# alu_exec_stage_flat

==> alu_exec_stage_flat/met1.png <==
Supply wires on this layer in gray.
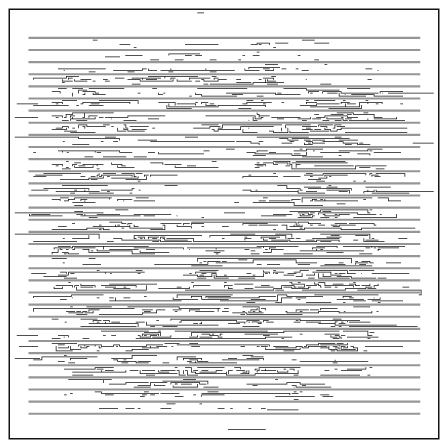
==> alu_exec_stage_flat/met2.png <==
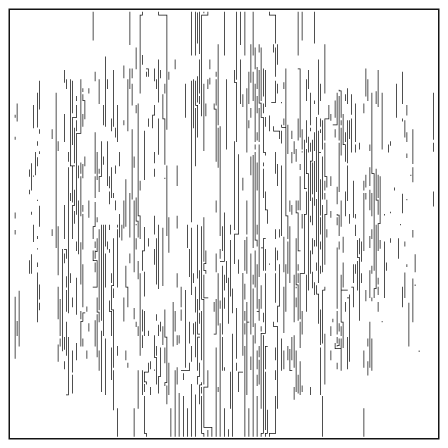
==> src/rtl/alu_exec_stage_if.sv <==
// rtl/alu_exec_stage_if.sv - micro-op, alu8 and result signals of the execute stage
interface alu_exec_stage_if;
   logic        in_valid;
   logic        in_ready;
   logic [4:0]  in_op;
   logic        in_wide;
   logic [15:0] in_a;
   logic [15:0] in_b;
   logic [7:0]  alu_a;
   logic [7:0]  alu_b;
   logic [4:0]  alu_op;
   logic        alu_cin;
   logic [7:0]  alu_res;
   logic [7:0]  alu_flags;
   logic        out_valid;
   logic        out_ready;
   logic [15:0] out_res;
   logic        out_wr;
   logic [7:0]  f_reg;
   logic        f_wr;
   logic [7:0]  f_wdata;

   modport slave (
      input  in_valid, in_op, in_wide, in_a, in_b, alu_res, alu_flags,
             out_ready, f_wr, f_wdata,
      output in_ready, alu_a, alu_b, alu_op, alu_cin, out_valid, out_res,
             out_wr, f_reg
   );

   modport master (
      output in_valid, in_op, in_wide, in_a, in_b, alu_res, alu_flags,
             out_ready, f_wr, f_wdata,
      input  in_ready, alu_a, alu_b, alu_op, alu_cin, out_valid, out_res,
             out_wr, f_reg
   );
endinterface

==> src/rtl/alu_exec_stage.sv <==
// rtl/alu_exec_stage.sv - execute-stage sequencer driving alu8, owning the F register
module alu_exec_stage #(
   parameter logic [7:0] F_RESET = 8'h00
) (
   input logic               clk,
   input logic               rst,
   alu_exec_stage_if.slave   bus
);
   localparam logic [4:0] OP_ADD  = 5'b00000;
   localparam logic [4:0] OP_ADC  = 5'b00001;
   localparam logic [4:0] OP_SBC  = 5'b00011;
   localparam logic [4:0] OP_CP   = 5'b00100;
   localparam logic [4:0] OP_RL   = 5'b01000;
   localparam logic [4:0] OP_RR   = 5'b01001;
   localparam logic [4:0] OP_RLA  = 5'b01010;
   localparam logic [4:0] OP_RRA  = 5'b01011;
   localparam logic [4:0] OP_RLCA = 5'b01110;
   localparam logic [4:0] OP_RRCA = 5'b01111;
   localparam logic [4:0] OP_LAST = 5'b10010;

   typedef enum logic [1:0] {IDLE, LO, HI, DONE} state_t;

   state_t      state;
   state_t      state_nxt;
   logic [4:0]  op_r;
   logic        wide_r;
   logic [15:0] a_r;
   logic [15:0] b_r;
   logic [7:0]  res_lo;
   logic        carry_lo;
   logic [15:0] out_res_r;
   logic        out_wr_r;
   logic [7:0]  f_r;

   logic uses_cin;
   logic acc_rot;
   logic op_defined;
   logic op_is_cp;
   logic unused_bits;

   assign uses_cin   = op_r inside {OP_ADC, OP_SBC, OP_RL, OP_RR, OP_RLA, OP_RRA};
   assign acc_rot    = op_r inside {OP_RLA, OP_RRA, OP_RLCA, OP_RRCA};
   assign op_defined = (op_r <= OP_LAST);
   assign op_is_cp   = (op_r == OP_CP);

   assign unused_bits = &{1'b0, bus.alu_flags[3:0], bus.f_wdata[3:0]};

   always_ff @(posedge clk) begin
      if (rst) begin
         state <= IDLE;
      end else begin
         state <= state_nxt;
      end
   end

   always_comb begin
      state_nxt = state;
      case (state)
         IDLE:    if (bus.in_valid) state_nxt = LO;
         LO:      state_nxt = wide_r ? HI : DONE;
         HI:      state_nxt = DONE;
         DONE:    if (bus.out_ready) state_nxt = IDLE;
         default: state_nxt = IDLE;
      endcase
   end

   always_comb begin
      bus.in_ready  = 1'b0;
      bus.out_valid = 1'b0;
      bus.alu_a     = 8'h00;
      bus.alu_b     = 8'h00;
      bus.alu_op    = 5'b00000;
      bus.alu_cin   = 1'b0;
      case (state)
         IDLE: bus.in_ready = 1'b1;
         LO: begin
            bus.alu_a   = a_r[7:0];
            bus.alu_b   = b_r[7:0];
            bus.alu_op  = wide_r ? OP_ADD : op_r;
            bus.alu_cin = !wide_r && uses_cin && f_r[4];
         end
         HI: begin
            bus.alu_a   = a_r[15:8];
            bus.alu_b   = b_r[15:8];
            bus.alu_op  = OP_ADC;
            bus.alu_cin = carry_lo;
         end
         DONE: bus.out_valid = 1'b1;
         default: ;
      endcase
   end

   assign bus.out_res = out_res_r;
   assign bus.out_wr  = out_wr_r;
   assign bus.f_reg   = f_r;

   // F load precedes the accept so a same-cycle op already sees the loaded carry
   always_ff @(posedge clk) begin
      if (rst) begin
         op_r      <= 5'b00000;
         wide_r    <= 1'b0;
         a_r       <= 16'h0000;
         b_r       <= 16'h0000;
         res_lo    <= 8'h00;
         carry_lo  <= 1'b0;
         out_res_r <= 16'h0000;
         out_wr_r  <= 1'b0;
         f_r       <= F_RESET & 8'hF0;
      end else begin
         case (state)
            IDLE: begin
               if (bus.f_wr) f_r <= bus.f_wdata & 8'hF0;
               if (bus.in_valid) begin
                  op_r   <= bus.in_op;
                  wide_r <= bus.in_wide;
                  a_r    <= bus.in_a;
                  b_r    <= bus.in_b;
               end
            end
            LO: begin
               res_lo   <= bus.alu_res;
               carry_lo <= bus.alu_flags[4];
               if (!wide_r) begin
                  if (!op_defined) begin
                     out_res_r <= {8'h00, a_r[7:0]};
                     out_wr_r  <= 1'b0;
                  end else begin
                     out_res_r <= {8'h00, op_is_cp ? a_r[7:0] : bus.alu_res};
                     out_wr_r  <= !op_is_cp;
                     f_r       <= {bus.alu_flags[7] && !acc_rot, bus.alu_flags[6:4], 4'h0};
                  end
               end
            end
            HI: begin
               out_res_r <= {bus.alu_res, res_lo};
               out_wr_r  <= 1'b1;
               f_r       <= {f_r[7], 1'b0, bus.alu_flags[5:4], 4'h0};
            end
            default: ;
         endcase
      end
   end
endmodule

==> src/flat_wrapper.sv <==
// flat-port wrapper written by rule: the top's interface ports become plain ports
module alu_exec_stage_flat 
#(
   parameter logic [7:0] F_RESET = 8'h00
)
  (clk, rst, bus_in_valid, bus_in_op, bus_in_wide, bus_in_a, bus_in_b, bus_alu_res, bus_alu_flags, bus_out_ready, bus_f_wr, bus_f_wdata, bus_in_ready, bus_alu_a, bus_alu_b, bus_alu_op, bus_alu_cin, bus_out_valid, bus_out_res, bus_out_wr, bus_f_reg);
  alu_exec_stage_if bus_i ();
  input logic clk;
  input logic rst;
  input wire logic [$bits(bus_i.in_valid)-1:0] bus_in_valid;
  input wire logic [$bits(bus_i.in_op)-1:0] bus_in_op;
  input wire logic [$bits(bus_i.in_wide)-1:0] bus_in_wide;
  input wire logic [$bits(bus_i.in_a)-1:0] bus_in_a;
  input wire logic [$bits(bus_i.in_b)-1:0] bus_in_b;
  input wire logic [$bits(bus_i.alu_res)-1:0] bus_alu_res;
  input wire logic [$bits(bus_i.alu_flags)-1:0] bus_alu_flags;
  input wire logic [$bits(bus_i.out_ready)-1:0] bus_out_ready;
  input wire logic [$bits(bus_i.f_wr)-1:0] bus_f_wr;
  input wire logic [$bits(bus_i.f_wdata)-1:0] bus_f_wdata;
  output wire logic [$bits(bus_i.in_ready)-1:0] bus_in_ready;
  output wire logic [$bits(bus_i.alu_a)-1:0] bus_alu_a;
  output wire logic [$bits(bus_i.alu_b)-1:0] bus_alu_b;
  output wire logic [$bits(bus_i.alu_op)-1:0] bus_alu_op;
  output wire logic [$bits(bus_i.alu_cin)-1:0] bus_alu_cin;
  output wire logic [$bits(bus_i.out_valid)-1:0] bus_out_valid;
  output wire logic [$bits(bus_i.out_res)-1:0] bus_out_res;
  output wire logic [$bits(bus_i.out_wr)-1:0] bus_out_wr;
  output wire logic [$bits(bus_i.f_reg)-1:0] bus_f_reg;
  assign bus_i.in_valid = bus_in_valid;
  assign bus_i.in_op = bus_in_op;
  assign bus_i.in_wide = bus_in_wide;
  assign bus_i.in_a = bus_in_a;
  assign bus_i.in_b = bus_in_b;
  assign bus_i.alu_res = bus_alu_res;
  assign bus_i.alu_flags = bus_alu_flags;
  assign bus_i.out_ready = bus_out_ready;
  assign bus_i.f_wr = bus_f_wr;
  assign bus_i.f_wdata = bus_f_wdata;
  assign bus_in_ready = bus_i.in_ready;
  assign bus_alu_a = bus_i.alu_a;
  assign bus_alu_b = bus_i.alu_b;
  assign bus_alu_op = bus_i.alu_op;
  assign bus_alu_cin = bus_i.alu_cin;
  assign bus_out_valid = bus_i.out_valid;
  assign bus_out_res = bus_i.out_res;
  assign bus_out_wr = bus_i.out_wr;
  assign bus_f_reg = bus_i.f_reg;
  alu_exec_stage #(.F_RESET(F_RESET)) u_core (.clk(clk), .rst(rst), .bus(bus_i));
endmodule
==> config.mk <==
export PLATFORM = sky130hd
export DESIGN_NAME = alu_exec_stage_flat
export DESIGN_NICKNAME = d
export VERILOG_FILES = /design/src/rtl/alu_exec_stage_if.sv /design/src/rtl/alu_exec_stage.sv /design/src/flat_wrapper.sv
export SDC_FILE = /design/constraint.sdc
export NUM_CORES = 1
export LEC_CHECK = 0
export CAP_MARGIN = 20
export CORE_MARGIN = 4
export CORE_UTILIZATION = 40
export CTS_CLUSTER_DIAMETER = 150
export CTS_CLUSTER_SIZE = 30
export DETAILED_ROUTE_END_ITERATION = 7
export MAX_ROUTING_LAYER = met4
export PLACE_DENSITY = 0.76
export SLEW_MARGIN = 20
export SYNTH_ARGS = -nofsm -noshare
export SYNTH_HDL_FRONTEND = slang
export SYNTH_SLANG_ARGS = --single-unit
==> constraint.sdc <==
create_clock -name clk -period 2.05 [get_ports clk]
set_clock_uncertainty 0.05 [all_clocks]
set_input_delay 0.41 -clock clk [delete_from_list [all_inputs] [get_ports clk]]
set_output_delay 0.41 -clock clk [all_outputs]
set_load 0.1 [all_outputs]
==> flow_summary.ini <==
; implementation run metrics
[run_status]
status = finished, violations left
violations = setup timing

[placement]
gp_congestion = 0.8700
hpwlAfterDp_microns = 6477

[synth]
yosysMostFrequentCell = nand2_1
synth.area.top_cells = dfxtp_1 (45%), nand2_1 (9.7%), a21oi_1 (7.3%)

[route]
drc = 0
vias_per_cell = 5.194
met2_wirelength_microns = 4320

[cells_and_area]
utilization_pct = 68.32
n_fill_cell = 545

[sta]
final.setup.worst_slack_ns = -0.1419
setup_viol_count_final = 22

[pwr]
internal-power_uw = 3851

[worst_setup_path]
timing.rr.start = u_core.state[0]
cp.required_ns = 1.59

[run]
maxCapViolations = 0

[clock_tree]
post-cts-setup-buffers = 8
Notes on alu_exec_stage_flat/met1.png above:
main direction	horizontal
share of all routed wire	45%
via count: 3049
final wirelength: 9027 microns
met1 Use GR: 26.62%

Notes on alu_exec_stage_flat/met2.png above:
main direction	vertical
share of all routed wire	48%
longest straight run	34.7 microns
wire length on this layer	4320 microns
met2 layer usage reported by global route: 31.34%

-- power groups by stage --
stage | Clock [uW] | Sequential (uW) | Combinational, uW
after global placement | 0 | 1950 | 3850
after detailed placement | 0 | 1970 | 3910
after global routing | 1330 | 1990 | 4450
after floorplan | 0 | 2770 | 2110
after CTS | 1250 | 1950 | 4180
final | 1230 | 1960 | 4190
-- layout make-up --
cell class | instances | area share (%)
clock buffer | 9 | 2.447
sequential | 70 | 27.91
timing repair buffer | 127 | 28.75
clock inverter | 7 | 1.953
tap | 99 | 2.447
multi-input combinational | 268 | 35.80
inverter | 7 | 0.6922

# muldiv_ctrl

[config.mk]
export PLATFORM = sky130hd
export DESIGN_NAME = muldiv_ctrl
export DESIGN_NICKNAME = d
export VERILOG_FILES = /design/src/rtl/muldiv_ctrl_pkg.sv /design/src/rtl/muldiv_ctrl.sv
export SDC_FILE = /design/constraint.sdc
export NUM_CORES = 1
export LEC_CHECK = 0
export CORE_MARGIN = 5
export CORE_UTILIZATION = 40
export DETAILED_ROUTE_END_ITERATION = 7
export PLACE_DENSITY = 0.83
export REMOVE_ABC_BUFFERS = 1
export SETUP_SLACK_MARGIN = 0.1
export SYNTH_ARGS = -nofsm -noshare
export SYNTH_HDL_FRONTEND = slang
export SYNTH_SLANG_ARGS = --single-unit
[constraint.sdc]
create_clock -name MDC_clk -period 6.2 [get_ports MDC_clk]
set_input_delay 0.62 -clock MDC_clk [delete_from_list [all_inputs] [get_ports MDC_clk]]
set_output_delay 0.62 -clock MDC_clk [all_outputs]
set_load 0.02 [all_outputs]
[src/rtl/muldiv_ctrl_pkg.sv]
// Shared constants for the HI/LO multiply/divide sequencing controller:
// MDC op codes, controller state encoding and MDC-to-unit op translation.
package muldiv_ctrl_pkg;

   // Requests arriving from the main control FSM
   localparam logic [2:0] MDC_MULT  = 3'd0;
   localparam logic [2:0] MDC_MULTU = 3'd1;
   localparam logic [2:0] MDC_DIV   = 3'd2;
   localparam logic [2:0] MDC_DIVU  = 3'd3;
   localparam logic [2:0] MDC_MFHI  = 3'd4;
   localparam logic [2:0] MDC_MFLO  = 3'd5;
   localparam logic [2:0] MDC_MTHI  = 3'd6;
   localparam logic [2:0] MDC_MTLO  = 3'd7;

   // Op codes understood by the multiply/divide unit
   localparam logic [2:0] MDNONE = 3'd0;
   localparam logic [2:0] MDMUL  = 3'd1;
   localparam logic [2:0] MDDIV  = 3'd2;
   localparam logic [2:0] MDMULU = 3'd3;
   localparam logic [2:0] MDDIVU = 3'd4;

   typedef enum logic [2:0] {
      S_IDLE  = 3'd0,
      S_ISSUE = 3'd1,
      S_RUN   = 3'd2,
      S_READ  = 3'd3,
      S_WRITE = 3'd4,
      S_DZ    = 3'd5
   } mdc_state_e;

   function automatic logic [2:0] mdc_to_md(input logic [2:0] op);
      logic [2:0] r;
      r = MDNONE;
      unique case (op)
         MDC_MULT:  r = MDMUL;
         MDC_MULTU: r = MDMULU;
         MDC_DIV:   r = MDDIV;
         MDC_DIVU:  r = MDDIVU;
         default:   r = MDNONE;
      endcase
      return r;
   endfunction

endpackage

[src/rtl/muldiv_ctrl.sv]
// HI/LO multiply/divide sequencing controller. One request at a time over
// req_i/ack_o; mult/div are fire-and-forget, later HI/LO accesses stall in
// RUN until the unit is idle. Div-by-zero is trapped before issue.
// Ports: MDC_clk/MDC_reset_n clock and async active-low reset;
//   req_i/op_i/a_i/b_i request, ack_o/rdata_o/dz_o response, err_o sticky
//   timeout; md_* outputs drive the unit, md_busy_i/md_hlrd_i come back.
module muldiv_ctrl
   import muldiv_ctrl_pkg::*;
#(
   parameter int TIMEOUT = 40,
   parameter int CNT_W   = 6
) (
   input  logic        MDC_clk,
   input  logic        MDC_reset_n,
   input  logic        req_i,
   input  logic [2:0]  op_i,
   input  logic [31:0] a_i,
   input  logic [31:0] b_i,
   output logic        ack_o,
   output logic [31:0] rdata_o,
   output logic        dz_o,
   output logic        err_o,
   output logic [31:0] md_a_o,
   output logic [31:0] md_b_o,
   output logic [2:0]  md_op_o,
   output logic        md_start_o,
   output logic        md_hlwe_o,
   output logic        md_hlsrc_o,
   output logic        md_reset_o,
   input  logic        md_busy_i,
   input  logic [31:0] md_hlrd_i
);

   localparam logic [CNT_W-1:0] CNT_LAST = CNT_W'(TIMEOUT - 1);
   localparam logic [CNT_W-1:0] CNT_ONE  = CNT_W'(1);

   mdc_state_e        r_state, w_state_nxt;
   logic [CNT_W-1:0]  r_cnt, w_cnt_nxt;
   logic              r_outst, w_outst_nxt;
   logic              r_err, w_err_nxt;
   logic [31:0]       r_md_a, w_md_a_nxt;
   logic [31:0]       r_md_b, w_md_b_nxt;
   logic [2:0]        r_md_op, w_md_op_nxt;
   logic              r_hlsrc, w_hlsrc_nxt;
   logic              r_tmo, w_tmo_nxt;
   logic              r_rel;

   logic w_is_mul;
   logic w_is_div;
   logic w_is_rd;
   logic w_b_zero;
   logic w_sel_hi;
   logic w_run_done;

   assign w_is_mul = (op_i == MDC_MULT) || (op_i == MDC_MULTU);
   assign w_is_div = (op_i == MDC_DIV) || (op_i == MDC_DIVU);
   assign w_is_rd  = (op_i == MDC_MFHI) || (op_i == MDC_MFLO);
   assign w_b_zero = (b_i == 32'd0);
   assign w_sel_hi = (op_i == MDC_MFHI) || (op_i == MDC_MTHI);

   // Busy is only rising on the edge after start, so the first RUN
   // cycle cannot be trusted to show it.
   assign w_run_done = (r_cnt != '0) && !md_busy_i;

   always_comb begin
      w_state_nxt = r_state;
      w_cnt_nxt   = r_cnt;
      w_outst_nxt = r_outst;
      w_err_nxt   = r_err;
      w_md_a_nxt  = r_md_a;
      w_md_b_nxt  = r_md_b;
      w_md_op_nxt = r_md_op;
      w_hlsrc_nxt = 1'b0;
      w_tmo_nxt   = 1'b0;
      unique case (r_state)
         S_IDLE: begin
            if (req_i) begin
               unique case (1'b1)
                  w_is_mul, w_is_div && !w_b_zero: begin
                     w_md_a_nxt  = a_i;
                     w_md_b_nxt  = b_i;
                     w_md_op_nxt = mdc_to_md(op_i);
                     w_state_nxt = S_ISSUE;
                  end
                  w_is_div && w_b_zero: begin
                     w_state_nxt = S_DZ;
                  end
                  w_is_rd: begin
                     w_hlsrc_nxt = w_sel_hi;
                     w_state_nxt = S_READ;
                  end
                  default: begin
                     w_md_a_nxt  = a_i;
                     w_hlsrc_nxt = w_sel_hi;
                     w_state_nxt = S_WRITE;
                  end
               endcase
            end
         end
         S_ISSUE: begin
            w_cnt_nxt   = '0;
            w_outst_nxt = 1'b1;
            w_state_nxt = S_RUN;
         end
         S_RUN: begin
            w_cnt_nxt = r_cnt + CNT_ONE;
            if (w_run_done) begin
               w_outst_nxt = 1'b0;
               w_state_nxt = S_IDLE;
            end else if (r_cnt == CNT_LAST) begin
               w_err_nxt   = 1'b1;
               w_tmo_nxt   = 1'b1;
               w_outst_nxt = 1'b0;
               w_state_nxt = S_IDLE;
            end
         end
         S_READ, S_WRITE, S_DZ: begin
            w_state_nxt = S_IDLE;
         end
         default: begin
            w_state_nxt = S_IDLE;
         end
      endcase
   end

   always_ff @(posedge MDC_clk or negedge MDC_reset_n) begin
      if (!MDC_reset_n) begin
         r_state <= S_IDLE;
         r_cnt   <= '0;
         r_outst <= 1'b0;
         r_err   <= 1'b0;
         r_md_a  <= 32'd0;
         r_md_b  <= 32'd0;
         r_md_op <= MDNONE;
         r_hlsrc <= 1'b0;
         r_tmo   <= 1'b0;
         r_rel   <= 1'b0;
      end else begin
         r_state <= w_state_nxt;
         r_cnt   <= w_cnt_nxt;
         r_outst <= w_outst_nxt;
         r_err   <= w_err_nxt;
         r_md_a  <= w_md_a_nxt;
         r_md_b  <= w_md_b_nxt;
         r_md_op <= w_md_op_nxt;
         r_hlsrc <= w_hlsrc_nxt;
         r_tmo   <= w_tmo_nxt;
         r_rel   <= 1'b1;
      end
   end

   assign ack_o      = (r_state == S_ISSUE) || (r_state == S_READ) ||
                       (r_state == S_WRITE) || (r_state == S_DZ);
   assign dz_o       = (r_state == S_DZ);
   assign md_start_o = (r_state == S_ISSUE);
   // A HI/LO write during an op would freeze the unit's sequencer.
   assign md_hlwe_o  = (r_state == S_WRITE) && !r_outst;
   assign md_hlsrc_o = r_hlsrc;
   assign rdata_o    = (r_state == S_READ) ? md_hlrd_i : 32'd0;
   assign err_o      = r_err;
   assign md_a_o     = r_md_a;
   assign md_b_o     = r_md_b;
   assign md_op_o    = r_md_op;
   // Unit reset covers the first edge after release and a timeout abort.
   assign md_reset_o = !r_rel || r_tmo;

endmodule

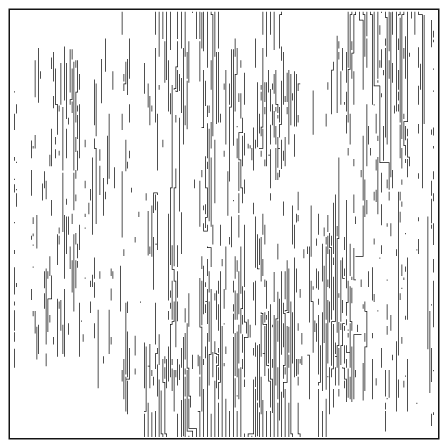
(muldiv_ctrl/met2.png)
main direction	vertical
wire length on this layer	5700 microns
met2 layer usage reported by global route: 34.30%
via count: 3292
final wirelength: 11360 microns

==> flow_summary.ini <==
; implementation run metrics
[run_status]
status = completed

[synth]
yosysMostFrequentCell = dfrtp_1

[min_path]
hp-class = input pin to asynchronous set/reset pin

[route]
drt_iter0_markers = 137
met2_wirelength_microns = 5703
met3WireLength_microns = 1183

[pwr]
power_frac_comb_pct = 48.5
internal-power_uw = 1644

[cells_and_area]
final_cells = 657
clkbuf_count = 9
ff_latch_area_sq_um = 2027

[worst_setup_path]
crit_end = md_b_o[22]
cpMaxStageDelayCell = a31oi_4
end_kind = flop

[clock_tree]
clk-insertion-delay-late_ns = 0.35

[sta]
rsz0062_at_grt = false
## cells in the final DEF (no fill, tap or decap), drive strengths merged, types with 2 or more instances in the layout
master,count
nand2,38
ha,2
inv,45
dfrtp,81
nand3,3
o21ai,7
or2,2
nor2,7
nor4,5
clkdlybuf4s50,207
and2,32
buf,4
nand2b,2
mux2,32
o32ai,32
nor3b,4
a21oi,5
o22ai,2
nand4,4
nor3,3
bufinv,2
clkbuf,9

# logic_alu_pipe

**config.mk**
```make
export PLATFORM = sky130hd
export DESIGN_NAME = logic_alu_pipe
export DESIGN_NICKNAME = d
export VERILOG_FILES = /design/src/rtl/alu_pkg.sv /design/src/rtl/logic_select.sv /design/src/rtl/logic_alu_pipe.sv
export SDC_FILE = /design/constraint.sdc
export NUM_CORES = 1
export LEC_CHECK = 0
export CORE_MARGIN = 4
export CORE_UTILIZATION = 50
export CTS_BUF_LIST = sky130_fd_sc_hd__clkbuf_8
export DETAILED_ROUTE_END_ITERATION = 6
export PLACE_DENSITY = 0.76
export SYNTH_ARGS = -nofsm -noshare
export SYNTH_HDL_FRONTEND = slang
export SYNTH_HIERARCHICAL = 1
export SYNTH_SLANG_ARGS = --single-unit
```
**constraint.sdc**
```tcl
create_clock -name clk -period 3.9 [get_ports clk]
set_clock_uncertainty 0.1 [all_clocks]
set_input_delay 0.975 -clock clk [delete_from_list [all_inputs] [get_ports clk]]
set_output_delay 0.975 -clock clk [all_outputs]
set_load 0.05 [all_outputs]
```
**src/rtl/alu_pkg.sv**
```systemverilog
// Shared definitions for the logic ALU pipeline: default datapath width and
// the function-select encodings.
package alu_pkg;

    localparam int unsigned ALU_WIDTH = 32;

    typedef enum logic [1:0] {
        OP_AND = 2'b00,
        OP_OR  = 2'b01,
        OP_XOR = 2'b10,
        OP_NOR = 2'b11
    } alu_op_e;

endpackage

```
**src/rtl/logic_select.sv**
```systemverilog
// Combinational four-function bitwise unit: computes AND/OR/XOR/NOR of the
// operands and selects one by op.
module logic_select
    import alu_pkg::*;
#(
    parameter int unsigned WIDTH = ALU_WIDTH
) (
    input  logic [WIDTH-1:0] a,
    input  logic [WIDTH-1:0] b,
    input  alu_op_e          op,
    output logic [WIDTH-1:0] result
);

    logic [WIDTH-1:0] w_and;
    logic [WIDTH-1:0] w_or;
    logic [WIDTH-1:0] w_xor;

    assign w_and = a & b;
    assign w_or  = a | b;
    assign w_xor = a ^ b;

    always_comb begin
        result = '0;
        unique case (op)
            OP_AND: result = w_and;
            OP_OR:  result = w_or;
            OP_XOR: result = w_xor;
            OP_NOR: result = ~w_or;
        endcase
    end

endmodule

```
**src/rtl/logic_alu_pipe.sv**
```systemverilog
// Two-stage valid/ready logic ALU: s1 captures operands, s2 holds the
// registered result and zero flag that drive the outputs directly.
module logic_alu_pipe
    import alu_pkg::*;
#(
    parameter int unsigned WIDTH = ALU_WIDTH
) (
    input  logic             clk,
    input  logic             reset,
    input  logic             in_valid,
    output logic             in_ready,
    input  logic [WIDTH-1:0] a,
    input  logic [WIDTH-1:0] b,
    input  logic [1:0]       op,
    output logic             out_valid,
    input  logic             out_ready,
    output logic [WIDTH-1:0] y,
    output logic             zero
);

    logic             r_s1_valid;
    logic [WIDTH-1:0] r_s1_a;
    logic [WIDTH-1:0] r_s1_b;
    alu_op_e          r_s1_op;

    logic             r_s2_valid;
    logic [WIDTH-1:0] r_s2_y;
    logic             r_s2_zero;

    logic             w_s2_adv;
    logic             w_accept;
    logic [WIDTH-1:0] w_result;

    // s2 may take new contents whenever it is empty or being drained this cycle.
    assign w_s2_adv = !r_s2_valid || out_ready;
    assign in_ready = !r_s1_valid || w_s2_adv;
    assign w_accept = in_valid && in_ready;

    logic_select #(
        .WIDTH (WIDTH)
    ) u_logic_select (
        .a      (r_s1_a),
        .b      (r_s1_b),
        .op     (r_s1_op),
        .result (w_result)
    );

    always_ff @(posedge clk or posedge reset) begin
        if (reset) begin
            r_s1_valid <= 1'b0;
            r_s1_a     <= '0;
            r_s1_b     <= '0;
            r_s1_op    <= OP_AND;
        end else begin
            if (w_accept) begin
                r_s1_valid <= 1'b1;
                r_s1_a     <= a;
                r_s1_b     <= b;
                r_s1_op    <= alu_op_e'(op);
            end else if (w_s2_adv) begin
                r_s1_valid <= 1'b0;
            end
        end
    end

    always_ff @(posedge clk or posedge reset) begin
        if (reset) begin
            r_s2_valid <= 1'b0;
            r_s2_y     <= '0;
            r_s2_zero  <= 1'b1;
        end else if (w_s2_adv) begin
            r_s2_valid <= r_s1_valid;
            if (r_s1_valid) begin
                r_s2_y    <= w_result;
                r_s2_zero <= (w_result == '0);
            end
        end
    end

    assign out_valid = r_s2_valid;
    assign y         = r_s2_y;
    assign zero      = r_s2_zero;

endmodule

```
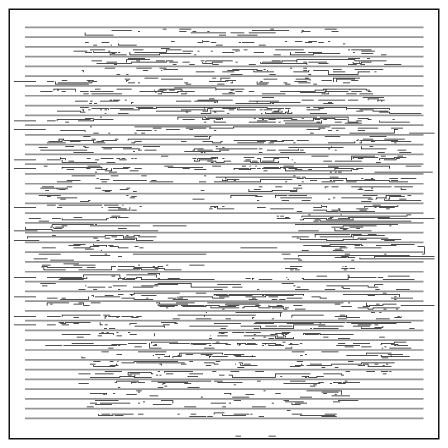
(logic_alu_pipe/met1.png)
Supply wires on this layer in gray.
wire length on this layer	4850 microns
longest straight run	37.7 microns
met1 Use GR: 20.27%
final wirelength: 11470 microns
via count: 3587

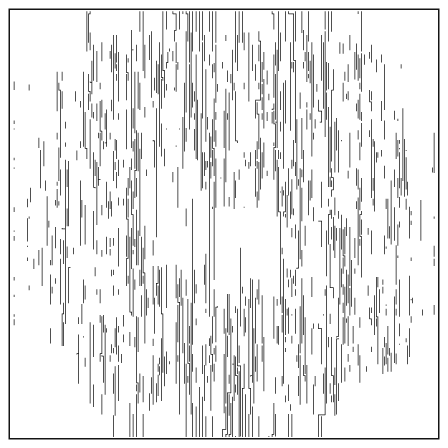
(logic_alu_pipe/met2.png)
share of all routed wire	52%
nets with wire on the layer	588
longest straight run	51.0 microns
wire length on this layer	5920 microns
met2 layer usage reported by global route: 30.20%

==> flow_summary.ini <==
; implementation run metrics
[run_status]
status = completed

[clock_tree]
post-cts-setup-buffers = 0

[worst_setup_path]
cp.required_ns = 2.82
critPathMaxStageDelay_ns = 0.82
worstSetupPathDepth = 3
crit_start = out_ready

[synth]
ys_cells = 463
mux_area_share_pct = 30.72
synth.area.top_cells = dfrtp_1 (41%), ha_1 (13%), mux2_2 (11%)

[placement]
gp_congestion = 0.7519
portBuffers = 104
dp.cells = 719

[pwr]
power_density_nw_per_um2 = 544.7

[route]
met2_wirelength_microns = 5915
routedWlPerCell_microns = 15.60
drt_iter0_markers = 108

[cells_and_area]
comb_area_share_pct = 42.07
mostFrequentLayoutCells = clkdlybuf4s50_1 (104), dfrtp_1 (98), inv_1 (65)
final_nets = 696
buffer_area_share_pct = 15.09

[run]
warnings = 58

[global_route]
grt_pass1_wl_microns = 19640
## Yosys cell counts
cell      number
nor4_1         8
inv_1         65
o31ai_1        1
ha_1          64
nand3b_4       1
xor2_1        32
nand2_2        1
buf_12         9
nand2_4        1
dfstp_2        1
nand2b_1       3
mux2_4        40
clkbuf_4       1
nand4_1        2
mux2i_1       64
clkbuf_2       1
a21bo_2        1
dfrtp_1      100
mux2_2        58
buf_2          2
buf_8          2
buf_6          1
buf_4          5
## where the power goes
group / total [uW] / internal (uW) / switching [uW]
sequential: 1520 / 1310 / 213
clock: 623 / 262 / 361
combinational: 1880 / 819 / 1060
total: 4030 / 2390 / 1640

# fdd_track_sched

<file path="src/rtl/fdd_track_sched.sv">
// Whole-track scheduler between the drive-0 SD block interface and the floppy
// track buffer: writes back a dirty track, then loads the new one sector by sector.
`timescale 1ns/1ps

module fdd_track_sched #(
   parameter int SECS  = 13,
   parameter int TRK_W = 6
) (
   input  logic             clk_sys,
   input  logic             reset_n,
   input  logic [TRK_W-1:0] track,
   input  logic             dirty_set,
   input  logic             img_mounted,
   input  logic             img_present,
   input  logic             img_readonly,
   input  logic             sd_ack,
   output logic [31:0]      sd_lba,
   output logic             sd_rd,
   output logic             sd_wr,
   output logic [3:0]       track_sec,
   output logic             cpu_wait,
   output logic             loaded,
   output logic             dirty
);

   // state | meaning
   // IDLE  | buffer owned by the disk controller; watches mounts and track moves
   // WB    | writing the old track back to the image, one sector per ack
   // RD    | loading the new track from the image, one sector per ack
   typedef enum logic [1:0] {IDLE, WB, RD} state_t;

   state_t            state_q, state_d;
   logic [TRK_W-1:0]  cur_track_q, cur_track_d;
   logic [TRK_W-1:0]  next_track_q, next_track_d;
   logic              mount_pend_q, mount_pend_d;
   logic              dirty_q, dirty_d;
   logic              loaded_q, loaded_d;
   logic [31:0]       lba_q, lba_d;
   logic              rd_q, rd_d;
   logic              wr_q, wr_d;
   logic [3:0]        sec_q, sec_d;
   logic              wait_q, wait_d;
   logic              ack_q, ack_d;
   logic              dirty_eff;
   logic              ack_rise;
   logic              ack_fall;

   function automatic logic [31:0] base(input logic [TRK_W-1:0] t);
      return 32'(SECS) * 32'(t);
   endfunction

   assign ack_rise = sd_ack & ~ack_q;
   assign ack_fall = ~sd_ack & ack_q;

   always_comb begin
      state_d      = state_q;
      cur_track_d  = cur_track_q;
      next_track_d = next_track_q;
      mount_pend_d = mount_pend_q | img_mounted;
      dirty_d      = dirty_q;
      loaded_d     = loaded_q;
      lba_d        = lba_q;
      rd_d         = rd_q;
      wr_d         = wr_q;
      sec_d        = sec_q;
      wait_d       = wait_q;
      ack_d        = sd_ack;
      dirty_eff    = dirty_q;

      case (state_q)
         IDLE: begin
            wait_d    = 1'b0;
            rd_d      = 1'b0;
            wr_d      = 1'b0;
            // a write landing on the same cycle as a track move still counts
            dirty_eff = dirty_q | (dirty_set & loaded_q & ~img_readonly);
            dirty_d   = dirty_eff;
            if (mount_pend_q) begin
               mount_pend_d = img_mounted;
               dirty_d      = 1'b0;
               loaded_d     = 1'b0;
               cur_track_d  = track;
               next_track_d = track;
               if (img_present) begin
                  state_d = RD;
                  lba_d   = base(track);
                  sec_d   = 4'd0;
                  rd_d    = 1'b1;
                  wait_d  = 1'b1;
               end
            end else if (track != cur_track_q) begin
               next_track_d = track;
               cur_track_d  = track;
               if (loaded_q & dirty_eff & ~img_readonly) begin
                  state_d = WB;
                  lba_d   = base(cur_track_q);
                  sec_d   = 4'd0;
                  wr_d    = 1'b1;
                  wait_d  = 1'b1;
               end else if (loaded_q | img_present) begin
                  state_d = RD;
                  lba_d   = base(track);
                  sec_d   = 4'd0;
                  rd_d    = 1'b1;
                  wait_d  = 1'b1;
               end
            end
         end

         WB, RD: begin
            wait_d = 1'b1;
            if (ack_rise) begin
               rd_d = 1'b0;
               wr_d = 1'b0;
            end else if (ack_fall) begin
               if (sec_q == 4'(SECS - 1)) begin
                  if (state_q == WB) begin
                     dirty_d = 1'b0;
                     state_d = RD;
                     lba_d   = base(next_track_q);
                     sec_d   = 4'd0;
                     rd_d    = 1'b1;
                     wr_d    = 1'b0;
                  end else begin
                     loaded_d = 1'b1;
                     dirty_d  = 1'b0;
                     state_d  = IDLE;
                     wait_d   = 1'b0;
                     rd_d     = 1'b0;
                     wr_d     = 1'b0;
                  end
               end else begin
                  sec_d = sec_q + 4'd1;
                  lba_d = lba_q + 32'd1;
                  rd_d  = (state_q == RD);
                  wr_d  = (state_q == WB);
               end
            end
         end

         default: begin
            state_d = IDLE;
            rd_d    = 1'b0;
            wr_d    = 1'b0;
            wait_d  = 1'b0;
         end
      endcase
   end

   always_ff @(posedge clk_sys or negedge reset_n) begin
      if (!reset_n) begin
         state_q      <= IDLE;
         cur_track_q  <= '0;
         next_track_q <= '0;
         mount_pend_q <= 1'b0;
         dirty_q      <= 1'b0;
         loaded_q     <= 1'b0;
         lba_q        <= 32'd0;
         rd_q         <= 1'b0;
         wr_q         <= 1'b0;
         sec_q        <= 4'd0;
         wait_q       <= 1'b0;
         ack_q        <= 1'b0;
      end else begin
         state_q      <= state_d;
         cur_track_q  <= cur_track_d;
         next_track_q <= next_track_d;
         mount_pend_q <= mount_pend_d;
         dirty_q      <= dirty_d;
         loaded_q     <= loaded_d;
         lba_q        <= lba_d;
         rd_q         <= rd_d;
         wr_q         <= wr_d;
         sec_q        <= sec_d;
         wait_q       <= wait_d;
         ack_q        <= ack_d;
      end
   end

   assign sd_lba    = lba_q;
   assign sd_rd     = rd_q;
   assign sd_wr     = wr_q;
   assign track_sec = sec_q;
   assign cpu_wait  = wait_q;
   assign loaded    = loaded_q;
   assign dirty     = dirty_q;

endmodule

</file>
<file path="config.mk">
export PLATFORM = sky130hd
export DESIGN_NAME = fdd_track_sched
export DESIGN_NICKNAME = d
export VERILOG_FILES = /design/src/rtl/fdd_track_sched.sv
export SDC_FILE = /design/constraint.sdc
export NUM_CORES = 1
export LEC_CHECK = 0
export CORE_MARGIN = 2
export CORE_UTILIZATION = 40
export CTS_BUF_LIST = sky130_fd_sc_hd__clkbuf_4 sky130_fd_sc_hd__clkbuf_8
export DETAILED_ROUTE_END_ITERATION = 10
export GPL_TIMING_DRIVEN = 0
export SLEW_MARGIN = 20
export SYNTH_ARGS = -nofsm -noshare
export SYNTH_HDL_FRONTEND = slang
export SYNTH_SLANG_ARGS = --single-unit
</file>
<file path="constraint.sdc">
create_clock -name clk_sys -period 8.3 [get_ports clk_sys]
set_input_delay 2.49 -clock clk_sys [delete_from_list [all_inputs] [get_ports clk_sys]]
set_output_delay 2.49 -clock clk_sys [all_outputs]
set_load 0.05 [all_outputs]
</file>
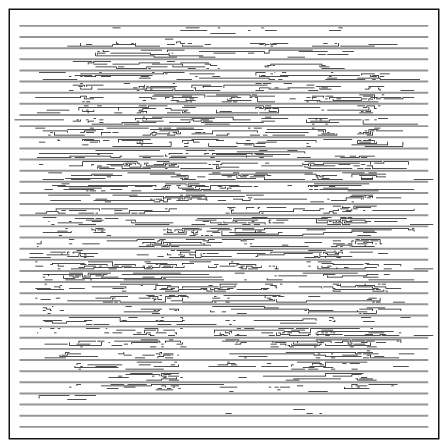
(fdd_track_sched/met1.png)
Supply wires on this layer in gray.
longest straight run	35.2 microns
wire length on this layer	4920 microns
via count: 3587
met1 Use GR: 25.11%
final wirelength: 10340 microns

==> flow_summary.ini <==
; implementation run metrics
[global_route]
grt_max_degree = 52
grt_pass1_wl_microns = 17380
met2_usage_pct = 33.24

[synth]
logic_family = AND-OR/OR-AND gates
fa_ha_area_share_pct = 15.67
edf_count = 0
synthTopCellsByCount = dfrtp_1 (51), nand2_1 (49), ha_1 (41)

[run]
warnings = 33

[worst_setup_path]
timing.rr.start = next_track_q[1]
critical_path_class = input pin to flop
crit_end = sd_lba[7]

[sta]
slew_violations = 0

[route]
drt_iter0_markers = 147

[run_status]
status = completed

[die]
die_y_microns = 104.5

[placement]
portBuffers = 53

[cells_and_area]
buffer_area_share_pct = 12.92
nNonClkBuffers = 73
area_dominant_class = logic gates

[clock_tree]
cts_tree = yes
## per-stage QoR
stage / area (sq um) / std cells / setup WS (ns) / total power [uW] / utilization [%]
global route: 4851 / 647 / 2.923 / 1792 / 49.63
detailed placement: 4736 / 639 / 2.836 / 1451 / 48.45
finish: 4851 / 647 / 3.167 / 1635 / 49.63
global placement: 4738 / 639 / 2.823 / 1430 / 48.48
floorplan: 4041 / 453 / 3.559 / 1166 / -
CTS: 4851 / 647 / 3.154 / 1647 / 49.63
## report_power, final
part | switching, uW | internal [uW]
logic | 651 | 416
clock network | 96.2 | 91.1
registers | 80.3 | 300

# instr_fetch_flat

<file path="src/rtl/instr_fetch_pkg.sv">
// Shared definitions for the instruction fetch unit.
//   PC_W / IR_W : program counter and instruction word widths
//   TIMEOUT     : number of waiting cycles before a memory request is abandoned
//   CNT_W       : width of the timeout counter
//   fetch_state_e : fetch FSM encoding (also exported on the debug port)
package instr_fetch_pkg;

  localparam int PC_W    = 8;
  localparam int IR_W    = 6;
  localparam int TIMEOUT = 15;
  localparam int CNT_W   = 4;

  typedef enum logic [1:0] {
    S_IDLE = 2'd0,
    S_WAIT = 2'd1,
    S_DROP = 2'd2
  } fetch_state_e;

  // PC arithmetic wraps naturally at PC_W bits (8'hFF + 1 -> 8'h00).
  function automatic logic [PC_W-1:0] pc_plus1(input logic [PC_W-1:0] pc_val);
    return pc_val + PC_W'(1);
  endfunction

endpackage

</file>
<file path="src/rtl/instr_fetch_if.sv">
// Instruction memory bus between the fetch unit (master) and memory (slave).
//   mem_addr  : word address, held stable while mem_rd is high
//   mem_rd    : read request, held high until the response strobe arrives
//   mem_data  : instruction word, meaningful only while mem_valid is high
//   mem_valid : one-cycle response strobe, 1..N cycles after the request
// Handshake: a request is outstanding from the cycle mem_rd rises until the
// edge on which mem_valid is sampled high; the master drops mem_rd on that
// same edge. mem_valid seen with no outstanding request is ignored.
interface instr_fetch_if;
  import instr_fetch_pkg::*;

  logic [PC_W-1:0] mem_addr;
  logic            mem_rd;
  logic [IR_W-1:0] mem_data;
  logic            mem_valid;

  modport master (
    output mem_addr,
    output mem_rd,
    input  mem_data,
    input  mem_valid
  );

  modport slave (
    input  mem_addr,
    input  mem_rd,
    output mem_data,
    output mem_valid
  );

endinterface

</file>
<file path="src/rtl/instr_fetch_fetch_buffer.sv">
// One-entry prefetch buffer holding an instruction word and the address it
// was fetched from.
//   clk, reset   : clock, synchronous active-high reset
//   wr_i         : capture wr_data_i tagged with wr_addr_i
//   rd_i         : entry consumed (invalidate)
//   flush_i      : discard entry; wins over write and read
//   cmp_addr_i   : address compared against the stored tag
//   data_o       : stored word
//   hit_o        : entry valid and tag equals cmp_addr_i
//   valid_nxt_o  : valid flag as it will be after this edge
module fetch_buffer
  import instr_fetch_pkg::*;
(
  input  logic            clk,
  input  logic            reset,
  input  logic            wr_i,
  input  logic [IR_W-1:0] wr_data_i,
  input  logic [PC_W-1:0] wr_addr_i,
  input  logic            rd_i,
  input  logic            flush_i,
  input  logic [PC_W-1:0] cmp_addr_i,
  output logic [IR_W-1:0] data_o,
  output logic            hit_o,
  output logic            valid_nxt_o
);

  logic            valid_q, valid_d;
  logic [IR_W-1:0] data_q, data_d;
  logic [PC_W-1:0] addr_q, addr_d;

  always_comb begin
    valid_d = valid_q;
    data_d  = data_q;
    addr_d  = addr_q;
    if (flush_i) begin
      valid_d = 1'b0;
    end else if (wr_i) begin
      valid_d = 1'b1;
      data_d  = wr_data_i;
      addr_d  = wr_addr_i;
    end else if (rd_i) begin
      valid_d = 1'b0;
    end
  end

  always_ff @(posedge clk) begin
    if (reset) begin
      valid_q <= 1'b0;
      data_q  <= '0;
      addr_q  <= '0;
    end else begin
      valid_q <= valid_d;
      data_q  <= data_d;
      addr_q  <= addr_d;
    end
  end

  assign data_o      = data_q;
  assign hit_o       = valid_q && (addr_q == cmp_addr_i);
  assign valid_nxt_o = valid_d;

endmodule

</file>
<file path="src/rtl/instr_fetch.sv">
// Instruction fetch unit: keeps the PC, prefetches the word at PC into a
// one-entry buffer and serves control-unit IR loads from it, stalling the
// control unit when the word is not yet available.
//   clk, reset   : clock, synchronous active-high reset
//   LDIR         : load IR from the word at the current PC
//   PC_INC       : PC <= PC + 1 (wraps)
//   pc_load      : PC <= pc_in, discards the prefetch (wins over PC_INC)
//   pc_in        : jump target
//   mem          : instruction memory bus (master side)
//   IR, ir_valid : instruction register and its valid flag
//   stall        : an IR load is pending
//   pc           : current PC
//   fetch_err    : sticky memory-timeout flag, cleared only by reset
//   dbg_state_o  : fetch FSM state
module instr_fetch
  import instr_fetch_pkg::*;
(
  input  logic            clk,
  input  logic            reset,
  input  logic            LDIR,
  input  logic            PC_INC,
  input  logic            pc_load,
  input  logic [PC_W-1:0] pc_in,
  instr_fetch_if.master   mem,
  output logic [IR_W-1:0] IR,
  output logic            ir_valid,
  output logic            stall,
  output logic [PC_W-1:0] pc,
  output logic            fetch_err,
  output fetch_state_e    dbg_state_o
);

  localparam logic [CNT_W-1:0] TMO_LAST = CNT_W'(TIMEOUT - 1);

  fetch_state_e    state_q, state_d;
  logic [PC_W-1:0] pc_q, pc_d;
  logic [IR_W-1:0] ir_q, ir_d;
  logic            ir_valid_q, ir_valid_d;
  logic            stall_q, stall_d;
  logic            ld_pend_q, ld_pend_d;
  logic [PC_W-1:0] ld_addr_q, ld_addr_d;
  logic            mem_rd_q, mem_rd_d;
  logic [PC_W-1:0] mem_addr_q, mem_addr_d;
  logic [PC_W-1:0] tag_q, tag_d;
  logic            fetch_err_q, fetch_err_d;
  logic [CNT_W-1:0] cnt_q, cnt_d;

  logic            buf_wr, buf_rd, buf_flush;
  logic            buf_hit, buf_valid_nxt;
  logic [IR_W-1:0] buf_data;
  logic            rsp_ok;
  logic            want_load;
  logic [PC_W-1:0] want_addr;
  logic [PC_W-1:0] fetch_addr;
  logic            timeout;

  fetch_buffer u_buf (
    .clk         (clk),
    .reset       (reset),
    .wr_i        (buf_wr),
    .wr_data_i   (mem.mem_data),
    .wr_addr_i   (tag_q),
    .rd_i        (buf_rd),
    .flush_i     (buf_flush),
    .cmp_addr_i  (pc_q),
    .data_o      (buf_data),
    .hit_o       (buf_hit),
    .valid_nxt_o (buf_valid_nxt)
  );

  // PC update, IR loads and prefetch-buffer control.
  always_comb begin
    pc_d       = pc_q;
    ir_d       = ir_q;
    ir_valid_d = ir_valid_q;
    ld_pend_d  = ld_pend_q;
    ld_addr_d  = ld_addr_q;
    stall_d    = stall_q;
    buf_wr     = 1'b0;
    buf_rd     = 1'b0;
    buf_flush  = 1'b0;

    // A response is usable only for a live (not jumped-away) WAIT request.
    rsp_ok    = (state_q == S_WAIT) && mem.mem_valid && !pc_load;
    want_load = ld_pend_q || LDIR;
    // A jump retargets a new or pending load to the jump target; otherwise a
    // new load uses the PC before any same-cycle increment.
    if (pc_load)        want_addr = pc_in;
    else if (ld_pend_q) want_addr = ld_addr_q;
    else                want_addr = pc_q;

    if (pc_load) begin
      pc_d      = pc_in;
      buf_flush = 1'b1;
    end else if (PC_INC) begin
      pc_d = pc_plus1(pc_q);
    end

    if (want_load) begin
      if (!ld_pend_q && !pc_load && buf_hit) begin
        ir_d       = buf_data;
        ir_valid_d = 1'b1;
        buf_rd     = 1'b1;
      end else if (rsp_ok && (tag_q == want_addr)) begin
        // Bypass: the response goes straight to IR, buffer stays empty.
        ir_d       = mem.mem_data;
        ir_valid_d = 1'b1;
        ld_pend_d  = 1'b0;
        stall_d    = 1'b0;
      end else begin
        ld_pend_d = 1'b1;
        ld_addr_d = want_addr;
        stall_d   = 1'b1;
        buf_flush = 1'b1;
      end
    end

    // With a load waiting on another address, a non-matching response is
    // dropped so IDLE immediately refetches the address the load needs.
    if (rsp_ok && !want_load) buf_wr = 1'b1;
  end

  // Fetch FSM: issues requests, waits for responses, handles timeouts.
  always_comb begin
    state_d     = state_q;
    mem_rd_d    = mem_rd_q;
    mem_addr_d  = mem_addr_q;
    tag_d       = tag_q;
    cnt_d       = cnt_q;
    fetch_err_d = fetch_err_q;
    fetch_addr  = ld_pend_d ? ld_addr_d : pc_d;
    timeout     = (cnt_q == TMO_LAST);

    unique case (state_q)
      S_IDLE: begin
        if (!buf_valid_nxt) begin
          state_d    = S_WAIT;
          mem_rd_d   = 1'b1;
          mem_addr_d = fetch_addr;
          tag_d      = fetch_addr;
          cnt_d      = '0;
        end
      end
      S_WAIT, S_DROP: begin
        if (mem.mem_valid) begin
          state_d  = S_IDLE;
          mem_rd_d = 1'b0;
          cnt_d    = '0;
        end else if (timeout) begin
          // mem_rd drops for one cycle; IDLE reissues on the next edge.
          state_d     = S_IDLE;
          mem_rd_d    = 1'b0;
          fetch_err_d = 1'b1;
          cnt_d       = '0;
        end else begin
          cnt_d = cnt_q + CNT_W'(1);
          if ((state_q == S_WAIT) && pc_load) state_d = S_DROP;
        end
      end
      default: begin
        state_d  = S_IDLE;
        mem_rd_d = 1'b0;
      end
    endcase
  end

  always_ff @(posedge clk) begin
    if (reset) begin
      state_q     <= S_IDLE;
      pc_q        <= '0;
      ir_q        <= '0;
      ir_valid_q  <= 1'b0;
      stall_q     <= 1'b0;
      ld_pend_q   <= 1'b0;
      ld_addr_q   <= '0;
      mem_rd_q    <= 1'b0;
      mem_addr_q  <= '0;
      tag_q       <= '0;
      fetch_err_q <= 1'b0;
      cnt_q       <= '0;
    end else begin
      state_q     <= state_d;
      pc_q        <= pc_d;
      ir_q        <= ir_d;
      ir_valid_q  <= ir_valid_d;
      stall_q     <= stall_d;
      ld_pend_q   <= ld_pend_d;
      ld_addr_q   <= ld_addr_d;
      mem_rd_q    <= mem_rd_d;
      mem_addr_q  <= mem_addr_d;
      tag_q       <= tag_d;
      fetch_err_q <= fetch_err_d;
      cnt_q       <= cnt_d;
    end
  end

  assign mem.mem_rd   = mem_rd_q;
  assign mem.mem_addr = mem_addr_q;
  assign IR           = ir_q;
  assign ir_valid     = ir_valid_q;
  assign stall        = stall_q;
  assign pc           = pc_q;
  assign fetch_err    = fetch_err_q;
  assign dbg_state_o  = state_q;

endmodule
</file>
<file path="src/flat_wrapper.sv">
// flat-port wrapper written by rule: the top's interface ports become plain ports
module instr_fetch_flat import instr_fetch_pkg::*;
  (clk, reset, LDIR, PC_INC, pc_load, pc_in, IR, ir_valid, stall, pc, fetch_err, dbg_state_o, mem_mem_addr, mem_mem_rd, mem_mem_data, mem_mem_valid);
  instr_fetch_if mem_i ();
  input  logic clk;
  input  logic reset;
  input  logic LDIR;
  input  logic PC_INC;
  input  logic pc_load;
  input  logic [PC_W-1:0] pc_in;
  output logic [IR_W-1:0] IR;
  output logic ir_valid;
  output logic stall;
  output logic [PC_W-1:0] pc;
  output logic fetch_err;
  output fetch_state_e dbg_state_o;
  output wire logic [$bits(mem_i.mem_addr)-1:0] mem_mem_addr;
  output wire logic [$bits(mem_i.mem_rd)-1:0] mem_mem_rd;
  input wire logic [$bits(mem_i.mem_data)-1:0] mem_mem_data;
  input wire logic [$bits(mem_i.mem_valid)-1:0] mem_mem_valid;
  assign mem_mem_addr = mem_i.mem_addr;
  assign mem_mem_rd = mem_i.mem_rd;
  assign mem_i.mem_data = mem_mem_data;
  assign mem_i.mem_valid = mem_mem_valid;
  instr_fetch u_core (.clk(clk), .reset(reset), .LDIR(LDIR), .PC_INC(PC_INC), .pc_load(pc_load), .pc_in(pc_in), .mem(mem_i), .IR(IR), .ir_valid(ir_valid), .stall(stall), .pc(pc), .fetch_err(fetch_err), .dbg_state_o(dbg_state_o));
endmodule
</file>
<file path="config.mk">
export PLATFORM = sky130hd
export DESIGN_NAME = instr_fetch_flat
export DESIGN_NICKNAME = d
export VERILOG_FILES = /design/src/rtl/instr_fetch_pkg.sv /design/src/rtl/instr_fetch_if.sv /design/src/rtl/instr_fetch_fetch_buffer.sv /design/src/rtl/instr_fetch.sv /design/src/flat_wrapper.sv
export SDC_FILE = /design/constraint.sdc
export NUM_CORES = 1
export LEC_CHECK = 0
export CORE_ASPECT_RATIO = 2
export CORE_UTILIZATION = 51
export CTS_BUF_LIST = sky130_fd_sc_hd__clkbuf_8
export CTS_CLUSTER_DIAMETER = 30
export DETAILED_ROUTE_END_ITERATION = 12
export PLACE_DENSITY = 0.8
export SETUP_SLACK_MARGIN = 0.05
export SLEW_MARGIN = 20
export SYNTH_ARGS = -nofsm -noshare
export SYNTH_HDL_FRONTEND = slang
export SYNTH_SLANG_ARGS = --single-unit
export TNS_END_PERCENT = 1
</file>
<file path="constraint.sdc">
create_clock -name clk -period 4.91 [get_ports clk]
set_input_delay 1.2275 -clock clk [delete_from_list [all_inputs] [get_ports clk]]
set_output_delay 1.2275 -clock clk [all_outputs]
set_load 0.02 [all_outputs]
</file>
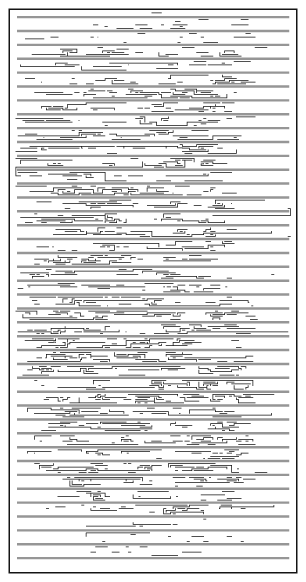
(instr_fetch_flat/met1.png)
Supply wires on this layer in gray.
main direction	horizontal
longest straight run	24.8 microns
share of all routed wire	38%
wire length on this layer	2860 microns
final wirelength: 7580 microns
met1 Use GR: 25.09%
via count: 2593

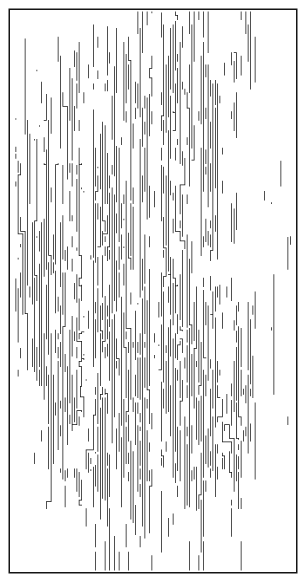
(instr_fetch_flat/met2.png)
main direction	vertical
longest straight run	44.5 microns
share of all routed wire	54%
met2 layer usage reported by global route: 46.85%

worst max-delay path, cell delays in order:
cell             delay [ns]
clkdlybuf4s50_1        0.70
inv_1                  0.29
a21o_1                 0.25
xnor2_1                0.15
nor4_4                 0.49
a21oi_2                0.24
or3_1                  0.37
a311oi_2               0.27
layer usage:
layer | up-vias | part of all wire (%) | GRT usage (%)
li1 | 1271 | - | -
met1 | 1241 | 38 | 25.09
met2 | 60 | 54 | 46.85
met3 | 21 | 2.9 | 3.734
met4 | 0 | 5.2 | 18.12
met5 | - | 0 | 0
==> flow_summary.ini <==
; implementation run metrics
[synth]
ys_sh_xor_pct = 5.574
edf_count = 0
synth.area.top_cells = dfxtp_1 (38%), mux2i_1 (8.0%), a21oi_1 (5.7%)
ys_cells = 329

[run_status]
status = completed

[worst_setup_path]
worstPathArrival_ns = 3.99
crit_start = pc_load

[sta]
slew_violations = 0
period_used_pct = 76.38
setup_viol_count_final = 0

[pwr]
peakVddDrop_uv = 306.7
power_frac_comb_pct = 36.1
leakage_uw = 0.001244

[cells_and_area]
n_fill_cell = 500
drive_above_1_share_pct = 9.756
clkbuf_count = 6
final_cells = 430
antenna_cells = 0

[die]
ios = 48

[placement]
hpwlAfterDp_microns = 5546

[clock_tree]
hold_buffers = 0

# kws_decision

[config.mk]
export PLATFORM = sky130hd
export DESIGN_NAME = kws_decision
export DESIGN_NICKNAME = d
export VERILOG_FILES = /design/src/rtl/kws_decision.sv
export SDC_FILE = /design/constraint.sdc
export NUM_CORES = 1
export LEC_CHECK = 0
export ABC_AREA = 1
export CAP_MARGIN = 30
export CORE_ASPECT_RATIO = 0.7
export CORE_MARGIN = 5
export CORE_UTILIZATION = 60
export CTS_BUF_LIST = sky130_fd_sc_hd__clkbuf_4
export DETAILED_ROUTE_END_ITERATION = 8
export GPL_ROUTABILITY_DRIVEN = 0
export PLACE_DENSITY_LB_ADDON = 0.08
export SYNTH_ARGS = -nofsm -noshare
export SYNTH_HDL_FRONTEND = slang
export SYNTH_SLANG_ARGS = --single-unit
export TNS_END_PERCENT = 30
[constraint.sdc]
create_clock -name clk -period 8.25 [get_ports clk]
set_input_delay 1.65 -clock clk [delete_from_list [all_inputs] [get_ports clk]]
set_output_delay 1.65 -clock clk [all_outputs]
set_load 0.02 [all_outputs]
[src/rtl/kws_decision.sv]
// Keyword-spotting decision stage: moving-average smoothing, serial argmax, thresholded detection.
// Optional build macro KWS_DECISION_HOLDOFF_EN enables post-detection hold-off suppression.
module kws_decision #(
    parameter int NUM_KEYWORDS   = 10,
    parameter int ACTIV_BITS     = 8,
    parameter int WIN_LEN        = 4,
    parameter int HOLDOFF_FRAMES = 8
) (
    input  logic                            clk,
    input  logic                            rst,
    input  logic [NUM_KEYWORDS*ACTIV_BITS-1:0] scores_in,
    input  logic                            scores_valid,
    input  logic [ACTIV_BITS-1:0]           threshold,
    output logic                            ready,
    output logic                            detect_valid,
    output logic [$clog2(NUM_KEYWORDS)-1:0] detect_id,
    output logic [ACTIV_BITS-1:0]           detect_score,
    output logic                            frame_done,
    output logic                            drop_err
);
    localparam int LOG2W  = $clog2(WIN_LEN);
    localparam int SUM_W  = ACTIV_BITS + LOG2W;
    localparam int ID_W   = $clog2(NUM_KEYWORDS);
    localparam int VEC_W  = NUM_KEYWORDS * ACTIV_BITS;
    localparam int FILL_W = $clog2(WIN_LEN + 1);

    if (WIN_LEN < 2 || WIN_LEN > 16 || (WIN_LEN & (WIN_LEN - 1)) != 0) begin : g_bad_win
        $error("kws_decision: WIN_LEN must be a power of two in 2..16");
    end
    if (HOLDOFF_FRAMES < 0 || HOLDOFF_FRAMES > 255) begin : g_bad_hold
        $error("kws_decision: HOLDOFF_FRAMES must be in 0..255");
    end

    typedef enum logic [1:0] {IDLE, UPDATE, SCAN, DECIDE} state_t;
    state_t state_reg, state_next;

    logic [VEC_W-1:0]      new_reg;
    logic [VEC_W-1:0]      ring_mem [WIN_LEN];
    logic [LOG2W-1:0]      wr_ptr_reg;
    logic [FILL_W-1:0]     fill_cnt_reg;
    logic [SUM_W-1:0]      sum_reg [NUM_KEYWORDS];
    logic [ID_W-1:0]       scan_idx_reg;
    logic [ACTIV_BITS-1:0] best_avg_reg;
    logic [ID_W-1:0]       best_id_reg;
    logic [VEC_W-1:0]      avg_all;
    logic [ACTIV_BITS-1:0] scan_avg;
    logic                  window_full;
    logic                  hold_clear;
    logic                  hit;

    assign ready = (state_reg == IDLE);

    // Averages are the sums with the low log2(WIN_LEN) bits dropped.
    for (genvar gi = 0; gi < NUM_KEYWORDS; gi++) begin : g_avg
        assign avg_all[gi*ACTIV_BITS +: ACTIV_BITS] = sum_reg[gi][SUM_W-1:LOG2W];
    end
    assign scan_avg = avg_all[scan_idx_reg*ACTIV_BITS +: ACTIV_BITS];

    assign window_full = (fill_cnt_reg == FILL_W'(WIN_LEN));
    assign hit         = window_full && (best_avg_reg >= threshold) && hold_clear;

    always_ff @(posedge clk) begin
        if (rst) state_reg <= IDLE;
        else     state_reg <= state_next;
    end

    always_comb begin
        state_next = state_reg;
        case (state_reg)
            IDLE:    if (scores_valid) state_next = UPDATE;
            UPDATE:  state_next = SCAN;
            SCAN:    if (scan_idx_reg == ID_W'(NUM_KEYWORDS - 1)) state_next = DECIDE;
            DECIDE:  state_next = IDLE;
            default: state_next = IDLE;
        endcase
    end

    always_ff @(posedge clk) begin
        if (rst) begin
            for (int w = 0; w < WIN_LEN; w++) ring_mem[w] <= '0;
        end else if (state_reg == UPDATE) begin
            ring_mem[wr_ptr_reg] <= new_reg;
        end
    end

    // The slot being overwritten holds the oldest vector, already part of the sum.
    always_ff @(posedge clk) begin
        if (rst) begin
            for (int k = 0; k < NUM_KEYWORDS; k++) sum_reg[k] <= '0;
        end else if (state_reg == UPDATE) begin
            for (int k = 0; k < NUM_KEYWORDS; k++) begin
                sum_reg[k] <= sum_reg[k]
                            + SUM_W'(new_reg[k*ACTIV_BITS +: ACTIV_BITS])
                            - SUM_W'(ring_mem[wr_ptr_reg][k*ACTIV_BITS +: ACTIV_BITS]);
            end
        end
    end

    always_ff @(posedge clk) begin
        if (rst) begin
            new_reg      <= '0;
            wr_ptr_reg   <= '0;
            fill_cnt_reg <= '0;
            scan_idx_reg <= '0;
            best_avg_reg <= '0;
            best_id_reg  <= '0;
            detect_valid <= 1'b0;
            detect_id    <= '0;
            detect_score <= '0;
            frame_done   <= 1'b0;
            drop_err     <= 1'b0;
        end else begin
            detect_valid <= 1'b0;
            frame_done   <= 1'b0;
            if (scores_valid && !ready) drop_err <= 1'b1;
            case (state_reg)
                IDLE: begin
                    if (scores_valid) new_reg <= scores_in;
                end
                UPDATE: begin
                    wr_ptr_reg   <= wr_ptr_reg + 1'b1;
                    scan_idx_reg <= '0;
                    if (!window_full) fill_cnt_reg <= fill_cnt_reg + 1'b1;
                end
                SCAN: begin
                    // Strictly-greater replacement keeps the lowest index on ties.
                    if (scan_idx_reg == '0 || scan_avg > best_avg_reg) begin
                        best_avg_reg <= scan_avg;
                        best_id_reg  <= scan_idx_reg;
                    end
                    scan_idx_reg <= scan_idx_reg + 1'b1;
                end
                DECIDE: begin
                    frame_done <= 1'b1;
                    if (hit) begin
                        detect_valid <= 1'b1;
                        detect_id    <= best_id_reg;
                        detect_score <= best_avg_reg;
                    end
                end
                default: ;
            endcase
        end
    end

`ifdef KWS_DECISION_HOLDOFF_EN
    logic [7:0] hold_cnt_reg;

    assign hold_clear = (hold_cnt_reg == 8'd0);

    always_ff @(posedge clk) begin
        if (rst) begin
            hold_cnt_reg <= 8'd0;
        end else if (state_reg == DECIDE) begin
            if (hit)               hold_cnt_reg <= 8'(HOLDOFF_FRAMES);
            else if (!hold_clear)  hold_cnt_reg <= hold_cnt_reg - 8'd1;
        end
    end
`else
    assign hold_clear = 1'b1;
`endif

endmodule

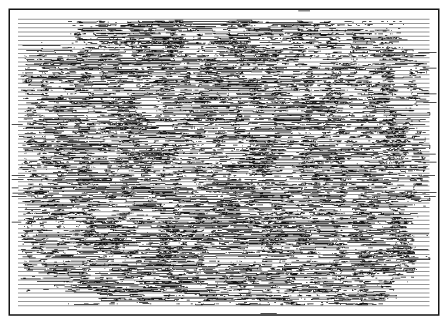
(kws_decision/met1.png)
Supply wires on this layer in gray.
share of all routed wire	44%
longest straight run	81.0 microns
wire length on this layer	32.0 mm
final wirelength: 72110 microns
met1 Use GR: 39.72%
via count: 22.51k

==> flow_summary.ini <==
; implementation run metrics
[cells_and_area]
largest_reg_flops = 320

[min_path]
worstHoldStart = drop_err
worstHoldEndpoint = drop_err

[clock_tree]
clk-insertion-delay-late_ns = 0.90
clk_pin_slew_ns = 0.06

[sta]
setup_viol_count_final = 0
finalHoldViolCount = 0
max_freq_mhz = 217.7

[synth]
syn_nets = 3440
synthCells = 3144
ys_cells = 3144
synth_top_area_share_pct = 43.68
ys_types = 40
edf_count = 420

[pwr]
pwr-share-clk_pct = 18.1
sw_frac_of_total_pct = 45.47

[worst_setup_path]
worstPathMaxFanout = 44
critPathLaunchType = input pin

[global_route]
grt_overflow = 0

[run_status]
status = completed

[die]
die_y_microns = 193.5
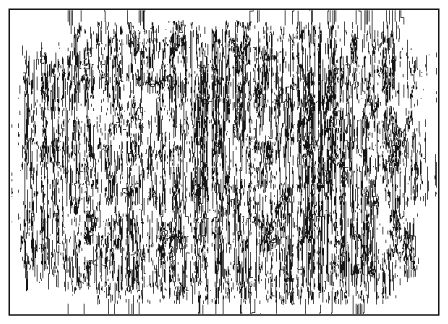
(kws_decision/met2.png)
share of all routed wire	44%
nets with wire on the layer	2846
wire length on this layer	31.9 mm
met2 layer usage reported by global route: 41.39%

[layout by cell type (no fill, tap or decap), types with 106 or more instances in the layout]
cell type,n
edfxtp_1,420
inv_1,474
dfxtp_1,117
nor2_1,541
a21oi_1,248
clkdlybuf4s50_1,106
ha_1,125
nand2_1,283
o21ai_0,319
clkbuf_4,209
[synthesized netlist by cell type, types with 17 or more instances]
master	n
fa_1	80
nor3_1	96
clkbuf_1	69
dfxtp_1	120
nand3_1	105
inv_1	475
o21a_1	17
ha_1	125
nor2_1	541
nand2_1	288
edfxtp_1	420
a21oi_1	248
buf_2	61
o21ai_0	321
o22ai_1	81

# tank_key_ctrl

==> tank_key_ctrl/met1.png <==
Supply wires on this layer in gray.
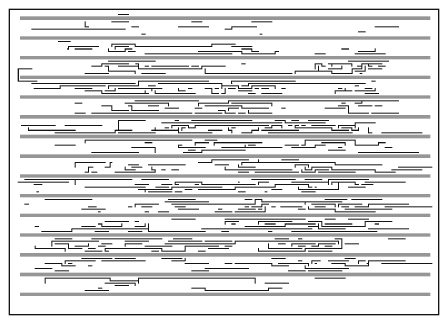
**src/rtl/tank_pkg.sv**
```systemverilog
// Shared types and constants for the tank keyboard front end.
// Latency: n/a (types, constants and pure helper functions only).
// Backpressure: n/a.
package tank_pkg;

  // Scan-code prefix FSM states.
  typedef enum logic [1:0] {
    IDLE,
    EXT,
    BRK,
    EXT_BRK
  } ps2_state_t;

  // Currently selected direction. DIR_NONE means no arrow is held.
  typedef enum logic [2:0] {
    DIR_NONE,
    DIR_DOWN,
    DIR_UP,
    DIR_LEFT,
    DIR_RIGHT
  } dir_t;

  localparam logic [7:0] PS2_EXT = 8'hE0;
  localparam logic [7:0] PS2_BRK = 8'hF0;

  // Arrow bitmap layout shared by heldKeys[3:0] and inputKeyPressed:
  // [0] down, [1] up, [2] left, [3] right.
  function automatic logic [3:0] dir_onehot(input dir_t d);
    logic [3:0] v;
    v = 4'b0000;
    case (d)
      DIR_DOWN:  v = 4'b0001;
      DIR_UP:    v = 4'b0010;
      DIR_LEFT:  v = 4'b0100;
      DIR_RIGHT: v = 4'b1000;
      default:   v = 4'b0000;
    endcase
    return v;
  endfunction

  // Highest-priority set arrow, order up > down > left > right.
  function automatic dir_t highest_held(input logic [3:0] h);
    dir_t d;
    d = DIR_NONE;
    if (h[1])      d = DIR_UP;
    else if (h[0]) d = DIR_DOWN;
    else if (h[2]) d = DIR_LEFT;
    else if (h[3]) d = DIR_RIGHT;
    return d;
  endfunction

endpackage

```
**src/rtl/tank_key_ctrl_ps2_code_fsm.sv**
```systemverilog
// Purpose: PS/2 prefix tracker; folds E0/F0 prefixes into one decoded code event.
// Latency: 0 clk -- codeValid is combinational on the strobe carrying the final byte.
// Backpressure: none; advances only on dinNew, every strobed byte is consumed.
// Ports: clk, reset (async, active-high), dinNew/dataIn byte strobe in;
//        codeValid/isBreak/isExt/code describe a completed code for one cycle.
module ps2_code_fsm
  import tank_pkg::*;
(
  input  logic       clk,
  input  logic       reset,
  input  logic       dinNew,
  input  logic [7:0] dataIn,
  output logic       codeValid,
  output logic       isBreak,
  output logic       isExt,
  output logic [7:0] code
);

  ps2_state_t state, nextState;

  always_ff @(posedge clk or posedge reset) begin
    if (reset) state <= IDLE;
    else       state <= nextState;
  end

  always_comb begin
    nextState = state;
    codeValid = 1'b0;
    isBreak   = 1'b0;
    isExt     = 1'b0;
    code      = dataIn;
    if (dinNew) begin
      case (state)
        IDLE: begin
          if (dataIn == PS2_EXT)      nextState = EXT;
          else if (dataIn == PS2_BRK) nextState = BRK;
          else                        codeValid = 1'b1;
        end
        EXT: begin
          // A repeated E0 is absorbed; the extended context is kept.
          if (dataIn == PS2_EXT) begin
            nextState = EXT;
          end else if (dataIn == PS2_BRK) begin
            nextState = EXT_BRK;
          end else begin
            codeValid = 1'b1;
            isExt     = 1'b1;
            nextState = IDLE;
          end
        end
        BRK: begin
          codeValid = 1'b1;
          isBreak   = 1'b1;
          nextState = IDLE;
        end
        EXT_BRK: begin
          if (dataIn == PS2_EXT) begin
            nextState = EXT_BRK;
          end else begin
            codeValid = 1'b1;
            isBreak   = 1'b1;
            isExt     = 1'b1;
            nextState = IDLE;
          end
        end
        default: nextState = IDLE;
      endcase
    end
  end

endmodule

```
**src/rtl/tank_key_ctrl.sv**
```systemverilog
// Purpose: PS/2 byte stream -> one-hot tank direction (last pressed arrow wins) + rate-limited fire pulse.
// Latency: 1 clk from the strobe of the final byte of a code to inputKeyPressed/firePulse.
// Backpressure: none; every dinNew byte is consumed in its cycle, startOfFrame is never stalled.
// Ports: clk, reset (async, active-high), startOfFrame frame tick, dinNew/dataIn PS/2 bytes;
//        inputKeyPressed[3:0] {right,left,up,down} one-hot or zero, firePulse,
//        heldKeys[4:0] {fire,right,left,up,down} raw held bitmap.
module tank_key_ctrl
  import tank_pkg::*;
#(
  parameter int         FIRE_COOLDOWN_FRAMES = 15,
  parameter logic [7:0] CODE_UP    = 8'h75,
  parameter logic [7:0] CODE_DOWN  = 8'h72,
  parameter logic [7:0] CODE_LEFT  = 8'h6B,
  parameter logic [7:0] CODE_RIGHT = 8'h74,
  parameter logic [7:0] CODE_FIRE  = 8'h29
) (
  input  logic       clk,
  input  logic       reset,
  input  logic       startOfFrame,
  input  logic       dinNew,
  input  logic [7:0] dataIn,
  output logic [3:0] inputKeyPressed,
  output logic       firePulse,
  output logic [4:0] heldKeys
);

  localparam int CW = (FIRE_COOLDOWN_FRAMES < 1) ? 1 : $clog2(FIRE_COOLDOWN_FRAMES + 1);
  localparam logic [CW-1:0] COOLDOWN_LOAD = CW'(FIRE_COOLDOWN_FRAMES);

  logic       codeValid;
  logic       isBreak;
  logic       isExt;
  logic [7:0] code;

  ps2_code_fsm u_ps2_code_fsm (
    .clk       (clk),
    .reset     (reset),
    .dinNew    (dinNew),
    .dataIn    (dataIn),
    .codeValid (codeValid),
    .isBreak   (isBreak),
    .isExt     (isExt),
    .code      (code)
  );

  logic [4:0]    held, heldNext;
  dir_t          lastDir, lastNext;
  logic [CW-1:0] cooldown, cooldownNext;
  logic [3:0]    arrowHit;
  logic          fireHit;
  logic          fireNow;

  // Arrows are only recognised behind E0, fire only without it.
  always_comb begin
    arrowHit    = 4'b0000;
    arrowHit[0] = codeValid && isExt && (code == CODE_DOWN);
    arrowHit[1] = codeValid && isExt && (code == CODE_UP);
    arrowHit[2] = codeValid && isExt && (code == CODE_LEFT);
    arrowHit[3] = codeValid && isExt && (code == CODE_RIGHT);
    fireHit     = codeValid && !isExt && (code == CODE_FIRE);
  end

  always_comb begin
    heldNext = held;
    lastNext = lastDir;
    fireNow  = 1'b0;

    if (arrowHit != 4'b0000) begin
      if (!isBreak) begin
        heldNext[3:0] = held[3:0] | arrowHit;
        // Only a fresh press retargets; typematic repeats leave lastDir alone.
        if ((held[3:0] & arrowHit) == 4'b0000)
          lastNext = highest_held(arrowHit);
      end else begin
        heldNext[3:0] = held[3:0] & ~arrowHit;
        if (dir_onehot(lastDir) == arrowHit)
          lastNext = highest_held(heldNext[3:0]);
      end
    end

    if (fireHit) begin
      if (!isBreak) begin
        heldNext[4] = 1'b1;
        // Pre-decrement cooldown is used, so a frame tick in this same
        // cycle cannot open the gate early.
        fireNow = !held[4] && (cooldown == '0);
      end else begin
        heldNext[4] = 1'b0;
      end
    end
  end

  always_comb begin
    cooldownNext = cooldown;
    if (fireNow)
      cooldownNext = COOLDOWN_LOAD;
    else if (startOfFrame && (cooldown != '0))
      cooldownNext = cooldown - 1'b1;
  end

  always_ff @(posedge clk or posedge reset) begin
    if (reset) begin
      held            <= '0;
      lastDir         <= DIR_NONE;
      inputKeyPressed <= 4'b0000;
      firePulse       <= 1'b0;
      cooldown        <= '0;
    end else begin
      held            <= heldNext;
      lastDir         <= lastNext;
      inputKeyPressed <= dir_onehot(lastNext);
      firePulse       <= fireNow;
      cooldown        <= cooldownNext;
    end
  end

  assign heldKeys = held;

endmodule

```
**config.mk**
```make
export PLATFORM = sky130hd
export DESIGN_NAME = tank_key_ctrl
export DESIGN_NICKNAME = d
export VERILOG_FILES = /design/src/rtl/tank_pkg.sv /design/src/rtl/tank_key_ctrl_ps2_code_fsm.sv /design/src/rtl/tank_key_ctrl.sv
export SDC_FILE = /design/constraint.sdc
export NUM_CORES = 1
export LEC_CHECK = 0
export CAP_MARGIN = 20
export CORE_ASPECT_RATIO = 0.7
export CORE_UTILIZATION = 59
export CTS_BUF_LIST = sky130_fd_sc_hd__clkbuf_4
export DETAILED_ROUTE_END_ITERATION = 7
export HOLD_SLACK_MARGIN = 0.15
export PLACE_DENSITY = 0.89
export SYNTH_ARGS = -nofsm -noshare
export SYNTH_HDL_FRONTEND = slang
export SYNTH_SLANG_ARGS = --single-unit
export TNS_END_PERCENT = 5
```
**constraint.sdc**
```tcl
create_clock -name clk -period 4.5 [get_ports clk]
set_clock_uncertainty 0.05 [all_clocks]
set_input_delay 0.45 -clock clk [delete_from_list [all_inputs] [get_ports clk]]
set_output_delay 0.45 -clock clk [all_outputs]
set_load 0.01 [all_outputs]
```
==> flow_summary.ini <==
; implementation run metrics
[run_status]
status = completed

[synth]
mux_area_share_pct = 7.263
synthTopCellsByCount = dfrtp_1 (19), nand2_1 (14), inv_1 (9)
ys_cells = 143
synth.area.top_cells = dfrtp_1 (35%), mux2i_1 (4.5%), nand2_1 (3.9%)

[placement]
placed_area_sq_um = 1567
gp_congestion = 0.9535
dp.cells = 191

[worst_setup_path]
crit_chain = clkdlybuf4s50_1, or2_1, or4_4, and3_1, o31a_1, o21a_1, nor3_2, nor3b_2
critPathMaxStageDelay_ns = 0.64
critical_path_class = input pin to flop
worstPathArrival_ns = 3.14

[clock_tree]
cts_tree = yes
cts_resized = 0
post-cts-setup-buffers = 0

[cells_and_area]
drive_above_1_share_pct = 12.27
utilization_pct = 74.10
design_area_sq_um = 1597
syn2layout_area_growth_pct = 18.81

[sta]
hold_ws_ns = 0.5014

[route]
top_layer_used = met4

[run]
maxCapViolations = 0

[pwr]
internal-power_uw = 277.6
peakVddDrop_uv = 269.8
leakage_uw = 0.0006593
About tank_key_ctrl/met1.png:
share of all routed wire	49%
main direction	horizontal
longest straight run	23.5 microns
wire length on this layer	1520 microns
final wirelength: 3097 microns
via count: 1193
met1 Use GR: 45.70%

==> power groups by stage <==
stage	combinational, uW	clock [uW]	sequential [uW]
CTS	96.8	95.5	203
floorplan	68.5	0	204
global placement	89.4	0	206
detailed placement	95.0	0	207
finish	95.8	92.6	204
global route	111	99.7	206
==> layout make-up <==
class                           count  area (sq um)  area share [%]
Multi-Input combinational cell    110         807.0           50.55
Sequential cell                    19         475.5           29.78
Timing Repair Buffer               21         210.2           13.17
Tap cell                           32         40.04           2.508
Inverter                            9         33.78           2.116
Clock buffer                        4         30.03           1.881

# writeback_buffer

===== src/rtl/writeback_buffer.sv =====
// Writeback buffer: a small circular queue of pending register-file writes.
// Results are drained one per cycle into the register file while the write
// port is free. Every occupied entry is visible to the read ports through
// forwarding, so a pending result is never hidden behind a stale register.
module writeback_buffer #(
  parameter int DEPTH = 4
) (
  input  logic                    clock,
  input  logic                    reset,
  input  logic                    in_valid,
  output logic                    in_ready,
  input  logic [4:0]              in_reg,
  input  logic [31:0]             in_data,
  input  logic                    stall,
  output logic                    RegWrite,
  output logic [4:0]              WriteReg,
  output logic [31:0]             WriteData,
  input  logic [4:0]              ReadReg1,
  input  logic [4:0]              ReadReg2,
  output logic                    fwd1_hit,
  output logic                    fwd2_hit,
  output logic [31:0]             fwd1_data,
  output logic [31:0]             fwd2_data,
  output logic [$clog2(DEPTH):0]  count
);

  localparam int PW = $clog2(DEPTH);
  localparam int CW = PW + 1;

  logic [PW-1:0] headQ, headD;
  logic [PW-1:0] tailQ, tailD;
  logic [CW-1:0] countQ, countD;

  logic [4:0]  regMem  [DEPTH];
  logic [31:0] dataMem [DEPTH];

  logic accept;
  logic push;
  logic pop;
  logic [PW-1:0] slot;

  // A full buffer refuses new results even when the head drains this cycle,
  // which keeps in_ready a pure function of the registered occupancy.
  assign in_ready  = (countQ < CW'(DEPTH));
  assign accept    = in_valid & in_ready;
  // Writes to register 0 are swallowed here so they never reach the file.
  assign push      = accept & (in_reg != 5'd0);
  assign RegWrite  = (countQ != '0) & ~stall;
  assign pop       = RegWrite;
  assign WriteReg  = regMem[headQ];
  assign WriteData = dataMem[headQ];
  assign count     = countQ;

  // Next pointers and occupancy: push advances the tail, pop the head, and
  // both together leave the occupancy unchanged.
  always_comb begin
    headD  = headQ;
    tailD  = tailQ;
    countD = countQ;
    if (push) tailD = tailQ + PW'(1);
    if (pop)  headD = headQ + PW'(1);
    case ({push, pop})
      2'b10:   countD = countQ + CW'(1);
      2'b01:   countD = countQ - CW'(1);
      default: countD = countQ;
    endcase
  end

  // Occupancy state; reset discards every pending entry immediately.
  always_ff @(posedge clock or posedge reset) begin
    if (reset) begin
      headQ  <= '0;
      tailQ  <= '0;
      countQ <= '0;
    end else begin
      headQ  <= headD;
      tailQ  <= tailD;
      countQ <= countD;
    end
  end

  // Entry storage is only meaningful while occupied, so it carries no reset.
  always_ff @(posedge clock) begin
    if (push) begin
      regMem[tailQ]  <= in_reg;
      dataMem[tailQ] <= in_data;
    end
  end

  // Forwarding walks entries oldest to newest so the newest match wins; the
  // head being written this cycle is still occupied and still forwards.
  always_comb begin
    fwd1_hit  = 1'b0;
    fwd2_hit  = 1'b0;
    fwd1_data = '0;
    fwd2_data = '0;
    slot      = '0;
    for (int k = 0; k < DEPTH; k++) begin
      slot = headQ + PW'(k);
      if (CW'(k) < countQ) begin
        if ((ReadReg1 != 5'd0) && (regMem[slot] == ReadReg1)) begin
          fwd1_hit  = 1'b1;
          fwd1_data = dataMem[slot];
        end
        if ((ReadReg2 != 5'd0) && (regMem[slot] == ReadReg2)) begin
          fwd2_hit  = 1'b1;
          fwd2_data = dataMem[slot];
        end
      end
    end
  end

endmodule


===== config.mk =====
export PLATFORM = sky130hd
export DESIGN_NAME = writeback_buffer
export DESIGN_NICKNAME = d
export VERILOG_FILES = /design/src/rtl/writeback_buffer.sv
export SDC_FILE = /design/constraint.sdc
export NUM_CORES = 1
export LEC_CHECK = 0
export CORE_MARGIN = 2
export CORE_UTILIZATION = 35
export DETAILED_ROUTE_END_ITERATION = 6
export PLACE_DENSITY = 0.66
export SETUP_SLACK_MARGIN = 0.3
export SYNTH_ARGS = -nofsm -noshare
export SYNTH_HDL_FRONTEND = slang
export SYNTH_SLANG_ARGS = --single-unit
export TNS_END_PERCENT = 20

===== constraint.sdc =====
create_clock -name clock -period 4.5 [get_ports clock]
set_input_delay 0.675 -clock clock [delete_from_list [all_inputs] [get_ports clock]]
set_output_delay 0.675 -clock clock [all_outputs]
set_load 0.01 [all_outputs]

==> flow_summary.ini <==
; implementation run metrics
[placement]
gp_congestion = 0.8699
dp.cells = 1527

[cells_and_area]
clock_area_share_pct = 3.615
inverters = 11
n_fill_cell = 3004

[route]
drt_iter0_markers = 1253
routedWlPerCell_microns = 25.24
vias_per_cell = 6.382

[global_route]
met2_usage_pct = 35.16
grt_max_degree = 65

[sta]
finalHoldViolCount = 0
final.setup.worst_slack_ns = 0.06381

[die]
core_area_sq_um = 33360
tap_cells = 448

[run_status]
status = completed

[synth]
fa_ha_area_share_pct = 0.9542
synthSimpleGateAreaFrac_pct = 12.16
edf_count = 148
yosysMostFrequentCell = edfxtp_1

[clock_tree]
cts_root_buffer = clkbuf_16
htreeDepth = 4

[pwr]
pwr-share-clk_pct = 14.0
comb_power_uw = 6650

[worst_setup_path]
timing.rr.start = count[2]
final timing paths:
path | endpoint | slack (ns) | cells after the start
setup / recovery | fwd2_data[25] | 0.06 | 10
setup reg to reg | dataMem[1][23] | 2.13 | 4
min in group clock | count[1] | 0.64 | 2
hold / removal | count[2] | 0.46 | 2
max in group asynchronous | headQ[1] | 3.80 | 2
hold reg to reg | count[1] | 0.64 | 2
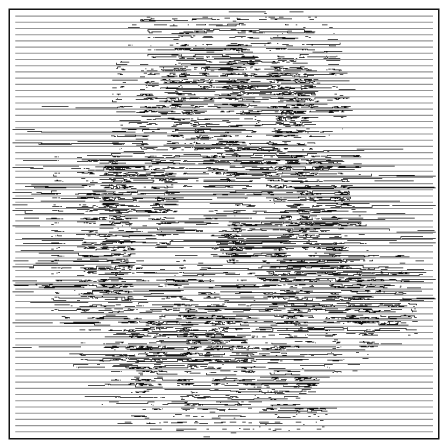
(writeback_buffer/met1.png)
Supply wires on this layer in gray.
share of all routed wire	39%
longest straight run	62.1 microns
met1 Use GR: 29.31%
via count: 10.17k
final wirelength: 40200 microns

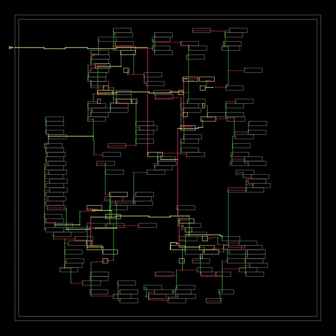
(writeback_buffer/final_clocks.png)
flop count: 155
clock buffer count: 17
CTS sink cnt: 155
Num CTS Buffers: 17
worst-skew pair later-pin latency: 0.44 ns


# ensemble_vote_combiner

==> ensemble_vote_combiner/met1.png <==
Supply wires on this layer in gray.
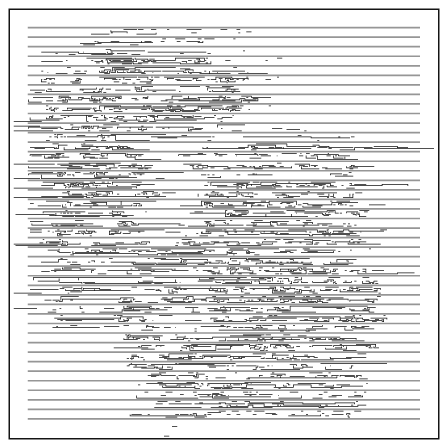
==> ensemble_vote_combiner/met2.png <==
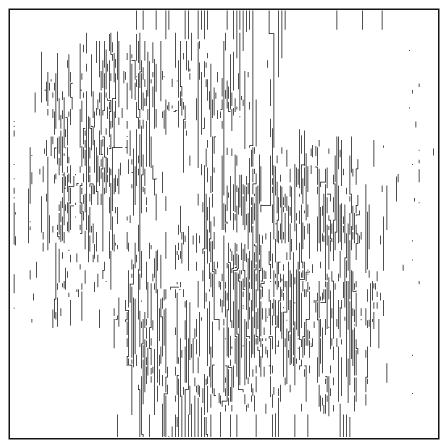
<file path="src/rtl/ensemble_pkg.sv">
// Shared types and constants for the ensemble majority-vote combiner.
// Holds the FSM state encoding, the result field offsets and the match-counter width helper.
package ensemble_pkg;

    typedef enum logic [1:0] {
        COLLECT = 2'd0,
        VOTE    = 2'd1,
        OUT     = 2'd2
    } state_t;

    localparam int LABEL_LSB     = 0;
    localparam int COUNT_LSB     = 8;
    localparam int UNANIMOUS_BIT = 16;

    // Bits needed to hold a match count of 0..n inclusive.
    function automatic int cnt_width(input int n);
        return $clog2(n + 1);
    endfunction

endpackage

</file>
<file path="src/rtl/ensemble_match_counter.sv">
// Combinational match counter: counts how many stored labels equal the candidate label.
// Uses one equality comparator per channel, followed by a popcount of the match bits.
module ensemble_match_counter #(
    parameter int NUM_CLASSIFIERS = 3,
    parameter int CLASS_WIDTH     = 8,
    parameter int CNT_W           = 2
) (
    input  logic [NUM_CLASSIFIERS*CLASS_WIDTH-1:0] i_labels,
    input  logic [CLASS_WIDTH-1:0]                 i_cand,
    output logic [CNT_W-1:0]                       o_count
);

    logic [NUM_CLASSIFIERS-1:0] w_match;

    generate
        for (genvar gi = 0; gi < NUM_CLASSIFIERS; gi++) begin : g_cmp
            assign w_match[gi] = (i_labels[gi*CLASS_WIDTH +: CLASS_WIDTH] == i_cand);
        end
    endgenerate

    always_comb begin
        o_count = '0;
        for (int j = 0; j < NUM_CLASSIFIERS; j++) begin
            o_count = o_count + CNT_W'(w_match[j]);
        end
    end

endmodule

</file>
<file path="src/rtl/ensemble_vote_combiner.sv">
// Collects one label beat per classifier stream, then evaluates the candidates one per cycle
// to form a majority vote, and emits a single AXI-Stream result beat per sample.
module ensemble_vote_combiner
    import ensemble_pkg::*;
#(
    parameter int NUM_CLASSIFIERS = 3,
    parameter int DATA_WIDTH      = 32,
    parameter int KEEP_WIDTH      = 4,
    parameter int CLASS_WIDTH     = 8
) (
    input  logic                                  clk,
    input  logic                                  rst,
    input  logic [NUM_CLASSIFIERS*DATA_WIDTH-1:0] s_axis_tdata,
    input  logic [NUM_CLASSIFIERS*KEEP_WIDTH-1:0] s_axis_tkeep,
    input  logic [NUM_CLASSIFIERS-1:0]            s_axis_tvalid,
    output logic [NUM_CLASSIFIERS-1:0]            s_axis_tready,
    input  logic [NUM_CLASSIFIERS-1:0]            s_axis_tlast,
    output logic [DATA_WIDTH-1:0]                 m_axis_tdata,
    output logic [KEEP_WIDTH-1:0]                 m_axis_tkeep,
    output logic                                  m_axis_tvalid,
    input  logic                                  m_axis_tready,
    output logic                                  m_axis_tlast,
    output logic [31:0]                           sample_count,
    output logic                                  err_last_mismatch
);

    localparam int CNT_W  = cnt_width(NUM_CLASSIFIERS);
    localparam int CAND_W = (NUM_CLASSIFIERS > 1) ? $clog2(NUM_CLASSIFIERS) : 1;

    state_t                                r_state;
    logic [NUM_CLASSIFIERS-1:0]            r_captured;
    logic [NUM_CLASSIFIERS*CLASS_WIDTH-1:0] r_labels;
    logic [NUM_CLASSIFIERS-1:0]            r_lasts;
    logic [CAND_W-1:0]                     r_cand;
    logic [CNT_W-1:0]                      r_best_cnt;
    logic [CLASS_WIDTH-1:0]                r_best_label;
    logic [DATA_WIDTH-1:0]                 r_m_tdata;
    logic                                  r_m_tvalid;
    logic                                  r_m_tlast;
    logic [31:0]                           r_sample_count;
    logic                                  r_err;

    logic [NUM_CLASSIFIERS-1:0]            w_fire;
    logic [NUM_CLASSIFIERS-1:0]            w_captured_next;
    logic [CLASS_WIDTH-1:0]                w_cand_label;
    logic [CNT_W-1:0]                      w_match_cnt;
    logic                                  w_better;
    logic [CNT_W-1:0]                      w_best_cnt_next;
    logic [CLASS_WIDTH-1:0]                w_best_label_next;
    logic [DATA_WIDTH-1:0]                 w_result;
    logic                                  w_last_mismatch;
    logic                                  w_unused;

    assign w_fire          = (r_state == COLLECT) ? (s_axis_tvalid & ~r_captured) : '0;
    assign w_captured_next = r_captured | w_fire;
    assign s_axis_tready   = (r_state == COLLECT) ? ~r_captured : '0;

    assign w_cand_label = r_labels[int'(r_cand)*CLASS_WIDTH +: CLASS_WIDTH];

    ensemble_match_counter #(
        .NUM_CLASSIFIERS (NUM_CLASSIFIERS),
        .CLASS_WIDTH     (CLASS_WIDTH),
        .CNT_W           (CNT_W)
    ) u_match_counter (
        .i_labels (r_labels),
        .i_cand   (w_cand_label),
        .o_count  (w_match_cnt)
    );

    // Strict greater-than keeps the earliest candidate on ties.
    assign w_better          = (w_match_cnt > r_best_cnt);
    assign w_best_cnt_next   = w_better ? w_match_cnt  : r_best_cnt;
    assign w_best_label_next = w_better ? w_cand_label : r_best_label;
    assign w_last_mismatch   = (r_lasts != '0) && (r_lasts != '1);

    always_comb begin
        w_result = '0;
        w_result[LABEL_LSB +: 8] = 8'(w_best_label_next);
        w_result[COUNT_LSB +: 8] = 8'(w_best_cnt_next);
        w_result[UNANIMOUS_BIT]  = (w_best_cnt_next == CNT_W'(NUM_CLASSIFIERS));
    end

    always_ff @(posedge clk) begin
        if (rst) begin
            r_labels <= '0;
            r_lasts  <= '0;
        end else begin
            for (int i = 0; i < NUM_CLASSIFIERS; i++) begin
                if (w_fire[i]) begin
                    r_labels[i*CLASS_WIDTH +: CLASS_WIDTH] <= s_axis_tdata[i*DATA_WIDTH +: CLASS_WIDTH];
                    r_lasts[i] <= s_axis_tlast[i];
                end
            end
        end
    end

    always_ff @(posedge clk) begin
        if (rst) begin
            r_state        <= COLLECT;
            r_captured     <= '0;
            r_cand         <= '0;
            r_best_cnt     <= '0;
            r_best_label   <= '0;
            r_m_tdata      <= '0;
            r_m_tvalid     <= 1'b0;
            r_m_tlast      <= 1'b0;
            r_sample_count <= '0;
            r_err          <= 1'b0;
        end else begin
            case (r_state)
                COLLECT: begin
                    r_captured <= w_captured_next;
                    if (&w_captured_next) begin
                        r_state      <= VOTE;
                        r_cand       <= '0;
                        r_best_cnt   <= '0;
                        r_best_label <= '0;
                    end
                end
                VOTE: begin
                    r_best_cnt   <= w_best_cnt_next;
                    r_best_label <= w_best_label_next;
                    if (r_cand == CAND_W'(NUM_CLASSIFIERS - 1)) begin
                        r_m_tdata  <= w_result;
                        r_m_tlast  <= r_lasts[0];
                        r_m_tvalid <= 1'b1;
                        r_state    <= OUT;
                        if (w_last_mismatch) begin
                            r_err <= 1'b1;
                        end
                    end else begin
                        r_cand <= r_cand + 1'b1;
                    end
                end
                OUT: begin
                    if (m_axis_tready) begin
                        r_m_tvalid     <= 1'b0;
                        r_sample_count <= r_sample_count + 32'd1;
                        r_captured     <= '0;
                        r_state        <= COLLECT;
                    end
                end
                default: r_state <= COLLECT;
            endcase
        end
    end

    assign m_axis_tdata      = r_m_tdata;
    assign m_axis_tkeep      = '1;
    assign m_axis_tvalid     = r_m_tvalid;
    assign m_axis_tlast      = r_m_tlast;
    assign sample_count      = r_sample_count;
    assign err_last_mismatch = r_err;

    // Label bits above CLASS_WIDTH and the keep strobes carry no vote information.
    assign w_unused = ^{s_axis_tkeep, s_axis_tdata};

endmodule
</file>
<file path="config.mk">
export PLATFORM = sky130hd
export DESIGN_NAME = ensemble_vote_combiner
export DESIGN_NICKNAME = d
export VERILOG_FILES = /design/src/rtl/ensemble_pkg.sv /design/src/rtl/ensemble_match_counter.sv /design/src/rtl/ensemble_vote_combiner.sv
export SDC_FILE = /design/constraint.sdc
export NUM_CORES = 1
export LEC_CHECK = 0
export ABC_AREA = 1
export ABC_CLOCK_PERIOD_IN_PS = 3000
export CORE_MARGIN = 5
export CORE_UTILIZATION = 40
export DETAILED_ROUTE_END_ITERATION = 12
export PLACE_DENSITY = 0.76
export SLEW_MARGIN = 20
export SYNTH_ARGS = -nofsm -noshare
export SYNTH_HDL_FRONTEND = slang
export SYNTH_HIERARCHICAL = 1
export SYNTH_SLANG_ARGS = --single-unit
export TNS_END_PERCENT = 100
</file>
<file path="constraint.sdc">
create_clock -name clk -period 3 [get_ports clk]
set_input_delay 0.6 -clock clk [delete_from_list [all_inputs] [get_ports clk]]
set_output_delay 0.6 -clock clk [all_outputs]
set_load 0.05 [all_outputs]
</file>
==> flow_summary.ini <==
; implementation run metrics
[run_status]
status = finished, violations left
violations = setup timing

[run]
maxCapViolations = 0

[clock_tree]
cts_sinks = 90
cts_tree = yes
hold_buffers = 0

[pwr]
power_density_nw_per_um2 = 605.6
peakVddDrop_uv = 306.9
maxPowerGroup = combinational logic
powerClk_uw = 1030

[worst_setup_path]
worstSetupPathDepth = 22
crit_end = r_best_label[4]
crit_top_cell = nand2_1
worstPathMaxFanout = 6

[synth]
synth_area_per_cell_sq_um = 6.456
synth-async-reset-ratio_pct = 0

[cells_and_area]
inverters = 108
nNonClkBuffers = 135
design_area_sq_um = 6877
buffer_area_share_pct = 18.07
final_cells = 1074

[route]
m1WireLength_microns = 6046

[sta]
worst_slew_pin_slew_ns = 0.7123
setup_viol_count_final = 19
final.setup.worst_slack_ns = -0.1367

[global_route]
grt_max_degree = 62
track_usage_pct = 18.80
first_global_vias = 4931

[placement]
portBuffers = 81
## Picture notes: ensemble_vote_combiner/met1.png
wire length on this layer	6050 microns
share of all routed wire	43%
via count: 5128
final wirelength: 14090 microns
met1 Use GR: 22.91%

## Picture notes: ensemble_vote_combiner/met2.png
nets with wire on the layer	760
wire length on this layer	6900 microns
share of all routed wire	49%
longest straight run	43.9 microns
main direction	vertical
met2 layer usage reported by global route: 32.46%

[kinds of logic after synthesis]
| family | Yosys count | synth area share, % |
|---|---|---|
| and+or+nand+nor | 405 | 35.52 |
| DFF | 90 | 35.92 |
| buffers and inverters | 155 | 13.94 |
| AOI/OAI and AO/OA | 115 | 12.12 |
| adders and majority gates | 6 | 1.646 |
| xor gates and xnor gates | 4 | 0.6984 |
| other | 2 | 0.1497 |
[what timing repair did]
action | CTS | global route
gates cloned | 1 | 0
setup endpoints to repair | 19 | 19
pin swaps | 24 | 20
buffers inserted | 2 | 4
resized | 52 | 47

# fifo_read_empty

==> fifo_read_empty/met1.png <==
Supply wires on this layer in gray.
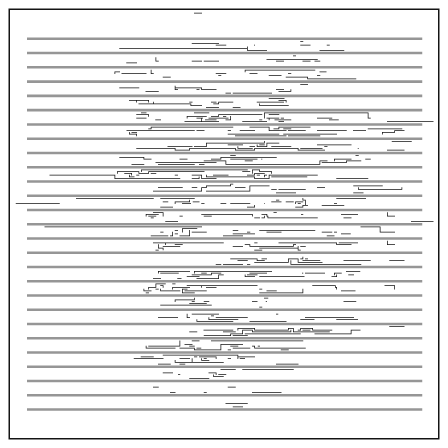
==> fifo_read_empty/met2.png <==
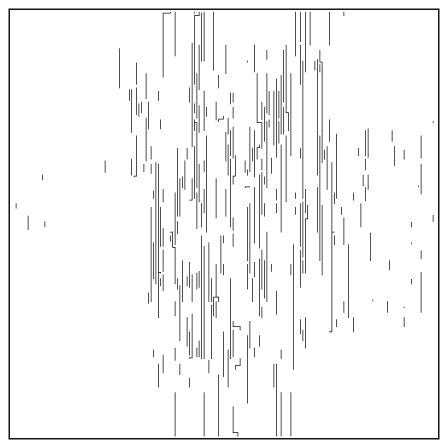
### src/rtl/fifo_read_empty.sv
// -----------------------------------------------------------------------------
// fifo_read_empty
//
// Read-side pointer and status stage of an asynchronous FIFO (the mirror of the
// write-full stage). It owns the read pointer in binary and gray form, drives
// the RAM read address, and derives empty, almost-empty, fill level and a
// sticky underflow flag. These are derived from the write pointer, which has
// already been synchronised into this clock domain.
//
// Parameters
//   size       pointer width including the wrap bit. The address width is
//              size-1 and the depth is 2**(size-1).
//   AE_THRESH  raempty is set while the fill level is <= AE_THRESH (0..depth).
//
// Ports
//   clk       in   1       read-domain clock (the only clock)
//   rst_n     in   1       synchronous active-low reset
//   rinc      in   1       read request; pops one word when rempty=0
//   rq2_wptr  in   size    write gray pointer, synchronised into clk domain
//   clr_err   in   1       clears rerr (a new underflow in the same cycle wins)
//   raddr     out  size-1  RAM read address (low bits of the binary pointer)
//   rptr      out  size    registered read gray pointer, to the r->w synchroniser
//   rempty    out  1       registered empty flag
//   raempty   out  1       registered almost-empty flag
//   rlevel    out  size    registered count of readable words, 0..depth
//   rerr      out  1       sticky underflow flag
//
// rq2_wptr must be a valid gray code between 0 and depth entries ahead of the
// read pointer. Values outside that range give undefined status; no clamping
// is applied.
// -----------------------------------------------------------------------------
module fifo_read_empty #(
    parameter int size      = 8,
    parameter int AE_THRESH = 2
) (
    input  logic            clk,
    input  logic            rst_n,
    input  logic            rinc,
    input  logic [size-1:0] rq2_wptr,
    input  logic            clr_err,
    output logic [size-2:0] raddr,
    output logic [size-1:0] rptr,
    output logic            rempty,
    output logic            raempty,
    output logic [size-1:0] rlevel,
    output logic            rerr
);

    // Almost-empty threshold at pointer width for the level compare.
    localparam logic [size-1:0] AE_LIMIT = size'(AE_THRESH);

    // Gray code of a binary pointer.
    function automatic logic [size-1:0] bin2gray(input logic [size-1:0] b);
        return b ^ (b >> 1);
    endfunction

    // Binary value of a gray pointer: each bit is the XOR of all gray bits at
    // or above it.
    function automatic logic [size-1:0] gray2bin(input logic [size-1:0] g);
        logic [size-1:0] b;
        b[size-1] = g[size-1];
        for (int i = size - 2; i >= 0; i--) begin
            b[i] = b[i+1] ^ g[i];
        end
        return b;
    endfunction

    // State registers
    logic [size-1:0] rbin_r;
    logic [size-1:0] rptr_r;
    logic            rempty_r;
    logic            raempty_r;
    logic [size-1:0] rlevel_r;
    logic            rerr_r;

    // Next-state values
    logic            pop_s;
    logic [size-1:0] rbin_next_s;
    logic [size-1:0] rgray_next_s;
    logic [size-1:0] wbin_s;
    logic [size-1:0] lvl_s;
    logic            rempty_next_s;
    logic            raempty_next_s;
    logic            rerr_next_s;

    // Next pointer and status. All flags are derived from the post-pop
    // pointer, so a pop and a write-pointer advance at the same edge both
    // count toward the level.
    always_comb begin
        pop_s          = rinc & ~rempty_r;
        rbin_next_s    = rbin_r + {{(size-1){1'b0}}, pop_s};
        rgray_next_s   = bin2gray(rbin_next_s);
        wbin_s         = gray2bin(rq2_wptr);
        lvl_s          = wbin_s - rbin_next_s;
        // A gray compare matches (lvl_s == 0) for in-contract pointers. It
        // avoids depending on the gray-to-binary chain for the empty flag.
        rempty_next_s  = (rgray_next_s == rq2_wptr);
        raempty_next_s = (lvl_s <= AE_LIMIT);
        // Underflow sets the flag; a set in the same cycle as a clear wins.
        if (rinc && rempty_r) begin
            rerr_next_s = 1'b1;
        end else if (clr_err) begin
            rerr_next_s = 1'b0;
        end else begin
            rerr_next_s = rerr_r;
        end
    end

    // Register the pointer and status. Reset overrides every input, including
    // an in-flight read.
    always_ff @(posedge clk) begin
        if (!rst_n) begin
            rbin_r    <= {size{1'b0}};
            rptr_r    <= {size{1'b0}};
            rempty_r  <= 1'b1;
            raempty_r <= 1'b1;
            rlevel_r  <= {size{1'b0}};
            rerr_r    <= 1'b0;
        end else begin
            rbin_r    <= rbin_next_s;
            rptr_r    <= rgray_next_s;
            rempty_r  <= rempty_next_s;
            raempty_r <= raempty_next_s;
            rlevel_r  <= lvl_s;
            rerr_r    <= rerr_next_s;
        end
    end

    // The RAM address comes directly from the binary register, so the word
    // being popped is addressed before the pop.
    assign raddr   = rbin_r[size-2:0];
    assign rptr    = rptr_r;
    assign rempty  = rempty_r;
    assign raempty = raempty_r;
    assign rlevel  = rlevel_r;
    assign rerr    = rerr_r;

endmodule

### config.mk
export PLATFORM = sky130hd
export DESIGN_NAME = fifo_read_empty
export DESIGN_NICKNAME = d
export VERILOG_FILES = /design/src/rtl/fifo_read_empty.sv
export SDC_FILE = /design/constraint.sdc
export NUM_CORES = 1
export LEC_CHECK = 0
export ABC_AREA = 0
export CORE_MARGIN = 3
export CORE_UTILIZATION = 25
export CTS_BUF_LIST = sky130_fd_sc_hd__clkbuf_8 sky130_fd_sc_hd__clkbuf_16
export CTS_CLUSTER_SIZE = 14
export DETAILED_ROUTE_END_ITERATION = 8
export SETUP_SLACK_MARGIN = 0.4
export SLEW_MARGIN = 30
export SYNTH_ARGS = -nofsm -noshare
export SYNTH_HDL_FRONTEND = slang
export SYNTH_SLANG_ARGS = --single-unit
### constraint.sdc
create_clock -name clk -period 4.9 [get_ports clk]
set_input_delay 1.47 -clock clk [delete_from_list [all_inputs] [get_ports clk]]
set_output_delay 1.47 -clock clk [all_outputs]
set_load 0.005 [all_outputs]
==> flow_summary.ini <==
; implementation run metrics
[run_status]
status = completed

[synth]
fa_ha_area_share_pct = 9.266
syn_nets = 165
synth_area_per_cell_sq_um = 10.01
ys_cells = 143

[cells_and_area]
comb.multi_input.count = 109
buffer_area_share_pct = 26.01
logic_area_sq_um = 923.4
final_nets = 230

[sta]
fin_setup_tns_ns = 0
layout_min_cycle_time_ns = 4.412
rsz0062_at_grt = true

[worst_setup_path]
critPathMaxStageDelay_ns = 0.55
worstSetupPathDepth = 14
crit_start = rq2_wptr[5]
end_kind = flop

[placement]
hpwlAfterDp_microns = 2603

[pwr]
power.switching_uw = 186.2
power_uw = 660.6
seq_power_share_pct = 36.2
power_density_nw_per_um2 = 303.8

[global_route]
track_usage_pct = 10.18
antenna_found_initial = 0
met3_usage_pct = 1.425

[clock_tree]
cts.path.max_buffers = 2
cts_resized = 11
hold_buffers = 0

[run]
maxCapViolations = 0

[min_path]
worstHoldStart = rerr
Notes on fifo_read_empty/met1.png above:
longest straight run	29.9 microns
nets with wire on the layer	204
share of all routed wire	46%
wire length on this layer	1500 microns
main direction	horizontal
final wirelength: 3268 microns
via count: 1170
met1 Use GR: 12.53%

Notes on fifo_read_empty/met2.png above:
longest straight run	32.3 microns
main direction	vertical
nets with wire on the layer	196
wire length on this layer	1560 microns
share of all routed wire	48%
met2 layer usage reported by global route: 17.59%

==> synthesized netlist by cell type, drive strengths merged <==
cell type,instances
mux2i,2
a21boi,1
or4,2
nand2,1
nor2b,9
nand2b,4
ha,9
dfxtp,26
o2111ai,1
a31oi,1
xor2,18
a21oi,3
and3,3
nor3,2
and2,18
o21bai,1
a21o,1
o41ai,1
xnor3,1
fa,1
nand3,4
inv,6
o31a,1
xnor2,16
o21a,2
nor2,3
o21ai,4
clkbuf,2
==> flip-flops by register name, indices dropped and copies added, names as in the netlist <==
signal / flops
rbin_r: 8
rptr: 7
rlevel: 8
raempty: 1
rerr: 1
rempty: 1

# fifo_ptr_ctrl

==> fifo_ptr_ctrl/met1.png <==
Supply wires on this layer in gray.
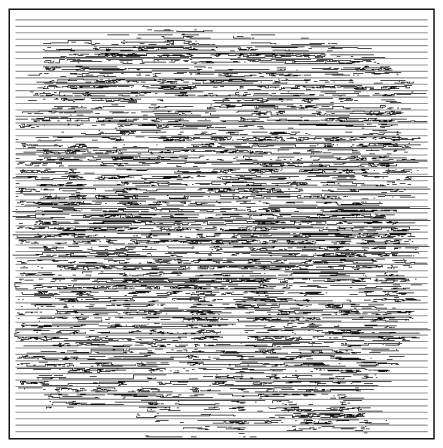
==> fifo_ptr_ctrl/met2.png <==
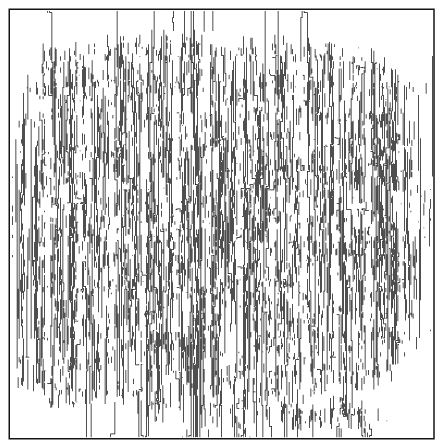
==> src/rtl/fifo_ptr_ctrl.sv <==
// Longword FIFO with write/read pointers, byte offset and status flags for the SCSI engine.
// Each storage entry is its own instance; bytes pack big-endian, with lane BO=0 at [31:24].

module fifo_ptr_ctrl_entry (
  input  logic        nCLK,
  input  logic        CRESET_,
  input  logic        we_lw,
  input  logic        we_byte,
  input  logic [1:0]  bo,
  input  logic [31:0] wr_data,
  input  logic [7:0]  byte_in,
  output logic [31:0] q
);

  // Lane l holds bits [8l+7:8l], so BO addresses lane 3-BO.
  for (genvar l = 0; l < 4; l++) begin : g_lane
    logic lane_hit;
    assign lane_hit = we_byte && (bo == 2'(3 - l));

    always_ff @(posedge nCLK or negedge CRESET_) begin
      if (!CRESET_)      q[l*8 +: 8] <= 8'h00;
      else if (we_lw)    q[l*8 +: 8] <= wr_data[l*8 +: 8];
      else if (lane_hit) q[l*8 +: 8] <= byte_in;
    end
  end

endmodule

module fifo_ptr_ctrl #(
  parameter int DEPTH_LOG2 = 3
) (
  input  logic                  nCLK,
  input  logic                  CRESET_,
  input  logic                  FLUSH,
  input  logic                  INCFIFO,
  input  logic                  DECFIFO,
  input  logic                  INCNI,
  input  logic                  INCNO,
  input  logic                  INCBO,
  input  logic                  WR_LW,
  input  logic [31:0]           WR_DATA,
  input  logic                  WR_BYTE,
  input  logic [7:0]            BYTE_IN,
  output logic [31:0]           RD_DATA,
  output logic [7:0]            BYTE_OUT,
  output logic [1:0]            BO,
  output logic                  BOEQ3,
  output logic [DEPTH_LOG2-1:0] WRPTR,
  output logic [DEPTH_LOG2-1:0] RDPTR,
  output logic [DEPTH_LOG2:0]   COUNT,
  output logic                  FIFOFULL,
  output logic                  FIFOEMPTY,
  output logic                  OVF,
  output logic                  UNF
);

  localparam int DEPTH = 1 << DEPTH_LOG2;
  localparam logic [DEPTH_LOG2:0] FULL_CNT = (DEPTH_LOG2 + 1)'(DEPTH);

  logic [DEPTH-1:0][31:0] mem_q;

  // FLUSH suppresses every other strobe, writes included.
  logic wr_lw_en, wr_byte_en;
  assign wr_lw_en   = WR_LW   & ~FLUSH;
  assign wr_byte_en = WR_BYTE & ~FLUSH;

  for (genvar e = 0; e < DEPTH; e++) begin : g_ent
    logic sel;
    assign sel = (WRPTR == DEPTH_LOG2'(e));

    fifo_ptr_ctrl_entry u_ent (
      .nCLK    (nCLK),
      .CRESET_ (CRESET_),
      .we_lw   (wr_lw_en & sel),
      .we_byte (wr_byte_en & sel),
      .bo      (BO),
      .wr_data (WR_DATA),
      .byte_in (BYTE_IN),
      .q       (mem_q[e])
    );
  end

  assign RD_DATA = mem_q[RDPTR];

  always_comb begin
    BYTE_OUT = RD_DATA[31:24];
    case (BO)
      2'd1:    BYTE_OUT = RD_DATA[23:16];
      2'd2:    BYTE_OUT = RD_DATA[15:8];
      2'd3:    BYTE_OUT = RD_DATA[7:0];
      default: BYTE_OUT = RD_DATA[31:24];
    endcase
  end

  assign FIFOFULL  = (COUNT == FULL_CNT);
  assign FIFOEMPTY = (COUNT == '0);
  assign BOEQ3     = (BO == 2'd3);

  logic [DEPTH_LOG2-1:0] wrptr_d, rdptr_d;
  logic [DEPTH_LOG2:0]   count_d;
  logic [1:0]            bo_d;
  logic                  ovf_d, unf_d;

  always_comb begin
    wrptr_d = WRPTR;
    rdptr_d = RDPTR;
    count_d = COUNT;
    bo_d    = BO;
    ovf_d   = OVF;
    unf_d   = UNF;
    if (FLUSH) begin
      wrptr_d = '0;
      rdptr_d = '0;
      count_d = '0;
      bo_d    = '0;
      ovf_d   = 1'b0;
      unf_d   = 1'b0;
    end else begin
      if (INCNI) wrptr_d = WRPTR + DEPTH_LOG2'(1);
      if (INCNO) rdptr_d = RDPTR + DEPTH_LOG2'(1);
      if (INCBO) bo_d    = BO + 2'd1;
      // Simultaneous add and remove leaves the count and error flags untouched.
      if (INCFIFO && !DECFIFO) begin
        if (FIFOFULL) ovf_d   = 1'b1;
        else          count_d = COUNT + (DEPTH_LOG2 + 1)'(1);
      end else if (DECFIFO && !INCFIFO) begin
        if (FIFOEMPTY) unf_d   = 1'b1;
        else           count_d = COUNT - (DEPTH_LOG2 + 1)'(1);
      end
    end
  end

  always_ff @(posedge nCLK or negedge CRESET_) begin
    if (!CRESET_) begin
      WRPTR <= '0;
      RDPTR <= '0;
      COUNT <= '0;
      BO    <= '0;
      OVF   <= 1'b0;
      UNF   <= 1'b0;
    end else begin
      WRPTR <= wrptr_d;
      RDPTR <= rdptr_d;
      COUNT <= count_d;
      BO    <= bo_d;
      OVF   <= ovf_d;
      UNF   <= unf_d;
    end
  end

endmodule

==> config.mk <==
export PLATFORM = sky130hd
export DESIGN_NAME = fifo_ptr_ctrl
export DESIGN_NICKNAME = d
export VERILOG_FILES = /design/src/rtl/fifo_ptr_ctrl.sv
export SDC_FILE = /design/constraint.sdc
export NUM_CORES = 1
export LEC_CHECK = 0
export CAP_MARGIN = 30
export CORE_AREA = 2 2 177 179
export DETAILED_ROUTE_END_ITERATION = 16
export DIE_AREA = 0 0 179 181
export DONT_BUFFER_PORTS = 1
export SLEW_MARGIN = 10
export SYNTH_ARGS = -nofsm -noshare
export SYNTH_HDL_FRONTEND = slang
export SYNTH_SLANG_ARGS = --single-unit
==> constraint.sdc <==
create_clock -name nCLK -period 2.61 [get_ports nCLK]
set_input_delay 0.522 -clock nCLK [delete_from_list [all_inputs] [get_ports nCLK]]
set_output_delay 0.522 -clock nCLK [all_outputs]
set_load 0.03 [all_outputs]
==> flow_summary.ini <==
; implementation run metrics
[synth]
logic_family = multiplexers
syn_nets = 1535
top_area_cell = dfrtp_1
yosys.stat.seqShare_pct = 44.82

[clock_tree]
cts_tree = yes
cts_buffers = 30
hold_buffers = 1

[worst_setup_path]
critical_path_class = flop to output pin
cpMaxStageDelayCell = dfrtp_4
crit_end = BYTE_OUT[0]

[cells_and_area]
final_common_cell = mux2i_1
seq_area_share_pct = 38.40

[run_status]
violations = hold timing, setup timing
status = finished, violations left

[pwr]
comb_power_uw = 4680
powerClk_uw = 3980

[route]
drt_iter0_markers = 958
vias_per_cell = 6.024

[die]
core_area_sq_um = 30350

[sta]
final.setup.worst_slack_ns = -0.5223
finalHoldViolCount = 270
hold_ws_ns = -0.3422
setup_viol_count_final = 40
About fifo_ptr_ctrl/met1.png:
wire length on this layer	20.1 mm
main direction	horizontal
longest straight run	82.8 microns
nets with wire on the layer	1440
share of all routed wire	43%
via count: 11.34k
final wirelength: 46680 microns

About fifo_ptr_ctrl/met2.png:
main direction	vertical
wire length on this layer	22.1 mm
share of all routed wire	47%
longest straight run	100 microns
nets with wire on the layer	1165
met2 layer usage reported by global route: 46.55%

==> worst reg2reg max path: stages, from the launching register on <==
cell and delay [ns]:
dfrtp_1 0.42, inv_1 0.11, ha_1 0.18, nor4bb_2 0.58, nand2_1 0.58, mux2i_1 0.28
o21ai_0 0.09
==> cell families after synthesis <==
logic type,count (synthesis)
AND-OR/OR-AND,308
AND/OR/NAND/NOR,350
flip-flops,270
adder cells (fa/ha/maj),13
buffers and inverters,158
multiplexers,365
XOR/XNOR,8

# fetch_stage

==> fetch_stage/met1.png <==
Supply wires on this layer in gray.
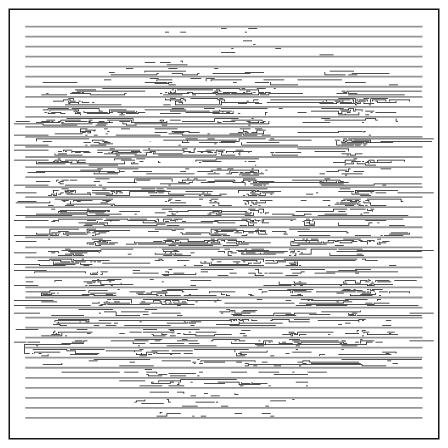
$ cat src/rtl/fetch_stage.sv
// rtl/fetch_stage.sv - instruction fetch stage with IF/ID pipeline register
module fetch_stage #(
    parameter logic [15:0] RESET_PC  = 16'h0000,
    parameter logic [15:0] NOP_INSTR = 16'h0800
) (
    input  logic        clk,
    input  logic        rst,
    input  logic        stall_i,
    input  logic        redirect_i,
    input  logic [15:0] redirect_pc_i,
    input  logic        halt_i,
    output logic        imem_rd_o,
    output logic [15:0] imem_addr_o,
    input  logic [15:0] imem_data_i,
    input  logic        imem_done_i,
    output logic [15:0] instr_o,
    output logic [15:0] pc_plus2_o,
    output logic        valid_o,
    output logic        align_err_o
);

    typedef enum logic [2:0] {
        S_FETCH = 3'd0,
        S_HOLD  = 3'd1,
        S_DRAIN = 3'd2,
        S_HALT  = 3'd3
    } state_t;

    state_t      state, state_n;
    logic [15:0] pc, pc_n;
    logic [15:0] buf_instr, buf_instr_n;
    logic [15:0] buf_pc2, buf_pc2_n;
    logic [15:0] instr_n, pc_plus2_n;
    logic        valid_n, err_n;
    logic [15:0] pc_inc;
    logic        req_active;

    assign pc_inc     = pc + 16'd2;
    // A request is live while fetching an aligned pc, or while waiting out a stale one.
    assign req_active = ((state == S_FETCH) && !pc[0]) || (state == S_DRAIN);
    assign imem_rd_o  = rst && req_active;
    assign imem_addr_o = pc;

    // Next-state, pc, buffer and IF/ID selection.
    always_comb begin
        state_n     = state;
        pc_n        = pc;
        buf_instr_n = buf_instr;
        buf_pc2_n   = buf_pc2;
        instr_n     = instr_o;
        pc_plus2_n  = pc_plus2_o;
        valid_n     = valid_o;
        err_n       = align_err_o;

        if ((state != S_HALT) && redirect_i) begin
            // Flush: any response arriving now belongs to the old path.
            pc_n        = redirect_pc_i;
            instr_n     = NOP_INSTR;
            pc_plus2_n  = 16'h0000;
            valid_n     = 1'b0;
            err_n       = 1'b0;
            buf_instr_n = 16'h0000;
            buf_pc2_n   = 16'h0000;
            state_n     = (req_active && !imem_done_i) ? S_DRAIN : S_FETCH;
        end else begin
            case (state)
                S_FETCH: begin
                    if (halt_i) begin
                        state_n = S_HALT;
                        if (!stall_i) begin
                            instr_n    = NOP_INSTR;
                            pc_plus2_n = 16'h0000;
                            valid_n    = 1'b0;
                            err_n      = 1'b0;
                        end
                    end else if (pc[0]) begin
                        // Misaligned pc: hand decode a fault slot, then stop.
                        if (!stall_i) begin
                            instr_n    = NOP_INSTR;
                            pc_plus2_n = pc_inc;
                            valid_n    = 1'b1;
                            err_n      = 1'b1;
                            state_n    = S_HALT;
                        end
                    end else if (imem_done_i) begin
                        pc_n = pc_inc;
                        if (stall_i) begin
                            buf_instr_n = imem_data_i;
                            buf_pc2_n   = pc_inc;
                            state_n     = S_HOLD;
                        end else begin
                            instr_n    = imem_data_i;
                            pc_plus2_n = pc_inc;
                            valid_n    = 1'b1;
                            err_n      = 1'b0;
                        end
                    end
                end
                S_HOLD: begin
                    if (halt_i) begin
                        state_n = S_HALT;
                        if (!stall_i) begin
                            instr_n    = NOP_INSTR;
                            pc_plus2_n = 16'h0000;
                            valid_n    = 1'b0;
                            err_n      = 1'b0;
                        end
                    end else if (!stall_i) begin
                        instr_n    = buf_instr;
                        pc_plus2_n = buf_pc2;
                        valid_n    = 1'b1;
                        err_n      = 1'b0;
                        state_n    = S_FETCH;
                    end
                end
                S_DRAIN: begin
                    if (imem_done_i) begin
                        state_n = S_FETCH;
                    end
                end
                S_HALT: begin
                    state_n = S_HALT;
                end
                default: begin
                    state_n = S_FETCH;
                end
            endcase
        end
    end

    // State, pc, buffer and IF/ID registers.
    always_ff @(posedge clk or negedge rst) begin
        if (!rst) begin
            state       <= S_FETCH;
            pc          <= RESET_PC;
            buf_instr   <= 16'h0000;
            buf_pc2     <= 16'h0000;
            instr_o     <= NOP_INSTR;
            pc_plus2_o  <= 16'h0000;
            valid_o     <= 1'b0;
            align_err_o <= 1'b0;
        end else begin
            state       <= state_n;
            pc          <= pc_n;
            buf_instr   <= buf_instr_n;
            buf_pc2     <= buf_pc2_n;
            instr_o     <= instr_n;
            pc_plus2_o  <= pc_plus2_n;
            valid_o     <= valid_n;
            align_err_o <= err_n;
        end
    end

endmodule

$ cat config.mk
export PLATFORM = sky130hd
export DESIGN_NAME = fetch_stage
export DESIGN_NICKNAME = d
export VERILOG_FILES = /design/src/rtl/fetch_stage.sv
export SDC_FILE = /design/constraint.sdc
export NUM_CORES = 1
export LEC_CHECK = 0
export CAP_MARGIN = 0
export CORE_MARGIN = 4
export CORE_UTILIZATION = 35
export CTS_CLUSTER_DIAMETER = 120
export DETAILED_ROUTE_END_ITERATION = 10
export GPL_TIMING_DRIVEN = 0
export MAX_ROUTING_LAYER = met4
export SLEW_MARGIN = 20
export SYNTH_ARGS = -nofsm -noshare
export SYNTH_HDL_FRONTEND = slang
export SYNTH_SLANG_ARGS = --single-unit
export TNS_END_PERCENT = 20
$ cat constraint.sdc
create_clock -name clk -period 4.5 [get_ports clk]
set_clock_uncertainty 0.15 [all_clocks]
set_input_delay 0.9 -clock clk [delete_from_list [all_inputs] [get_ports clk]]
set_output_delay 0.9 -clock clk [all_outputs]
set_load 0.01 [all_outputs]
==> flow_summary.ini <==
; implementation run metrics
[worst_setup_path]
worstPathMaxFanout = 43
r2r_cells = 6
crit_start = rst
cp.required_ns = 3.45
critPathLaunchType = input pin
cpMaxStageDelayCell = clkdlybuf4s50_1

[clock_tree]
cts_sinks = 84
clk_pin_slew_ns = 0.06

[run]
warnings = 26

[route]
top_layer_used = met4
m1WireLength_microns = 5553

[global_route]
track_usage_pct = 18.88
first_global_vias = 3640
met2_usage_pct = 28.73

[pwr]
sw_frac_of_total_pct = 36.46
seq_power_share_pct = 36.1
peakVddDrop_uv = 217.1
powerClk_uw = 769

[synth]
top_area_cell = dfrtp_1
synth.area.top_cells = dfrtp_1 (51%), a22o_1 (5.8%), nand2_1 (4.7%)
synthTopCellsByCount = dfrtp_1 (83), nand2_1 (51), o21ai_0 (36)
yosys_most_used_dff = dfrtp_1

[placement]
dp.cells = 649

[run_status]
status = completed

[sta]
period_used_pct = 82.43
worst_slew_pin_slew_ns = 0.7420
hold_ws_ns = 0.3293

[die]
die_w_microns = 116.0

[cells_and_area]
final_common_cell = clkdlybuf4s50_1

[min_path]
hp-class = flop to flop
About fetch_stage/met1.png:
main direction	horizontal
share of all routed wire	47%
via count: 3692
final wirelength: 11820 microns
met1 Use GR: 25.08%

[worst min-delay path, stage by stage, from the launching register on]
cell and delay [ns]:
dfrtp_1 0.34, nand2_1 0.04, o21ai_0 0.06
[final cells by class]
type,instances,area (sq um),area share [%]
flip-flops and latches,84,2103,38.50
well taps,143,178.9,3.275
inverters,9,33.78,0.6184
plain buffers,28,121.4,2.222
clock inverters,5,60.06,1.099
repair buffers,88,888.4,16.26
clock buffers,11,252.7,4.627
multi-input cells,297,1824,33.39

# ahb_sensor_bank

[src/rtl/ahb_sensor_pkg.sv]
// ahb_sensor_pkg: shared AHB transfer codes and register word addresses for ahb_sensor_bank.
package ahb_sensor_pkg;
    typedef enum logic [1:0] {No_Transfer = 2'b00, Busy = 2'b01, Nonseq = 2'b10, Seq = 2'b11} htrans_t;
    localparam logic [4:0] STATUS_WORD = 5'h10;
    localparam logic [4:0] IRQ_EN_WORD = 5'h11;
    localparam int MAX_CH = 16;
endpackage

[src/rtl/sensor_channel.sv]
// sensor_channel: one captured value with valid/overrun flags.
// A strobe wins over a same-cycle read clear: valid stays set, overrun drops.
module sensor_channel #(
    parameter int WIDTH = 32
) (
    input  logic             HCLK,
    input  logic             HRESETn,
    input  logic             strobe,
    input  logic [WIDTH-1:0] data,
    input  logic             read_clear,
    output logic [WIDTH-1:0] value,
    output logic             valid,
    output logic             overrun
);
    always_ff @(posedge HCLK or negedge HRESETn)
        if (!HRESETn) begin
            value   <= '0;
            valid   <= 1'b0;
            overrun <= 1'b0;
        end else if (strobe) begin
            value   <= data;
            overrun <= valid && !read_clear;
            valid   <= 1'b1;
        end else if (read_clear) begin
            valid   <= 1'b0;
            overrun <= 1'b0;
        end
endmodule

[src/rtl/ahb_sensor_bank.sv]
// ahb_sensor_bank: AHB-Lite slave exposing strobed sensor channels plus valid/overrun status.
// Define AHB_SENSOR_BANK_IRQ_EN to add the IRQ_EN mask register at 0x44 and the irq output.
module ahb_sensor_bank
    import ahb_sensor_pkg::*;
#(
    parameter int NUM_CH   = 6,
    parameter int CH_WIDTH = 32
) (
    input  logic                       HCLK,
    input  logic                       HRESETn,
    input  logic [31:0]                HADDR,
    input  logic [31:0]                HWDATA,
    input  logic [2:0]                 HSIZE,
    input  logic [1:0]                 HTRANS,
    input  logic                       HWRITE,
    input  logic                       HREADY,
    input  logic                       HSEL,
    output logic [31:0]                HRDATA,
    output logic                       HREADYOUT,
    input  logic [NUM_CH*CH_WIDTH-1:0] ch_data,
    input  logic [NUM_CH-1:0]          ch_strobe
`ifdef AHB_SENSOR_BANK_IRQ_EN
    ,output logic                      irq
`endif
);
    logic                access;
    logic                read_en;
    logic                write_en;
    logic [4:0]          word;
    logic [CH_WIDTH-1:0] value [NUM_CH];
    logic [NUM_CH-1:0]   valid;
    logic [NUM_CH-1:0]   overrun;
    logic [NUM_CH-1:0]   read_clear;
    logic [MAX_CH-1:0]   valid_w;
    logic [MAX_CH-1:0]   overrun_w;
    logic [31:0]         rdata;
    logic                unused;

    assign HREADYOUT = 1'b1;
    assign access    = HSEL && HREADY && HTRANS != No_Transfer;

    always_ff @(posedge HCLK or negedge HRESETn)
        if (!HRESETn) begin
            read_en  <= 1'b0;
            write_en <= 1'b0;
            word     <= '0;
        end else begin
            read_en  <= access && !HWRITE;
            write_en <= access && HWRITE;
            word     <= HADDR[6:2];
        end

    for (genvar i = 0; i < NUM_CH; i++) begin : g_ch
        assign read_clear[i] = read_en && word == 5'(i);
        sensor_channel #(.WIDTH(CH_WIDTH)) u_ch (
            .HCLK      (HCLK),
            .HRESETn   (HRESETn),
            .strobe    (ch_strobe[i]),
            .data      (ch_data[i*CH_WIDTH +: CH_WIDTH]),
            .read_clear(read_clear[i]),
            .value     (value[i]),
            .valid     (valid[i]),
            .overrun   (overrun[i])
        );
    end

`ifdef AHB_SENSOR_BANK_IRQ_EN
    logic [NUM_CH-1:0] irq_en;

    always_ff @(posedge HCLK or negedge HRESETn)
        if (!HRESETn) begin
            irq_en <= '0;
            irq    <= 1'b0;
        end else begin
            if (write_en && word == IRQ_EN_WORD)
                irq_en <= HWDATA[NUM_CH-1:0];
            irq <= |(valid & irq_en);
        end

    assign unused = ^{HSIZE, HADDR[31:7], HADDR[1:0], HWDATA};
`else
    assign unused = ^{HSIZE, HADDR[31:7], HADDR[1:0], HWDATA, write_en};
`endif

    always_comb begin
        valid_w                = '0;
        overrun_w              = '0;
        valid_w[NUM_CH-1:0]    = valid;
        overrun_w[NUM_CH-1:0]  = overrun;
        rdata                  = '0;
        for (int i = 0; i < NUM_CH; i++)
            if (word == 5'(i))
                rdata = 32'(value[i]);
        if (word == STATUS_WORD)
            rdata = {overrun_w, valid_w};
`ifdef AHB_SENSOR_BANK_IRQ_EN
        if (word == IRQ_EN_WORD)
            rdata = 32'(irq_en);
`endif
        HRDATA = read_en ? rdata : '0;
    end
endmodule

[config.mk]
export PLATFORM = sky130hd
export DESIGN_NAME = ahb_sensor_bank
export DESIGN_NICKNAME = d
export VERILOG_FILES = /design/src/rtl/ahb_sensor_pkg.sv /design/src/rtl/sensor_channel.sv /design/src/rtl/ahb_sensor_bank.sv
export SDC_FILE = /design/constraint.sdc
export NUM_CORES = 1
export LEC_CHECK = 0
export CAP_MARGIN = 25
export CORE_MARGIN = 4
export CORE_UTILIZATION = 48
export DETAILED_ROUTE_END_ITERATION = 6
export GPL_TIMING_DRIVEN = 1
export PLACE_DENSITY = 0.89
export SLEW_MARGIN = 15
export SYNTH_ARGS = -nofsm -noshare
export SYNTH_HDL_FRONTEND = slang
export SYNTH_HIERARCHICAL = 1
export SYNTH_SLANG_ARGS = --single-unit
[constraint.sdc]
create_clock -name HCLK -period 2.25 [get_ports HCLK]
set_input_delay 0.3375 -clock HCLK [delete_from_list [all_inputs] [get_ports HCLK]]
set_output_delay 0.3375 -clock HCLK [all_outputs]
set_load 0.01 [all_outputs]
==> flow_summary.ini <==
; implementation run metrics
[worst_setup_path]
worstPathMaxFanout = 5
worstSetupPathDepth = 7
crit_top_cell = buf_6
rrSetupSlack_ns = 0.51
crit_end = HRDATA[1]

[synth]
ys_cells = 722
top_area_cell = dfrtp_1
edf_count = 0
yosys_most_used_dff = dfrtp_1

[run_status]
status = finished, violations left
violations = setup timing

[route]
met2_wirelength_microns = 16530
m1WireLength_microns = 12990
met3WireLength_microns = 2178

[run]
maxCapViolations = 0

[cells_and_area]
clkbuf_count = 29
buffer_area_share_pct = 22.43

[pwr]
pwr-share-clk_pct = 37.3
power_uw = 9910

[die]
core_area_sq_um = 21760
tap_cells = 280

[global_route]
antenna_found_initial = 2
track_usage_pct = 25.57

[sta]
setup_viol_count_final = 32
final.setup.worst_slack_ns = -0.4561
max_freq_mhz = 369.5

[clock_tree]
cts.path.max_buffers = 3

[min_path]
worstHoldStart = HADDR[6]

[placement]
gp_congestion = 0.8504
-- kinds of logic after synthesis --
kind of cell,Yosys count,synth area share (%)
muxes,229,31.49
buffers and inverters,65,6.015
other,1,0.03535
DFF,210,49.53
and+or+nand+nor,62,3.267
AOI/OAI and AO/OA,155,9.659
-- flip-flops by register name, indices dropped and copies added, names as in the netlist --
signal	count
g_ch.u_ch/valid	6
word	5
g_ch.u_ch/value	192
g_ch.u_ch/overrun	6
read_en	1
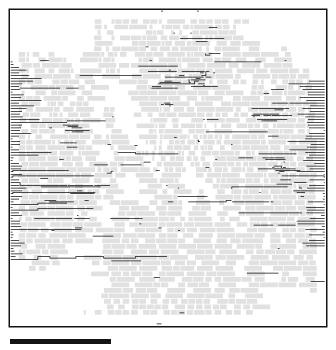
(ahb_sensor_bank/met3.png)
The bar under the picture is 50 microns long. Cells faint in the background.
longest straight run	40.7 microns
nets with wire on the layer	214
main direction	horizontal
share of all routed wire	6.6%
final wirelength: 33060 microns
via count: 7589
GRT met3 Usage: 4.895%


# seq_divider

<file path="src/rtl/seq_divider_defs.vh">
// Shared FSM state encodings for the sequential divider.
`ifndef SEQ_DIVIDER_DEFS_VH
`define SEQ_DIVIDER_DEFS_VH
`define SEQ_DIVIDER_IDLE 2'b00
`define SEQ_DIVIDER_RUN  2'b01
`define SEQ_DIVIDER_DONE 2'b10
`endif

</file>
<file path="src/rtl/seq_divider_pkg.sv">
// Common types for the sequential restoring divider.
`include "seq_divider_defs.vh"

package seq_divider_pkg;

  typedef enum logic [1:0] {
    IDLE = `SEQ_DIVIDER_IDLE,
    RUN  = `SEQ_DIVIDER_RUN,
    DONE = `SEQ_DIVIDER_DONE
  } state_t;

  // Step counter must hold the value N itself.
  function automatic int cnt_width(input int n);
    return $clog2(n + 1);
  endfunction

endpackage

</file>
<file path="src/rtl/addern.sv">
// Generic N-bit ripple adder with carry in and carry out.
module addern #(
  parameter int N = 4
) (
  input  logic [N-1:0] a,
  input  logic [N-1:0] b,
  input  logic         cin,
  output logic [N-1:0] s,
  output logic         cout
);

  assign {cout, s} = {1'b0, a} + {1'b0, b} + {{N{1'b0}}, cin};

endmodule

</file>
<file path="src/rtl/seq_divider_div_step.sv">
// One combinational restoring-division step built on a shared N+1-bit adder.
module div_step #(
  parameter int N = 4
) (
  input  logic [N-1:0] rem,
  input  logic         msb,
  input  logic [N-1:0] dvs,
  output logic [N-1:0] rem_nxt,
  output logic         qbit
);

  logic [N:0] shifted;
  logic [N:0] diff;
  logic       cout;

  assign shifted = {rem, msb};

  addern #(.N(N + 1)) u_add (
    .a    (shifted),
    .b    (~{1'b0, dvs}),
    .cin  (1'b1),
    .s    (diff),
    .cout (cout)
  );

  // The partial remainder stays below the divisor, so a kept difference
  // never has its top bit set; folding it in costs nothing.
  assign qbit    = cout & ~diff[N];
  assign rem_nxt = qbit ? diff[N-1:0] : shifted[N-1:0];

endmodule

</file>
<file path="src/rtl/seq_divider.sv">
// Sequential unsigned restoring divider, one quotient bit per cycle.
// Define SEQ_DIVIDER_DBZ_EN to short-circuit divide-by-zero with a dbz flag.
module seq_divider
  import seq_divider_pkg::*;
#(
  parameter int N = 4
) (
  input  logic         clk,
  input  logic         reset,
  input  logic         start,
  input  logic [N-1:0] dividend,
  input  logic [N-1:0] divisor,
  output logic         busy,
  output logic         done,
  output logic [N-1:0] quotient,
  output logic [N-1:0] remainder,
  output logic         dbz
);

  localparam int CW = cnt_width(N);

  state_t        state, state_nxt;
  logic [CW-1:0] cnt;
  logic [N-1:0]  q_r;
  logic [N-1:0]  r_r;
  logic [N-1:0]  d_r;
  logic [N-1:0]  rem_nxt;
  logic          qbit;
  logic          accept;
  logic          zero_div;

  assign accept = start && (state != RUN);

`ifdef SEQ_DIVIDER_DBZ_EN
  assign zero_div = (divisor == '0);
`else
  assign zero_div = 1'b0;
`endif

  always_ff @(posedge clk or posedge reset) begin
    if (reset) state <= IDLE;
    else       state <= state_nxt;
  end

  always_comb begin
    state_nxt = state;
    case (state)
      IDLE, DONE: begin
        if (start)      state_nxt = zero_div ? DONE : RUN;
        else            state_nxt = IDLE;
      end
      RUN: begin
        if (cnt == CW'(1)) state_nxt = DONE;
      end
      default:          state_nxt = IDLE;
    endcase
  end

  div_step #(.N(N)) u_step (
    .rem     (r_r),
    .msb     (q_r[N-1]),
    .dvs     (d_r),
    .rem_nxt (rem_nxt),
    .qbit    (qbit)
  );

  // Dividend shifts out of q_r as quotient bits shift in.
  always_ff @(posedge clk or posedge reset) begin
    if (reset) begin
      q_r <= '0;
      r_r <= '0;
      d_r <= '0;
      cnt <= '0;
    end else if (accept) begin
      d_r <= divisor;
      if (zero_div) begin
        q_r <= '1;
        r_r <= dividend;
        cnt <= '0;
      end else begin
        q_r <= dividend;
        r_r <= '0;
        cnt <= CW'(N);
      end
    end else if (state == RUN) begin
      q_r <= {q_r[N-2:0], qbit};
      r_r <= rem_nxt;
      cnt <= cnt - CW'(1);
    end
  end

`ifdef SEQ_DIVIDER_DBZ_EN
  logic dbz_r;

  always_ff @(posedge clk or posedge reset) begin
    if (reset)       dbz_r <= 1'b0;
    else if (accept) dbz_r <= zero_div;
  end

  assign dbz = dbz_r;
`else
  assign dbz = 1'b0;
`endif

  assign busy      = (state == RUN);
  assign done      = (state == DONE);
  assign quotient  = q_r;
  assign remainder = r_r;

endmodule

</file>
<file path="config.mk">
export PLATFORM = sky130hd
export DESIGN_NAME = seq_divider
export DESIGN_NICKNAME = d
export VERILOG_FILES = /design/src/rtl/seq_divider_pkg.sv /design/src/rtl/addern.sv /design/src/rtl/seq_divider_div_step.sv /design/src/rtl/seq_divider.sv
export VERILOG_INCLUDE_DIRS = /design/src /design/src/rtl
export SDC_FILE = /design/constraint.sdc
export NUM_CORES = 1
export LEC_CHECK = 0
export ABC_AREA = 1
export CORE_UTILIZATION = 40
export CTS_CLUSTER_DIAMETER = 150
export DETAILED_ROUTE_END_ITERATION = 8
export HOLD_SLACK_MARGIN = 0.03
export PLACE_DENSITY = 0.75
export RECOVER_POWER = 50
export SYNTH_ARGS = -nofsm -noshare
export SYNTH_HDL_FRONTEND = slang
export SYNTH_SLANG_ARGS = --single-unit
</file>
<file path="constraint.sdc">
create_clock -name clk -period 2.3 [get_ports clk]
set_input_delay 0.46 -clock clk [delete_from_list [all_inputs] [get_ports clk]]
set_output_delay 0.46 -clock clk [all_outputs]
set_load 0.02 [all_outputs]
</file>
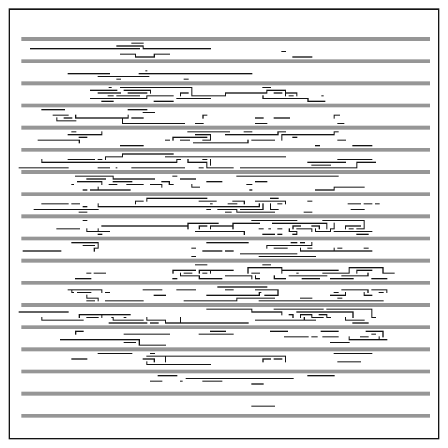
(seq_divider/met1.png)
Supply wires on this layer in gray.
share of all routed wire	47%
nets with wire on the layer	143
final wirelength: 1995 microns
met1 Use GR: 20.37%
via count: 868

==> flow_summary.ini <==
; implementation run metrics
[cells_and_area]
design_area_sq_um = 1264
comb.multi_input.count = 87
ff_latch_area_sq_um = 425.4
syn2layout_area_growth_pct = 23.77

[route]
routedWlPerCell_microns = 11.02
drc = 0
drt_first_pass_iters = 4

[placement]
gp_congestion = 0.8772

[die]
die-area_sq_um = 2758

[run_status]
status = completed

[sta]
fin_setup_tns_ns = 0

[pwr]
powerSeq_uw = 543
power_uw = 1993

[synth]
ys_types = 25
syn-cell-area_sq_um = 1021
synthSimpleGateAreaFrac_pct = 28.68

[clock_tree]
post-cts-setup-buffers = 0

[global_route]
top_usage_layer = met2

[run]
maxCapViolations = 0
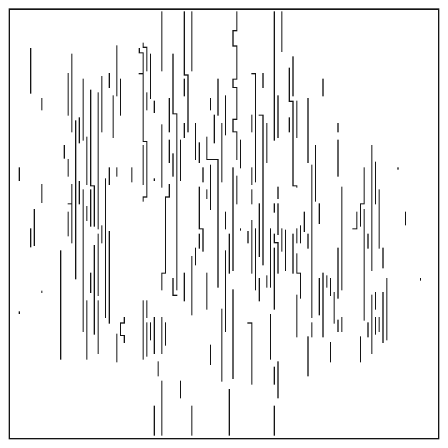
(seq_divider/met2.png)
wire length on this layer	992 microns
main direction	vertical
met2 layer usage reported by global route: 30.59%

-- state kept, by name, indices dropped and copies added (netlist names) --
| name | flops |
|---|---|
| d_r | 4 |
| quotient | 4 |
| remainder | 4 |
| cnt | 3 |
| state | 2 |
-- final timing paths --
check	startpoint	to	depth (start not counted)
setup / recovery	state[1]	busy	4
hold / removal	d_r[0]	d_r[0]	2
setup reg to reg	quotient[3]	remainder[1]	11
hold reg to reg	d_r[0]	d_r[0]	2
max in group asynchronous	reset	remainder[3]	2
min in group asynchronous	reset	quotient[3]	2

# exp_series_sum

[src/rtl/exp_pkg.sv]
// Shared constants, coefficient table and FSM state type for the e^X series stage.
package exp_pkg;

    localparam int unsigned DW    = 26;       // term/result width, Q15.11
    localparam int unsigned CW    = 17;       // coefficient width, Q1.16
    localparam int unsigned NTERM = 6;        // number of series terms
    localparam int unsigned AW    = 32;       // accumulator width
    localparam int unsigned TW    = DW + 1;   // rounded product width
    localparam int unsigned PW    = DW + CW + 1;  // product plus rounding headroom

    localparam logic [AW-1:0] ONE_Q11 = 32'd2048;
    localparam logic [DW-1:0] SAT_MAX = {DW{1'b1}};

    typedef enum logic [1:0] {
        IDLE = 2'd0,
        ACC  = 2'd1,
        OUT  = 2'd2
    } state_t;

    // 1/(k+1)! in Q1.16
    function automatic logic [CW-1:0] coef(input logic [2:0] k);
        logic [CW-1:0] c;
        c = '0;
        case (k)
            3'd0:    c = 17'd65536;
            3'd1:    c = 17'd32768;
            3'd2:    c = 17'd10923;
            3'd3:    c = 17'd2731;
            3'd4:    c = 17'd546;
            3'd5:    c = 17'd91;
            default: c = '0;
        endcase
        return c;
    endfunction

endpackage

[src/rtl/exp_term_mul.sv]
// Combinational term * coefficient multiply with round-half-up shift back to Q15.11.
module exp_term_mul
    import exp_pkg::*;
(
    input  logic [DW-1:0] term,
    input  logic [CW-1:0] coef_val,
    output logic [TW-1:0] scaled
);

    logic [PW-1:0] prod;
    logic [PW-1:0] rounded;

    // Product, then add half an LSB of the Q1.16 scale before dropping 16 fraction bits
    always_comb begin
        prod    = PW'(term) * PW'(coef_val);
        rounded = prod + PW'(32'd32768);
        scaled  = rounded[16 +: TW];
    end

endmodule

[src/rtl/exp_series_sum.sv]
// Accumulates 1 + sum X^n/n! over six captured power terms using one shared multiplier.
module exp_series_sum
    import exp_pkg::*;
(
    input  logic          clk,
    input  logic          rst_n,
    input  logic          mul_valid,
    input  logic [DW-1:0] multiplier_0,
    input  logic [DW-1:0] multiplier_1,
    input  logic [DW-1:0] multiplier_2,
    input  logic [DW-1:0] multiplier_3,
    input  logic [DW-1:0] multiplier_4,
    input  logic [DW-1:0] multiplier_5,
    output logic          exp_valid,
    output logic [DW-1:0] exp_result,
    output logic          exp_sat,
    output logic          busy,
    output logic          drop_err
);

    state_t        state;
    logic [DW-1:0] terms [NTERM];
    logic [2:0]    k;
    logic [AW-1:0] acc;

    logic [DW-1:0] cur_term;
    logic [CW-1:0] cur_coef;
    logic [TW-1:0] scaled;
    logic          sat;

    // Select the term and coefficient for the current series index
    always_comb begin
        cur_term = '0;
        case (k)
            3'd0:    cur_term = terms[0];
            3'd1:    cur_term = terms[1];
            3'd2:    cur_term = terms[2];
            3'd3:    cur_term = terms[3];
            3'd4:    cur_term = terms[4];
            3'd5:    cur_term = terms[5];
            default: cur_term = '0;
        endcase
        cur_coef = coef(k);
        sat      = |acc[AW-1:DW];
    end

    exp_term_mul u_term_mul (
        .term     (cur_term),
        .coef_val (cur_coef),
        .scaled   (scaled)
    );

    assign busy = (state != IDLE);

    // Control FSM with term capture, accumulation and registered result outputs
    always_ff @(posedge clk or negedge rst_n) begin
        if (!rst_n) begin
            state      <= IDLE;
            k          <= '0;
            acc        <= '0;
            exp_valid  <= 1'b0;
            exp_result <= '0;
            exp_sat    <= 1'b0;
            drop_err   <= 1'b0;
            for (int i = 0; i < NTERM; i++) begin
                terms[i] <= '0;
            end
        end else begin
            exp_valid <= 1'b0;
            // Pulses arriving during a computation are lost; flag it until reset
            if (mul_valid && state != IDLE) begin
                drop_err <= 1'b1;
            end
            case (state)
                IDLE: begin
                    if (mul_valid) begin
                        terms[0] <= multiplier_0;
                        terms[1] <= multiplier_1;
                        terms[2] <= multiplier_2;
                        terms[3] <= multiplier_3;
                        terms[4] <= multiplier_4;
                        terms[5] <= multiplier_5;
                        acc      <= ONE_Q11;
                        k        <= '0;
                        state    <= ACC;
                    end
                end
                ACC: begin
                    acc <= acc + AW'(scaled);
                    if (k == 3'(NTERM - 1)) begin
                        state <= OUT;
                    end else begin
                        k <= k + 3'd1;
                    end
                end
                OUT: begin
                    exp_result <= sat ? SAT_MAX : acc[DW-1:0];
                    exp_sat    <= sat;
                    exp_valid  <= 1'b1;
                    state      <= IDLE;
                end
                default: state <= IDLE;
            endcase
        end
    end

endmodule

[config.mk]
export PLATFORM = sky130hd
export DESIGN_NAME = exp_series_sum
export DESIGN_NICKNAME = d
export VERILOG_FILES = /design/src/rtl/exp_pkg.sv /design/src/rtl/exp_term_mul.sv /design/src/rtl/exp_series_sum.sv
export SDC_FILE = /design/constraint.sdc
export NUM_CORES = 1
export LEC_CHECK = 0
export CAP_MARGIN = 40
export CORE_UTILIZATION = 30
export CTS_CLUSTER_SIZE = 8
export DETAILED_ROUTE_END_ITERATION = 8
export GPL_ROUTABILITY_DRIVEN = 0
export SYNTH_ARGS = -nofsm -noshare
export SYNTH_HDL_FRONTEND = slang
export SYNTH_SLANG_ARGS = --single-unit
[constraint.sdc]
create_clock -name clk -period 19.8 [get_ports clk]
set_input_delay 3.96 -clock clk [delete_from_list [all_inputs] [get_ports clk]]
set_output_delay 3.96 -clock clk [all_outputs]
set_load 0.05 [all_outputs]
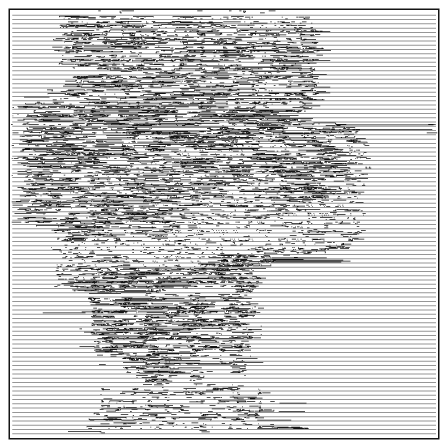
(exp_series_sum/met1.png)
Supply wires on this layer in gray.
wire length on this layer	24.5 mm
main direction	horizontal
final wirelength: 58340 microns
met1 Use GR: 19.70%
via count: 17.09k

==> cells by family (layout without fill, tap and decap cells) <==
family                   Yosys count  count (layout)  share of synthesized area, %
flip-flops                       222             222                         25.28
AND/OR/NAND/NOR                  951             951                         17.56
XOR/XNOR                          46              46                         1.833
other                              0               4                             0
adder cells (fa/ha/maj)          487             487                         35.58
buffers and inverters            513             681                         8.847
multiplexers                      22              22                         1.082
AND-OR/OR-AND                    293             293                         9.826
==> flow_summary.ini <==
; implementation run metrics
[clock_tree]
clk-insertion-delay-late_ns = 0.55
hold_buffers = 0
cts_buffers = 34
cts_root_buffer = clkbuf_16
post-cts-setup-buffers = 0

[global_route]
first_global_vias = 17550
top_usage_layer = met2
antenna_found_initial = 4

[die]
tap_cells = 950
die-area_sq_um = 74350

[sta]
worst_slew_pin_slew_ns = 0.8948

[cells_and_area]
top_register = terms
design_area_sq_um = 26050
final_common_cell = nand2_1
antenna_cells = 4
syn2layout_area_growth_pct = 18.53
utilization_pct = 36.19
largest_reg_flops = 156

[min_path]
worstHoldEndpoint = drop_err
hp-class = flop to flop

[worst_setup_path]
rrSetupSlack_ns = 9.87
cp.required_ns = 20.21

[placement]
hpwlAfterDp_microns = 46910

[synth]
ys_types = 71

[run_status]
status = completed

# bin_sched_ctrl

**config.mk**
```make
export PLATFORM = sky130hd
export DESIGN_NAME = bin_sched_ctrl
export DESIGN_NICKNAME = d
export VERILOG_FILES = /design/src/rtl/bin_sched_ctrl.sv
export SDC_FILE = /design/constraint.sdc
export NUM_CORES = 1
export LEC_CHECK = 0
export ABC_AREA = 1
export CAP_MARGIN = 20
export CORE_MARGIN = 2
export CORE_UTILIZATION = 54
export CTS_BUF_LIST = sky130_fd_sc_hd__clkbuf_4 sky130_fd_sc_hd__clkbuf_8
export DETAILED_ROUTE_END_ITERATION = 10
export GPL_ROUTABILITY_DRIVEN = 0
export PLACE_DENSITY = 0.78
export SLEW_MARGIN = 10
export SYNTH_ARGS = -nofsm -noshare
export SYNTH_HDL_FRONTEND = slang
export SYNTH_SLANG_ARGS = --single-unit
```
**constraint.sdc**
```tcl
create_clock -name clk -period 2.25 [get_ports clk]
set_input_delay 0.5625 -clock clk [delete_from_list [all_inputs] [get_ports clk]]
set_output_delay 0.5625 -clock clk [all_outputs]
set_load 0.01 [all_outputs]
```
**src/rtl/bin_sched_ctrl.sv**
```systemverilog
// ---------------------------------------------------------------------------
// bin_sched_ctrl
// Top-level sequencer for the bin manager. For each bin it performs four
// steps in order: load the bin into the SAT engine, run the engine, write the
// bin back, then pick the next bin. On SAT it moves forward one bin. On a
// conflict it jumps to the backtrack bin. It reports sticky SAT/UNSAT results
// and counts the loads it issues.
//
// Ports:
//   clk, rst            clock, synchronous active-high reset
//   start_i             one-cycle pulse, begin solving from bin 0 (idle only)
//   num_bins_i          total bins, sampled with start_i
//   start_load_o        one-cycle pulse to load_bin
//   request_bin_num_o   bin to load/update (cur_bin register)
//   done_load_i         load_bin completion pulse
//   start_core_o        one-cycle pulse to the SAT engine
//   done_core_i         engine completion pulse, qualifies core_* below
//   core_sat_i          bin satisfied
//   core_bkt_bin_i      backtrack target bin on conflict
//   core_bkt_lvl_i      backtrack level on conflict (0 = root conflict)
//   start_update_o      one-cycle pulse to the write-back block
//   done_update_i       write-back completion pulse
//   busy_o              solve in progress
//   global_sat_o        sticky SAT result
//   global_unsat_o      sticky UNSAT result
//   switch_cnt_o        loads issued since start_i (wraps)
// ---------------------------------------------------------------------------
module bin_sched_ctrl #(
    parameter int WIDTH_BIN_ID = 10,
    parameter int WIDTH_LVL    = 16,
    parameter int WIDTH_CNT    = 32
) (
    input  logic                    clk,
    input  logic                    rst,
    input  logic                    start_i,
    input  logic [WIDTH_BIN_ID-1:0] num_bins_i,
    output logic                    start_load_o,
    output logic [WIDTH_BIN_ID-1:0] request_bin_num_o,
    input  logic                    done_load_i,
    output logic                    start_core_o,
    input  logic                    done_core_i,
    input  logic                    core_sat_i,
    input  logic [WIDTH_BIN_ID-1:0] core_bkt_bin_i,
    input  logic [WIDTH_LVL-1:0]    core_bkt_lvl_i,
    output logic                    start_update_o,
    input  logic                    done_update_i,
    output logic                    busy_o,
    output logic                    global_sat_o,
    output logic                    global_unsat_o,
    output logic [WIDTH_CNT-1:0]    switch_cnt_o
);

    typedef enum logic [3:0] {
        IDLE,
        LOAD,
        WAIT_LOAD,
        RUN,
        WAIT_CORE,
        UPDATE,
        WAIT_UPD,
        NEXT,
        FINISH
    } state_t;

    state_t                  state_q, state_d;
    logic [WIDTH_BIN_ID-1:0] cur_bin_q, cur_bin_d;
    logic [WIDTH_BIN_ID-1:0] num_bins_q, num_bins_d;
    logic [WIDTH_CNT-1:0]    cnt_d;
    logic                    sat_d, unsat_d;

    // Engine result captured on done_core_i, consumed in NEXT.
    logic                    cap_sat_q, cap_sat_d;
    logic [WIDTH_BIN_ID-1:0] cap_bin_q, cap_bin_d;
    logic [WIDTH_LVL-1:0]    cap_lvl_q, cap_lvl_d;

    logic                    start_load_d, start_core_d, start_update_d, busy_d;

    // One extra bit so that cur_bin+1 cannot wrap before it is compared
    // with num_bins.
    logic [WIDTH_BIN_ID:0]   cur_bin_inc;
    logic                    last_bin;

    assign cur_bin_inc = {1'b0, cur_bin_q} + {{WIDTH_BIN_ID{1'b0}}, 1'b1};
    assign last_bin    = (cur_bin_inc == {1'b0, num_bins_q});

    // ------------------------------------------------------------------
    // Next-state and next-output logic
    // ------------------------------------------------------------------
    always_comb begin
        state_d    = state_q;
        cur_bin_d  = cur_bin_q;
        num_bins_d = num_bins_q;
        cnt_d      = switch_cnt_o;
        sat_d      = global_sat_o;
        unsat_d    = global_unsat_o;
        cap_sat_d  = cap_sat_q;
        cap_bin_d  = cap_bin_q;
        cap_lvl_d  = cap_lvl_q;

        case (state_q)
            IDLE: begin
                if (start_i) begin
                    num_bins_d = num_bins_i;
                    cur_bin_d  = '0;
                    cnt_d      = '0;
                    sat_d      = 1'b0;
                    unsat_d    = 1'b0;
                    // An empty problem is trivially SAT; FINISH raises the
                    // flag, so it appears two cycles after start_i.
                    state_d    = (num_bins_i == '0) ? FINISH : LOAD;
                end
            end
            LOAD: begin
                cnt_d   = switch_cnt_o + WIDTH_CNT'(1);
                state_d = WAIT_LOAD;
            end
            WAIT_LOAD: begin
                if (done_load_i) state_d = RUN;
            end
            RUN: begin
                state_d = WAIT_CORE;
            end
            WAIT_CORE: begin
                if (done_core_i) begin
                    cap_sat_d = core_sat_i;
                    cap_bin_d = core_bkt_bin_i;
                    cap_lvl_d = core_bkt_lvl_i;
                    state_d   = UPDATE;
                end
            end
            UPDATE: begin
                state_d = WAIT_UPD;
            end
            WAIT_UPD: begin
                if (done_update_i) state_d = NEXT;
            end
            NEXT: begin
                if (cap_sat_q) begin
                    if (last_bin) begin
                        sat_d   = 1'b1;
                        state_d = FINISH;
                    end else begin
                        cur_bin_d = cur_bin_inc[WIDTH_BIN_ID-1:0];
                        state_d   = LOAD;
                    end
                end else if (cap_lvl_q == '0 || cap_bin_q >= num_bins_q) begin
                    // A root conflict, or a backtrack target outside the
                    // problem, ends the solve as UNSAT.
                    unsat_d = 1'b1;
                    state_d = FINISH;
                end else begin
                    cur_bin_d = cap_bin_q;
                    state_d   = LOAD;
                end
            end
            FINISH: begin
                // Only the empty-problem path arrives here with num_bins == 0.
                if (num_bins_q == '0) sat_d = 1'b1;
                state_d = IDLE;
            end
            default: begin
                state_d = IDLE;
            end
        endcase

        // Pulses are registered copies of the state being entered, so each
        // pulse lasts exactly one cycle.
        start_load_d   = (state_d == LOAD);
        start_core_d   = (state_d == RUN);
        start_update_d = (state_d == UPDATE);
        busy_d         = (state_d != IDLE && state_d != FINISH) ||
                         (state_d == FINISH && num_bins_d == '0);
    end

    // ------------------------------------------------------------------
    // State and output registers
    // ------------------------------------------------------------------
    always_ff @(posedge clk) begin
        if (rst) begin
            state_q        <= IDLE;
            cur_bin_q      <= '0;
            num_bins_q     <= '0;
            cap_sat_q      <= 1'b0;
            cap_bin_q      <= '0;
            cap_lvl_q      <= '0;
            switch_cnt_o   <= '0;
            global_sat_o   <= 1'b0;
            global_unsat_o <= 1'b0;
            start_load_o   <= 1'b0;
            start_core_o   <= 1'b0;
            start_update_o <= 1'b0;
            busy_o         <= 1'b0;
        end else begin
            state_q        <= state_d;
            cur_bin_q      <= cur_bin_d;
            num_bins_q     <= num_bins_d;
            cap_sat_q      <= cap_sat_d;
            cap_bin_q      <= cap_bin_d;
            cap_lvl_q      <= cap_lvl_d;
            switch_cnt_o   <= cnt_d;
            global_sat_o   <= sat_d;
            global_unsat_o <= unsat_d;
            start_load_o   <= start_load_d;
            start_core_o   <= start_core_d;
            start_update_o <= start_update_d;
            busy_o         <= busy_d;
        end
    end

    assign request_bin_num_o = cur_bin_q;

endmodule
```
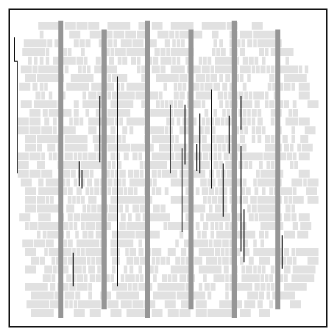
(bin_sched_ctrl/met4.png)
Supply wires on this layer in gray. Cells faint in the background.
wire length on this layer	372 microns
main direction	vertical
nets with wire on the layer	17
final wirelength: 14070 microns
via count: 5357

==> flow_summary.ini <==
; implementation run metrics
[die]
num_rows = 34
die_w_microns = 98.81

[cells_and_area]
antenna_cells = 0
largest_reg_flops = 32
flops = 89
design_area_sq_um = 6251
utilization_pct = 71.68
n_fill_cell = 717
buffer_area_share_pct = 17.37

[clock_tree]
cts_root_buffer = clkbuf_8
cts_sinks = 89
hold_buffers = 0

[synth]
synthCells = 722
synth.area.top_cells = dfxtp_1 (37%), nand2_1 (12%), nor2_1 (10%)
edf_count = 0
yosysMostFrequentCell = nand2_1

[global_route]
grt_pass1_wl_microns = 22930
grt_max_degree = 34

[route]
drt_first_pass_iters = 6

[worst_setup_path]
cp.required_ns = 2.51

[sta]
slew_violations = 0
fin_setup_tns_ns = 0

[min_path]
worstHoldStart = global_sat_o
worstHoldEndpoint = global_sat_o
hp-class = flop to flop

[run_status]
status = completed

[pwr]
powerSeq_uw = 1720

[placement]
dpl_worst_slack_ns = 0.01249
==> per-layer routing <==
layer,part of all wire (%),track usage (%),vias up
li1,-,-,2605
met1,42,37.78,2450
met2,46,46.67,261
met3,8.7,6.383,41
met4,2.6,10.33,0
met5,0,0,-
==> worst max-delay path, cell delays in order, from the launching register on <==
cell	delay, ns
dfxtp_2	0.35
inv_1	0.11
ha_1	0.34
a21oi_2	0.16
nor2_1	0.05
a211oi_1	0.19
nand3_1	0.19
nand2_1	0.10
nand2_1	0.09
nand2_2	0.11
nand3b_4	0.14
o21ai_0	0.17
nor2_1	0.05

# pulse_sched

==> pulse_sched/met1.png <==
Supply wires on this layer in gray.
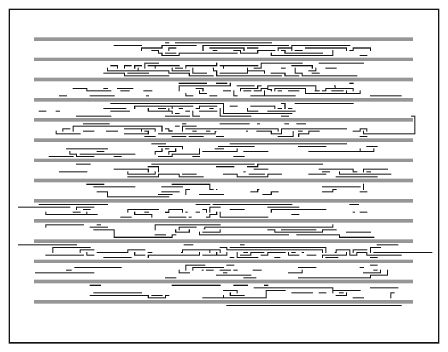
==> pulse_sched/met2.png <==
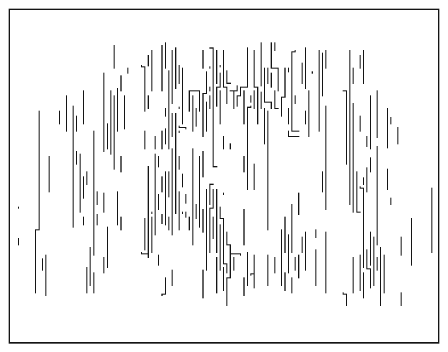
==> pulse_sched/met3.png <==
The bar under the picture is 20 microns long. Cells faint in the background.
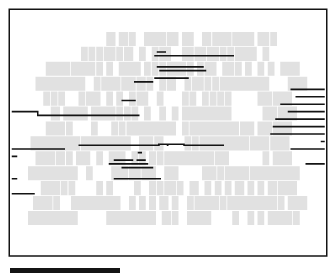
[config.mk]
export PLATFORM = sky130hd
export DESIGN_NAME = pulse_sched
export DESIGN_NICKNAME = d
export VERILOG_FILES = /design/src/rtl/pulse_sched_pkg.sv /design/src/rtl/pulse_sched_rr_arbiter.sv /design/src/rtl/pulse_sched.sv
export SDC_FILE = /design/constraint.sdc
export NUM_CORES = 1
export LEC_CHECK = 0
export ABC_AREA = 1
export CAP_MARGIN = 25
export CORE_ASPECT_RATIO = 0.75
export CORE_MARGIN = 3
export CORE_UTILIZATION = 56
export CTS_BUF_LIST = sky130_fd_sc_hd__clkbuf_4
export DETAILED_ROUTE_END_ITERATION = 6
export PLACE_DENSITY = 0.81
export SYNTH_ARGS = -nofsm -noshare
export SYNTH_HDL_FRONTEND = slang
export SYNTH_HIERARCHICAL = 1
export SYNTH_SLANG_ARGS = --single-unit
[constraint.sdc]
create_clock -name clk -period 2.5 [get_ports clk]
set_clock_uncertainty 0.05 [all_clocks]
set_input_delay 0.5 -clock clk [delete_from_list [all_inputs] [get_ports clk]]
set_output_delay 0.5 -clock clk [all_outputs]
set_load 0.02 [all_outputs]
[src/rtl/pulse_sched_pkg.sv]
// rtl/pulse_sched_pkg.sv - shared types and sizing helpers for pulse_sched
package pulse_sched_pkg;

  typedef enum logic [1:0] {S_IDLE, S_PULSE, S_GAP} state_t;

  localparam int MERGE_CNT_W = 16;

  function automatic int max_int(input int a, input int b);
    return (a > b) ? a : b;
  endfunction

  function automatic int cnt_width(input int width, input int gap);
    return $clog2(max_int(width, gap) + 1);
  endfunction

endpackage

[src/rtl/pulse_sched_rr_arbiter.sv]
// rtl/pulse_sched_rr_arbiter.sv - combinational round-robin pick, searching upward from ptr with wrap
module rr_arbiter #(
  parameter int N  = 4,
  parameter int IW = $clog2(N)
) (
  input  logic [N-1:0]  eff,
  input  logic [IW-1:0] ptr,
  output logic          any,
  output logic [IW-1:0] winner
);

  always_comb begin
    any    = 1'b0;
    winner = '0;
    for (int i = 0; i < N; i++) begin
      if (!any && eff[(int'(ptr) + i) % N]) begin
        any    = 1'b1;
        winner = IW'((int'(ptr) + i) % N);
      end
    end
  end

endmodule

[src/rtl/pulse_sched.sv]
// rtl/pulse_sched.sv - round-robin sharing of one strobe-to-pulse output between N_REQ requesters
// Optional merge counter enabled by PULSE_SCHED_MERGE_CNT_EN.
module pulse_sched
  import pulse_sched_pkg::*;
#(
  parameter int N_REQ = 4,
  parameter int WIDTH = 4,
  parameter int GAP   = 2
) (
  input  logic                     clk,
  input  logic                     rst,
  input  logic                     ena,
  input  logic [N_REQ-1:0]         req,
  output logic                     pulseo,
  output logic [$clog2(N_REQ)-1:0] gnt_id,
  output logic                     busy,
  output logic [N_REQ-1:0]         pending
`ifdef PULSE_SCHED_MERGE_CNT_EN
  ,
  input  logic                     merge_clr,
  output logic [MERGE_CNT_W-1:0]   merge_cnt
`endif
);

  localparam int IW = $clog2(N_REQ);
  localparam int CW = cnt_width(WIDTH, GAP);
  localparam logic [CW-1:0] W_LAST = CW'(WIDTH - 1);
  localparam logic [CW-1:0] G_LAST = (GAP > 0) ? CW'(GAP - 1) : '0;

  state_t            state;
  logic [CW-1:0]     cnt;
  logic [IW-1:0]     ptr;
  logic [IW-1:0]     win;
  logic              any;
  logic [N_REQ-1:0]  eff;
  logic [N_REQ-1:0]  gnt_vec;
  logic              at_end_pulse;
  logic              at_end_gap;
  logic              do_grant;

  assign eff = pending | (req & {N_REQ{ena}});

  rr_arbiter #(.N(N_REQ), .IW(IW)) u_arb (
    .eff    (eff),
    .ptr    (ptr),
    .any    (any),
    .winner (win)
  );

  assign at_end_pulse = (state == S_PULSE) && (cnt == W_LAST);
  assign at_end_gap   = (GAP > 0) && (state == S_GAP) && (cnt == G_LAST);
  // With no guard interval the end of a pulse is itself an arbitration point.
  assign do_grant     = any && ((state == S_IDLE) || at_end_gap || (at_end_pulse && (GAP == 0)));
  assign gnt_vec      = do_grant ? (N_REQ'(1) << win) : '0;

  always_ff @(posedge clk or posedge rst) begin
    if (rst) begin
      state   <= S_IDLE;
      cnt     <= '0;
      ptr     <= '0;
      pulseo  <= 1'b0;
      gnt_id  <= '0;
      busy    <= 1'b0;
      pending <= '0;
    end else begin
      pending <= eff & ~gnt_vec;
      if (do_grant) begin
        pulseo <= 1'b1;
        gnt_id <= win;
        ptr    <= (win == IW'(N_REQ - 1)) ? '0 : win + 1'b1;
        cnt    <= '0;
        state  <= S_PULSE;
        busy   <= 1'b1;
      end else begin
        case (state)
          S_PULSE: begin
            if (cnt == W_LAST) begin
              pulseo <= 1'b0;
              cnt    <= '0;
              if (GAP > 0) begin
                state <= S_GAP;
                busy  <= 1'b1;
              end else begin
                state <= S_IDLE;
                busy  <= 1'b0;
              end
            end else begin
              cnt <= cnt + 1'b1;
            end
          end
          S_GAP: begin
            if (cnt == G_LAST) begin
              state <= S_IDLE;
              busy  <= 1'b0;
              cnt   <= '0;
            end else begin
              cnt <= cnt + 1'b1;
            end
          end
          default: ;
        endcase
      end
    end
  end

`ifdef PULSE_SCHED_MERGE_CNT_EN
  localparam int MW1 = MERGE_CNT_W + 1;

  logic [N_REQ-1:0] merged;
  logic [MW1-1:0]   merge_sum;

  assign merged = req & {N_REQ{ena}} & pending;

  always_comb begin
    merge_sum = {1'b0, merge_cnt};
    for (int i = 0; i < N_REQ; i++) begin
      merge_sum = merge_sum + MW1'(merged[i]);
    end
  end

  always_ff @(posedge clk or posedge rst) begin
    if (rst) begin
      merge_cnt <= '0;
    end else if (merge_clr) begin
      merge_cnt <= '0;
    end else if (merge_sum[MERGE_CNT_W]) begin
      merge_cnt <= '1;
    end else begin
      merge_cnt <= merge_sum[MERGE_CNT_W-1:0];
    end
  end
`endif

endmodule

==> flow_summary.ini <==
; implementation run metrics
[route]
vias_per_cell = 5.071

[run_status]
status = completed

[die]
die_y_microns = 44.73

[pwr]
maxPowerGroup = combinational logic
power_frac_comb_pct = 67.9
seq_power_share_pct = 24.4

[clock_tree]
hold_buffers = 0
cts_resized = 0
post-cts-setup-buffers = 0
clk-insertion-delay-late_ns = 0.28

[cells_and_area]
final_cells = 198
largestRegisters = pending x4, cnt x3

[global_route]
first_global_vias = 893
grt_max_degree = 16

[synth]
fa_ha_area_share_pct = 8.939
compound_area_share_pct = 7.151
synth.area.top_cells = dfrtp_1 (34%), nand2_1 (21%), ha_1 (8.9%)
edf_count = 0
Notes on pulse_sched/met1.png above:
wire length on this layer	1180 microns
main direction	horizontal
nets with wire on the layer	169
share of all routed wire	50%
met1 Use GR: 29.91%
final wirelength: 2350 microns

Notes on pulse_sched/met2.png above:
wire length on this layer	968 microns
nets with wire on the layer	142
via count: 1004
met2 layer usage reported by global route: 30.63%

Notes on pulse_sched/met3.png above:
share of all routed wire	8.4%
longest straight run	18.4 microns
main direction	horizontal
wire length on this layer	197 microns
nets with wire on the layer	27
GRT met3 Usage: 7.143%

-- cell type report --
cell class,count,area (sq um)
Multi-Input combinational cell,117,643.1
Fill cell,153,484.2
Sequential cell,15,375.4
Timing Repair Buffer,16,155.1
Inverter,24,90.09
Clock buffer,4,30.03
Tap cell,22,27.53
-- final timing paths --
check	startpoint	endpoint	slack [ns]	cells after the start
max	ena	ptr[1]	0.19	13
max in group asynchronous	rst	busy	1.51	2
min reg2reg	busy	busy	0.45	2
min	busy	busy	0.45	2
min in group asynchronous	rst	cnt[0]	0.51	2
max reg2reg	ptr[0]	ptr[1]	0.33	12

# slicem_dram

==> slicem_dram/met1.png <==
Supply wires on this layer in gray.
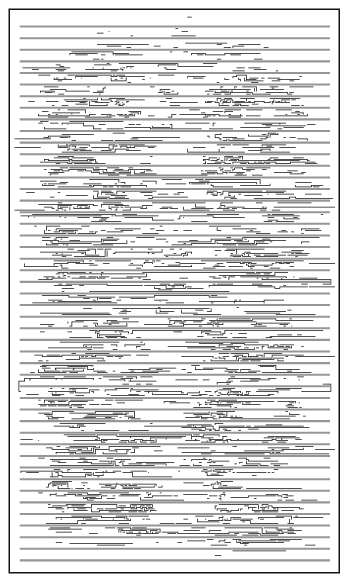
==> slicem_dram/met2.png <==
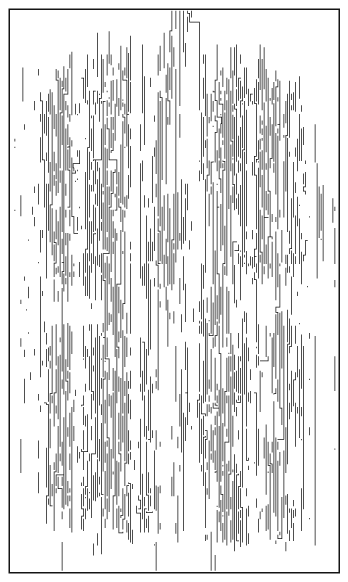
==> slicem_dram/met3.png <==
The bar under the picture is 20 microns long. Cells faint in the background.
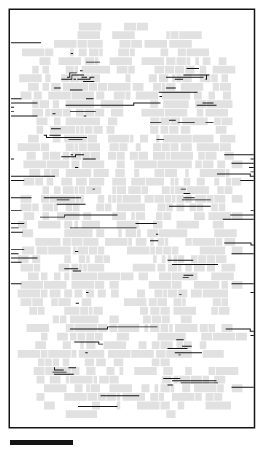
--- config.mk ---
export PLATFORM = sky130hd
export DESIGN_NAME = slicem_dram
export DESIGN_NICKNAME = d
export VERILOG_FILES = /design/src/rtl/slicem_pkg.sv /design/src/rtl/slicem_lut_mem.sv /design/src/rtl/slicem_dram.sv
export SDC_FILE = /design/constraint.sdc
export NUM_CORES = 1
export LEC_CHECK = 0
export CAP_MARGIN = 20
export CORE_ASPECT_RATIO = 1.75
export CORE_MARGIN = 2
export CORE_UTILIZATION = 50
export DETAILED_ROUTE_END_ITERATION = 8
export GPL_TIMING_DRIVEN = 0
export PLACE_DENSITY_LB_ADDON = 0.1
export SLEW_MARGIN = 10
export SYNTH_ARGS = -nofsm -noshare
export SYNTH_HDL_FRONTEND = slang
export SYNTH_HIERARCHICAL = 1
export SYNTH_SLANG_ARGS = --single-unit
export TNS_END_PERCENT = 10
--- constraint.sdc ---
create_clock -name clk -period 3.25 [get_ports clk]
set_input_delay 0.65 -clock clk [delete_from_list [all_inputs] [get_ports clk]]
set_output_delay 0.65 -clock clk [all_outputs]
set_load 0.01 [all_outputs]
--- src/rtl/slicem_pkg.sv ---
// Shared types and config-layout helpers for the SLICEM distributed-RAM slice.
package slicem_pkg;

  typedef enum logic [1:0] {
    MODE_LOGIC = 2'b00,
    MODE_RAM   = 2'b01,
    MODE_SRL   = 2'b10,
    MODE_RSVD  = 2'b11
  } mode_t;

  function automatic int unsigned lut_depth(input int unsigned k);
    return 32'd1 << k;
  endfunction

  function automatic int unsigned cfg_width(input int unsigned k, input int unsigned n);
    return n * lut_depth(k) + 3;
  endfunction

  // Config layout: LUT tables at the bottom, then 2-bit mode, then use_cc at the MSB.
  function automatic int unsigned mode_offset(input int unsigned k, input int unsigned n);
    return n * lut_depth(k);
  endfunction

  function automatic int unsigned use_cc_offset(input int unsigned k, input int unsigned n);
    return cfg_width(k, n) - 1;
  endfunction

endpackage

--- src/rtl/slicem_lut_mem.sv ---
// One LUT table: async read, RAM bit write, and shift (config load or SRL).
module slicem_lut_mem
  import slicem_pkg::*;
#(
  parameter int unsigned LUT_INPUTS = 4
) (
  input  logic                  clk,
  input  logic                  rst_n,
  input  logic                  shift_en,
  input  logic                  shift_in,
  input  logic                  write_en,
  input  logic [LUT_INPUTS-1:0] write_addr,
  input  logic                  write_data,
  input  logic [LUT_INPUTS-1:0] read_addr,
  output logic                  read_data,
  output logic                  msb
);

  localparam int unsigned DEPTH = lut_depth(LUT_INPUTS);

  logic [DEPTH-1:0] mem_q;

  // Config shift and SRL shift share one path; the top decides which input feeds it.
  always_ff @(posedge clk) begin
    if (!rst_n) begin
      mem_q <= '0;
    end else if (shift_en) begin
      mem_q <= {mem_q[DEPTH-2:0], shift_in};
    end else if (write_en) begin
      mem_q[write_addr] <= write_data;
    end
  end

  assign read_data = mem_q[read_addr];
  assign msb       = mem_q[DEPTH-1];

endmodule

--- src/rtl/slicem_dram.sv ---
// SLICEM slice: NUM_LUTS LUT-RAM/SRL tables, serial config chain, carry chain, output registers.
module slicem_dram
  import slicem_pkg::*;
#(
  parameter int unsigned LUT_INPUTS = 4,
  parameter int unsigned NUM_LUTS   = 4
) (
  input  logic                             clk,
  input  logic                             rst_n,
  input  logic                             cen,
  input  logic                             config_in,
  output logic                             config_out,
  input  logic [NUM_LUTS*LUT_INPUTS-1:0]   luts_in,
  input  logic                             ci,
  input  logic                             reg_ce,
  input  logic                             write_en,
  input  logic [LUT_INPUTS-1:0]            write_addr,
  input  logic [NUM_LUTS-1:0]              data_in,
  input  logic [NUM_LUTS-1:0]              write_lut_select,
  output logic [NUM_LUTS-1:0]              out,
  output logic [NUM_LUTS-1:0]              sync_out,
  output logic                             co,
  output logic                             srl_out
);

  localparam int unsigned K       = LUT_INPUTS;
  localparam int unsigned DEPTH   = lut_depth(LUT_INPUTS);
  localparam int unsigned CFG_W   = cfg_width(LUT_INPUTS, NUM_LUTS);
  localparam int unsigned MODE_LO = mode_offset(LUT_INPUTS, NUM_LUTS);
  localparam int unsigned CC_BIT  = use_cc_offset(LUT_INPUTS, NUM_LUTS);

  // Upper config bits (mode, use_cc) live here; table bits live in the LUT instances.
  logic [CFG_W-1:MODE_LO] ctl_q;
  logic [NUM_LUTS-1:0]    lut_out;
  logic [NUM_LUTS-1:0]    msb;
  logic [NUM_LUTS-1:0]    sum;
  logic [NUM_LUTS:0]      carry;
  logic [NUM_LUTS-1:0]    sync_q;
  mode_t                  mode;
  logic                   use_cc;
  logic                   ram_wr;
  logic                   srl_sh;

  assign mode   = mode_t'(ctl_q[MODE_LO +: 2]);
  assign use_cc = ctl_q[CC_BIT];
  assign ram_wr = write_en && !cen && (mode == MODE_RAM);
  assign srl_sh = write_en && !cen && (mode == MODE_SRL);

  for (genvar g = 0; g < NUM_LUTS; g++) begin : g_lut
    logic chain_in;
    // The config chain and SRL chain both enter at LUT0 and ripple through each LUT's MSB.
    if (g == 0) begin : g_head
      assign chain_in = cen ? config_in : data_in[0];
    end else begin : g_link
      assign chain_in = msb[g-1];
    end

    slicem_lut_mem #(.LUT_INPUTS(LUT_INPUTS)) u_mem (
      .clk        (clk),
      .rst_n      (rst_n),
      .shift_en   (cen || (srl_sh && write_lut_select[g])),
      .shift_in   (chain_in),
      .write_en   (ram_wr && write_lut_select[g]),
      .write_addr (write_addr),
      .write_data (data_in[g]),
      .read_addr  (luts_in[K*g +: K]),
      .read_data  (lut_out[g]),
      .msb        (msb[g])
    );
  end

  always_ff @(posedge clk) begin
    if (!rst_n) begin
      ctl_q  <= '0;
      sync_q <= '0;
    end else begin
      if (cen) begin
        ctl_q <= {ctl_q[CFG_W-2:MODE_LO], msb[NUM_LUTS-1]};
      end
      if (reg_ce) begin
        sync_q <= out;
      end
    end
  end

  always_comb begin
    carry    = '0;
    sum      = '0;
    carry[0] = ci;
    for (int unsigned i = 0; i < NUM_LUTS; i++) begin
      sum[i]     = lut_out[i] ^ carry[i];
      carry[i+1] = lut_out[i] ? carry[i] : luts_in[K*i + K - 1];
    end
  end

  assign out        = use_cc ? sum : lut_out;
  assign co         = carry[NUM_LUTS];
  assign sync_out   = sync_q;
  assign srl_out    = msb[NUM_LUTS-1];
  assign config_out = ctl_q[CFG_W-1];

endmodule

==> flow_summary.ini <==
; implementation run metrics
[synth]
ys.warnings.count = 6
syn_nets = 509

[sta]
setup_viol_count_final = 0
max_freq_mhz = 310.5

[cells_and_area]
comb.multi_input.count = 347
utilization_pct = 62.64
mostFrequentLayoutCells = dfxtp_1 (71), a21boi_0 (44), and3_1 (36)
final_nets = 570
inverters = 23

[route]
m1WireLength_microns = 5336
drt_iter0_markers = 302

[pwr]
leakage_uw = 0.002323
peakVddDrop_uv = 310.3

[clock_tree]
cts_buffers = 9
post-cts-setup-buffers = 4
clk-insertion-delay-late_ns = 0.34

[placement]
dpl_worst_slack_ns = -0.9909

[min_path]
worstHoldEndpoint = sync_out[3]

[run_status]
status = completed

[worst_setup_path]
critPathLaunchType = input pin
About slicem_dram/met1.png:
nets with wire on the layer	524
longest straight run	32.7 microns
met1 Use GR: 30.46%
final wirelength: 13160 microns
via count: 4336

About slicem_dram/met2.png:
longest straight run	49.0 microns
wire length on this layer	6820 microns
nets with wire on the layer	496
main direction	vertical
share of all routed wire	52%
met2 layer usage reported by global route: 44.64%

About slicem_dram/met3.png:
share of all routed wire	4.7%
main direction	horizontal
longest straight run	21.4 microns
GRT met3 Usage: 5.014%

## kinds of logic (layout without fill, tap and decap cells)
logic type / Yosys count / in the layout / share of synthesized area [%]
compound gates: 176 / 176 / 31.70
simple gates: 133 / 133 / 19.09
flops: 71 / 71 / 30.50
buf+inv: 56 / 122 / 6.228
mux: 34 / 34 / 11.73
xor+xnor: 4 / 4 / 0.7518
## worst max-delay path, stage by stage
cell	delay [ns]
buf_6	0.11
mux4_2	0.53
mux2i_1	0.19
mux2i_2	0.12
buf_4	0.17
mux2_4	0.31
nand4_2	0.11
nand2_2	0.08
xor2_2	0.15
buf_2	0.16

# tempo_gen_flat

**config.mk**
```make
export PLATFORM = sky130hd
export DESIGN_NAME = tempo_gen_flat
export DESIGN_NICKNAME = d
export VERILOG_FILES = /design/src/rtl/tempo_pkg.sv /design/src/rtl/tempo_gen_if.sv /design/src/rtl/tempo_gen_key_debounce.sv /design/src/rtl/tempo_gen.sv /design/src/flat_wrapper.sv
export SDC_FILE = /design/constraint.sdc
export NUM_CORES = 1
export LEC_CHECK = 0
export ABC_AREA = 1
export CAP_MARGIN = 15
export CORE_ASPECT_RATIO = 0.5
export CORE_MARGIN = 5
export CORE_UTILIZATION = 63
export DETAILED_ROUTE_END_ITERATION = 8
export PLACE_DENSITY_LB_ADDON = 0.1
export SYNTH_ARGS = -nofsm -noshare
export SYNTH_HDL_FRONTEND = slang
export SYNTH_SLANG_ARGS = --single-unit
```
**constraint.sdc**
```tcl
create_clock -name clock -period 4.7 [get_ports clock]
set_clock_uncertainty 0.2 [all_clocks]
set_input_delay 0.94 -clock clock [delete_from_list [all_inputs] [get_ports clock]]
set_output_delay 0.94 -clock clock [all_outputs]
set_load 0.02 [all_outputs]
```
**src/rtl/tempo_pkg.sv**
```systemverilog
// Shared types and timing helpers for the beat-timing source and its key debouncers.
package tempo_pkg;

  typedef enum logic {
    STOPPED = 1'b0,
    RUNNING = 1'b1
  } state_t;

  localparam int BPM_W = 8;
  localparam int ACC_W = 32;

  // One beat lasts PERIOD/bpm clocks, so PERIOD is sixty seconds' worth of clocks.
  function automatic logic [ACC_W-1:0] period_of(input longint unsigned clk_hz);
    return ACC_W'(clk_hz * 64'd60);
  endfunction

  function automatic logic [ACC_W-1:0] half_of(input longint unsigned clk_hz);
    return period_of(clk_hz) >> 1;
  endfunction

endpackage

```
**src/rtl/tempo_gen_if.sv**
```systemverilog
// Key inputs and beat outputs of the tempo generator, grouped as one bundle.
interface tempo_gen_if;
  import tempo_pkg::*;

  logic             key_run;
  logic             key_up;
  logic             key_down;
  logic             new_clk;
  logic             beat_tick;
  logic [3:0]       beat_idx;
  logic [BPM_W-1:0] bpm;
  logic             running;

  modport master (
    input  key_run, key_up, key_down,
    output new_clk, beat_tick, beat_idx, bpm, running
  );

  modport slave (
    output key_run, key_up, key_down,
    input  new_clk, beat_tick, beat_idx, bpm, running
  );

endinterface

```
**src/rtl/tempo_gen_key_debounce.sv**
```systemverilog
// Turns a raw active-low board key into a single-cycle pulse per accepted press.
module key_debounce #(
  parameter int unsigned DEBOUNCE_CYC = 500_000
) (
  input  logic clock,
  input  logic resetn,
  input  logic key_n,
  output logic press
);

  localparam int CNT_W = $clog2(DEBOUNCE_CYC + 1);

  logic             sync0;
  logic             sync1;
  logic             level;
  logic [CNT_W-1:0] cnt;

  // A new level is accepted only after it has differed from the held level for DEBOUNCE_CYC cycles.
  always_ff @(posedge clock or negedge resetn) begin
    if (!resetn) begin
      sync0 <= 1'b1;
      sync1 <= 1'b1;
      level <= 1'b1;
      cnt   <= '0;
      press <= 1'b0;
    end else begin
      sync0 <= key_n;
      sync1 <= sync0;
      press <= 1'b0;
      if (sync1 == level) begin
        cnt <= '0;
      end else if (cnt == CNT_W'(DEBOUNCE_CYC - 1)) begin
        cnt   <= '0;
        level <= sync1;
        press <= ~sync1;
      end else begin
        cnt <= cnt + 1'b1;
      end
    end
  end

endmodule

```
**src/rtl/tempo_gen.sv**
```systemverilog
// Beat-timing source: key-adjustable BPM, run/stop control and a phase-accumulator beat clock.
module tempo_gen
  import tempo_pkg::*;
#(
  parameter int unsigned CLK_HZ       = 50_000_000,
  parameter int unsigned BPM_MIN      = 60,
  parameter int unsigned BPM_MAX      = 240,
  parameter int unsigned BPM_STEP     = 10,
  parameter int unsigned BPM_RESET    = 120,
  parameter int unsigned DEBOUNCE_CYC = 500_000
) (
  input  logic        clock,
  input  logic        resetn,
  tempo_gen_if.master bus
);

  localparam logic [ACC_W-1:0] PERIOD  = period_of(CLK_HZ);
  localparam logic [ACC_W-1:0] HALF    = half_of(CLK_HZ);
  localparam logic [BPM_W-1:0] MIN_B   = BPM_W'(BPM_MIN);
  localparam logic [BPM_W-1:0] MAX_B   = BPM_W'(BPM_MAX);
  localparam logic [BPM_W-1:0] STEP_B  = BPM_W'(BPM_STEP);
  localparam logic [BPM_W-1:0] RESET_B = BPM_W'(BPM_RESET);

  logic             run_p;
  logic             up_p;
  logic             down_p;
  state_t           state;
  logic [BPM_W-1:0] bpm_q;
  logic [ACC_W-1:0] acc;
  logic [ACC_W-1:0] acc_sum;
  logic [ACC_W-1:0] acc_next;
  logic             wrap;
  logic             new_clk_q;
  logic             beat_tick_q;
  logic [3:0]       beat_idx_q;

  key_debounce #(.DEBOUNCE_CYC(DEBOUNCE_CYC)) u_deb_run (
    .clock (clock),
    .resetn(resetn),
    .key_n (bus.key_run),
    .press (run_p)
  );

  key_debounce #(.DEBOUNCE_CYC(DEBOUNCE_CYC)) u_deb_up (
    .clock (clock),
    .resetn(resetn),
    .key_n (bus.key_up),
    .press (up_p)
  );

  key_debounce #(.DEBOUNCE_CYC(DEBOUNCE_CYC)) u_deb_down (
    .clock (clock),
    .resetn(resetn),
    .key_n (bus.key_down),
    .press (down_p)
  );

  // Simultaneous up and down presses cancel; otherwise step and clamp to the tempo range.
  always_ff @(posedge clock or negedge resetn) begin
    if (!resetn) begin
      bpm_q <= RESET_B;
    end else if (up_p && !down_p) begin
      bpm_q <= (bpm_q >= MAX_B - STEP_B) ? MAX_B : bpm_q + STEP_B;
    end else if (down_p && !up_p) begin
      bpm_q <= (bpm_q <= MIN_B + STEP_B) ? MIN_B : bpm_q - STEP_B;
    end
  end

  always_comb begin
    acc_sum  = acc + ACC_W'(bpm_q);
    wrap     = (acc_sum >= PERIOD);
    acc_next = wrap ? acc_sum - PERIOD : acc_sum;
  end

  // Starting plays the held step at once; stopping drops any tick due in the same cycle.
  always_ff @(posedge clock or negedge resetn) begin
    if (!resetn) begin
      state       <= STOPPED;
      acc         <= '0;
      new_clk_q   <= 1'b0;
      beat_tick_q <= 1'b0;
      beat_idx_q  <= '0;
    end else begin
      case (state)
        STOPPED: begin
          acc         <= '0;
          new_clk_q   <= 1'b0;
          beat_tick_q <= 1'b0;
          if (run_p) begin
            state       <= RUNNING;
            new_clk_q   <= 1'b1;
            beat_tick_q <= 1'b1;
          end
        end
        RUNNING: begin
          if (run_p) begin
            state       <= STOPPED;
            acc         <= '0;
            new_clk_q   <= 1'b0;
            beat_tick_q <= 1'b0;
          end else begin
            acc         <= acc_next;
            beat_tick_q <= wrap;
            new_clk_q   <= (acc_next < HALF);
            if (wrap) begin
              beat_idx_q <= beat_idx_q + 4'd1;
            end
          end
        end
        default: begin
          state <= STOPPED;
        end
      endcase
    end
  end

  assign bus.new_clk   = new_clk_q;
  assign bus.beat_tick = beat_tick_q;
  assign bus.beat_idx  = beat_idx_q;
  assign bus.bpm       = bpm_q;
  assign bus.running   = (state == RUNNING);

endmodule

```
**src/flat_wrapper.sv**
```systemverilog
// flat-port wrapper written by rule: the top's interface ports become plain ports
module tempo_gen_flat import tempo_pkg::*;
#(
  parameter int unsigned CLK_HZ       = 50_000_000,
  parameter int unsigned BPM_MIN      = 60,
  parameter int unsigned BPM_MAX      = 240,
  parameter int unsigned BPM_STEP     = 10,
  parameter int unsigned BPM_RESET    = 120,
  parameter int unsigned DEBOUNCE_CYC = 500_000
)
  (clock, resetn, bus_key_run, bus_key_up, bus_key_down, bus_new_clk, bus_beat_tick, bus_beat_idx, bus_bpm, bus_running);
  tempo_gen_if bus_i ();
  input  logic clock;
  input  logic resetn;
  input wire logic [$bits(bus_i.key_run)-1:0] bus_key_run;
  input wire logic [$bits(bus_i.key_up)-1:0] bus_key_up;
  input wire logic [$bits(bus_i.key_down)-1:0] bus_key_down;
  output wire logic [$bits(bus_i.new_clk)-1:0] bus_new_clk;
  output wire logic [$bits(bus_i.beat_tick)-1:0] bus_beat_tick;
  output wire logic [$bits(bus_i.beat_idx)-1:0] bus_beat_idx;
  output wire logic [$bits(bus_i.bpm)-1:0] bus_bpm;
  output wire logic [$bits(bus_i.running)-1:0] bus_running;
  assign bus_i.key_run = bus_key_run;
  assign bus_i.key_up = bus_key_up;
  assign bus_i.key_down = bus_key_down;
  assign bus_new_clk = bus_i.new_clk;
  assign bus_beat_tick = bus_i.beat_tick;
  assign bus_beat_idx = bus_i.beat_idx;
  assign bus_bpm = bus_i.bpm;
  assign bus_running = bus_i.running;
  tempo_gen #(.CLK_HZ(CLK_HZ), .BPM_MIN(BPM_MIN), .BPM_MAX(BPM_MAX), .BPM_STEP(BPM_STEP), .BPM_RESET(BPM_RESET), .DEBOUNCE_CYC(DEBOUNCE_CYC)) u_core (.clock(clock), .resetn(resetn), .bus(bus_i));
endmodule
```
==> flow_summary.ini <==
; implementation run metrics
[synth]
synthTopCellsByCount = nand2_1 (291), nor2_1 (178), inv_1 (168)
syn_nets = 1152
yosysMostFrequentCell = nand2_1
fa_ha_area_share_pct = 2.447
synth_top_area_share_pct = 32.95

[global_route]
grt_pass1_wl_microns = 31760
grt_overflow = 0
antenna_found_initial = 0

[cells_and_area]
buffer_area_share_pct = 2.338
seq_area_share_pct = 33.50
logic_area_sq_um = 4043
design_area_sq_um = 8563
ff_latch_area_sq_um = 2869
inverters = 180

[worst_setup_path]
crit_top_cell = nand2_1
crit_chain = ha_1, nand2_1, nand2_2, nand2_1, nand2_2, nand2_1, nand2_2, nand3_1, nand2_2, inv_2, nand2_1, nand3_1, nand3_2, nand3_4, o21ai_0, nand2_1, nor2_1, nand2_1, nand2_1, nand3_1, nand3_1, nand2_1
cp.required_ns = 4.80
reg2reg_to = u_core.bus.new_clk

[pwr]
power_frac_comb_pct = 2.0
seq_power_share_pct = 43.7

[sta]
slew_violations = 0
max_freq_mhz = 241.0

[die]
initCoreUtil_pct = 64.59

[route]
routedWlPerCell_microns = 14.05
vias_per_cell = 5.485
m1WireLength_microns = 8616

[run_status]
status = completed

[clock_tree]
cts_root_buffer = clkbuf_16
cts.path.max_buffers = 2

[placement]
hpwlAfterDp_microns = 13890
==> worst max-delay path, delay by kind of cell, from the launching register on <==
kind / cells / cell delay (ns)
flops: 1 / 0.45
compound gates: 1 / 0.46
simple gates: 19 / 2.51
buf+inv: 1 / 0.06
fa+ha+maj: 1 / 0.33
==> registers in the layout (all words and copies together) (netlist names), 4 cells and up <==
signal,count
u_core.acc,31
u_core.bus.bpm,7
u_core.bus.beat_idx,4
u_core.u_deb_up.cnt,19
u_core.u_deb_run.cnt,19
u_core.u_deb_down.cnt,19
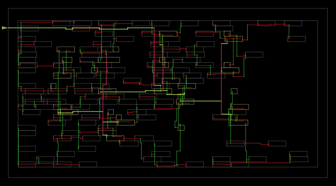
(tempo_gen_flat/final_clocks.png)
clock group total power: 1240 uW
Num CTS Buffers: 17
clock buffer count: 19
flop count: 114
CTS sink cnt: 114

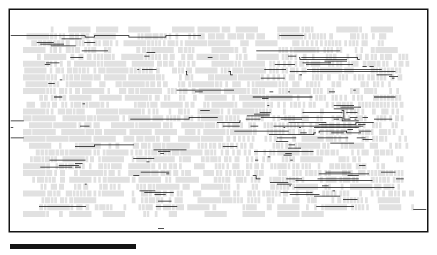
(tempo_gen_flat/met3.png)
The bar under the picture is 50 microns long. Cells faint in the background.
wire length on this layer	1290 microns
main direction	horizontal
share of all routed wire	6.9%
GRT met3 Usage: 4.193%
final wirelength: 18760 microns
via count: 7323


# alu_arbiter_flat

==> alu_arbiter_flat/met1.png <==
Supply wires on this layer in gray.
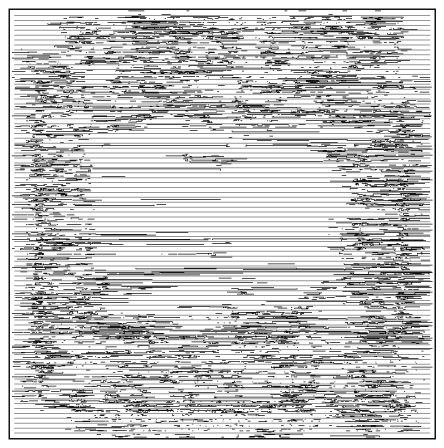
==> alu_arbiter_flat/met3.png <==
The bar under the picture is 50 microns long. Cells faint in the background.
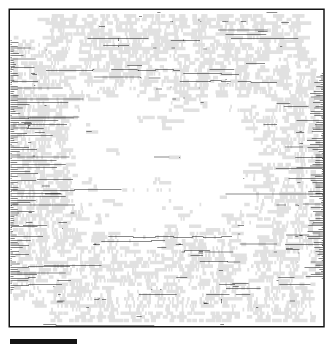
File: config.mk
export PLATFORM = sky130hd
export DESIGN_NAME = alu_arbiter_flat
export DESIGN_NICKNAME = d
export VERILOG_FILES = /design/src/rtl/alu_arbiter_if.sv /design/src/rtl/alu_arbiter.sv /design/src/flat_wrapper.sv
export SDC_FILE = /design/constraint.sdc
export NUM_CORES = 1
export LEC_CHECK = 0
export ABC_AREA = 1
export ABC_CLOCK_PERIOD_IN_PS = 1800
export CAP_MARGIN = 40
export CELL_PAD_IN_SITES_DETAIL_PLACEMENT = 0
export CELL_PAD_IN_SITES_GLOBAL_PLACEMENT = 1
export CORE_AREA = 2 2 233 235
export DETAILED_ROUTE_END_ITERATION = 10
export DIE_AREA = 0 0 235 237
export GPL_TIMING_DRIVEN = 0
export PLACE_DENSITY = 0.73
export SLEW_MARGIN = 15
export SYNTH_ARGS = -nofsm -noshare
export SYNTH_HDL_FRONTEND = slang
export SYNTH_SLANG_ARGS = --single-unit
File: constraint.sdc
create_clock -name clk -period 1.8 [get_ports clk]
set_input_delay 0.27 -clock clk [delete_from_list [all_inputs] [get_ports clk]]
set_output_delay 0.27 -clock clk [all_outputs]
set_load 0.05 [all_outputs]
File: src/rtl/alu_arbiter_if.sv
// Request/response bundle between the two requesters and alu_arbiter.
// The master side is the requester pair; the slave side is the arbiter.
interface alu_arbiter_if #(
    parameter int N = 64
);
    logic         req0_valid;
    logic         req0_ready;
    logic [N-1:0] req0_a;
    logic [N-1:0] req0_b;
    logic [3:0]   req0_op;

    logic         req1_valid;
    logic         req1_ready;
    logic [N-1:0] req1_a;
    logic [N-1:0] req1_b;
    logic [3:0]   req1_op;

    logic         rsp0_valid;
    logic [N-1:0] rsp0_result;
    logic         rsp1_valid;
    logic [N-1:0] rsp1_result;

    modport master (
        output req0_valid, req0_a, req0_b, req0_op,
        output req1_valid, req1_a, req1_b, req1_op,
        input  req0_ready, req1_ready,
        input  rsp0_valid, rsp0_result, rsp1_valid, rsp1_result
    );

    modport slave (
        input  req0_valid, req0_a, req0_b, req0_op,
        input  req1_valid, req1_a, req1_b, req1_op,
        output req0_ready, req1_ready,
        output rsp0_valid, rsp0_result, rsp1_valid, rsp1_result
    );
endinterface

File: src/rtl/alu_arbiter.sv
// Round-robin two-port sequencer for a shared ALU: accept in IDLE, drive the ALU
// in EXEC, capture the result into the winner's response register, own NZCV.
module alu_arbiter #(
    parameter int N = 64
) (
    input  logic          clk,
    input  logic          reset_n,
    alu_arbiter_if.slave  bus,
    output logic [N-1:0]  alu_a,
    output logic [N-1:0]  alu_b,
    output logic [3:0]    alu_ctrl,
    input  logic [N-1:0]  alu_result,
    input  logic          alu_zero,
    input  logic          alu_negative,
    input  logic          alu_carry,
    input  logic          alu_overflow,
    output logic [3:0]    nzcv
);

    typedef enum logic {
        IDLE = 1'b0,
        EXEC = 1'b1
    } state_t;

    state_t       state;
    state_t       state_next;
    logic         last;
    logic         grant0;
    logic         grant1;
    logic         accept;
    logic [N-1:0] op_a;
    logic [N-1:0] op_b;
    logic [3:0]   op_ctrl;
    logic         op_id;

    always_ff @(posedge clk or negedge reset_n) begin
        if (!reset_n) begin
            state <= IDLE;
        end else begin
            state <= state_next;
        end
    end

    // Under contention the port that did not win last time is granted.
    always_comb begin
        state_next = state;
        grant0     = 1'b0;
        grant1     = 1'b0;
        alu_a      = '0;
        alu_b      = '0;
        alu_ctrl   = 4'b0000;
        case (state)
            IDLE: begin
                if (bus.req0_valid && bus.req1_valid) begin
                    grant0 = last;
                    grant1 = !last;
                end else begin
                    grant0 = bus.req0_valid;
                    grant1 = bus.req1_valid;
                end
                if (grant0 || grant1) begin
                    state_next = EXEC;
                end
            end
            EXEC: begin
                alu_a      = op_a;
                alu_b      = op_b;
                alu_ctrl   = op_ctrl;
                state_next = IDLE;
            end
            default: state_next = IDLE;
        endcase
    end

    assign bus.req0_ready = grant0;
    assign bus.req1_ready = grant1;
    assign accept         = grant0 || grant1;

    always_ff @(posedge clk or negedge reset_n) begin
        if (!reset_n) begin
            last            <= 1'b1;
            op_a            <= '0;
            op_b            <= '0;
            op_ctrl         <= 4'b0000;
            op_id           <= 1'b0;
            nzcv            <= 4'b0000;
            bus.rsp0_valid  <= 1'b0;
            bus.rsp1_valid  <= 1'b0;
            bus.rsp0_result <= '0;
            bus.rsp1_result <= '0;
        end else begin
            bus.rsp0_valid <= 1'b0;
            bus.rsp1_valid <= 1'b0;
            if (accept) begin
                op_a    <= grant1 ? bus.req1_a  : bus.req0_a;
                op_b    <= grant1 ? bus.req1_b  : bus.req0_b;
                op_ctrl <= grant1 ? bus.req1_op : bus.req0_op;
                op_id   <= grant1;
                last    <= grant1;
            end
            // Flags land in the same edge as the response, ahead of any later EXEC.
            if (state == EXEC) begin
                if (op_id) begin
                    bus.rsp1_valid  <= 1'b1;
                    bus.rsp1_result <= alu_result;
                end else begin
                    bus.rsp0_valid  <= 1'b1;
                    bus.rsp0_result <= alu_result;
                end
                if (op_ctrl[3]) begin
                    nzcv <= {alu_negative, alu_zero, alu_carry, alu_overflow};
                end
            end
        end
    end

endmodule

File: src/flat_wrapper.sv
// flat-port wrapper written by rule: the top's interface ports become plain ports
module alu_arbiter_flat 
#(
    parameter int N = 64
)
  (clk, reset_n, alu_a, alu_b, alu_ctrl, alu_result, alu_zero, alu_negative, alu_carry, alu_overflow, nzcv, bus_req0_valid, bus_req0_a, bus_req0_b, bus_req0_op, bus_req1_valid, bus_req1_a, bus_req1_b, bus_req1_op, bus_req0_ready, bus_req1_ready, bus_rsp0_valid, bus_rsp0_result, bus_rsp1_valid, bus_rsp1_result);
  alu_arbiter_if #(.N(N)) bus_i ();
  input  logic clk;
  input  logic reset_n;
  output logic [N-1:0] alu_a;
  output logic [N-1:0] alu_b;
  output logic [3:0] alu_ctrl;
  input  logic [N-1:0] alu_result;
  input  logic alu_zero;
  input  logic alu_negative;
  input  logic alu_carry;
  input  logic alu_overflow;
  output logic [3:0] nzcv;
  input wire logic [$bits(bus_i.req0_valid)-1:0] bus_req0_valid;
  input wire logic [$bits(bus_i.req0_a)-1:0] bus_req0_a;
  input wire logic [$bits(bus_i.req0_b)-1:0] bus_req0_b;
  input wire logic [$bits(bus_i.req0_op)-1:0] bus_req0_op;
  input wire logic [$bits(bus_i.req1_valid)-1:0] bus_req1_valid;
  input wire logic [$bits(bus_i.req1_a)-1:0] bus_req1_a;
  input wire logic [$bits(bus_i.req1_b)-1:0] bus_req1_b;
  input wire logic [$bits(bus_i.req1_op)-1:0] bus_req1_op;
  output wire logic [$bits(bus_i.req0_ready)-1:0] bus_req0_ready;
  output wire logic [$bits(bus_i.req1_ready)-1:0] bus_req1_ready;
  output wire logic [$bits(bus_i.rsp0_valid)-1:0] bus_rsp0_valid;
  output wire logic [$bits(bus_i.rsp0_result)-1:0] bus_rsp0_result;
  output wire logic [$bits(bus_i.rsp1_valid)-1:0] bus_rsp1_valid;
  output wire logic [$bits(bus_i.rsp1_result)-1:0] bus_rsp1_result;
  assign bus_i.req0_valid = bus_req0_valid;
  assign bus_i.req0_a = bus_req0_a;
  assign bus_i.req0_b = bus_req0_b;
  assign bus_i.req0_op = bus_req0_op;
  assign bus_i.req1_valid = bus_req1_valid;
  assign bus_i.req1_a = bus_req1_a;
  assign bus_i.req1_b = bus_req1_b;
  assign bus_i.req1_op = bus_req1_op;
  assign bus_req0_ready = bus_i.req0_ready;
  assign bus_req1_ready = bus_i.req1_ready;
  assign bus_rsp0_valid = bus_i.rsp0_valid;
  assign bus_rsp0_result = bus_i.rsp0_result;
  assign bus_rsp1_valid = bus_i.rsp1_valid;
  assign bus_rsp1_result = bus_i.rsp1_result;
  alu_arbiter #(.N(N)) u_core (.clk(clk), .reset_n(reset_n), .bus(bus_i), .alu_a(alu_a), .alu_b(alu_b), .alu_ctrl(alu_ctrl), .alu_result(alu_result), .alu_zero(alu_zero), .alu_negative(alu_negative), .alu_carry(alu_carry), .alu_overflow(alu_overflow), .nzcv(nzcv));
endmodule
==> flow_summary.ini <==
; implementation run metrics
[run_status]
status = finished, violations left
violations = setup timing

[die]
die_y_microns = 237

[placement]
portBuffers = 603
placed_area_sq_um = 20560

[cells_and_area]
inverters = 468
drive_above_1_share_pct = 16.78

[synth]
synthCells = 1920
ys.warnings.count = 0
synth.area.top_cells = dfrtp_1 (49%), nand2_1 (19%), inv_1 (13%)

[worst_setup_path]
worstPathMaxFanout = 10
crit_start = u_core.state
worstPathArrival_ns = 1.78
worstSetupPathDepth = 6

[sta]
final.setup.worst_slack_ns = -0.2503
setup_viol_count_final = 215

[clock_tree]
htreeDepth = 2
clk-insertion-delay-late_ns = 0.54
clk_pin_slew_ns = 0.06
cts_tree = yes

[run]
warnings = 28

[pwr]
leakage_uw = 0.01367
## Picture notes: alu_arbiter_flat/met1.png
main direction	horizontal
nets with wire on the layer	2642
share of all routed wire	41%
wire length on this layer	23.1 mm
final wirelength: 56290 microns
via count: 14.22k
met1 Use GR: 23.71%

## Picture notes: alu_arbiter_flat/met3.png
nets with wire on the layer	340
wire length on this layer	3770 microns
longest straight run	73.6 microns
share of all routed wire	6.7%
main direction	horizontal
GRT met3 Usage: 4.885%

## routing by layer
metal	vias to the layer above	GRT usage, %	part of all wire, %
li1	6976	-	-
met2	475	33.73	50
met3	69	4.885	6.7
met1	6701	23.71	41
met5	-	0	0
met4	0	5.946	2.4
## through the flow
stage | setup WS (ns) | cells
final | -0.2503 | 3305
after CTS | -0.2809 | 3286
after floorplan | 0.1569 | 1920
after global routing | -0.3021 | 3304
after detailed placement | -1.378 | 3222
after global placement | -11.63 | 3219

# id_stage

$ cat src/rtl/id_stage.sv
// RV32I decode stage: register file with write-back bypass, immediate generation,
// control decode and load-use hazard detection, feeding a registered ID/EX bundle.
module id_stage #(
  parameter int XLEN     = 32,
  parameter int NUM_REGS = 32
) (
  input  logic            clk,
  input  logic            rst,
  input  logic [XLEN-1:0] order_data,
  input  logic [XLEN-1:0] pc_in_data,
  input  logic [XLEN-1:0] plusFour_in_data,
  input  logic            flush,
  input  logic            ex_mem_read,
  input  logic [4:0]      ex_rd,
  input  logic            wb_we,
  input  logic [4:0]      wb_rd,
  input  logic [XLEN-1:0] wb_data,
  output logic            stall,
  output logic            id_valid,
  output logic [XLEN-1:0] rs1_data,
  output logic [XLEN-1:0] rs2_data,
  output logic [XLEN-1:0] imm,
  output logic [4:0]      rd,
  output logic [4:0]      rs1,
  output logic [4:0]      rs2,
  output logic [2:0]      funct3,
  output logic            funct7b5,
  output logic            alu_src,
  output logic            mem_read,
  output logic            mem_write,
  output logic            reg_write,
  output logic            branch,
  output logic            jump,
  output logic [1:0]      wb_sel,
  output logic [XLEN-1:0] pc_out_data,
  output logic [XLEN-1:0] plusFour_out_data,
  output logic            illegal
);

  localparam logic [6:0] OP_R      = 7'b0110011;
  localparam logic [6:0] OP_IMM    = 7'b0010011;
  localparam logic [6:0] OP_LOAD   = 7'b0000011;
  localparam logic [6:0] OP_STORE  = 7'b0100011;
  localparam logic [6:0] OP_BRANCH = 7'b1100011;
  localparam logic [6:0] OP_JAL    = 7'b1101111;
  localparam logic [6:0] OP_JALR   = 7'b1100111;
  localparam logic [6:0] OP_LUI    = 7'b0110111;
  localparam logic [6:0] OP_AUIPC  = 7'b0010111;

  function automatic logic signed [XLEN-1:0] imm_i(input logic [XLEN-1:0] ins);
    return {{20{ins[31]}}, ins[31:20]};
  endfunction

  function automatic logic signed [XLEN-1:0] imm_s(input logic [XLEN-1:0] ins);
    return {{20{ins[31]}}, ins[31:25], ins[11:7]};
  endfunction

  function automatic logic signed [XLEN-1:0] imm_b(input logic [XLEN-1:0] ins);
    return {{20{ins[31]}}, ins[7], ins[30:25], ins[11:8], 1'b0};
  endfunction

  function automatic logic signed [XLEN-1:0] imm_j(input logic [XLEN-1:0] ins);
    return {{12{ins[31]}}, ins[19:12], ins[20], ins[30:21], 1'b0};
  endfunction

  function automatic logic signed [XLEN-1:0] imm_u(input logic [XLEN-1:0] ins);
    return {ins[31:12], 12'b0};
  endfunction

  logic [6:0] opcode;
  logic [4:0] rs1_idx, rs2_idx;
  assign opcode  = order_data[6:0];
  assign rs1_idx = order_data[19:15];
  assign rs2_idx = order_data[24:20];

  // Register file; a same-cycle write-back is forwarded to the read ports.
  logic [XLEN-1:0] regs_q [NUM_REGS];
  logic [XLEN-1:0] rs1_val, rs2_val;

  always_ff @(posedge clk) begin
    if (rst) begin
      for (int i = 0; i < NUM_REGS; i++) regs_q[i] <= '0;
    end else if (wb_we && wb_rd != 5'd0) begin
      regs_q[wb_rd] <= wb_data;
    end
  end

  assign rs1_val = (rs1_idx == 5'd0) ? '0 :
                   (wb_we && wb_rd == rs1_idx) ? wb_data : regs_q[rs1_idx];
  assign rs2_val = (rs2_idx == 5'd0) ? '0 :
                   (wb_we && wb_rd == rs2_idx) ? wb_data : regs_q[rs2_idx];

  logic            legal, uses_rs1, uses_rs2;
  logic            alu_src_d, mem_read_d, mem_write_d, reg_write_d, branch_d, jump_d;
  logic [1:0]      wb_sel_d;
  logic [XLEN-1:0] imm_d;

  always_comb begin
    legal       = 1'b1;
    uses_rs1    = 1'b0;
    uses_rs2    = 1'b0;
    alu_src_d   = 1'b0;
    mem_read_d  = 1'b0;
    mem_write_d = 1'b0;
    reg_write_d = 1'b1;
    branch_d    = 1'b0;
    jump_d      = 1'b0;
    wb_sel_d    = 2'd0;
    imm_d       = '0;
    case (opcode)
      OP_R:      begin uses_rs1 = 1'b1; uses_rs2 = 1'b1; end
      OP_IMM:    begin uses_rs1 = 1'b1; alu_src_d = 1'b1; imm_d = imm_i(order_data); end
      OP_LOAD:   begin
        uses_rs1 = 1'b1; alu_src_d = 1'b1; mem_read_d = 1'b1; wb_sel_d = 2'd1;
        imm_d = imm_i(order_data);
      end
      OP_STORE:  begin
        uses_rs1 = 1'b1; uses_rs2 = 1'b1; alu_src_d = 1'b1; mem_write_d = 1'b1;
        reg_write_d = 1'b0; imm_d = imm_s(order_data);
      end
      OP_BRANCH: begin
        uses_rs1 = 1'b1; uses_rs2 = 1'b1; branch_d = 1'b1; reg_write_d = 1'b0;
        imm_d = imm_b(order_data);
      end
      OP_JAL:    begin jump_d = 1'b1; wb_sel_d = 2'd2; imm_d = imm_j(order_data); end
      OP_JALR:   begin
        uses_rs1 = 1'b1; jump_d = 1'b1; alu_src_d = 1'b1; wb_sel_d = 2'd2;
        imm_d = imm_i(order_data);
      end
      OP_LUI, OP_AUIPC: imm_d = imm_u(order_data);
      default:   begin legal = 1'b0; reg_write_d = 1'b0; end
    endcase
  end

  // A load in EX whose destination this instruction reads must stall one cycle.
  logic hazard, live;
  assign hazard = ex_mem_read && (ex_rd != 5'd0) &&
                  ((uses_rs1 && ex_rd == rs1_idx) || (uses_rs2 && ex_rd == rs2_idx));
  assign stall  = hazard && !flush && !rst;
  assign live   = legal && !flush && !hazard;

  logic            id_valid_q, illegal_q;
  logic [7:0]      ctrl_q;
  logic [XLEN-1:0] rs1_data_q, rs2_data_q, imm_q, pc_q, plus4_q;
  logic [4:0]      rd_q, rs1_q, rs2_q;
  logic [2:0]      funct3_q;
  logic            funct7b5_q;

  // ID/EX boundary
  always_ff @(posedge clk) begin
    if (rst) begin
      id_valid_q <= 1'b0;
      illegal_q  <= 1'b0;
      ctrl_q     <= '0;
      rs1_data_q <= '0;
      rs2_data_q <= '0;
      imm_q      <= '0;
      pc_q       <= '0;
      plus4_q    <= '0;
      rd_q       <= '0;
      rs1_q      <= '0;
      rs2_q      <= '0;
      funct3_q   <= '0;
      funct7b5_q <= 1'b0;
    end else begin
      id_valid_q <= live;
      illegal_q  <= !legal && !flush;
      ctrl_q     <= live ? {alu_src_d, mem_read_d, mem_write_d, reg_write_d,
                            branch_d, jump_d, wb_sel_d} : 8'd0;
      rs1_data_q <= rs1_val;
      rs2_data_q <= rs2_val;
      imm_q      <= imm_d;
      pc_q       <= pc_in_data;
      plus4_q    <= plusFour_in_data;
      rd_q       <= order_data[11:7];
      rs1_q      <= rs1_idx;
      rs2_q      <= rs2_idx;
      funct3_q   <= order_data[14:12];
      funct7b5_q <= order_data[30];
    end
  end

  assign id_valid          = id_valid_q;
  assign illegal           = illegal_q;
  assign {alu_src, mem_read, mem_write, reg_write, branch, jump, wb_sel} = ctrl_q;
  assign rs1_data          = rs1_data_q;
  assign rs2_data          = rs2_data_q;
  assign imm               = imm_q;
  assign pc_out_data       = pc_q;
  assign plusFour_out_data = plus4_q;
  assign rd                = rd_q;
  assign rs1               = rs1_q;
  assign rs2               = rs2_q;
  assign funct3            = funct3_q;
  assign funct7b5          = funct7b5_q;

endmodule

$ cat config.mk
export PLATFORM = sky130hd
export DESIGN_NAME = id_stage
export DESIGN_NICKNAME = d
export VERILOG_FILES = /design/src/rtl/id_stage.sv
export SDC_FILE = /design/constraint.sdc
export NUM_CORES = 2
export LEC_CHECK = 0
export ABC_AREA = 1
export CAP_MARGIN = 20
export CORE_ASPECT_RATIO = 1.75
export CORE_MARGIN = 10
export CORE_UTILIZATION = 35
export CTS_CLUSTER_DIAMETER = 40
export DETAILED_ROUTE_END_ITERATION = 8
export PLACE_DENSITY = 0.58
export RECOVER_POWER = 50
export SETUP_SLACK_MARGIN = 0.05
export SYNTH_ARGS = -nofsm -noshare
export SYNTH_HDL_FRONTEND = slang
export SYNTH_SLANG_ARGS = --single-unit
$ cat constraint.sdc
create_clock -name clk -period 3.7 [get_ports clk]
set_clock_uncertainty 0.05 [all_clocks]
set_input_delay 0.74 -clock clk [delete_from_list [all_inputs] [get_ports clk]]
set_output_delay 0.74 -clock clk [all_outputs]
set_load 0.1 [all_outputs]
==> flow_summary.ini <==
; implementation run metrics
[cells_and_area]
drive_above_1_share_pct = 6.706
logic_area_sq_um = 23820
final_nets = 8777
clkbuf_count = 172
largest_reg_flops = 1024
top_register = regs_q
inverters = 1007

[worst_setup_path]
critical_path_class = input pin to flop
crit_start = order_data[23]
worstPathArrival_ns = 4.45

[synth]
ys.warnings.count = 0
mux_area_share_pct = 0

[run_status]
status = finished, violations left
violations = capacitance limit, slew limit, setup timing

[sta]
slew_violations = 149
setup_viol_count_final = 2
max_freq_mhz = 266.9
final.setup.worst_slack_ns = -0.04612

[clock_tree]
cts_tree = yes
cts.path.max_buffers = 4
hold_buffers = 0

[route]
antenna_left = 0
met3WireLength_microns = 28410

[placement]
portBuffers = 332

[pwr]
peakVddDrop_uv = 330.5

[run]
maxCapViolations = 9

[die]
initCoreUtil_pct = 35.15

[global_route]
grt_max_degree = 136
-- power by group --
group          leakage (uW)  total [uW]  internal, uW  switching, uW
combinational        0.0206        5850          1460           4380
clock               0.00225       14300          8130           6150
sequential           0.0113       15900         15600            337
-- worst min-delay path, stage by stage --
cell     delay (ns)
buf_6          0.13
nand2_1        0.07
a21oi_1        0.05
-- worst paths after layout --
kind                  endpoint  slack [ns]  cells after the start
hold reg to reg   rs2_data[24]        0.73                      6
setup reg to reg  rs1_data[18]        1.70                      9
setup / recovery  rs2_data[19]       -0.05                      7
hold / removal         imm[17]        0.22                      3
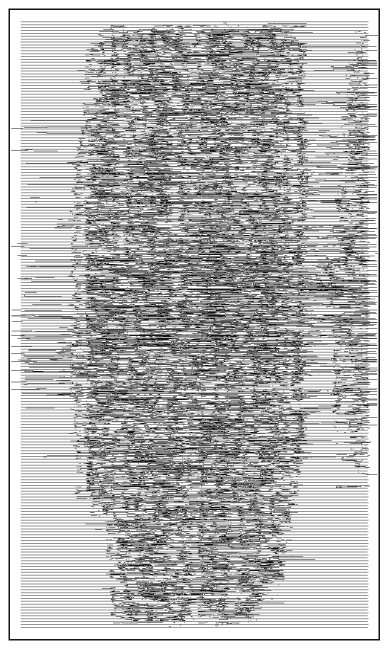
(id_stage/met1.png)
Supply wires on this layer in gray.
wire length on this layer	97.6 mm
nets with wire on the layer	8177
final wirelength: 282200 microns
via count: 61.57k
met1 Use GR: 29.74%

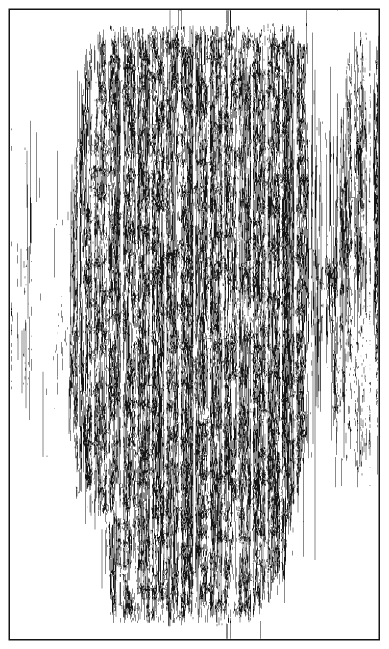
(id_stage/met2.png)
main direction	vertical
share of all routed wire	47%
nets with wire on the layer	6809
longest straight run	222 microns
met2 layer usage reported by global route: 44.64%


# spi_master_ctrl_flat

==> spi_master_ctrl_flat/met1.png <==
Supply wires on this layer in gray.
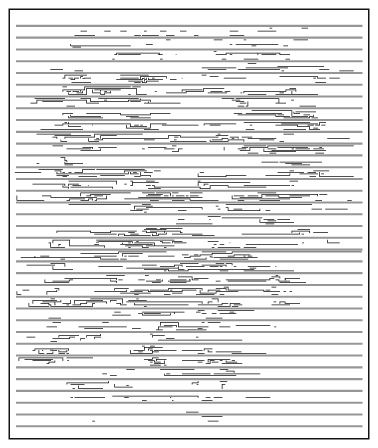
==> spi_master_ctrl_flat/met2.png <==
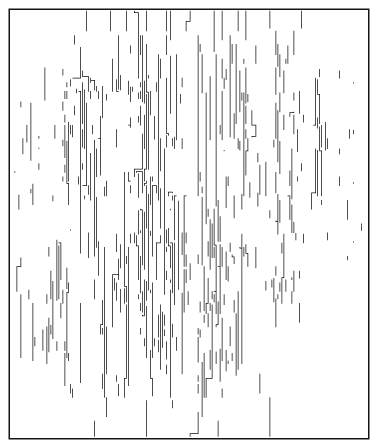
==> spi_master_ctrl_flat/met3.png <==
The bar under the picture is 20 microns long. Cells faint in the background.
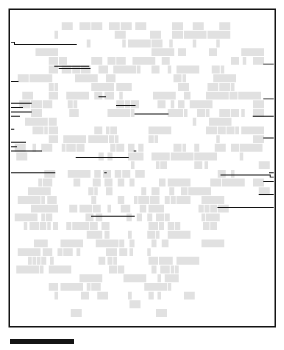
--- src/rtl/spi_pkg.sv ---
// rtl/spi_pkg.sv - shared SPI frame constants, FSM states and header packing
package spi_pkg;

   typedef enum logic [2:0] {
      IDLE,
      FLUSH,
      SETUP,
      HDR,
      DATA,
      GAP,
      TAIL
   } state_e;

   localparam int HDR_BITS  = 8;
   localparam int DATA_BITS = 8;

   localparam logic RSV_BIT = 1'b0;

   // Header bit positions, MSB is shifted out first; shared with the slave.
   localparam int HDR_POS_WR   = 7;
   localparam int HDR_POS_EXT0 = 6;
   localparam int HDR_POS_RSV  = 3;
   localparam int HDR_POS_REG0 = 2;

   function automatic logic [7:0] build_header(input logic wr,
                                               input logic [2:0] ext_a,
                                               input logic [2:0] reg_a);
      logic [7:0] h;
      h = '0;
      h[HDR_POS_WR]  = wr;
      h[HDR_POS_RSV] = RSV_BIT;
      for (int i = 0; i < 3; i++) begin
         h[HDR_POS_EXT0 - i] = ext_a[i];
         h[HDR_POS_REG0 - i] = reg_a[i];
      end
      return h;
   endfunction

endpackage

--- src/rtl/spi_master_ctrl_if.sv ---
// rtl/spi_master_ctrl_if.sv - host-side request/response bundle of the SPI initiator
interface spi_master_ctrl_if #(
   parameter int MAX_LEN_W = 3
);
   logic                 start;
   logic                 wr;
   logic [2:0]           ext_addr;
   logic [2:0]           reg_addr;
   logic [MAX_LEN_W-1:0] len;
   logic [7:0]           wdata;
   logic                 wdata_take;
   logic [7:0]           rdata;
   logic                 rdata_valid;
   logic                 busy;
   logic                 done;
   logic                 err;

   modport master (
      output start, wr, ext_addr, reg_addr, len, wdata,
      input  wdata_take, rdata, rdata_valid, busy, done, err
   );

   modport slave (
      input  start, wr, ext_addr, reg_addr, len, wdata,
      output wdata_take, rdata, rdata_valid, busy, done, err
   );
endinterface

--- src/rtl/spi_clk_gen.sv ---
// rtl/spi_clk_gen.sv - half-period tick divider and sclk level with rise/fall strobes
module spi_clk_gen #(
   parameter int CLK_DIV = 4
) (
   input  logic clk,
   input  logic rst,
   input  logic en_i,
   input  logic toggle_i,
   output logic tick_o,
   output logic rise_o,
   output logic fall_o,
   output logic sclk_o
);
   logic [7:0] cnt_q, cnt_d;
   logic       sclk_q, sclk_d;

   assign tick_o = en_i && (cnt_q == 8'(CLK_DIV - 1));
   assign rise_o = tick_o && toggle_i && !sclk_q;
   assign fall_o = tick_o && toggle_i && sclk_q;
   assign sclk_o = sclk_q;

   // With toggle_i low a tick still marks a half-period but sclk holds its level.
   always_comb begin
      cnt_d  = (!en_i || tick_o) ? 8'd0 : cnt_q + 8'd1;
      sclk_d = (tick_o && toggle_i) ? ~sclk_q : sclk_q;
   end

   always_ff @(posedge clk) begin
      if (rst) begin
         cnt_q  <= 8'd0;
         sclk_q <= 1'b0;
      end else begin
         cnt_q  <= cnt_d;
         sclk_q <= sclk_d;
      end
   end

endmodule

--- src/rtl/spi_master_ctrl.sv ---
// rtl/spi_master_ctrl.sv - SPI initiator for the addressed slave register bank
module spi_master_ctrl
   import spi_pkg::*;
#(
   parameter int CLK_DIV   = 4,
   parameter int MAX_LEN_W = 3
) (
   input  logic             clk,
   input  logic             rst,
   spi_master_ctrl_if.slave host,
   output logic             sclk,
   output logic             cs,
   output logic             mosi,
   input  logic             miso,
   input  logic             miso_oe
);
   state_e               state_q, state_d;
   logic [2:0]           bit_q, bit_d;
   logic [MAX_LEN_W-1:0] len_q, len_d;
   logic                 wr_q, wr_d;
   logic [7:0]           sh_q, sh_d;
   logic [7:0]           rx_q, rx_d;
   logic [7:0]           rdata_q, rdata_d;
   logic                 rv_q, rv_d;
   logic                 done_q, done_d;
   logic                 err_q, err_d;
   logic                 frame_q, frame_d;
   logic                 take;
   logic                 gen_en, gen_toggle;
   logic                 tick, rise, fall;
   logic                 miso_bit;

   assign gen_en     = (state_q != IDLE);
   assign gen_toggle = (state_q != TAIL);
   assign miso_bit   = miso & miso_oe;

   spi_clk_gen #(
      .CLK_DIV (CLK_DIV)
   ) u_clk_gen (
      .clk      (clk),
      .rst      (rst),
      .en_i     (gen_en),
      .toggle_i (gen_toggle),
      .tick_o   (tick),
      .rise_o   (rise),
      .fall_o   (fall),
      .sclk_o   (sclk)
   );

   always_comb begin
      state_d = state_q;
      bit_d   = bit_q;
      len_d   = len_q;
      wr_d    = wr_q;
      sh_d    = sh_q;
      rx_d    = rx_q;
      rdata_d = rdata_q;
      rv_d    = 1'b0;
      done_d  = 1'b0;
      err_d   = err_q;
      frame_d = frame_q;
      take    = 1'b0;
      unique case (state_q)
         IDLE: begin
            if (host.start) begin
               wr_d    = host.wr;
               len_d   = host.len;
               sh_d    = build_header(host.wr, host.ext_addr, host.reg_addr);
               bit_d   = 3'd0;
               err_d   = 1'b0;
               frame_d = 1'b1;
               state_d = SETUP;
            end
         end
         FLUSH: begin
            if (fall) begin
               done_d  = frame_q;
               frame_d = 1'b0;
               state_d = IDLE;
            end
         end
         SETUP: begin
            if (rise) state_d = HDR;
         end
         HDR: begin
            // bit_q wraps 7 -> 0, so DATA starts at bit 0 without a reload.
            if (fall) begin
               sh_d  = {sh_q[6:0], 1'b0};
               bit_d = bit_q + 3'd1;
               if (bit_q == 3'(HDR_BITS - 1)) begin
                  take    = wr_q;
                  sh_d    = wr_q ? host.wdata : 8'h00;
                  state_d = DATA;
               end
            end
         end
         DATA: begin
            if (fall) begin
               rx_d  = wr_q ? {rx_q[6:0], miso_bit} : {miso_bit, rx_q[7:1]};
               sh_d  = {sh_q[6:0], 1'b0};
               bit_d = bit_q + 3'd1;
               if (!miso_oe) err_d = 1'b1;
               if (bit_q == 3'(DATA_BITS - 1)) begin
                  rdata_d = rx_d;
                  rv_d    = 1'b1;
                  if (len_q != '0) begin
                     len_d   = len_q - MAX_LEN_W'(1);
                     state_d = GAP;
                  end else begin
                     state_d = TAIL;
                  end
               end
            end
         end
         GAP: begin
            if (fall) begin
               take    = wr_q;
               sh_d    = wr_q ? host.wdata : 8'h00;
               state_d = DATA;
            end
         end
         TAIL: begin
            if (tick) state_d = FLUSH;
         end
         default: state_d = FLUSH;
      endcase
   end

   always_ff @(posedge clk) begin
      if (rst) begin
         state_q <= FLUSH;
         bit_q   <= 3'd0;
         len_q   <= '0;
         wr_q    <= 1'b0;
         sh_q    <= 8'h00;
         rx_q    <= 8'h00;
         rdata_q <= 8'h00;
         rv_q    <= 1'b0;
         done_q  <= 1'b0;
         err_q   <= 1'b0;
         frame_q <= 1'b0;
      end else begin
         state_q <= state_d;
         bit_q   <= bit_d;
         len_q   <= len_d;
         wr_q    <= wr_d;
         sh_q    <= sh_d;
         rx_q    <= rx_d;
         rdata_q <= rdata_d;
         rv_q    <= rv_d;
         done_q  <= done_d;
         err_q   <= err_d;
         frame_q <= frame_d;
      end
   end

   assign cs   = (state_q != IDLE) && (state_q != FLUSH);
   assign mosi = sh_q[7] && ((state_q == SETUP) || (state_q == HDR) || (state_q == DATA));

   assign host.wdata_take  = take && !rst;
   assign host.rdata       = rdata_q;
   assign host.rdata_valid = rv_q;
   assign host.busy        = (state_q != IDLE);
   assign host.done        = done_q;
   assign host.err         = err_q;

endmodule

--- src/flat_wrapper.sv ---
// flat-port wrapper written by rule: the top's interface ports become plain ports
module spi_master_ctrl_flat import spi_pkg::*;
#(
   parameter int CLK_DIV   = 4,
   parameter int MAX_LEN_W = 3
)
  (clk, rst, sclk, cs, mosi, miso, miso_oe, host_start, host_wr, host_ext_addr, host_reg_addr, host_len, host_wdata, host_wdata_take, host_rdata, host_rdata_valid, host_busy, host_done, host_err);
  spi_master_ctrl_if #(.MAX_LEN_W(MAX_LEN_W)) host_i ();
  input  logic clk;
  input  logic rst;
  output logic sclk;
  output logic cs;
  output logic mosi;
  input  logic miso;
  input  logic miso_oe;
  input wire logic [$bits(host_i.start)-1:0] host_start;
  input wire logic [$bits(host_i.wr)-1:0] host_wr;
  input wire logic [$bits(host_i.ext_addr)-1:0] host_ext_addr;
  input wire logic [$bits(host_i.reg_addr)-1:0] host_reg_addr;
  input wire logic [$bits(host_i.len)-1:0] host_len;
  input wire logic [$bits(host_i.wdata)-1:0] host_wdata;
  output wire logic [$bits(host_i.wdata_take)-1:0] host_wdata_take;
  output wire logic [$bits(host_i.rdata)-1:0] host_rdata;
  output wire logic [$bits(host_i.rdata_valid)-1:0] host_rdata_valid;
  output wire logic [$bits(host_i.busy)-1:0] host_busy;
  output wire logic [$bits(host_i.done)-1:0] host_done;
  output wire logic [$bits(host_i.err)-1:0] host_err;
  assign host_i.start = host_start;
  assign host_i.wr = host_wr;
  assign host_i.ext_addr = host_ext_addr;
  assign host_i.reg_addr = host_reg_addr;
  assign host_i.len = host_len;
  assign host_i.wdata = host_wdata;
  assign host_wdata_take = host_i.wdata_take;
  assign host_rdata = host_i.rdata;
  assign host_rdata_valid = host_i.rdata_valid;
  assign host_busy = host_i.busy;
  assign host_done = host_i.done;
  assign host_err = host_i.err;
  spi_master_ctrl #(.CLK_DIV(CLK_DIV), .MAX_LEN_W(MAX_LEN_W)) u_core (.clk(clk), .rst(rst), .host(host_i), .sclk(sclk), .cs(cs), .mosi(mosi), .miso(miso), .miso_oe(miso_oe));
endmodule
--- config.mk ---
export PLATFORM = sky130hd
export DESIGN_NAME = spi_master_ctrl_flat
export DESIGN_NICKNAME = d
export VERILOG_FILES = /design/src/rtl/spi_pkg.sv /design/src/rtl/spi_master_ctrl_if.sv /design/src/rtl/spi_clk_gen.sv /design/src/rtl/spi_master_ctrl.sv /design/src/flat_wrapper.sv
export SDC_FILE = /design/constraint.sdc
export NUM_CORES = 1
export LEC_CHECK = 0
export ABC_CLOCK_PERIOD_IN_PS = 5100
export CORE_ASPECT_RATIO = 1.2
export CORE_UTILIZATION = 30
export CTS_CLUSTER_SIZE = 12
export DETAILED_ROUTE_END_ITERATION = 10
export PLACE_DENSITY = 0.48
export SYNTH_ARGS = -nofsm -noshare
export SYNTH_HDL_FRONTEND = slang
export SYNTH_SLANG_ARGS = --single-unit
--- constraint.sdc ---
create_clock -name clk -period 5.1 [get_ports clk]
set_clock_uncertainty 0.1 [all_clocks]
set_input_delay 0.51 -clock clk [delete_from_list [all_inputs] [get_ports clk]]
set_output_delay 0.51 -clock clk [all_outputs]
set_load 0.02 [all_outputs]
==> flow_summary.ini <==
; implementation run metrics
[pwr]
comb_power_uw = 122
powerClk_uw = 237
maxPowerGroup = registers
leakage_uw = 0.0009495

[cells_and_area]
antenna_cells = 0
ff_latch_area_sq_um = 940.9

[die]
die_y_microns = 98.87
tap_cells = 90

[synth]
synth.area.top_cells = dfxtp_1 (40%), nor2_1 (7.2%), a211oi_1 (6.1%)
synthCells = 271
ys_types = 49

[clock_tree]
htreeDepth = 2
hold_buffers = 0

[min_path]
worstHoldStart = u_core.len_q[1]

[run_status]
status = completed

[worst_setup_path]
crit_start = u_core.state_q[2]
Notes on spi_master_ctrl_flat/met1.png above:
longest straight run	29.9 microns
main direction	horizontal
wire length on this layer	2690 microns
share of all routed wire	49%
via count: 2000
final wirelength: 5498 microns
met1 Use GR: 19.54%

Notes on spi_master_ctrl_flat/met2.png above:
longest straight run	37.4 microns
wire length on this layer	2540 microns
nets with wire on the layer	260
met2 layer usage reported by global route: 22.70%

Notes on spi_master_ctrl_flat/met3.png above:
longest straight run	19.3 microns
share of all routed wire	3.6%
GRT met3 Usage: 3.519%

layout by cell type (no fill, tap or decap), drive strengths merged, types with 2 or more instances in the layout:
master          n
a211oi         19
inv             9
a21oi          15
or2             3
clkbuf          5
xor2            4
nor2b           3
and2            2
xnor2           3
nand2b          7
a221oi          9
mux2i           7
nand3           8
nor4            2
nor2           46
o21ai           8
clkdlybuf4s50  38
and3            2
nor3            6
o41ai           6
clkinvlp        2
a31oi           3
a22oi           3
nand3b          8
nor3b           2
dfxtp          47
nand2          11
ha              5
a211o           2
nor4b           2

# read_sequencer

==> read_sequencer/met1.png <==
Supply wires on this layer in gray.
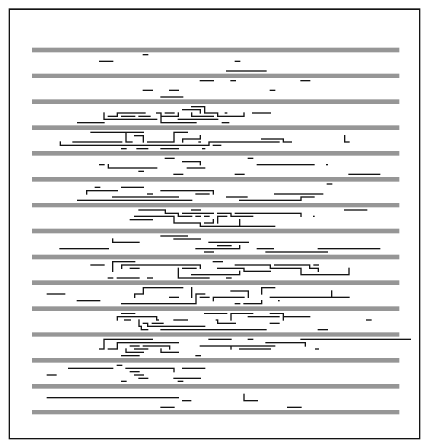
==> read_sequencer/met2.png <==
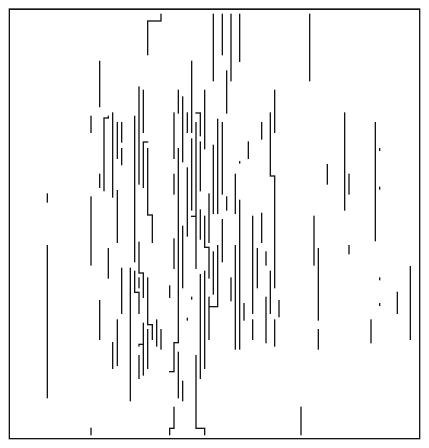
==> read_sequencer/met3.png <==
The bar under the picture is 10 microns long. Cells faint in the background.
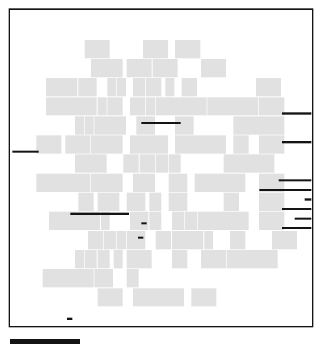
File: src/rtl/gcn_pkg.sv
// Types shared by the GCN transformation control path.
package gcn_pkg;

  typedef enum logic [1:0] {
    S_IDLE    = 2'd0,
    S_WEIGHT  = 2'd1,
    S_FEATURE = 2'd2,
    S_DONE    = 2'd3
  } read_seq_state_t;

endpackage

File: src/rtl/read_sequencer_wrap_counter.sv
// Up-counter modulo MODULUS with enable, sync clear and terminal flag.
// Clear has priority over enable; enabling at terminal count wraps to 0.
module wrap_counter #(
  parameter int MODULUS = 4,
  parameter int WIDTH   = $clog2(MODULUS)
) (
  input  logic             clk,
  input  logic             reset,
  input  logic             clear,
  input  logic             enable,
  output logic [WIDTH-1:0] count,
  output logic             terminal
);

  assign terminal = (count == WIDTH'(MODULUS - 1));

  always_ff @(posedge clk) begin
    if (reset || clear) begin
      count <= '0;
    end else if (enable) begin
      count <= terminal ? '0 : count + WIDTH'(1);
    end
  end

endmodule

File: src/rtl/read_sequencer.sv
// Walks weight columns: one weight read then FEATURE_ROWS feature reads each.
// data_* outputs lag the read strobes by one cycle; stall freezes the walk.
module read_sequencer
  import gcn_pkg::*;
#(
  parameter int WEIGHT_COLS           = 3,
  parameter int FEATURE_ROWS          = 6,
  parameter int COUNTER_WEIGHT_WIDTH  = $clog2(WEIGHT_COLS),
  parameter int COUNTER_FEATURE_WIDTH = $clog2(FEATURE_ROWS)
) (
  input  logic                             clk,
  input  logic                             reset,
  input  logic                             start,
  input  logic                             stall,
  output logic                             read_feature_or_weight,
  output logic [COUNTER_FEATURE_WIDTH-1:0] feature_count,
  output logic [COUNTER_WEIGHT_WIDTH-1:0]  weight_count,
  output logic                             read_enable,
  output logic                             data_valid,
  output logic                             data_is_feature,
  output logic [COUNTER_FEATURE_WIDTH-1:0] data_row,
  output logic                             column_done,
  output logic                             busy,
  output logic                             done
);

  read_seq_state_t state, next_state;
  logic f_en, f_clr, f_term;
  logic w_en, w_clr, w_term;

  wrap_counter #(.MODULUS(FEATURE_ROWS), .WIDTH(COUNTER_FEATURE_WIDTH)) u_feature_cnt (
    .clk      (clk),
    .reset    (reset),
    .clear    (f_clr),
    .enable   (f_en),
    .count    (feature_count),
    .terminal (f_term)
  );

  wrap_counter #(.MODULUS(WEIGHT_COLS), .WIDTH(COUNTER_WEIGHT_WIDTH)) u_weight_cnt (
    .clk      (clk),
    .reset    (reset),
    .clear    (w_clr),
    .enable   (w_en),
    .count    (weight_count),
    .terminal (w_term)
  );

  always_ff @(posedge clk) begin
    if (reset) begin
      state <= S_IDLE;
    end else begin
      state <= next_state;
    end
  end

  always_comb begin
    next_state             = state;
    read_feature_or_weight = 1'b0;
    read_enable            = 1'b0;
    busy                   = 1'b1;
    done                   = 1'b0;
    f_en                   = 1'b0;
    f_clr                  = 1'b0;
    w_en                   = 1'b0;
    w_clr                  = 1'b0;
    case (state)
      S_IDLE: begin
        busy  = 1'b0;
        f_clr = 1'b1;
        w_clr = 1'b1;
        if (start) next_state = S_WEIGHT;
      end
      S_WEIGHT: begin
        read_enable = !stall;
        if (!stall) begin
          f_clr      = 1'b1;
          next_state = S_FEATURE;
        end
      end
      S_FEATURE: begin
        read_feature_or_weight = 1'b1;
        read_enable            = !stall;
        if (!stall) begin
          if (!f_term) begin
            f_en = 1'b1;
          end else if (!w_term) begin
            // feature counter wraps to 0 while the column advances
            f_en       = 1'b1;
            w_en       = 1'b1;
            next_state = S_WEIGHT;
          end else begin
            next_state = S_DONE;
          end
        end
      end
      S_DONE: begin
        done       = 1'b1;
        f_clr      = 1'b1;
        w_clr      = 1'b1;
        next_state = S_IDLE;
      end
      default: next_state = S_IDLE;
    endcase
  end

  // Aligned with the 1-cycle synchronous memory read.
  always_ff @(posedge clk) begin
    if (reset) begin
      data_valid      <= 1'b0;
      data_is_feature <= 1'b0;
      data_row        <= '0;
      column_done     <= 1'b0;
    end else begin
      data_valid      <= read_enable;
      data_is_feature <= read_feature_or_weight;
      data_row        <= feature_count;
      column_done     <= read_enable & read_feature_or_weight & f_term;
    end
  end

endmodule
File: config.mk
export PLATFORM = sky130hd
export DESIGN_NAME = read_sequencer
export DESIGN_NICKNAME = d
export VERILOG_FILES = /design/src/rtl/gcn_pkg.sv /design/src/rtl/read_sequencer_wrap_counter.sv /design/src/rtl/read_sequencer.sv
export SDC_FILE = /design/constraint.sdc
export NUM_CORES = 1
export LEC_CHECK = 0
export CORE_AREA = 2 2 41 43
export DETAILED_ROUTE_END_ITERATION = 12
export DIE_AREA = 0 0 43 45
export PLACE_DENSITY = 0.7
export REMOVE_ABC_BUFFERS = 1
export SYNTH_ARGS = -nofsm -noshare
export SYNTH_HDL_FRONTEND = slang
export SYNTH_SLANG_ARGS = --single-unit
File: constraint.sdc
create_clock -name clk -period 2.2 [get_ports clk]
set_input_delay 0.22 -clock clk [delete_from_list [all_inputs] [get_ports clk]]
set_output_delay 0.22 -clock clk [all_outputs]
set_load 0.005 [all_outputs]
==> flow_summary.ini <==
; implementation run metrics
[route]
antenna_left = 0

[synth]
synthSimpleGateAreaFrac_pct = 25.35
compound_area_share_pct = 13.59
ys_sh_xor_pct = 1.420
synth_top_area_share_pct = 42.19
synthCells = 66

[clock_tree]
cts_root_buffer = clkbuf_4
clk_pin_slew_ns = 0.08
htreeDepth = 1

[sta]
hold_ws_ns = 0.5228
layout_min_cycle_time_ns = 2.009

[worst_setup_path]
worstPathArrival_ns = 1.79
critPathMaxStageDelay_ns = 0.52

[pwr]
power.switching_uw = 243.6
power_uw = 727.5

[run_status]
status = completed

[cells_and_area]
final_nets = 98
buffer_area_share_pct = 21.43

[run]
warnings = 30
## Picture notes: read_sequencer/met1.png
nets with wire on the layer	80
wire length on this layer	510 microns
share of all routed wire	44%
via count: 532
met1 Use GR: 17.09%
final wirelength: 1167 microns

## Picture notes: read_sequencer/met2.png
longest straight run	20.4 microns
wire length on this layer	579 microns
share of all routed wire	50%
met2 layer usage reported by global route: 21.52%

## Picture notes: read_sequencer/met3.png
nets with wire on the layer	11
longest straight run	8.00 microns
main direction	horizontal
wire length on this layer	47.4 microns
share of all routed wire	4.1%
GRT met3 Usage: 2.400%

-- sequential cells by signal, summed over array words and instances, names as in the netlist --
name,flops
state,2
column_done,1
data_is_feature,1
data_valid,1
u_weight_cnt.count,2
data_row,3
u_feature_cnt.count,3
-- path summary, 6_finish.rpt --
check,slack (ns),endpoint,depth (start not counted),from
hold reg to reg,0.52,u_weight_cnt.count[0],2,u_weight_cnt.count[0]
setup reg to reg,0.54,state[1],6,state[0]
hold / removal,0.52,u_weight_cnt.count[0],2,u_weight_cnt.count[0]
setup / recovery,0.19,read_enable,4,state[0]

# fa_clk_ctrl

==> fa_clk_ctrl/met1.png <==
Supply wires on this layer in gray.
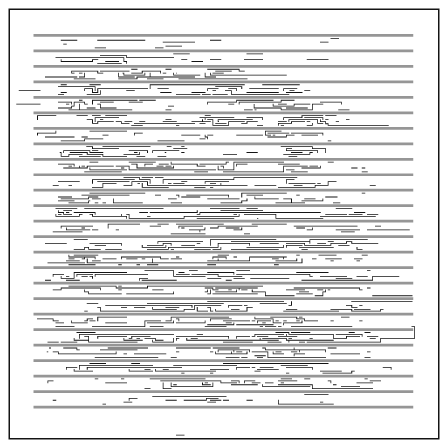
==> fa_clk_ctrl/met2.png <==
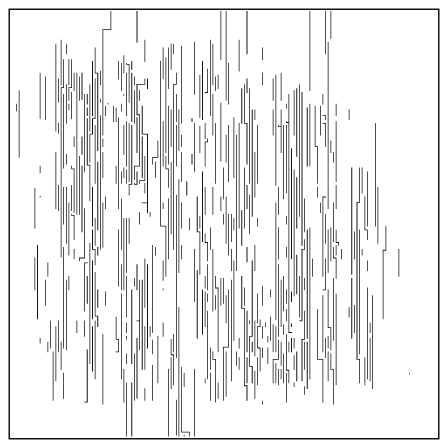
--- src/rtl/fa_clk_ctrl.sv ---
// Clock-path control for the fulladder datapath: functional clock gating with drain hold,
// plus a shift/capture/unload scan sequencer. Every output comes straight from a flop.
module fa_clk_ctrl #(
    parameter int CNT_W    = 8,
    parameter int PAT_W    = 8,
    parameter int HOLD_CYC = 2
) (
    input  logic             Clock,
    input  logic             Reset,
    input  logic             Func_req,
    input  logic             Scan_start,
    input  logic [CNT_W-1:0] Shift_len,
    input  logic [PAT_W-1:0] Pattern_cnt,
    output logic             Scan_en,
    output logic             cg_en,
    output logic             Busy,
    output logic             Done,
    output logic             Start_err
);

    // state   | meaning
    // IDLE    | clock gated off, waiting for Func_req or Scan_start
    // FUNC    | functional clock running while Func_req is high
    // DRAIN   | clock held HOLD_CYC cycles so the pipeline empties
    // SHIFT   | scan load, Shift_len cycles with Scan_en high
    // CAPTURE | one functional capture cycle, consumes one pattern
    // UNLOAD  | final scan unload, Shift_len cycles, then Done
    localparam logic [2:0] ST_IDLE    = 3'd0;
    localparam logic [2:0] ST_FUNC    = 3'd1;
    localparam logic [2:0] ST_DRAIN   = 3'd2;
    localparam logic [2:0] ST_SHIFT   = 3'd3;
    localparam logic [2:0] ST_CAPTURE = 3'd4;
    localparam logic [2:0] ST_UNLOAD  = 3'd5;

    localparam int HOLD_W = (HOLD_CYC > 1) ? $clog2(HOLD_CYC) : 1;
    localparam logic [HOLD_W-1:0] HOLD_LD = HOLD_W'((HOLD_CYC > 0) ? HOLD_CYC - 1 : 0);

    logic [2:0]        state, state_nx;
    logic [CNT_W-1:0]  shift_cnt, shift_cnt_nx;
    logic [CNT_W-1:0]  len_q, len_nx;
    logic [PAT_W-1:0]  pat_q, pat_nx;
    logic [HOLD_W-1:0] hold_cnt, hold_nx;
    logic              done_nx;

    // Down-counters are loaded with N-1 so a segment ends on terminal count zero,
    // which keeps the maximum lengths exact without an extra counter bit.
    always_comb begin
        state_nx     = state;
        shift_cnt_nx = shift_cnt;
        len_nx       = len_q;
        pat_nx       = pat_q;
        hold_nx      = hold_cnt;
        done_nx      = 1'b0;
        case (state)
            ST_IDLE: begin
                if (Scan_start) begin
                    len_nx = Shift_len;
                    pat_nx = Pattern_cnt;
                    if (Pattern_cnt == '0) begin
                        done_nx = 1'b1;
                    end else if (Shift_len == '0) begin
                        state_nx = ST_CAPTURE;
                    end else begin
                        state_nx     = ST_SHIFT;
                        shift_cnt_nx = Shift_len - CNT_W'(1);
                    end
                end else if (Func_req) begin
                    state_nx = ST_FUNC;
                end
            end
            ST_FUNC: begin
                if (!Func_req) begin
                    if (HOLD_CYC == 0) begin
                        state_nx = ST_IDLE;
                    end else begin
                        state_nx = ST_DRAIN;
                        hold_nx  = HOLD_LD;
                    end
                end
            end
            ST_DRAIN: begin
                if (Func_req) begin
                    state_nx = ST_FUNC;
                end else if (hold_cnt == '0) begin
                    state_nx = ST_IDLE;
                end else begin
                    hold_nx = hold_cnt - HOLD_W'(1);
                end
            end
            ST_SHIFT: begin
                if (shift_cnt == '0) begin
                    state_nx = ST_CAPTURE;
                end else begin
                    shift_cnt_nx = shift_cnt - CNT_W'(1);
                end
            end
            ST_CAPTURE: begin
                pat_nx = pat_q - PAT_W'(1);
                if (pat_q == PAT_W'(1)) begin
                    if (len_q == '0) begin
                        state_nx = ST_IDLE;
                        done_nx  = 1'b1;
                    end else begin
                        state_nx     = ST_UNLOAD;
                        shift_cnt_nx = len_q - CNT_W'(1);
                    end
                end else if (len_q != '0) begin
                    state_nx     = ST_SHIFT;
                    shift_cnt_nx = len_q - CNT_W'(1);
                end
            end
            ST_UNLOAD: begin
                if (shift_cnt == '0) begin
                    state_nx = ST_IDLE;
                    done_nx  = 1'b1;
                end else begin
                    shift_cnt_nx = shift_cnt - CNT_W'(1);
                end
            end
            default: state_nx = ST_IDLE;
        endcase
    end

    always_ff @(posedge Clock or posedge Reset) begin
        if (Reset) begin
            state     <= ST_IDLE;
            shift_cnt <= '0;
            len_q     <= '0;
            pat_q     <= '0;
            hold_cnt  <= '0;
            Scan_en   <= 1'b0;
            cg_en     <= 1'b0;
            Busy      <= 1'b0;
            Done      <= 1'b0;
            Start_err <= 1'b0;
        end else begin
            state     <= state_nx;
            shift_cnt <= shift_cnt_nx;
            len_q     <= len_nx;
            pat_q     <= pat_nx;
            hold_cnt  <= hold_nx;
            Scan_en   <= (state_nx == ST_SHIFT) || (state_nx == ST_UNLOAD);
            cg_en     <= (state_nx != ST_IDLE);
            Busy      <= (state_nx != ST_IDLE);
            Done      <= done_nx;
            Start_err <= Scan_start && (state != ST_IDLE);
        end
    end

endmodule
--- config.mk ---
export PLATFORM = sky130hd
export DESIGN_NAME = fa_clk_ctrl
export DESIGN_NICKNAME = d
export VERILOG_FILES = /design/src/rtl/fa_clk_ctrl.sv
export SDC_FILE = /design/constraint.sdc
export NUM_CORES = 1
export LEC_CHECK = 0
export CAP_MARGIN = 20
export CELL_PAD_IN_SITES_DETAIL_PLACEMENT = 1
export CELL_PAD_IN_SITES_GLOBAL_PLACEMENT = 1
export CORE_MARGIN = 4
export CORE_UTILIZATION = 43
export CTS_BUF_LIST = sky130_fd_sc_hd__clkbuf_8
export DETAILED_ROUTE_END_ITERATION = 10
export PLACE_DENSITY = 0.86
export SYNTH_ARGS = -nofsm -noshare
export SYNTH_HDL_FRONTEND = slang
export SYNTH_SLANG_ARGS = --single-unit
--- constraint.sdc ---
create_clock -name Clock -period 2.4 [get_ports Clock]
set_clock_uncertainty 0.05 [all_clocks]
set_input_delay 0.6 -clock Clock [delete_from_list [all_inputs] [get_ports Clock]]
set_output_delay 0.6 -clock Clock [all_outputs]
set_load 0.02 [all_outputs]
==> flow_summary.ini <==
; implementation run metrics
[worst_setup_path]
worstPathArrival_ns = 2.42
critPathMaxStageDelay_ns = 0.52
reg2reg_to = Busy

[cells_and_area]
drive_above_1_share_pct = 19.35
flops = 32
antenna_cells = 0
ff_latch_area_sq_um = 802.0

[clock_tree]
cts.path.max_buffers = 2
cts_sinks = 32

[sta]
fin_setup_tns_ns = 0
worst_slew_pin_slew_ns = 0.4739

[die]
die_w_microns = 75.18

[global_route]
track_usage_pct = 22.17
top_usage_layer = met2

[synth]
ys_types = 49
yosys.stat.seqShare_pct = 41.26

[min_path]
whs_path_depth = 2
worstHoldStart = len_q[3]

[route]
routedWlPerCell_microns = 18.09
vias_per_cell = 5.879

[placement]
dp.cells = 325
hpwlAfterDp_microns = 4539

[run_status]
status = completed

[pwr]
pwr-share-clk_pct = 12.4
leakage_uw = 0.001088
powerClk_uw = 371
About fa_clk_ctrl/met1.png:
share of all routed wire	44%
nets with wire on the layer	276
met1 Use GR: 28.41%
final wirelength: 5988 microns

About fa_clk_ctrl/met2.png:
wire length on this layer	3130 microns
main direction	vertical
via count: 1946
met2 layer usage reported by global route: 38.68%

==> cell families after synthesis <==
group	count (synthesis)
AND-OR/OR-AND	53
XOR/XNOR	7
adder cells (fa/ha/maj)	3
buffers and inverters	22
flip-flops	32
AND/OR/NAND/NOR	116
==> flip-flops by register name, indices dropped and copies added (netlist names) <==
register / count
hold_cnt: 1
Scan_en: 1
pat_q: 8
Done: 1
Busy: 1
Start_err: 1
shift_cnt: 8
state: 3
len_q: 8
==> layer usage <==
layer	routed length (microns)	share of wire [%]
met5	0	0
met4	58	0.97
met3	168	2.8
met2	3130	52
met1	2631	44

# fetch_unit

==> fetch_unit/met1.png <==
Supply wires on this layer in gray.
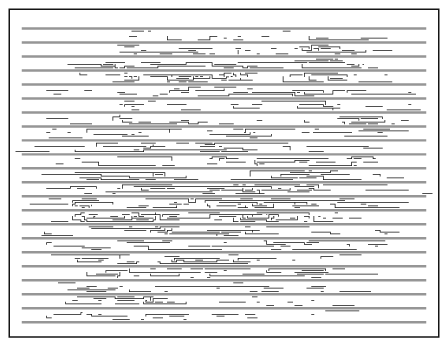
==> fetch_unit/met2.png <==
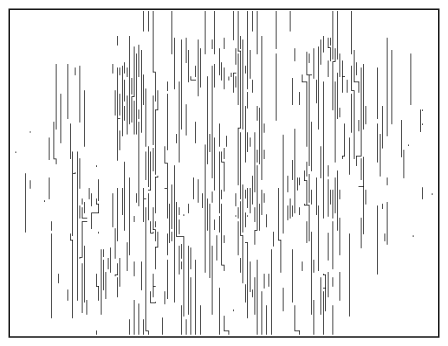
### src/rtl/fetch_unit.sv
// Program counter / instruction register stage with jump-to-self halt detection and a retired-cycle counter.
// Optional hardware single-stepping is enabled by defining FETCH_SINGLE_STEP_EN.
module fetch_unit #(
   parameter int CYCLE_W = 16
) (
   input  logic               clk,
   input  logic               reset,
   input  logic [7:0]         bus,
   input  logic               loadBarIR,
   input  logic               doJumpBar,
`ifdef FETCH_SINGLE_STEP_EN
   input  logic               stepMode,
   input  logic               stepReq,
`endif
   output logic [7:0]         pc,
   output logic [7:0]         ir,
   output logic [7:0]         instrPc,
   output logic               halted,
   output logic [CYCLE_W-1:0] cycles
);

   // state | meaning
   // RUN   | free-running, every cycle advances
   // HALT  | jump-to-self seen, frozen until reset
   // WAIT  | single-step mode, advance only on a stepReq rising edge
   localparam logic [1:0] RUN  = 2'd0;
   localparam logic [1:0] HALT = 2'd1;
`ifdef FETCH_SINGLE_STEP_EN
   localparam logic [1:0] WAIT = 2'd2;
`endif

   logic [1:0] state;
   logic [1:0] state_nxt;
   logic       advance;
   logic       self_jump;

`ifdef FETCH_SINGLE_STEP_EN
   logic step_sync1;
   logic step_sync2;
   logic step_prev;
   logic step_grant;

   always_ff @(posedge clk or posedge reset) begin
      if (reset) begin
         step_sync1 <= 1'b0;
         step_sync2 <= 1'b0;
         step_prev  <= 1'b0;
      end else begin
         step_sync1 <= stepReq;
         step_sync2 <= step_sync1;
         step_prev  <= step_sync2;
      end
   end

   assign step_grant = (state == WAIT) && step_sync2 && !step_prev;
   assign advance    = (state == RUN) || step_grant;
`else
   assign advance    = (state == RUN);
`endif

   assign self_jump = advance && !doJumpBar && (bus == instrPc);

   always_comb begin
      state_nxt = state;
      if (state != HALT) begin
         if (self_jump) begin
            state_nxt = HALT;
`ifdef FETCH_SINGLE_STEP_EN
         end else if (state == RUN && stepMode) begin
            state_nxt = WAIT;
         end else if (state == WAIT && !stepMode) begin
            state_nxt = RUN;
`endif
         end
      end
   end

   always_ff @(posedge clk or posedge reset) begin
      if (reset) begin
         state   <= RUN;
         pc      <= 8'h00;
         ir      <= 8'h00;
         instrPc <= 8'h00;
         cycles  <= '0;
      end else begin
         state <= state_nxt;
         if (advance) begin
            pc     <= doJumpBar ? pc + 8'd1 : bus;
            cycles <= cycles + CYCLE_W'(1);
            // instrPc takes the pre-jump pc even when both strobes are low
            if (!loadBarIR) begin
               ir      <= bus;
               instrPc <= pc;
            end
         end
      end
   end

   assign halted = (state == HALT);

endmodule
### config.mk
export PLATFORM = sky130hd
export DESIGN_NAME = fetch_unit
export DESIGN_NICKNAME = d
export VERILOG_FILES = /design/src/rtl/fetch_unit.sv
export SDC_FILE = /design/constraint.sdc
export NUM_CORES = 1
export LEC_CHECK = 0
export CAP_MARGIN = 20
export CORE_ASPECT_RATIO = 0.75
export CORE_MARGIN = 2
export CORE_UTILIZATION = 40
export CTS_BUF_LIST = sky130_fd_sc_hd__clkbuf_16
export DETAILED_ROUTE_END_ITERATION = 16
export PLACE_DENSITY = 0.68
export SLEW_MARGIN = 30
export SYNTH_ARGS = -nofsm -noshare
export SYNTH_HDL_FRONTEND = slang
export SYNTH_SLANG_ARGS = --single-unit
export TNS_END_PERCENT = 100
### constraint.sdc
create_clock -name clk -period 1.35 [get_ports clk]
set_input_delay 0.27 -clock clk [delete_from_list [all_inputs] [get_ports clk]]
set_output_delay 0.27 -clock clk [all_outputs]
set_load 0.01 [all_outputs]
==> flow_summary.ini <==
; implementation run metrics
[min_path]
hp-class = input pin to asynchronous set/reset pin

[die]
die-area_sq_um = 5281
num_rows = 21

[synth]
ys_sh_xor_pct = 10.69
synthSimpleGateAreaFrac_pct = 13.41
fa_ha_area_share_pct = 1.328
synthCells = 152
synth.area.top_cells = dfrtp_1 (54%), mux2_2 (10%), xnor2_1 (8.8%)

[global_route]
top_usage_layer = met2
met3_usage_pct = 4.063
grt_overflow = 0
track_usage_pct = 19.22

[sta]
setup_viol_count_final = 1
period_used_pct = 101.1
final.setup.worst_slack_ns = -0.01538

[run_status]
status = finished, violations left
violations = setup timing

[pwr]
power_density_nw_per_um2 = 1985

[route]
routedWlPerCell_microns = 15.88
drt_iter0_markers = 71
vias_per_cell = 5.064

[cells_and_area]
area_dominant_class = flip-flops and latches
nNonClkBuffers = 87
inverters = 3
n_fill_cell = 335

[worst_setup_path]
critical_path_class = flop to flop
## Picture notes: fetch_unit/met1.png
main direction	horizontal
wire length on this layer	2170 microns
nets with wire on the layer	230
share of all routed wire	46%
met1 Use GR: 23.36%
final wirelength: 4748 microns

## Picture notes: fetch_unit/met2.png
main direction	vertical
share of all routed wire	50%
longest straight run	28.9 microns
met2 layer usage reported by global route: 33.77%
via count: 1514

==> worst paths after layout <==
path                                  from    endpoint  slack (ns)
worst min-delay path                 reset       ir[4]        0.34
worst min register to register  cycles[15]  cycles[15]        0.47
min in group clk                cycles[15]  cycles[15]        0.47
max in group asynchronous            reset       pc[2]        0.78
worst max register to register   cycles[0]  cycles[15]       -0.02
worst max-delay path             cycles[0]  cycles[15]       -0.02
==> critical path, cell delays in order (launching register included) <==
cell	delay (ns)
dfrtp_2	0.38
buf_4	0.15
nand4b_4	0.11
nor3_4	0.31
nand4_1	0.15
xnor2_1	0.15

# pc_unit

==> pc_unit/met1.png <==
Supply wires on this layer in gray.
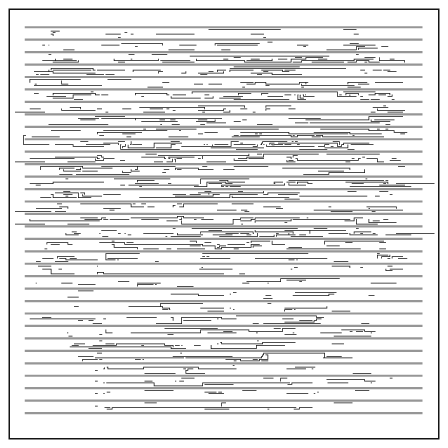
==> pc_unit/met2.png <==
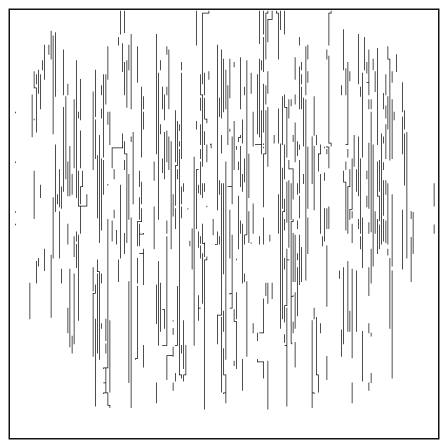
**config.mk**
```make
export PLATFORM = sky130hd
export DESIGN_NAME = pc_unit
export DESIGN_NICKNAME = d
export VERILOG_FILES = /design/src/rtl/pc_pkg.sv /design/src/rtl/pc_ras.sv /design/src/rtl/pc_unit.sv
export SDC_FILE = /design/constraint.sdc
export NUM_CORES = 1
export LEC_CHECK = 0
export CELL_PAD_IN_SITES_DETAIL_PLACEMENT = 1
export CELL_PAD_IN_SITES_GLOBAL_PLACEMENT = 2
export CORE_MARGIN = 3
export CORE_UTILIZATION = 35
export CTS_CLUSTER_SIZE = 16
export DETAILED_ROUTE_END_ITERATION = 8
export PLACE_DENSITY_LB_ADDON = 0.1
export SYNTH_ARGS = -nofsm -noshare
export SYNTH_HDL_FRONTEND = slang
export SYNTH_SLANG_ARGS = --single-unit
export TNS_END_PERCENT = 50
```
**constraint.sdc**
```tcl
create_clock -name CLK -period 2.15 [get_ports CLK]
set_input_delay 0.43 -clock CLK [delete_from_list [all_inputs] [get_ports CLK]]
set_output_delay 0.43 -clock CLK [all_outputs]
set_load 0.01 [all_outputs]
```
**src/rtl/pc_pkg.sv**
```systemverilog
// rtl/pc_pkg.sv - shared types and helpers for the program-counter unit
package pc_pkg;

    typedef enum logic [1:0] {
        PC_SEQ    = 2'd0,
        PC_JUMP   = 2'd1,
        PC_BRANCH = 2'd2,
        PC_RET    = 2'd3
    } pc_sel_e;

    // Width of the return-address stack pointer for a given depth.
    function automatic int ras_ptr_w(input int depth);
        return $clog2(depth);
    endfunction

endpackage

```
**src/rtl/pc_ras.sv**
```systemverilog
// rtl/pc_ras.sv - circular LIFO return-address stack with overflow/underflow flag
module pc_ras
    import pc_pkg::*;
#(
    parameter int W     = 8,
    parameter int DEPTH = 4
) (
    input  logic         clk,
    input  logic         reset,
    input  logic         push,
    input  logic         pop,
    input  logic [W-1:0] data_in,
    output logic [W-1:0] top,
    output logic         empty,
    output logic         full,
    output logic         err
);

    localparam int PTR_W = ras_ptr_w(DEPTH);
    localparam int CNT_W = PTR_W + 1;

    logic [W-1:0]     mem [DEPTH];
    logic [PTR_W-1:0] wptr;
    logic [CNT_W-1:0] count;

    assign empty = (count == '0);
    assign full  = (count == CNT_W'(DEPTH));
    assign top   = mem[wptr - PTR_W'(1)];

    // Entries live in a ring; a push on a full stack silently replaces the
    // oldest entry so the DEPTH most recent return addresses survive.
    always_ff @(posedge clk) begin
        if (reset) begin
            wptr  <= '0;
            count <= '0;
            err   <= 1'b0;
        end else if (push) begin
            mem[wptr] <= data_in;
            wptr      <= wptr + PTR_W'(1);
            if (full) begin
                err <= 1'b1;
            end else begin
                count <= count + CNT_W'(1);
            end
        end else if (pop) begin
            if (empty) begin
                err <= 1'b1;
            end else begin
                wptr  <= wptr - PTR_W'(1);
                count <= count - CNT_W'(1);
            end
        end
    end

endmodule

```
**src/rtl/pc_unit.sv**
```systemverilog
// rtl/pc_unit.sv - program counter with jump, relative branch and call/return stack
module pc_unit
    import pc_pkg::*;
#(
    parameter int              PC_W      = 8,
    parameter int              RAS_DEPTH = 4,
    parameter logic [PC_W-1:0] RESET_VEC = '0
) (
    input  logic            CLK,
    input  logic            reset,
    input  logic            stall,
    input  logic [1:0]      PCsrc,
    input  logic            call,
    input  logic [PC_W-1:0] immediate,
    output logic [PC_W-1:0] PC,
    output logic            ras_empty,
    output logic            ras_full,
    output logic            ras_err
);

    logic [PC_W-1:0] pc_inc;
    logic [PC_W-1:0] pc_br;
    logic [PC_W-1:0] pc_next;
    logic [PC_W-1:0] ras_top;
    logic            push;
    logic            pop;

    // Both adders wrap modulo 2^PC_W; the branch offset is two's complement
    // so a plain add of equal widths gives the signed result.
    assign pc_inc = PC + PC_W'(1);
    assign pc_br  = PC + immediate;

    // Next-PC select and stack control; a stall freezes both PC and stack.
    always_comb begin
        pc_next = PC;
        push    = 1'b0;
        pop     = 1'b0;
        if (!stall) begin
            case (pc_sel_e'(PCsrc))
                PC_SEQ: begin
                    pc_next = pc_inc;
                end
                PC_JUMP: begin
                    pc_next = immediate;
                    push    = call;
                end
                PC_BRANCH: begin
                    pc_next = pc_br;
                    push    = call;
                end
                PC_RET: begin
                    pop     = 1'b1;
                    pc_next = ras_empty ? pc_inc : ras_top;
                end
                default: pc_next = pc_inc;
            endcase
        end
    end

    // PC register.
    always_ff @(posedge CLK) begin
        if (reset) begin
            PC <= RESET_VEC;
        end else begin
            PC <= pc_next;
        end
    end

    pc_ras #(
        .W     (PC_W),
        .DEPTH (RAS_DEPTH)
    ) u_ras (
        .clk     (CLK),
        .reset   (reset),
        .push    (push),
        .pop     (pop),
        .data_in (pc_inc),
        .top     (ras_top),
        .empty   (ras_empty),
        .full    (ras_full),
        .err     (ras_err)
    );

endmodule

```
==> flow_summary.ini <==
; implementation run metrics
[pwr]
power_uw = 2149
sw_frac_of_total_pct = 29.32
seq_power_share_pct = 47.0

[cells_and_area]
antenna_cells = 0
final_cells = 395
inverters = 13
seq_area_share_pct = 35.42
comb.multi_input.count = 157

[placement]
portBuffers = 24
placed_area_sq_um = 3376

[min_path]
whs_path_depth = 2

[sta]
hold_ws_ns = 0.5404

[global_route]
grt_overflow = 0

[clock_tree]
cts_resized = 3
clk_pin_slew_ns = 0.09

[run_status]
status = completed

[die]
core_area_sq_um = 7331

[worst_setup_path]
cpMaxStageDelayCell = clkdlybuf4s50_1
worstPathMaxFanout = 5
crit_chain = nor3b_4, clkdlybuf4s50_1

[synth]
synth.area.top_cells = edfxtp_1 (36%), dfxtp_1 (10%), ha_1 (7.5%)
syn-cell-area_sq_um = 2681
About pc_unit/met1.png:
main direction	horizontal
wire length on this layer	3240 microns
share of all routed wire	45%
nets with wire on the layer	303
longest straight run	40.2 microns
via count: 2049
met1 Use GR: 22.39%

About pc_unit/met2.png:
longest straight run	49.3 microns
wire length on this layer	3700 microns
nets with wire on the layer	288
main direction	vertical
met2 layer usage reported by global route: 31.57%
final wirelength: 7174 microns

per-layer routing:
layer  vias up  wire (microns)  share of wire (%)
met1      1016            3240                 45
met2        32            3699                 52
met4         0              51               0.71
met5         -               0                  0
li1        994               -                  -
met3         7             183                2.6
kinds of logic after synthesis:
kind of cell               count (synthesis)  synth area share (%)
AOI/OAI and AO/OA                         58                 14.93
xor gates and xnor gates                  13                 4.246
adders and majority gates                 18                 8.959
buffers and inverters                     23                 4.806
DFF                                       46                 46.29
muxes                                     11                 8.679
and+or+nand+nor                           57                 12.09

# painel_varredura

==> painel_varredura/met1.png <==
Supply wires on this layer in gray.
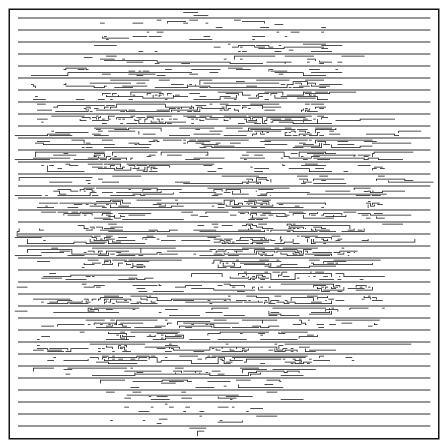
==> painel_varredura/met2.png <==
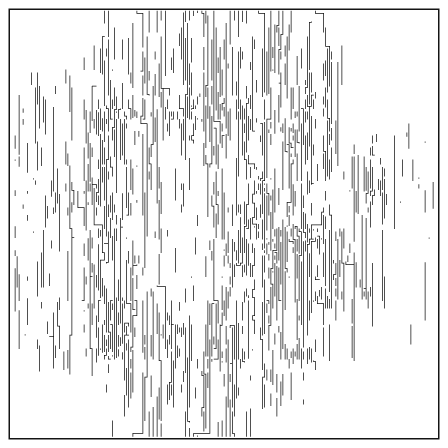
### config.mk
export PLATFORM = sky130hd
export DESIGN_NAME = painel_varredura
export DESIGN_NICKNAME = d
export VERILOG_FILES = /design/src/rtl/painel_varredura.sv
export SDC_FILE = /design/constraint.sdc
export NUM_CORES = 1
export LEC_CHECK = 0
export ABC_AREA = 1
export CORE_MARGIN = 1.5
export CORE_UTILIZATION = 50
export DETAILED_ROUTE_END_ITERATION = 8
export PLACE_DENSITY = 0.83
export SYNTH_ARGS = -nofsm -noshare
export SYNTH_HDL_FRONTEND = slang
export SYNTH_SLANG_ARGS = --single-unit
### constraint.sdc
create_clock -name clk -period 3.9 [get_ports clk]
set_input_delay 0.585 -clock clk [delete_from_list [all_inputs] [get_ports clk]]
set_output_delay 0.585 -clock clk [all_outputs]
set_load 0.005 [all_outputs]
### src/rtl/painel_varredura.sv
// ============================================================================
// Module      : painel_varredura
// Description : Column-scan and double-buffered frame controller for a 5x7
//               LED panel. It feeds the row demux bank.
// Revision    : 1.0 - initial release
// ============================================================================
`default_nettype none

module painel_varredura #(
  parameter int CLK_DIV = 1000
) (
  input  logic        clk,
  input  logic        rst,
  input  logic        load_valid,
  output logic        load_ready,
  input  logic [34:0] load_data,
  input  logic        scroll_en,
  output logic        sel1,
  output logic        sel2,
  output logic        sel3,
  output logic [6:0]  outRU0,
  output logic [6:0]  outRU1,
  output logic [6:0]  outRU2,
  output logic [6:0]  outRU3,
  output logic [6:0]  outRU4,
  output logic        frame_start
);

  localparam logic [15:0] c_PRESC_MAX = 16'(CLK_DIV - 1);
  localparam logic [2:0]  c_COL_LAST  = 3'd6;

  localparam logic [0:0]  c_EMPTY     = 1'b0;
  localparam logic [0:0]  c_PENDING   = 1'b1;

  logic [15:0] r_prescaler;
  logic [2:0]  r_col;
  logic        r_frameStart;
  logic [0:0]  r_state;
  logic [34:0] r_shadow;
  logic [34:0] r_active;

  logic        w_tick;
  logic        w_boundary;
  logic [34:0] w_rotated;

  assign w_tick     = (r_prescaler == c_PRESC_MAX);
  assign w_boundary = w_tick && (r_col == c_COL_LAST);

  // Each 7-bit row rotates left by one column: new[c] = old[c-1], new[0] = old[6].
  for (genvar r = 0; r < 5; r++) begin : g_rot
    assign w_rotated[7*r +: 7] = {r_active[7*r +: 6], r_active[7*r + 6]};
  end

  always_ff @(posedge clk or posedge rst) begin
    if (rst) begin
      r_prescaler  <= '0;
      r_col        <= '0;
      r_frameStart <= 1'b0;
    end else begin
      r_prescaler  <= w_tick ? '0 : r_prescaler + 16'd1;
      r_frameStart <= w_boundary;
      if (w_tick) begin
        r_col <= (r_col == c_COL_LAST) ? 3'd0 : r_col + 3'd1;
      end
    end
  end

  // A load accepted on a boundary edge lands in PENDING and waits for the next wrap.
  always_ff @(posedge clk or posedge rst) begin
    if (rst) begin
      r_state  <= c_EMPTY;
      r_shadow <= '0;
      r_active <= '0;
    end else begin
      case (r_state)
        c_EMPTY: begin
          if (load_valid) begin
            r_shadow <= load_data;
            r_state  <= c_PENDING;
          end
          if (w_boundary && scroll_en) begin
            r_active <= w_rotated;
          end
        end
        c_PENDING: begin
          if (w_boundary) begin
            r_active <= r_shadow;
            r_state  <= c_EMPTY;
          end
        end
        default: r_state <= c_EMPTY;
      endcase
    end
  end

  assign load_ready  = (r_state == c_EMPTY);
  assign sel1        = r_col[0];
  assign sel2        = r_col[1];
  assign sel3        = r_col[2];
  assign frame_start = r_frameStart;
  assign outRU0      = r_active[6:0];
  assign outRU1      = r_active[13:7];
  assign outRU2      = r_active[20:14];
  assign outRU3      = r_active[27:21];
  assign outRU4      = r_active[34:28];

endmodule

`default_nettype wire

==> flow_summary.ini <==
; implementation run metrics
[run_status]
status = completed

[cells_and_area]
drive_above_1_share_pct = 12.52
clock_area_share_pct = 3.771

[global_route]
grt_max_degree = 48
grt_overflow = 0

[pwr]
internal-power_uw = 1295
comb_power_uw = 57.3

[worst_setup_path]
critical_path_class = flop to output pin
critPathTopFamily = buffers and inverters

[clock_tree]
htreeDepth = 3
cts_tree = yes

[sta]
hold_ws_ns = 0.4662

[synth]
ys_sh_xor_pct = 1.388
ys.warnings.count = 0
synth.area.top_cells = dfrtp_1 (52%), nand2_1 (17%), mux2_2 (8.7%)

[die]
num_rows = 34

[placement]
gp_congestion = 0.8800

[route]
routedWlPerCell_microns = 14.43
Notes on painel_varredura/met1.png above:
wire length on this layer	4180 microns
share of all routed wire	43%
nets with wire on the layer	526
main direction	horizontal
longest straight run	28.5 microns
met1 Use GR: 30.50%
via count: 3628
final wirelength: 9743 microns

Notes on painel_varredura/met2.png above:
nets with wire on the layer	493
wire length on this layer	4800 microns
share of all routed wire	49%
met2 layer usage reported by global route: 34.43%

==> Yosys cell counts <==
cell type / count
nand2_1: 198
dfrtp_1: 91
nand4_1: 36
mux2_2: 34
nor2_1: 26
inv_1: 25
nand3_1: 15
buf_2: 13
buf_6: 10
nor3_1: 10
xor2_1: 7
nand2_2: 5
nor2_2: 4
a21oi_1: 3
o21ai_0: 3
inv_2: 2
nor2_8: 2
or2_2: 2
buf_4: 1
ha_1: 1
inv_4: 1
mux2_1: 1
mux2i_1: 1
nand2_4: 1
nand4_4: 1
o211ai_1: 1


==> gallery <==
Clock nets.
shot_01.png
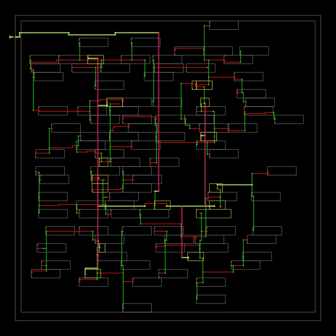
shot_02.png
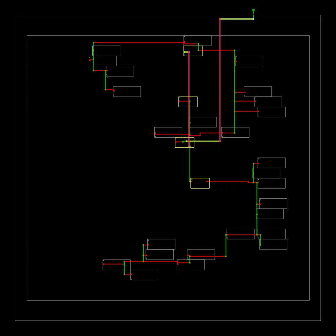
shot_03.png
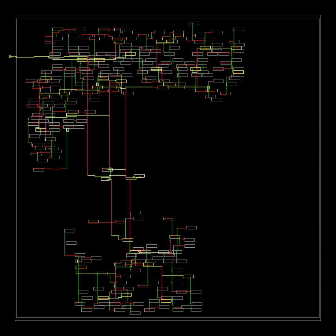
shot_04.png
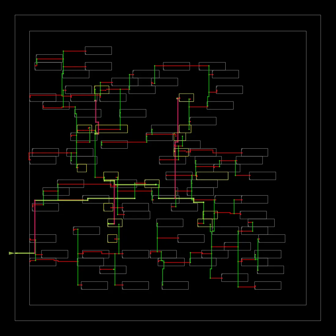
shot_05.png
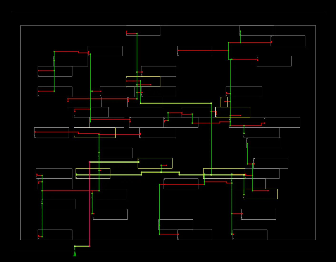
shot_06.png
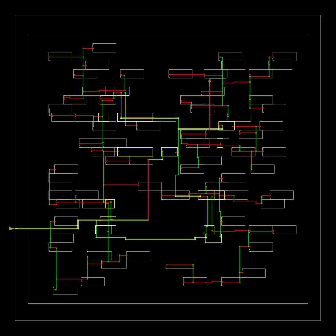
Of these, most sequential cells: shot_03.png
Of these, most clock buffers: shot_03.png
| from | picture |
|---|---|
| muldiv_ctrl | shot_04.png |
| painel_varredura | shot_01.png |
| exp_series_sum | shot_03.png |
| alu_exec_stage_flat | shot_06.png |
| fifo_read_empty | shot_02.png |
| fetch_unit | shot_05.png |


==> gallery <==
The metal 1 layer.
Supply wires on this layer in gray.
(a)
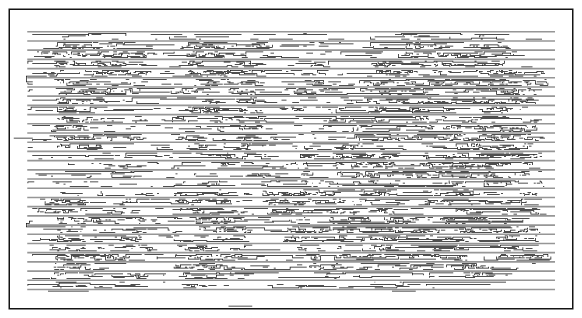
(b)
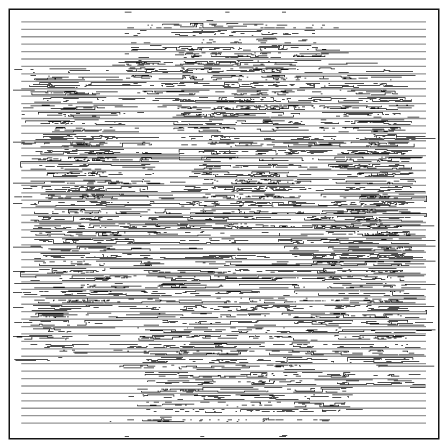
(c)
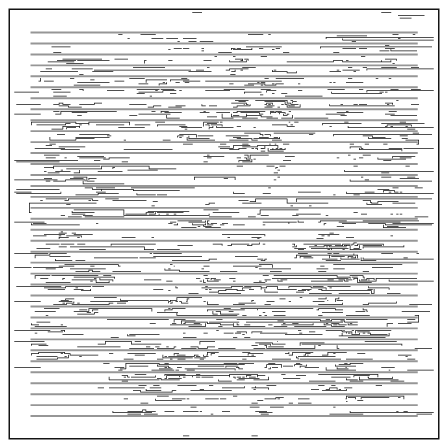
(d)
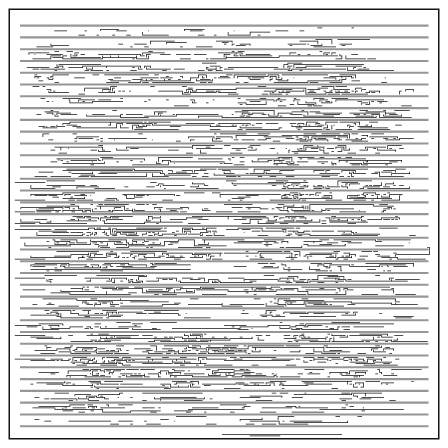
tempo_gen_flat: (a)
bin_sched_ctrl: (d)
ahb_sensor_bank: (b)
muldiv_ctrl: (c)

Key to (d):
main direction	horizontal
longest straight run	36.8 microns
share of all routed wire	42%
wire length on this layer	5930 microns
nets with wire on the layer	807

Power is estimated from default activity; no workload was simulated.
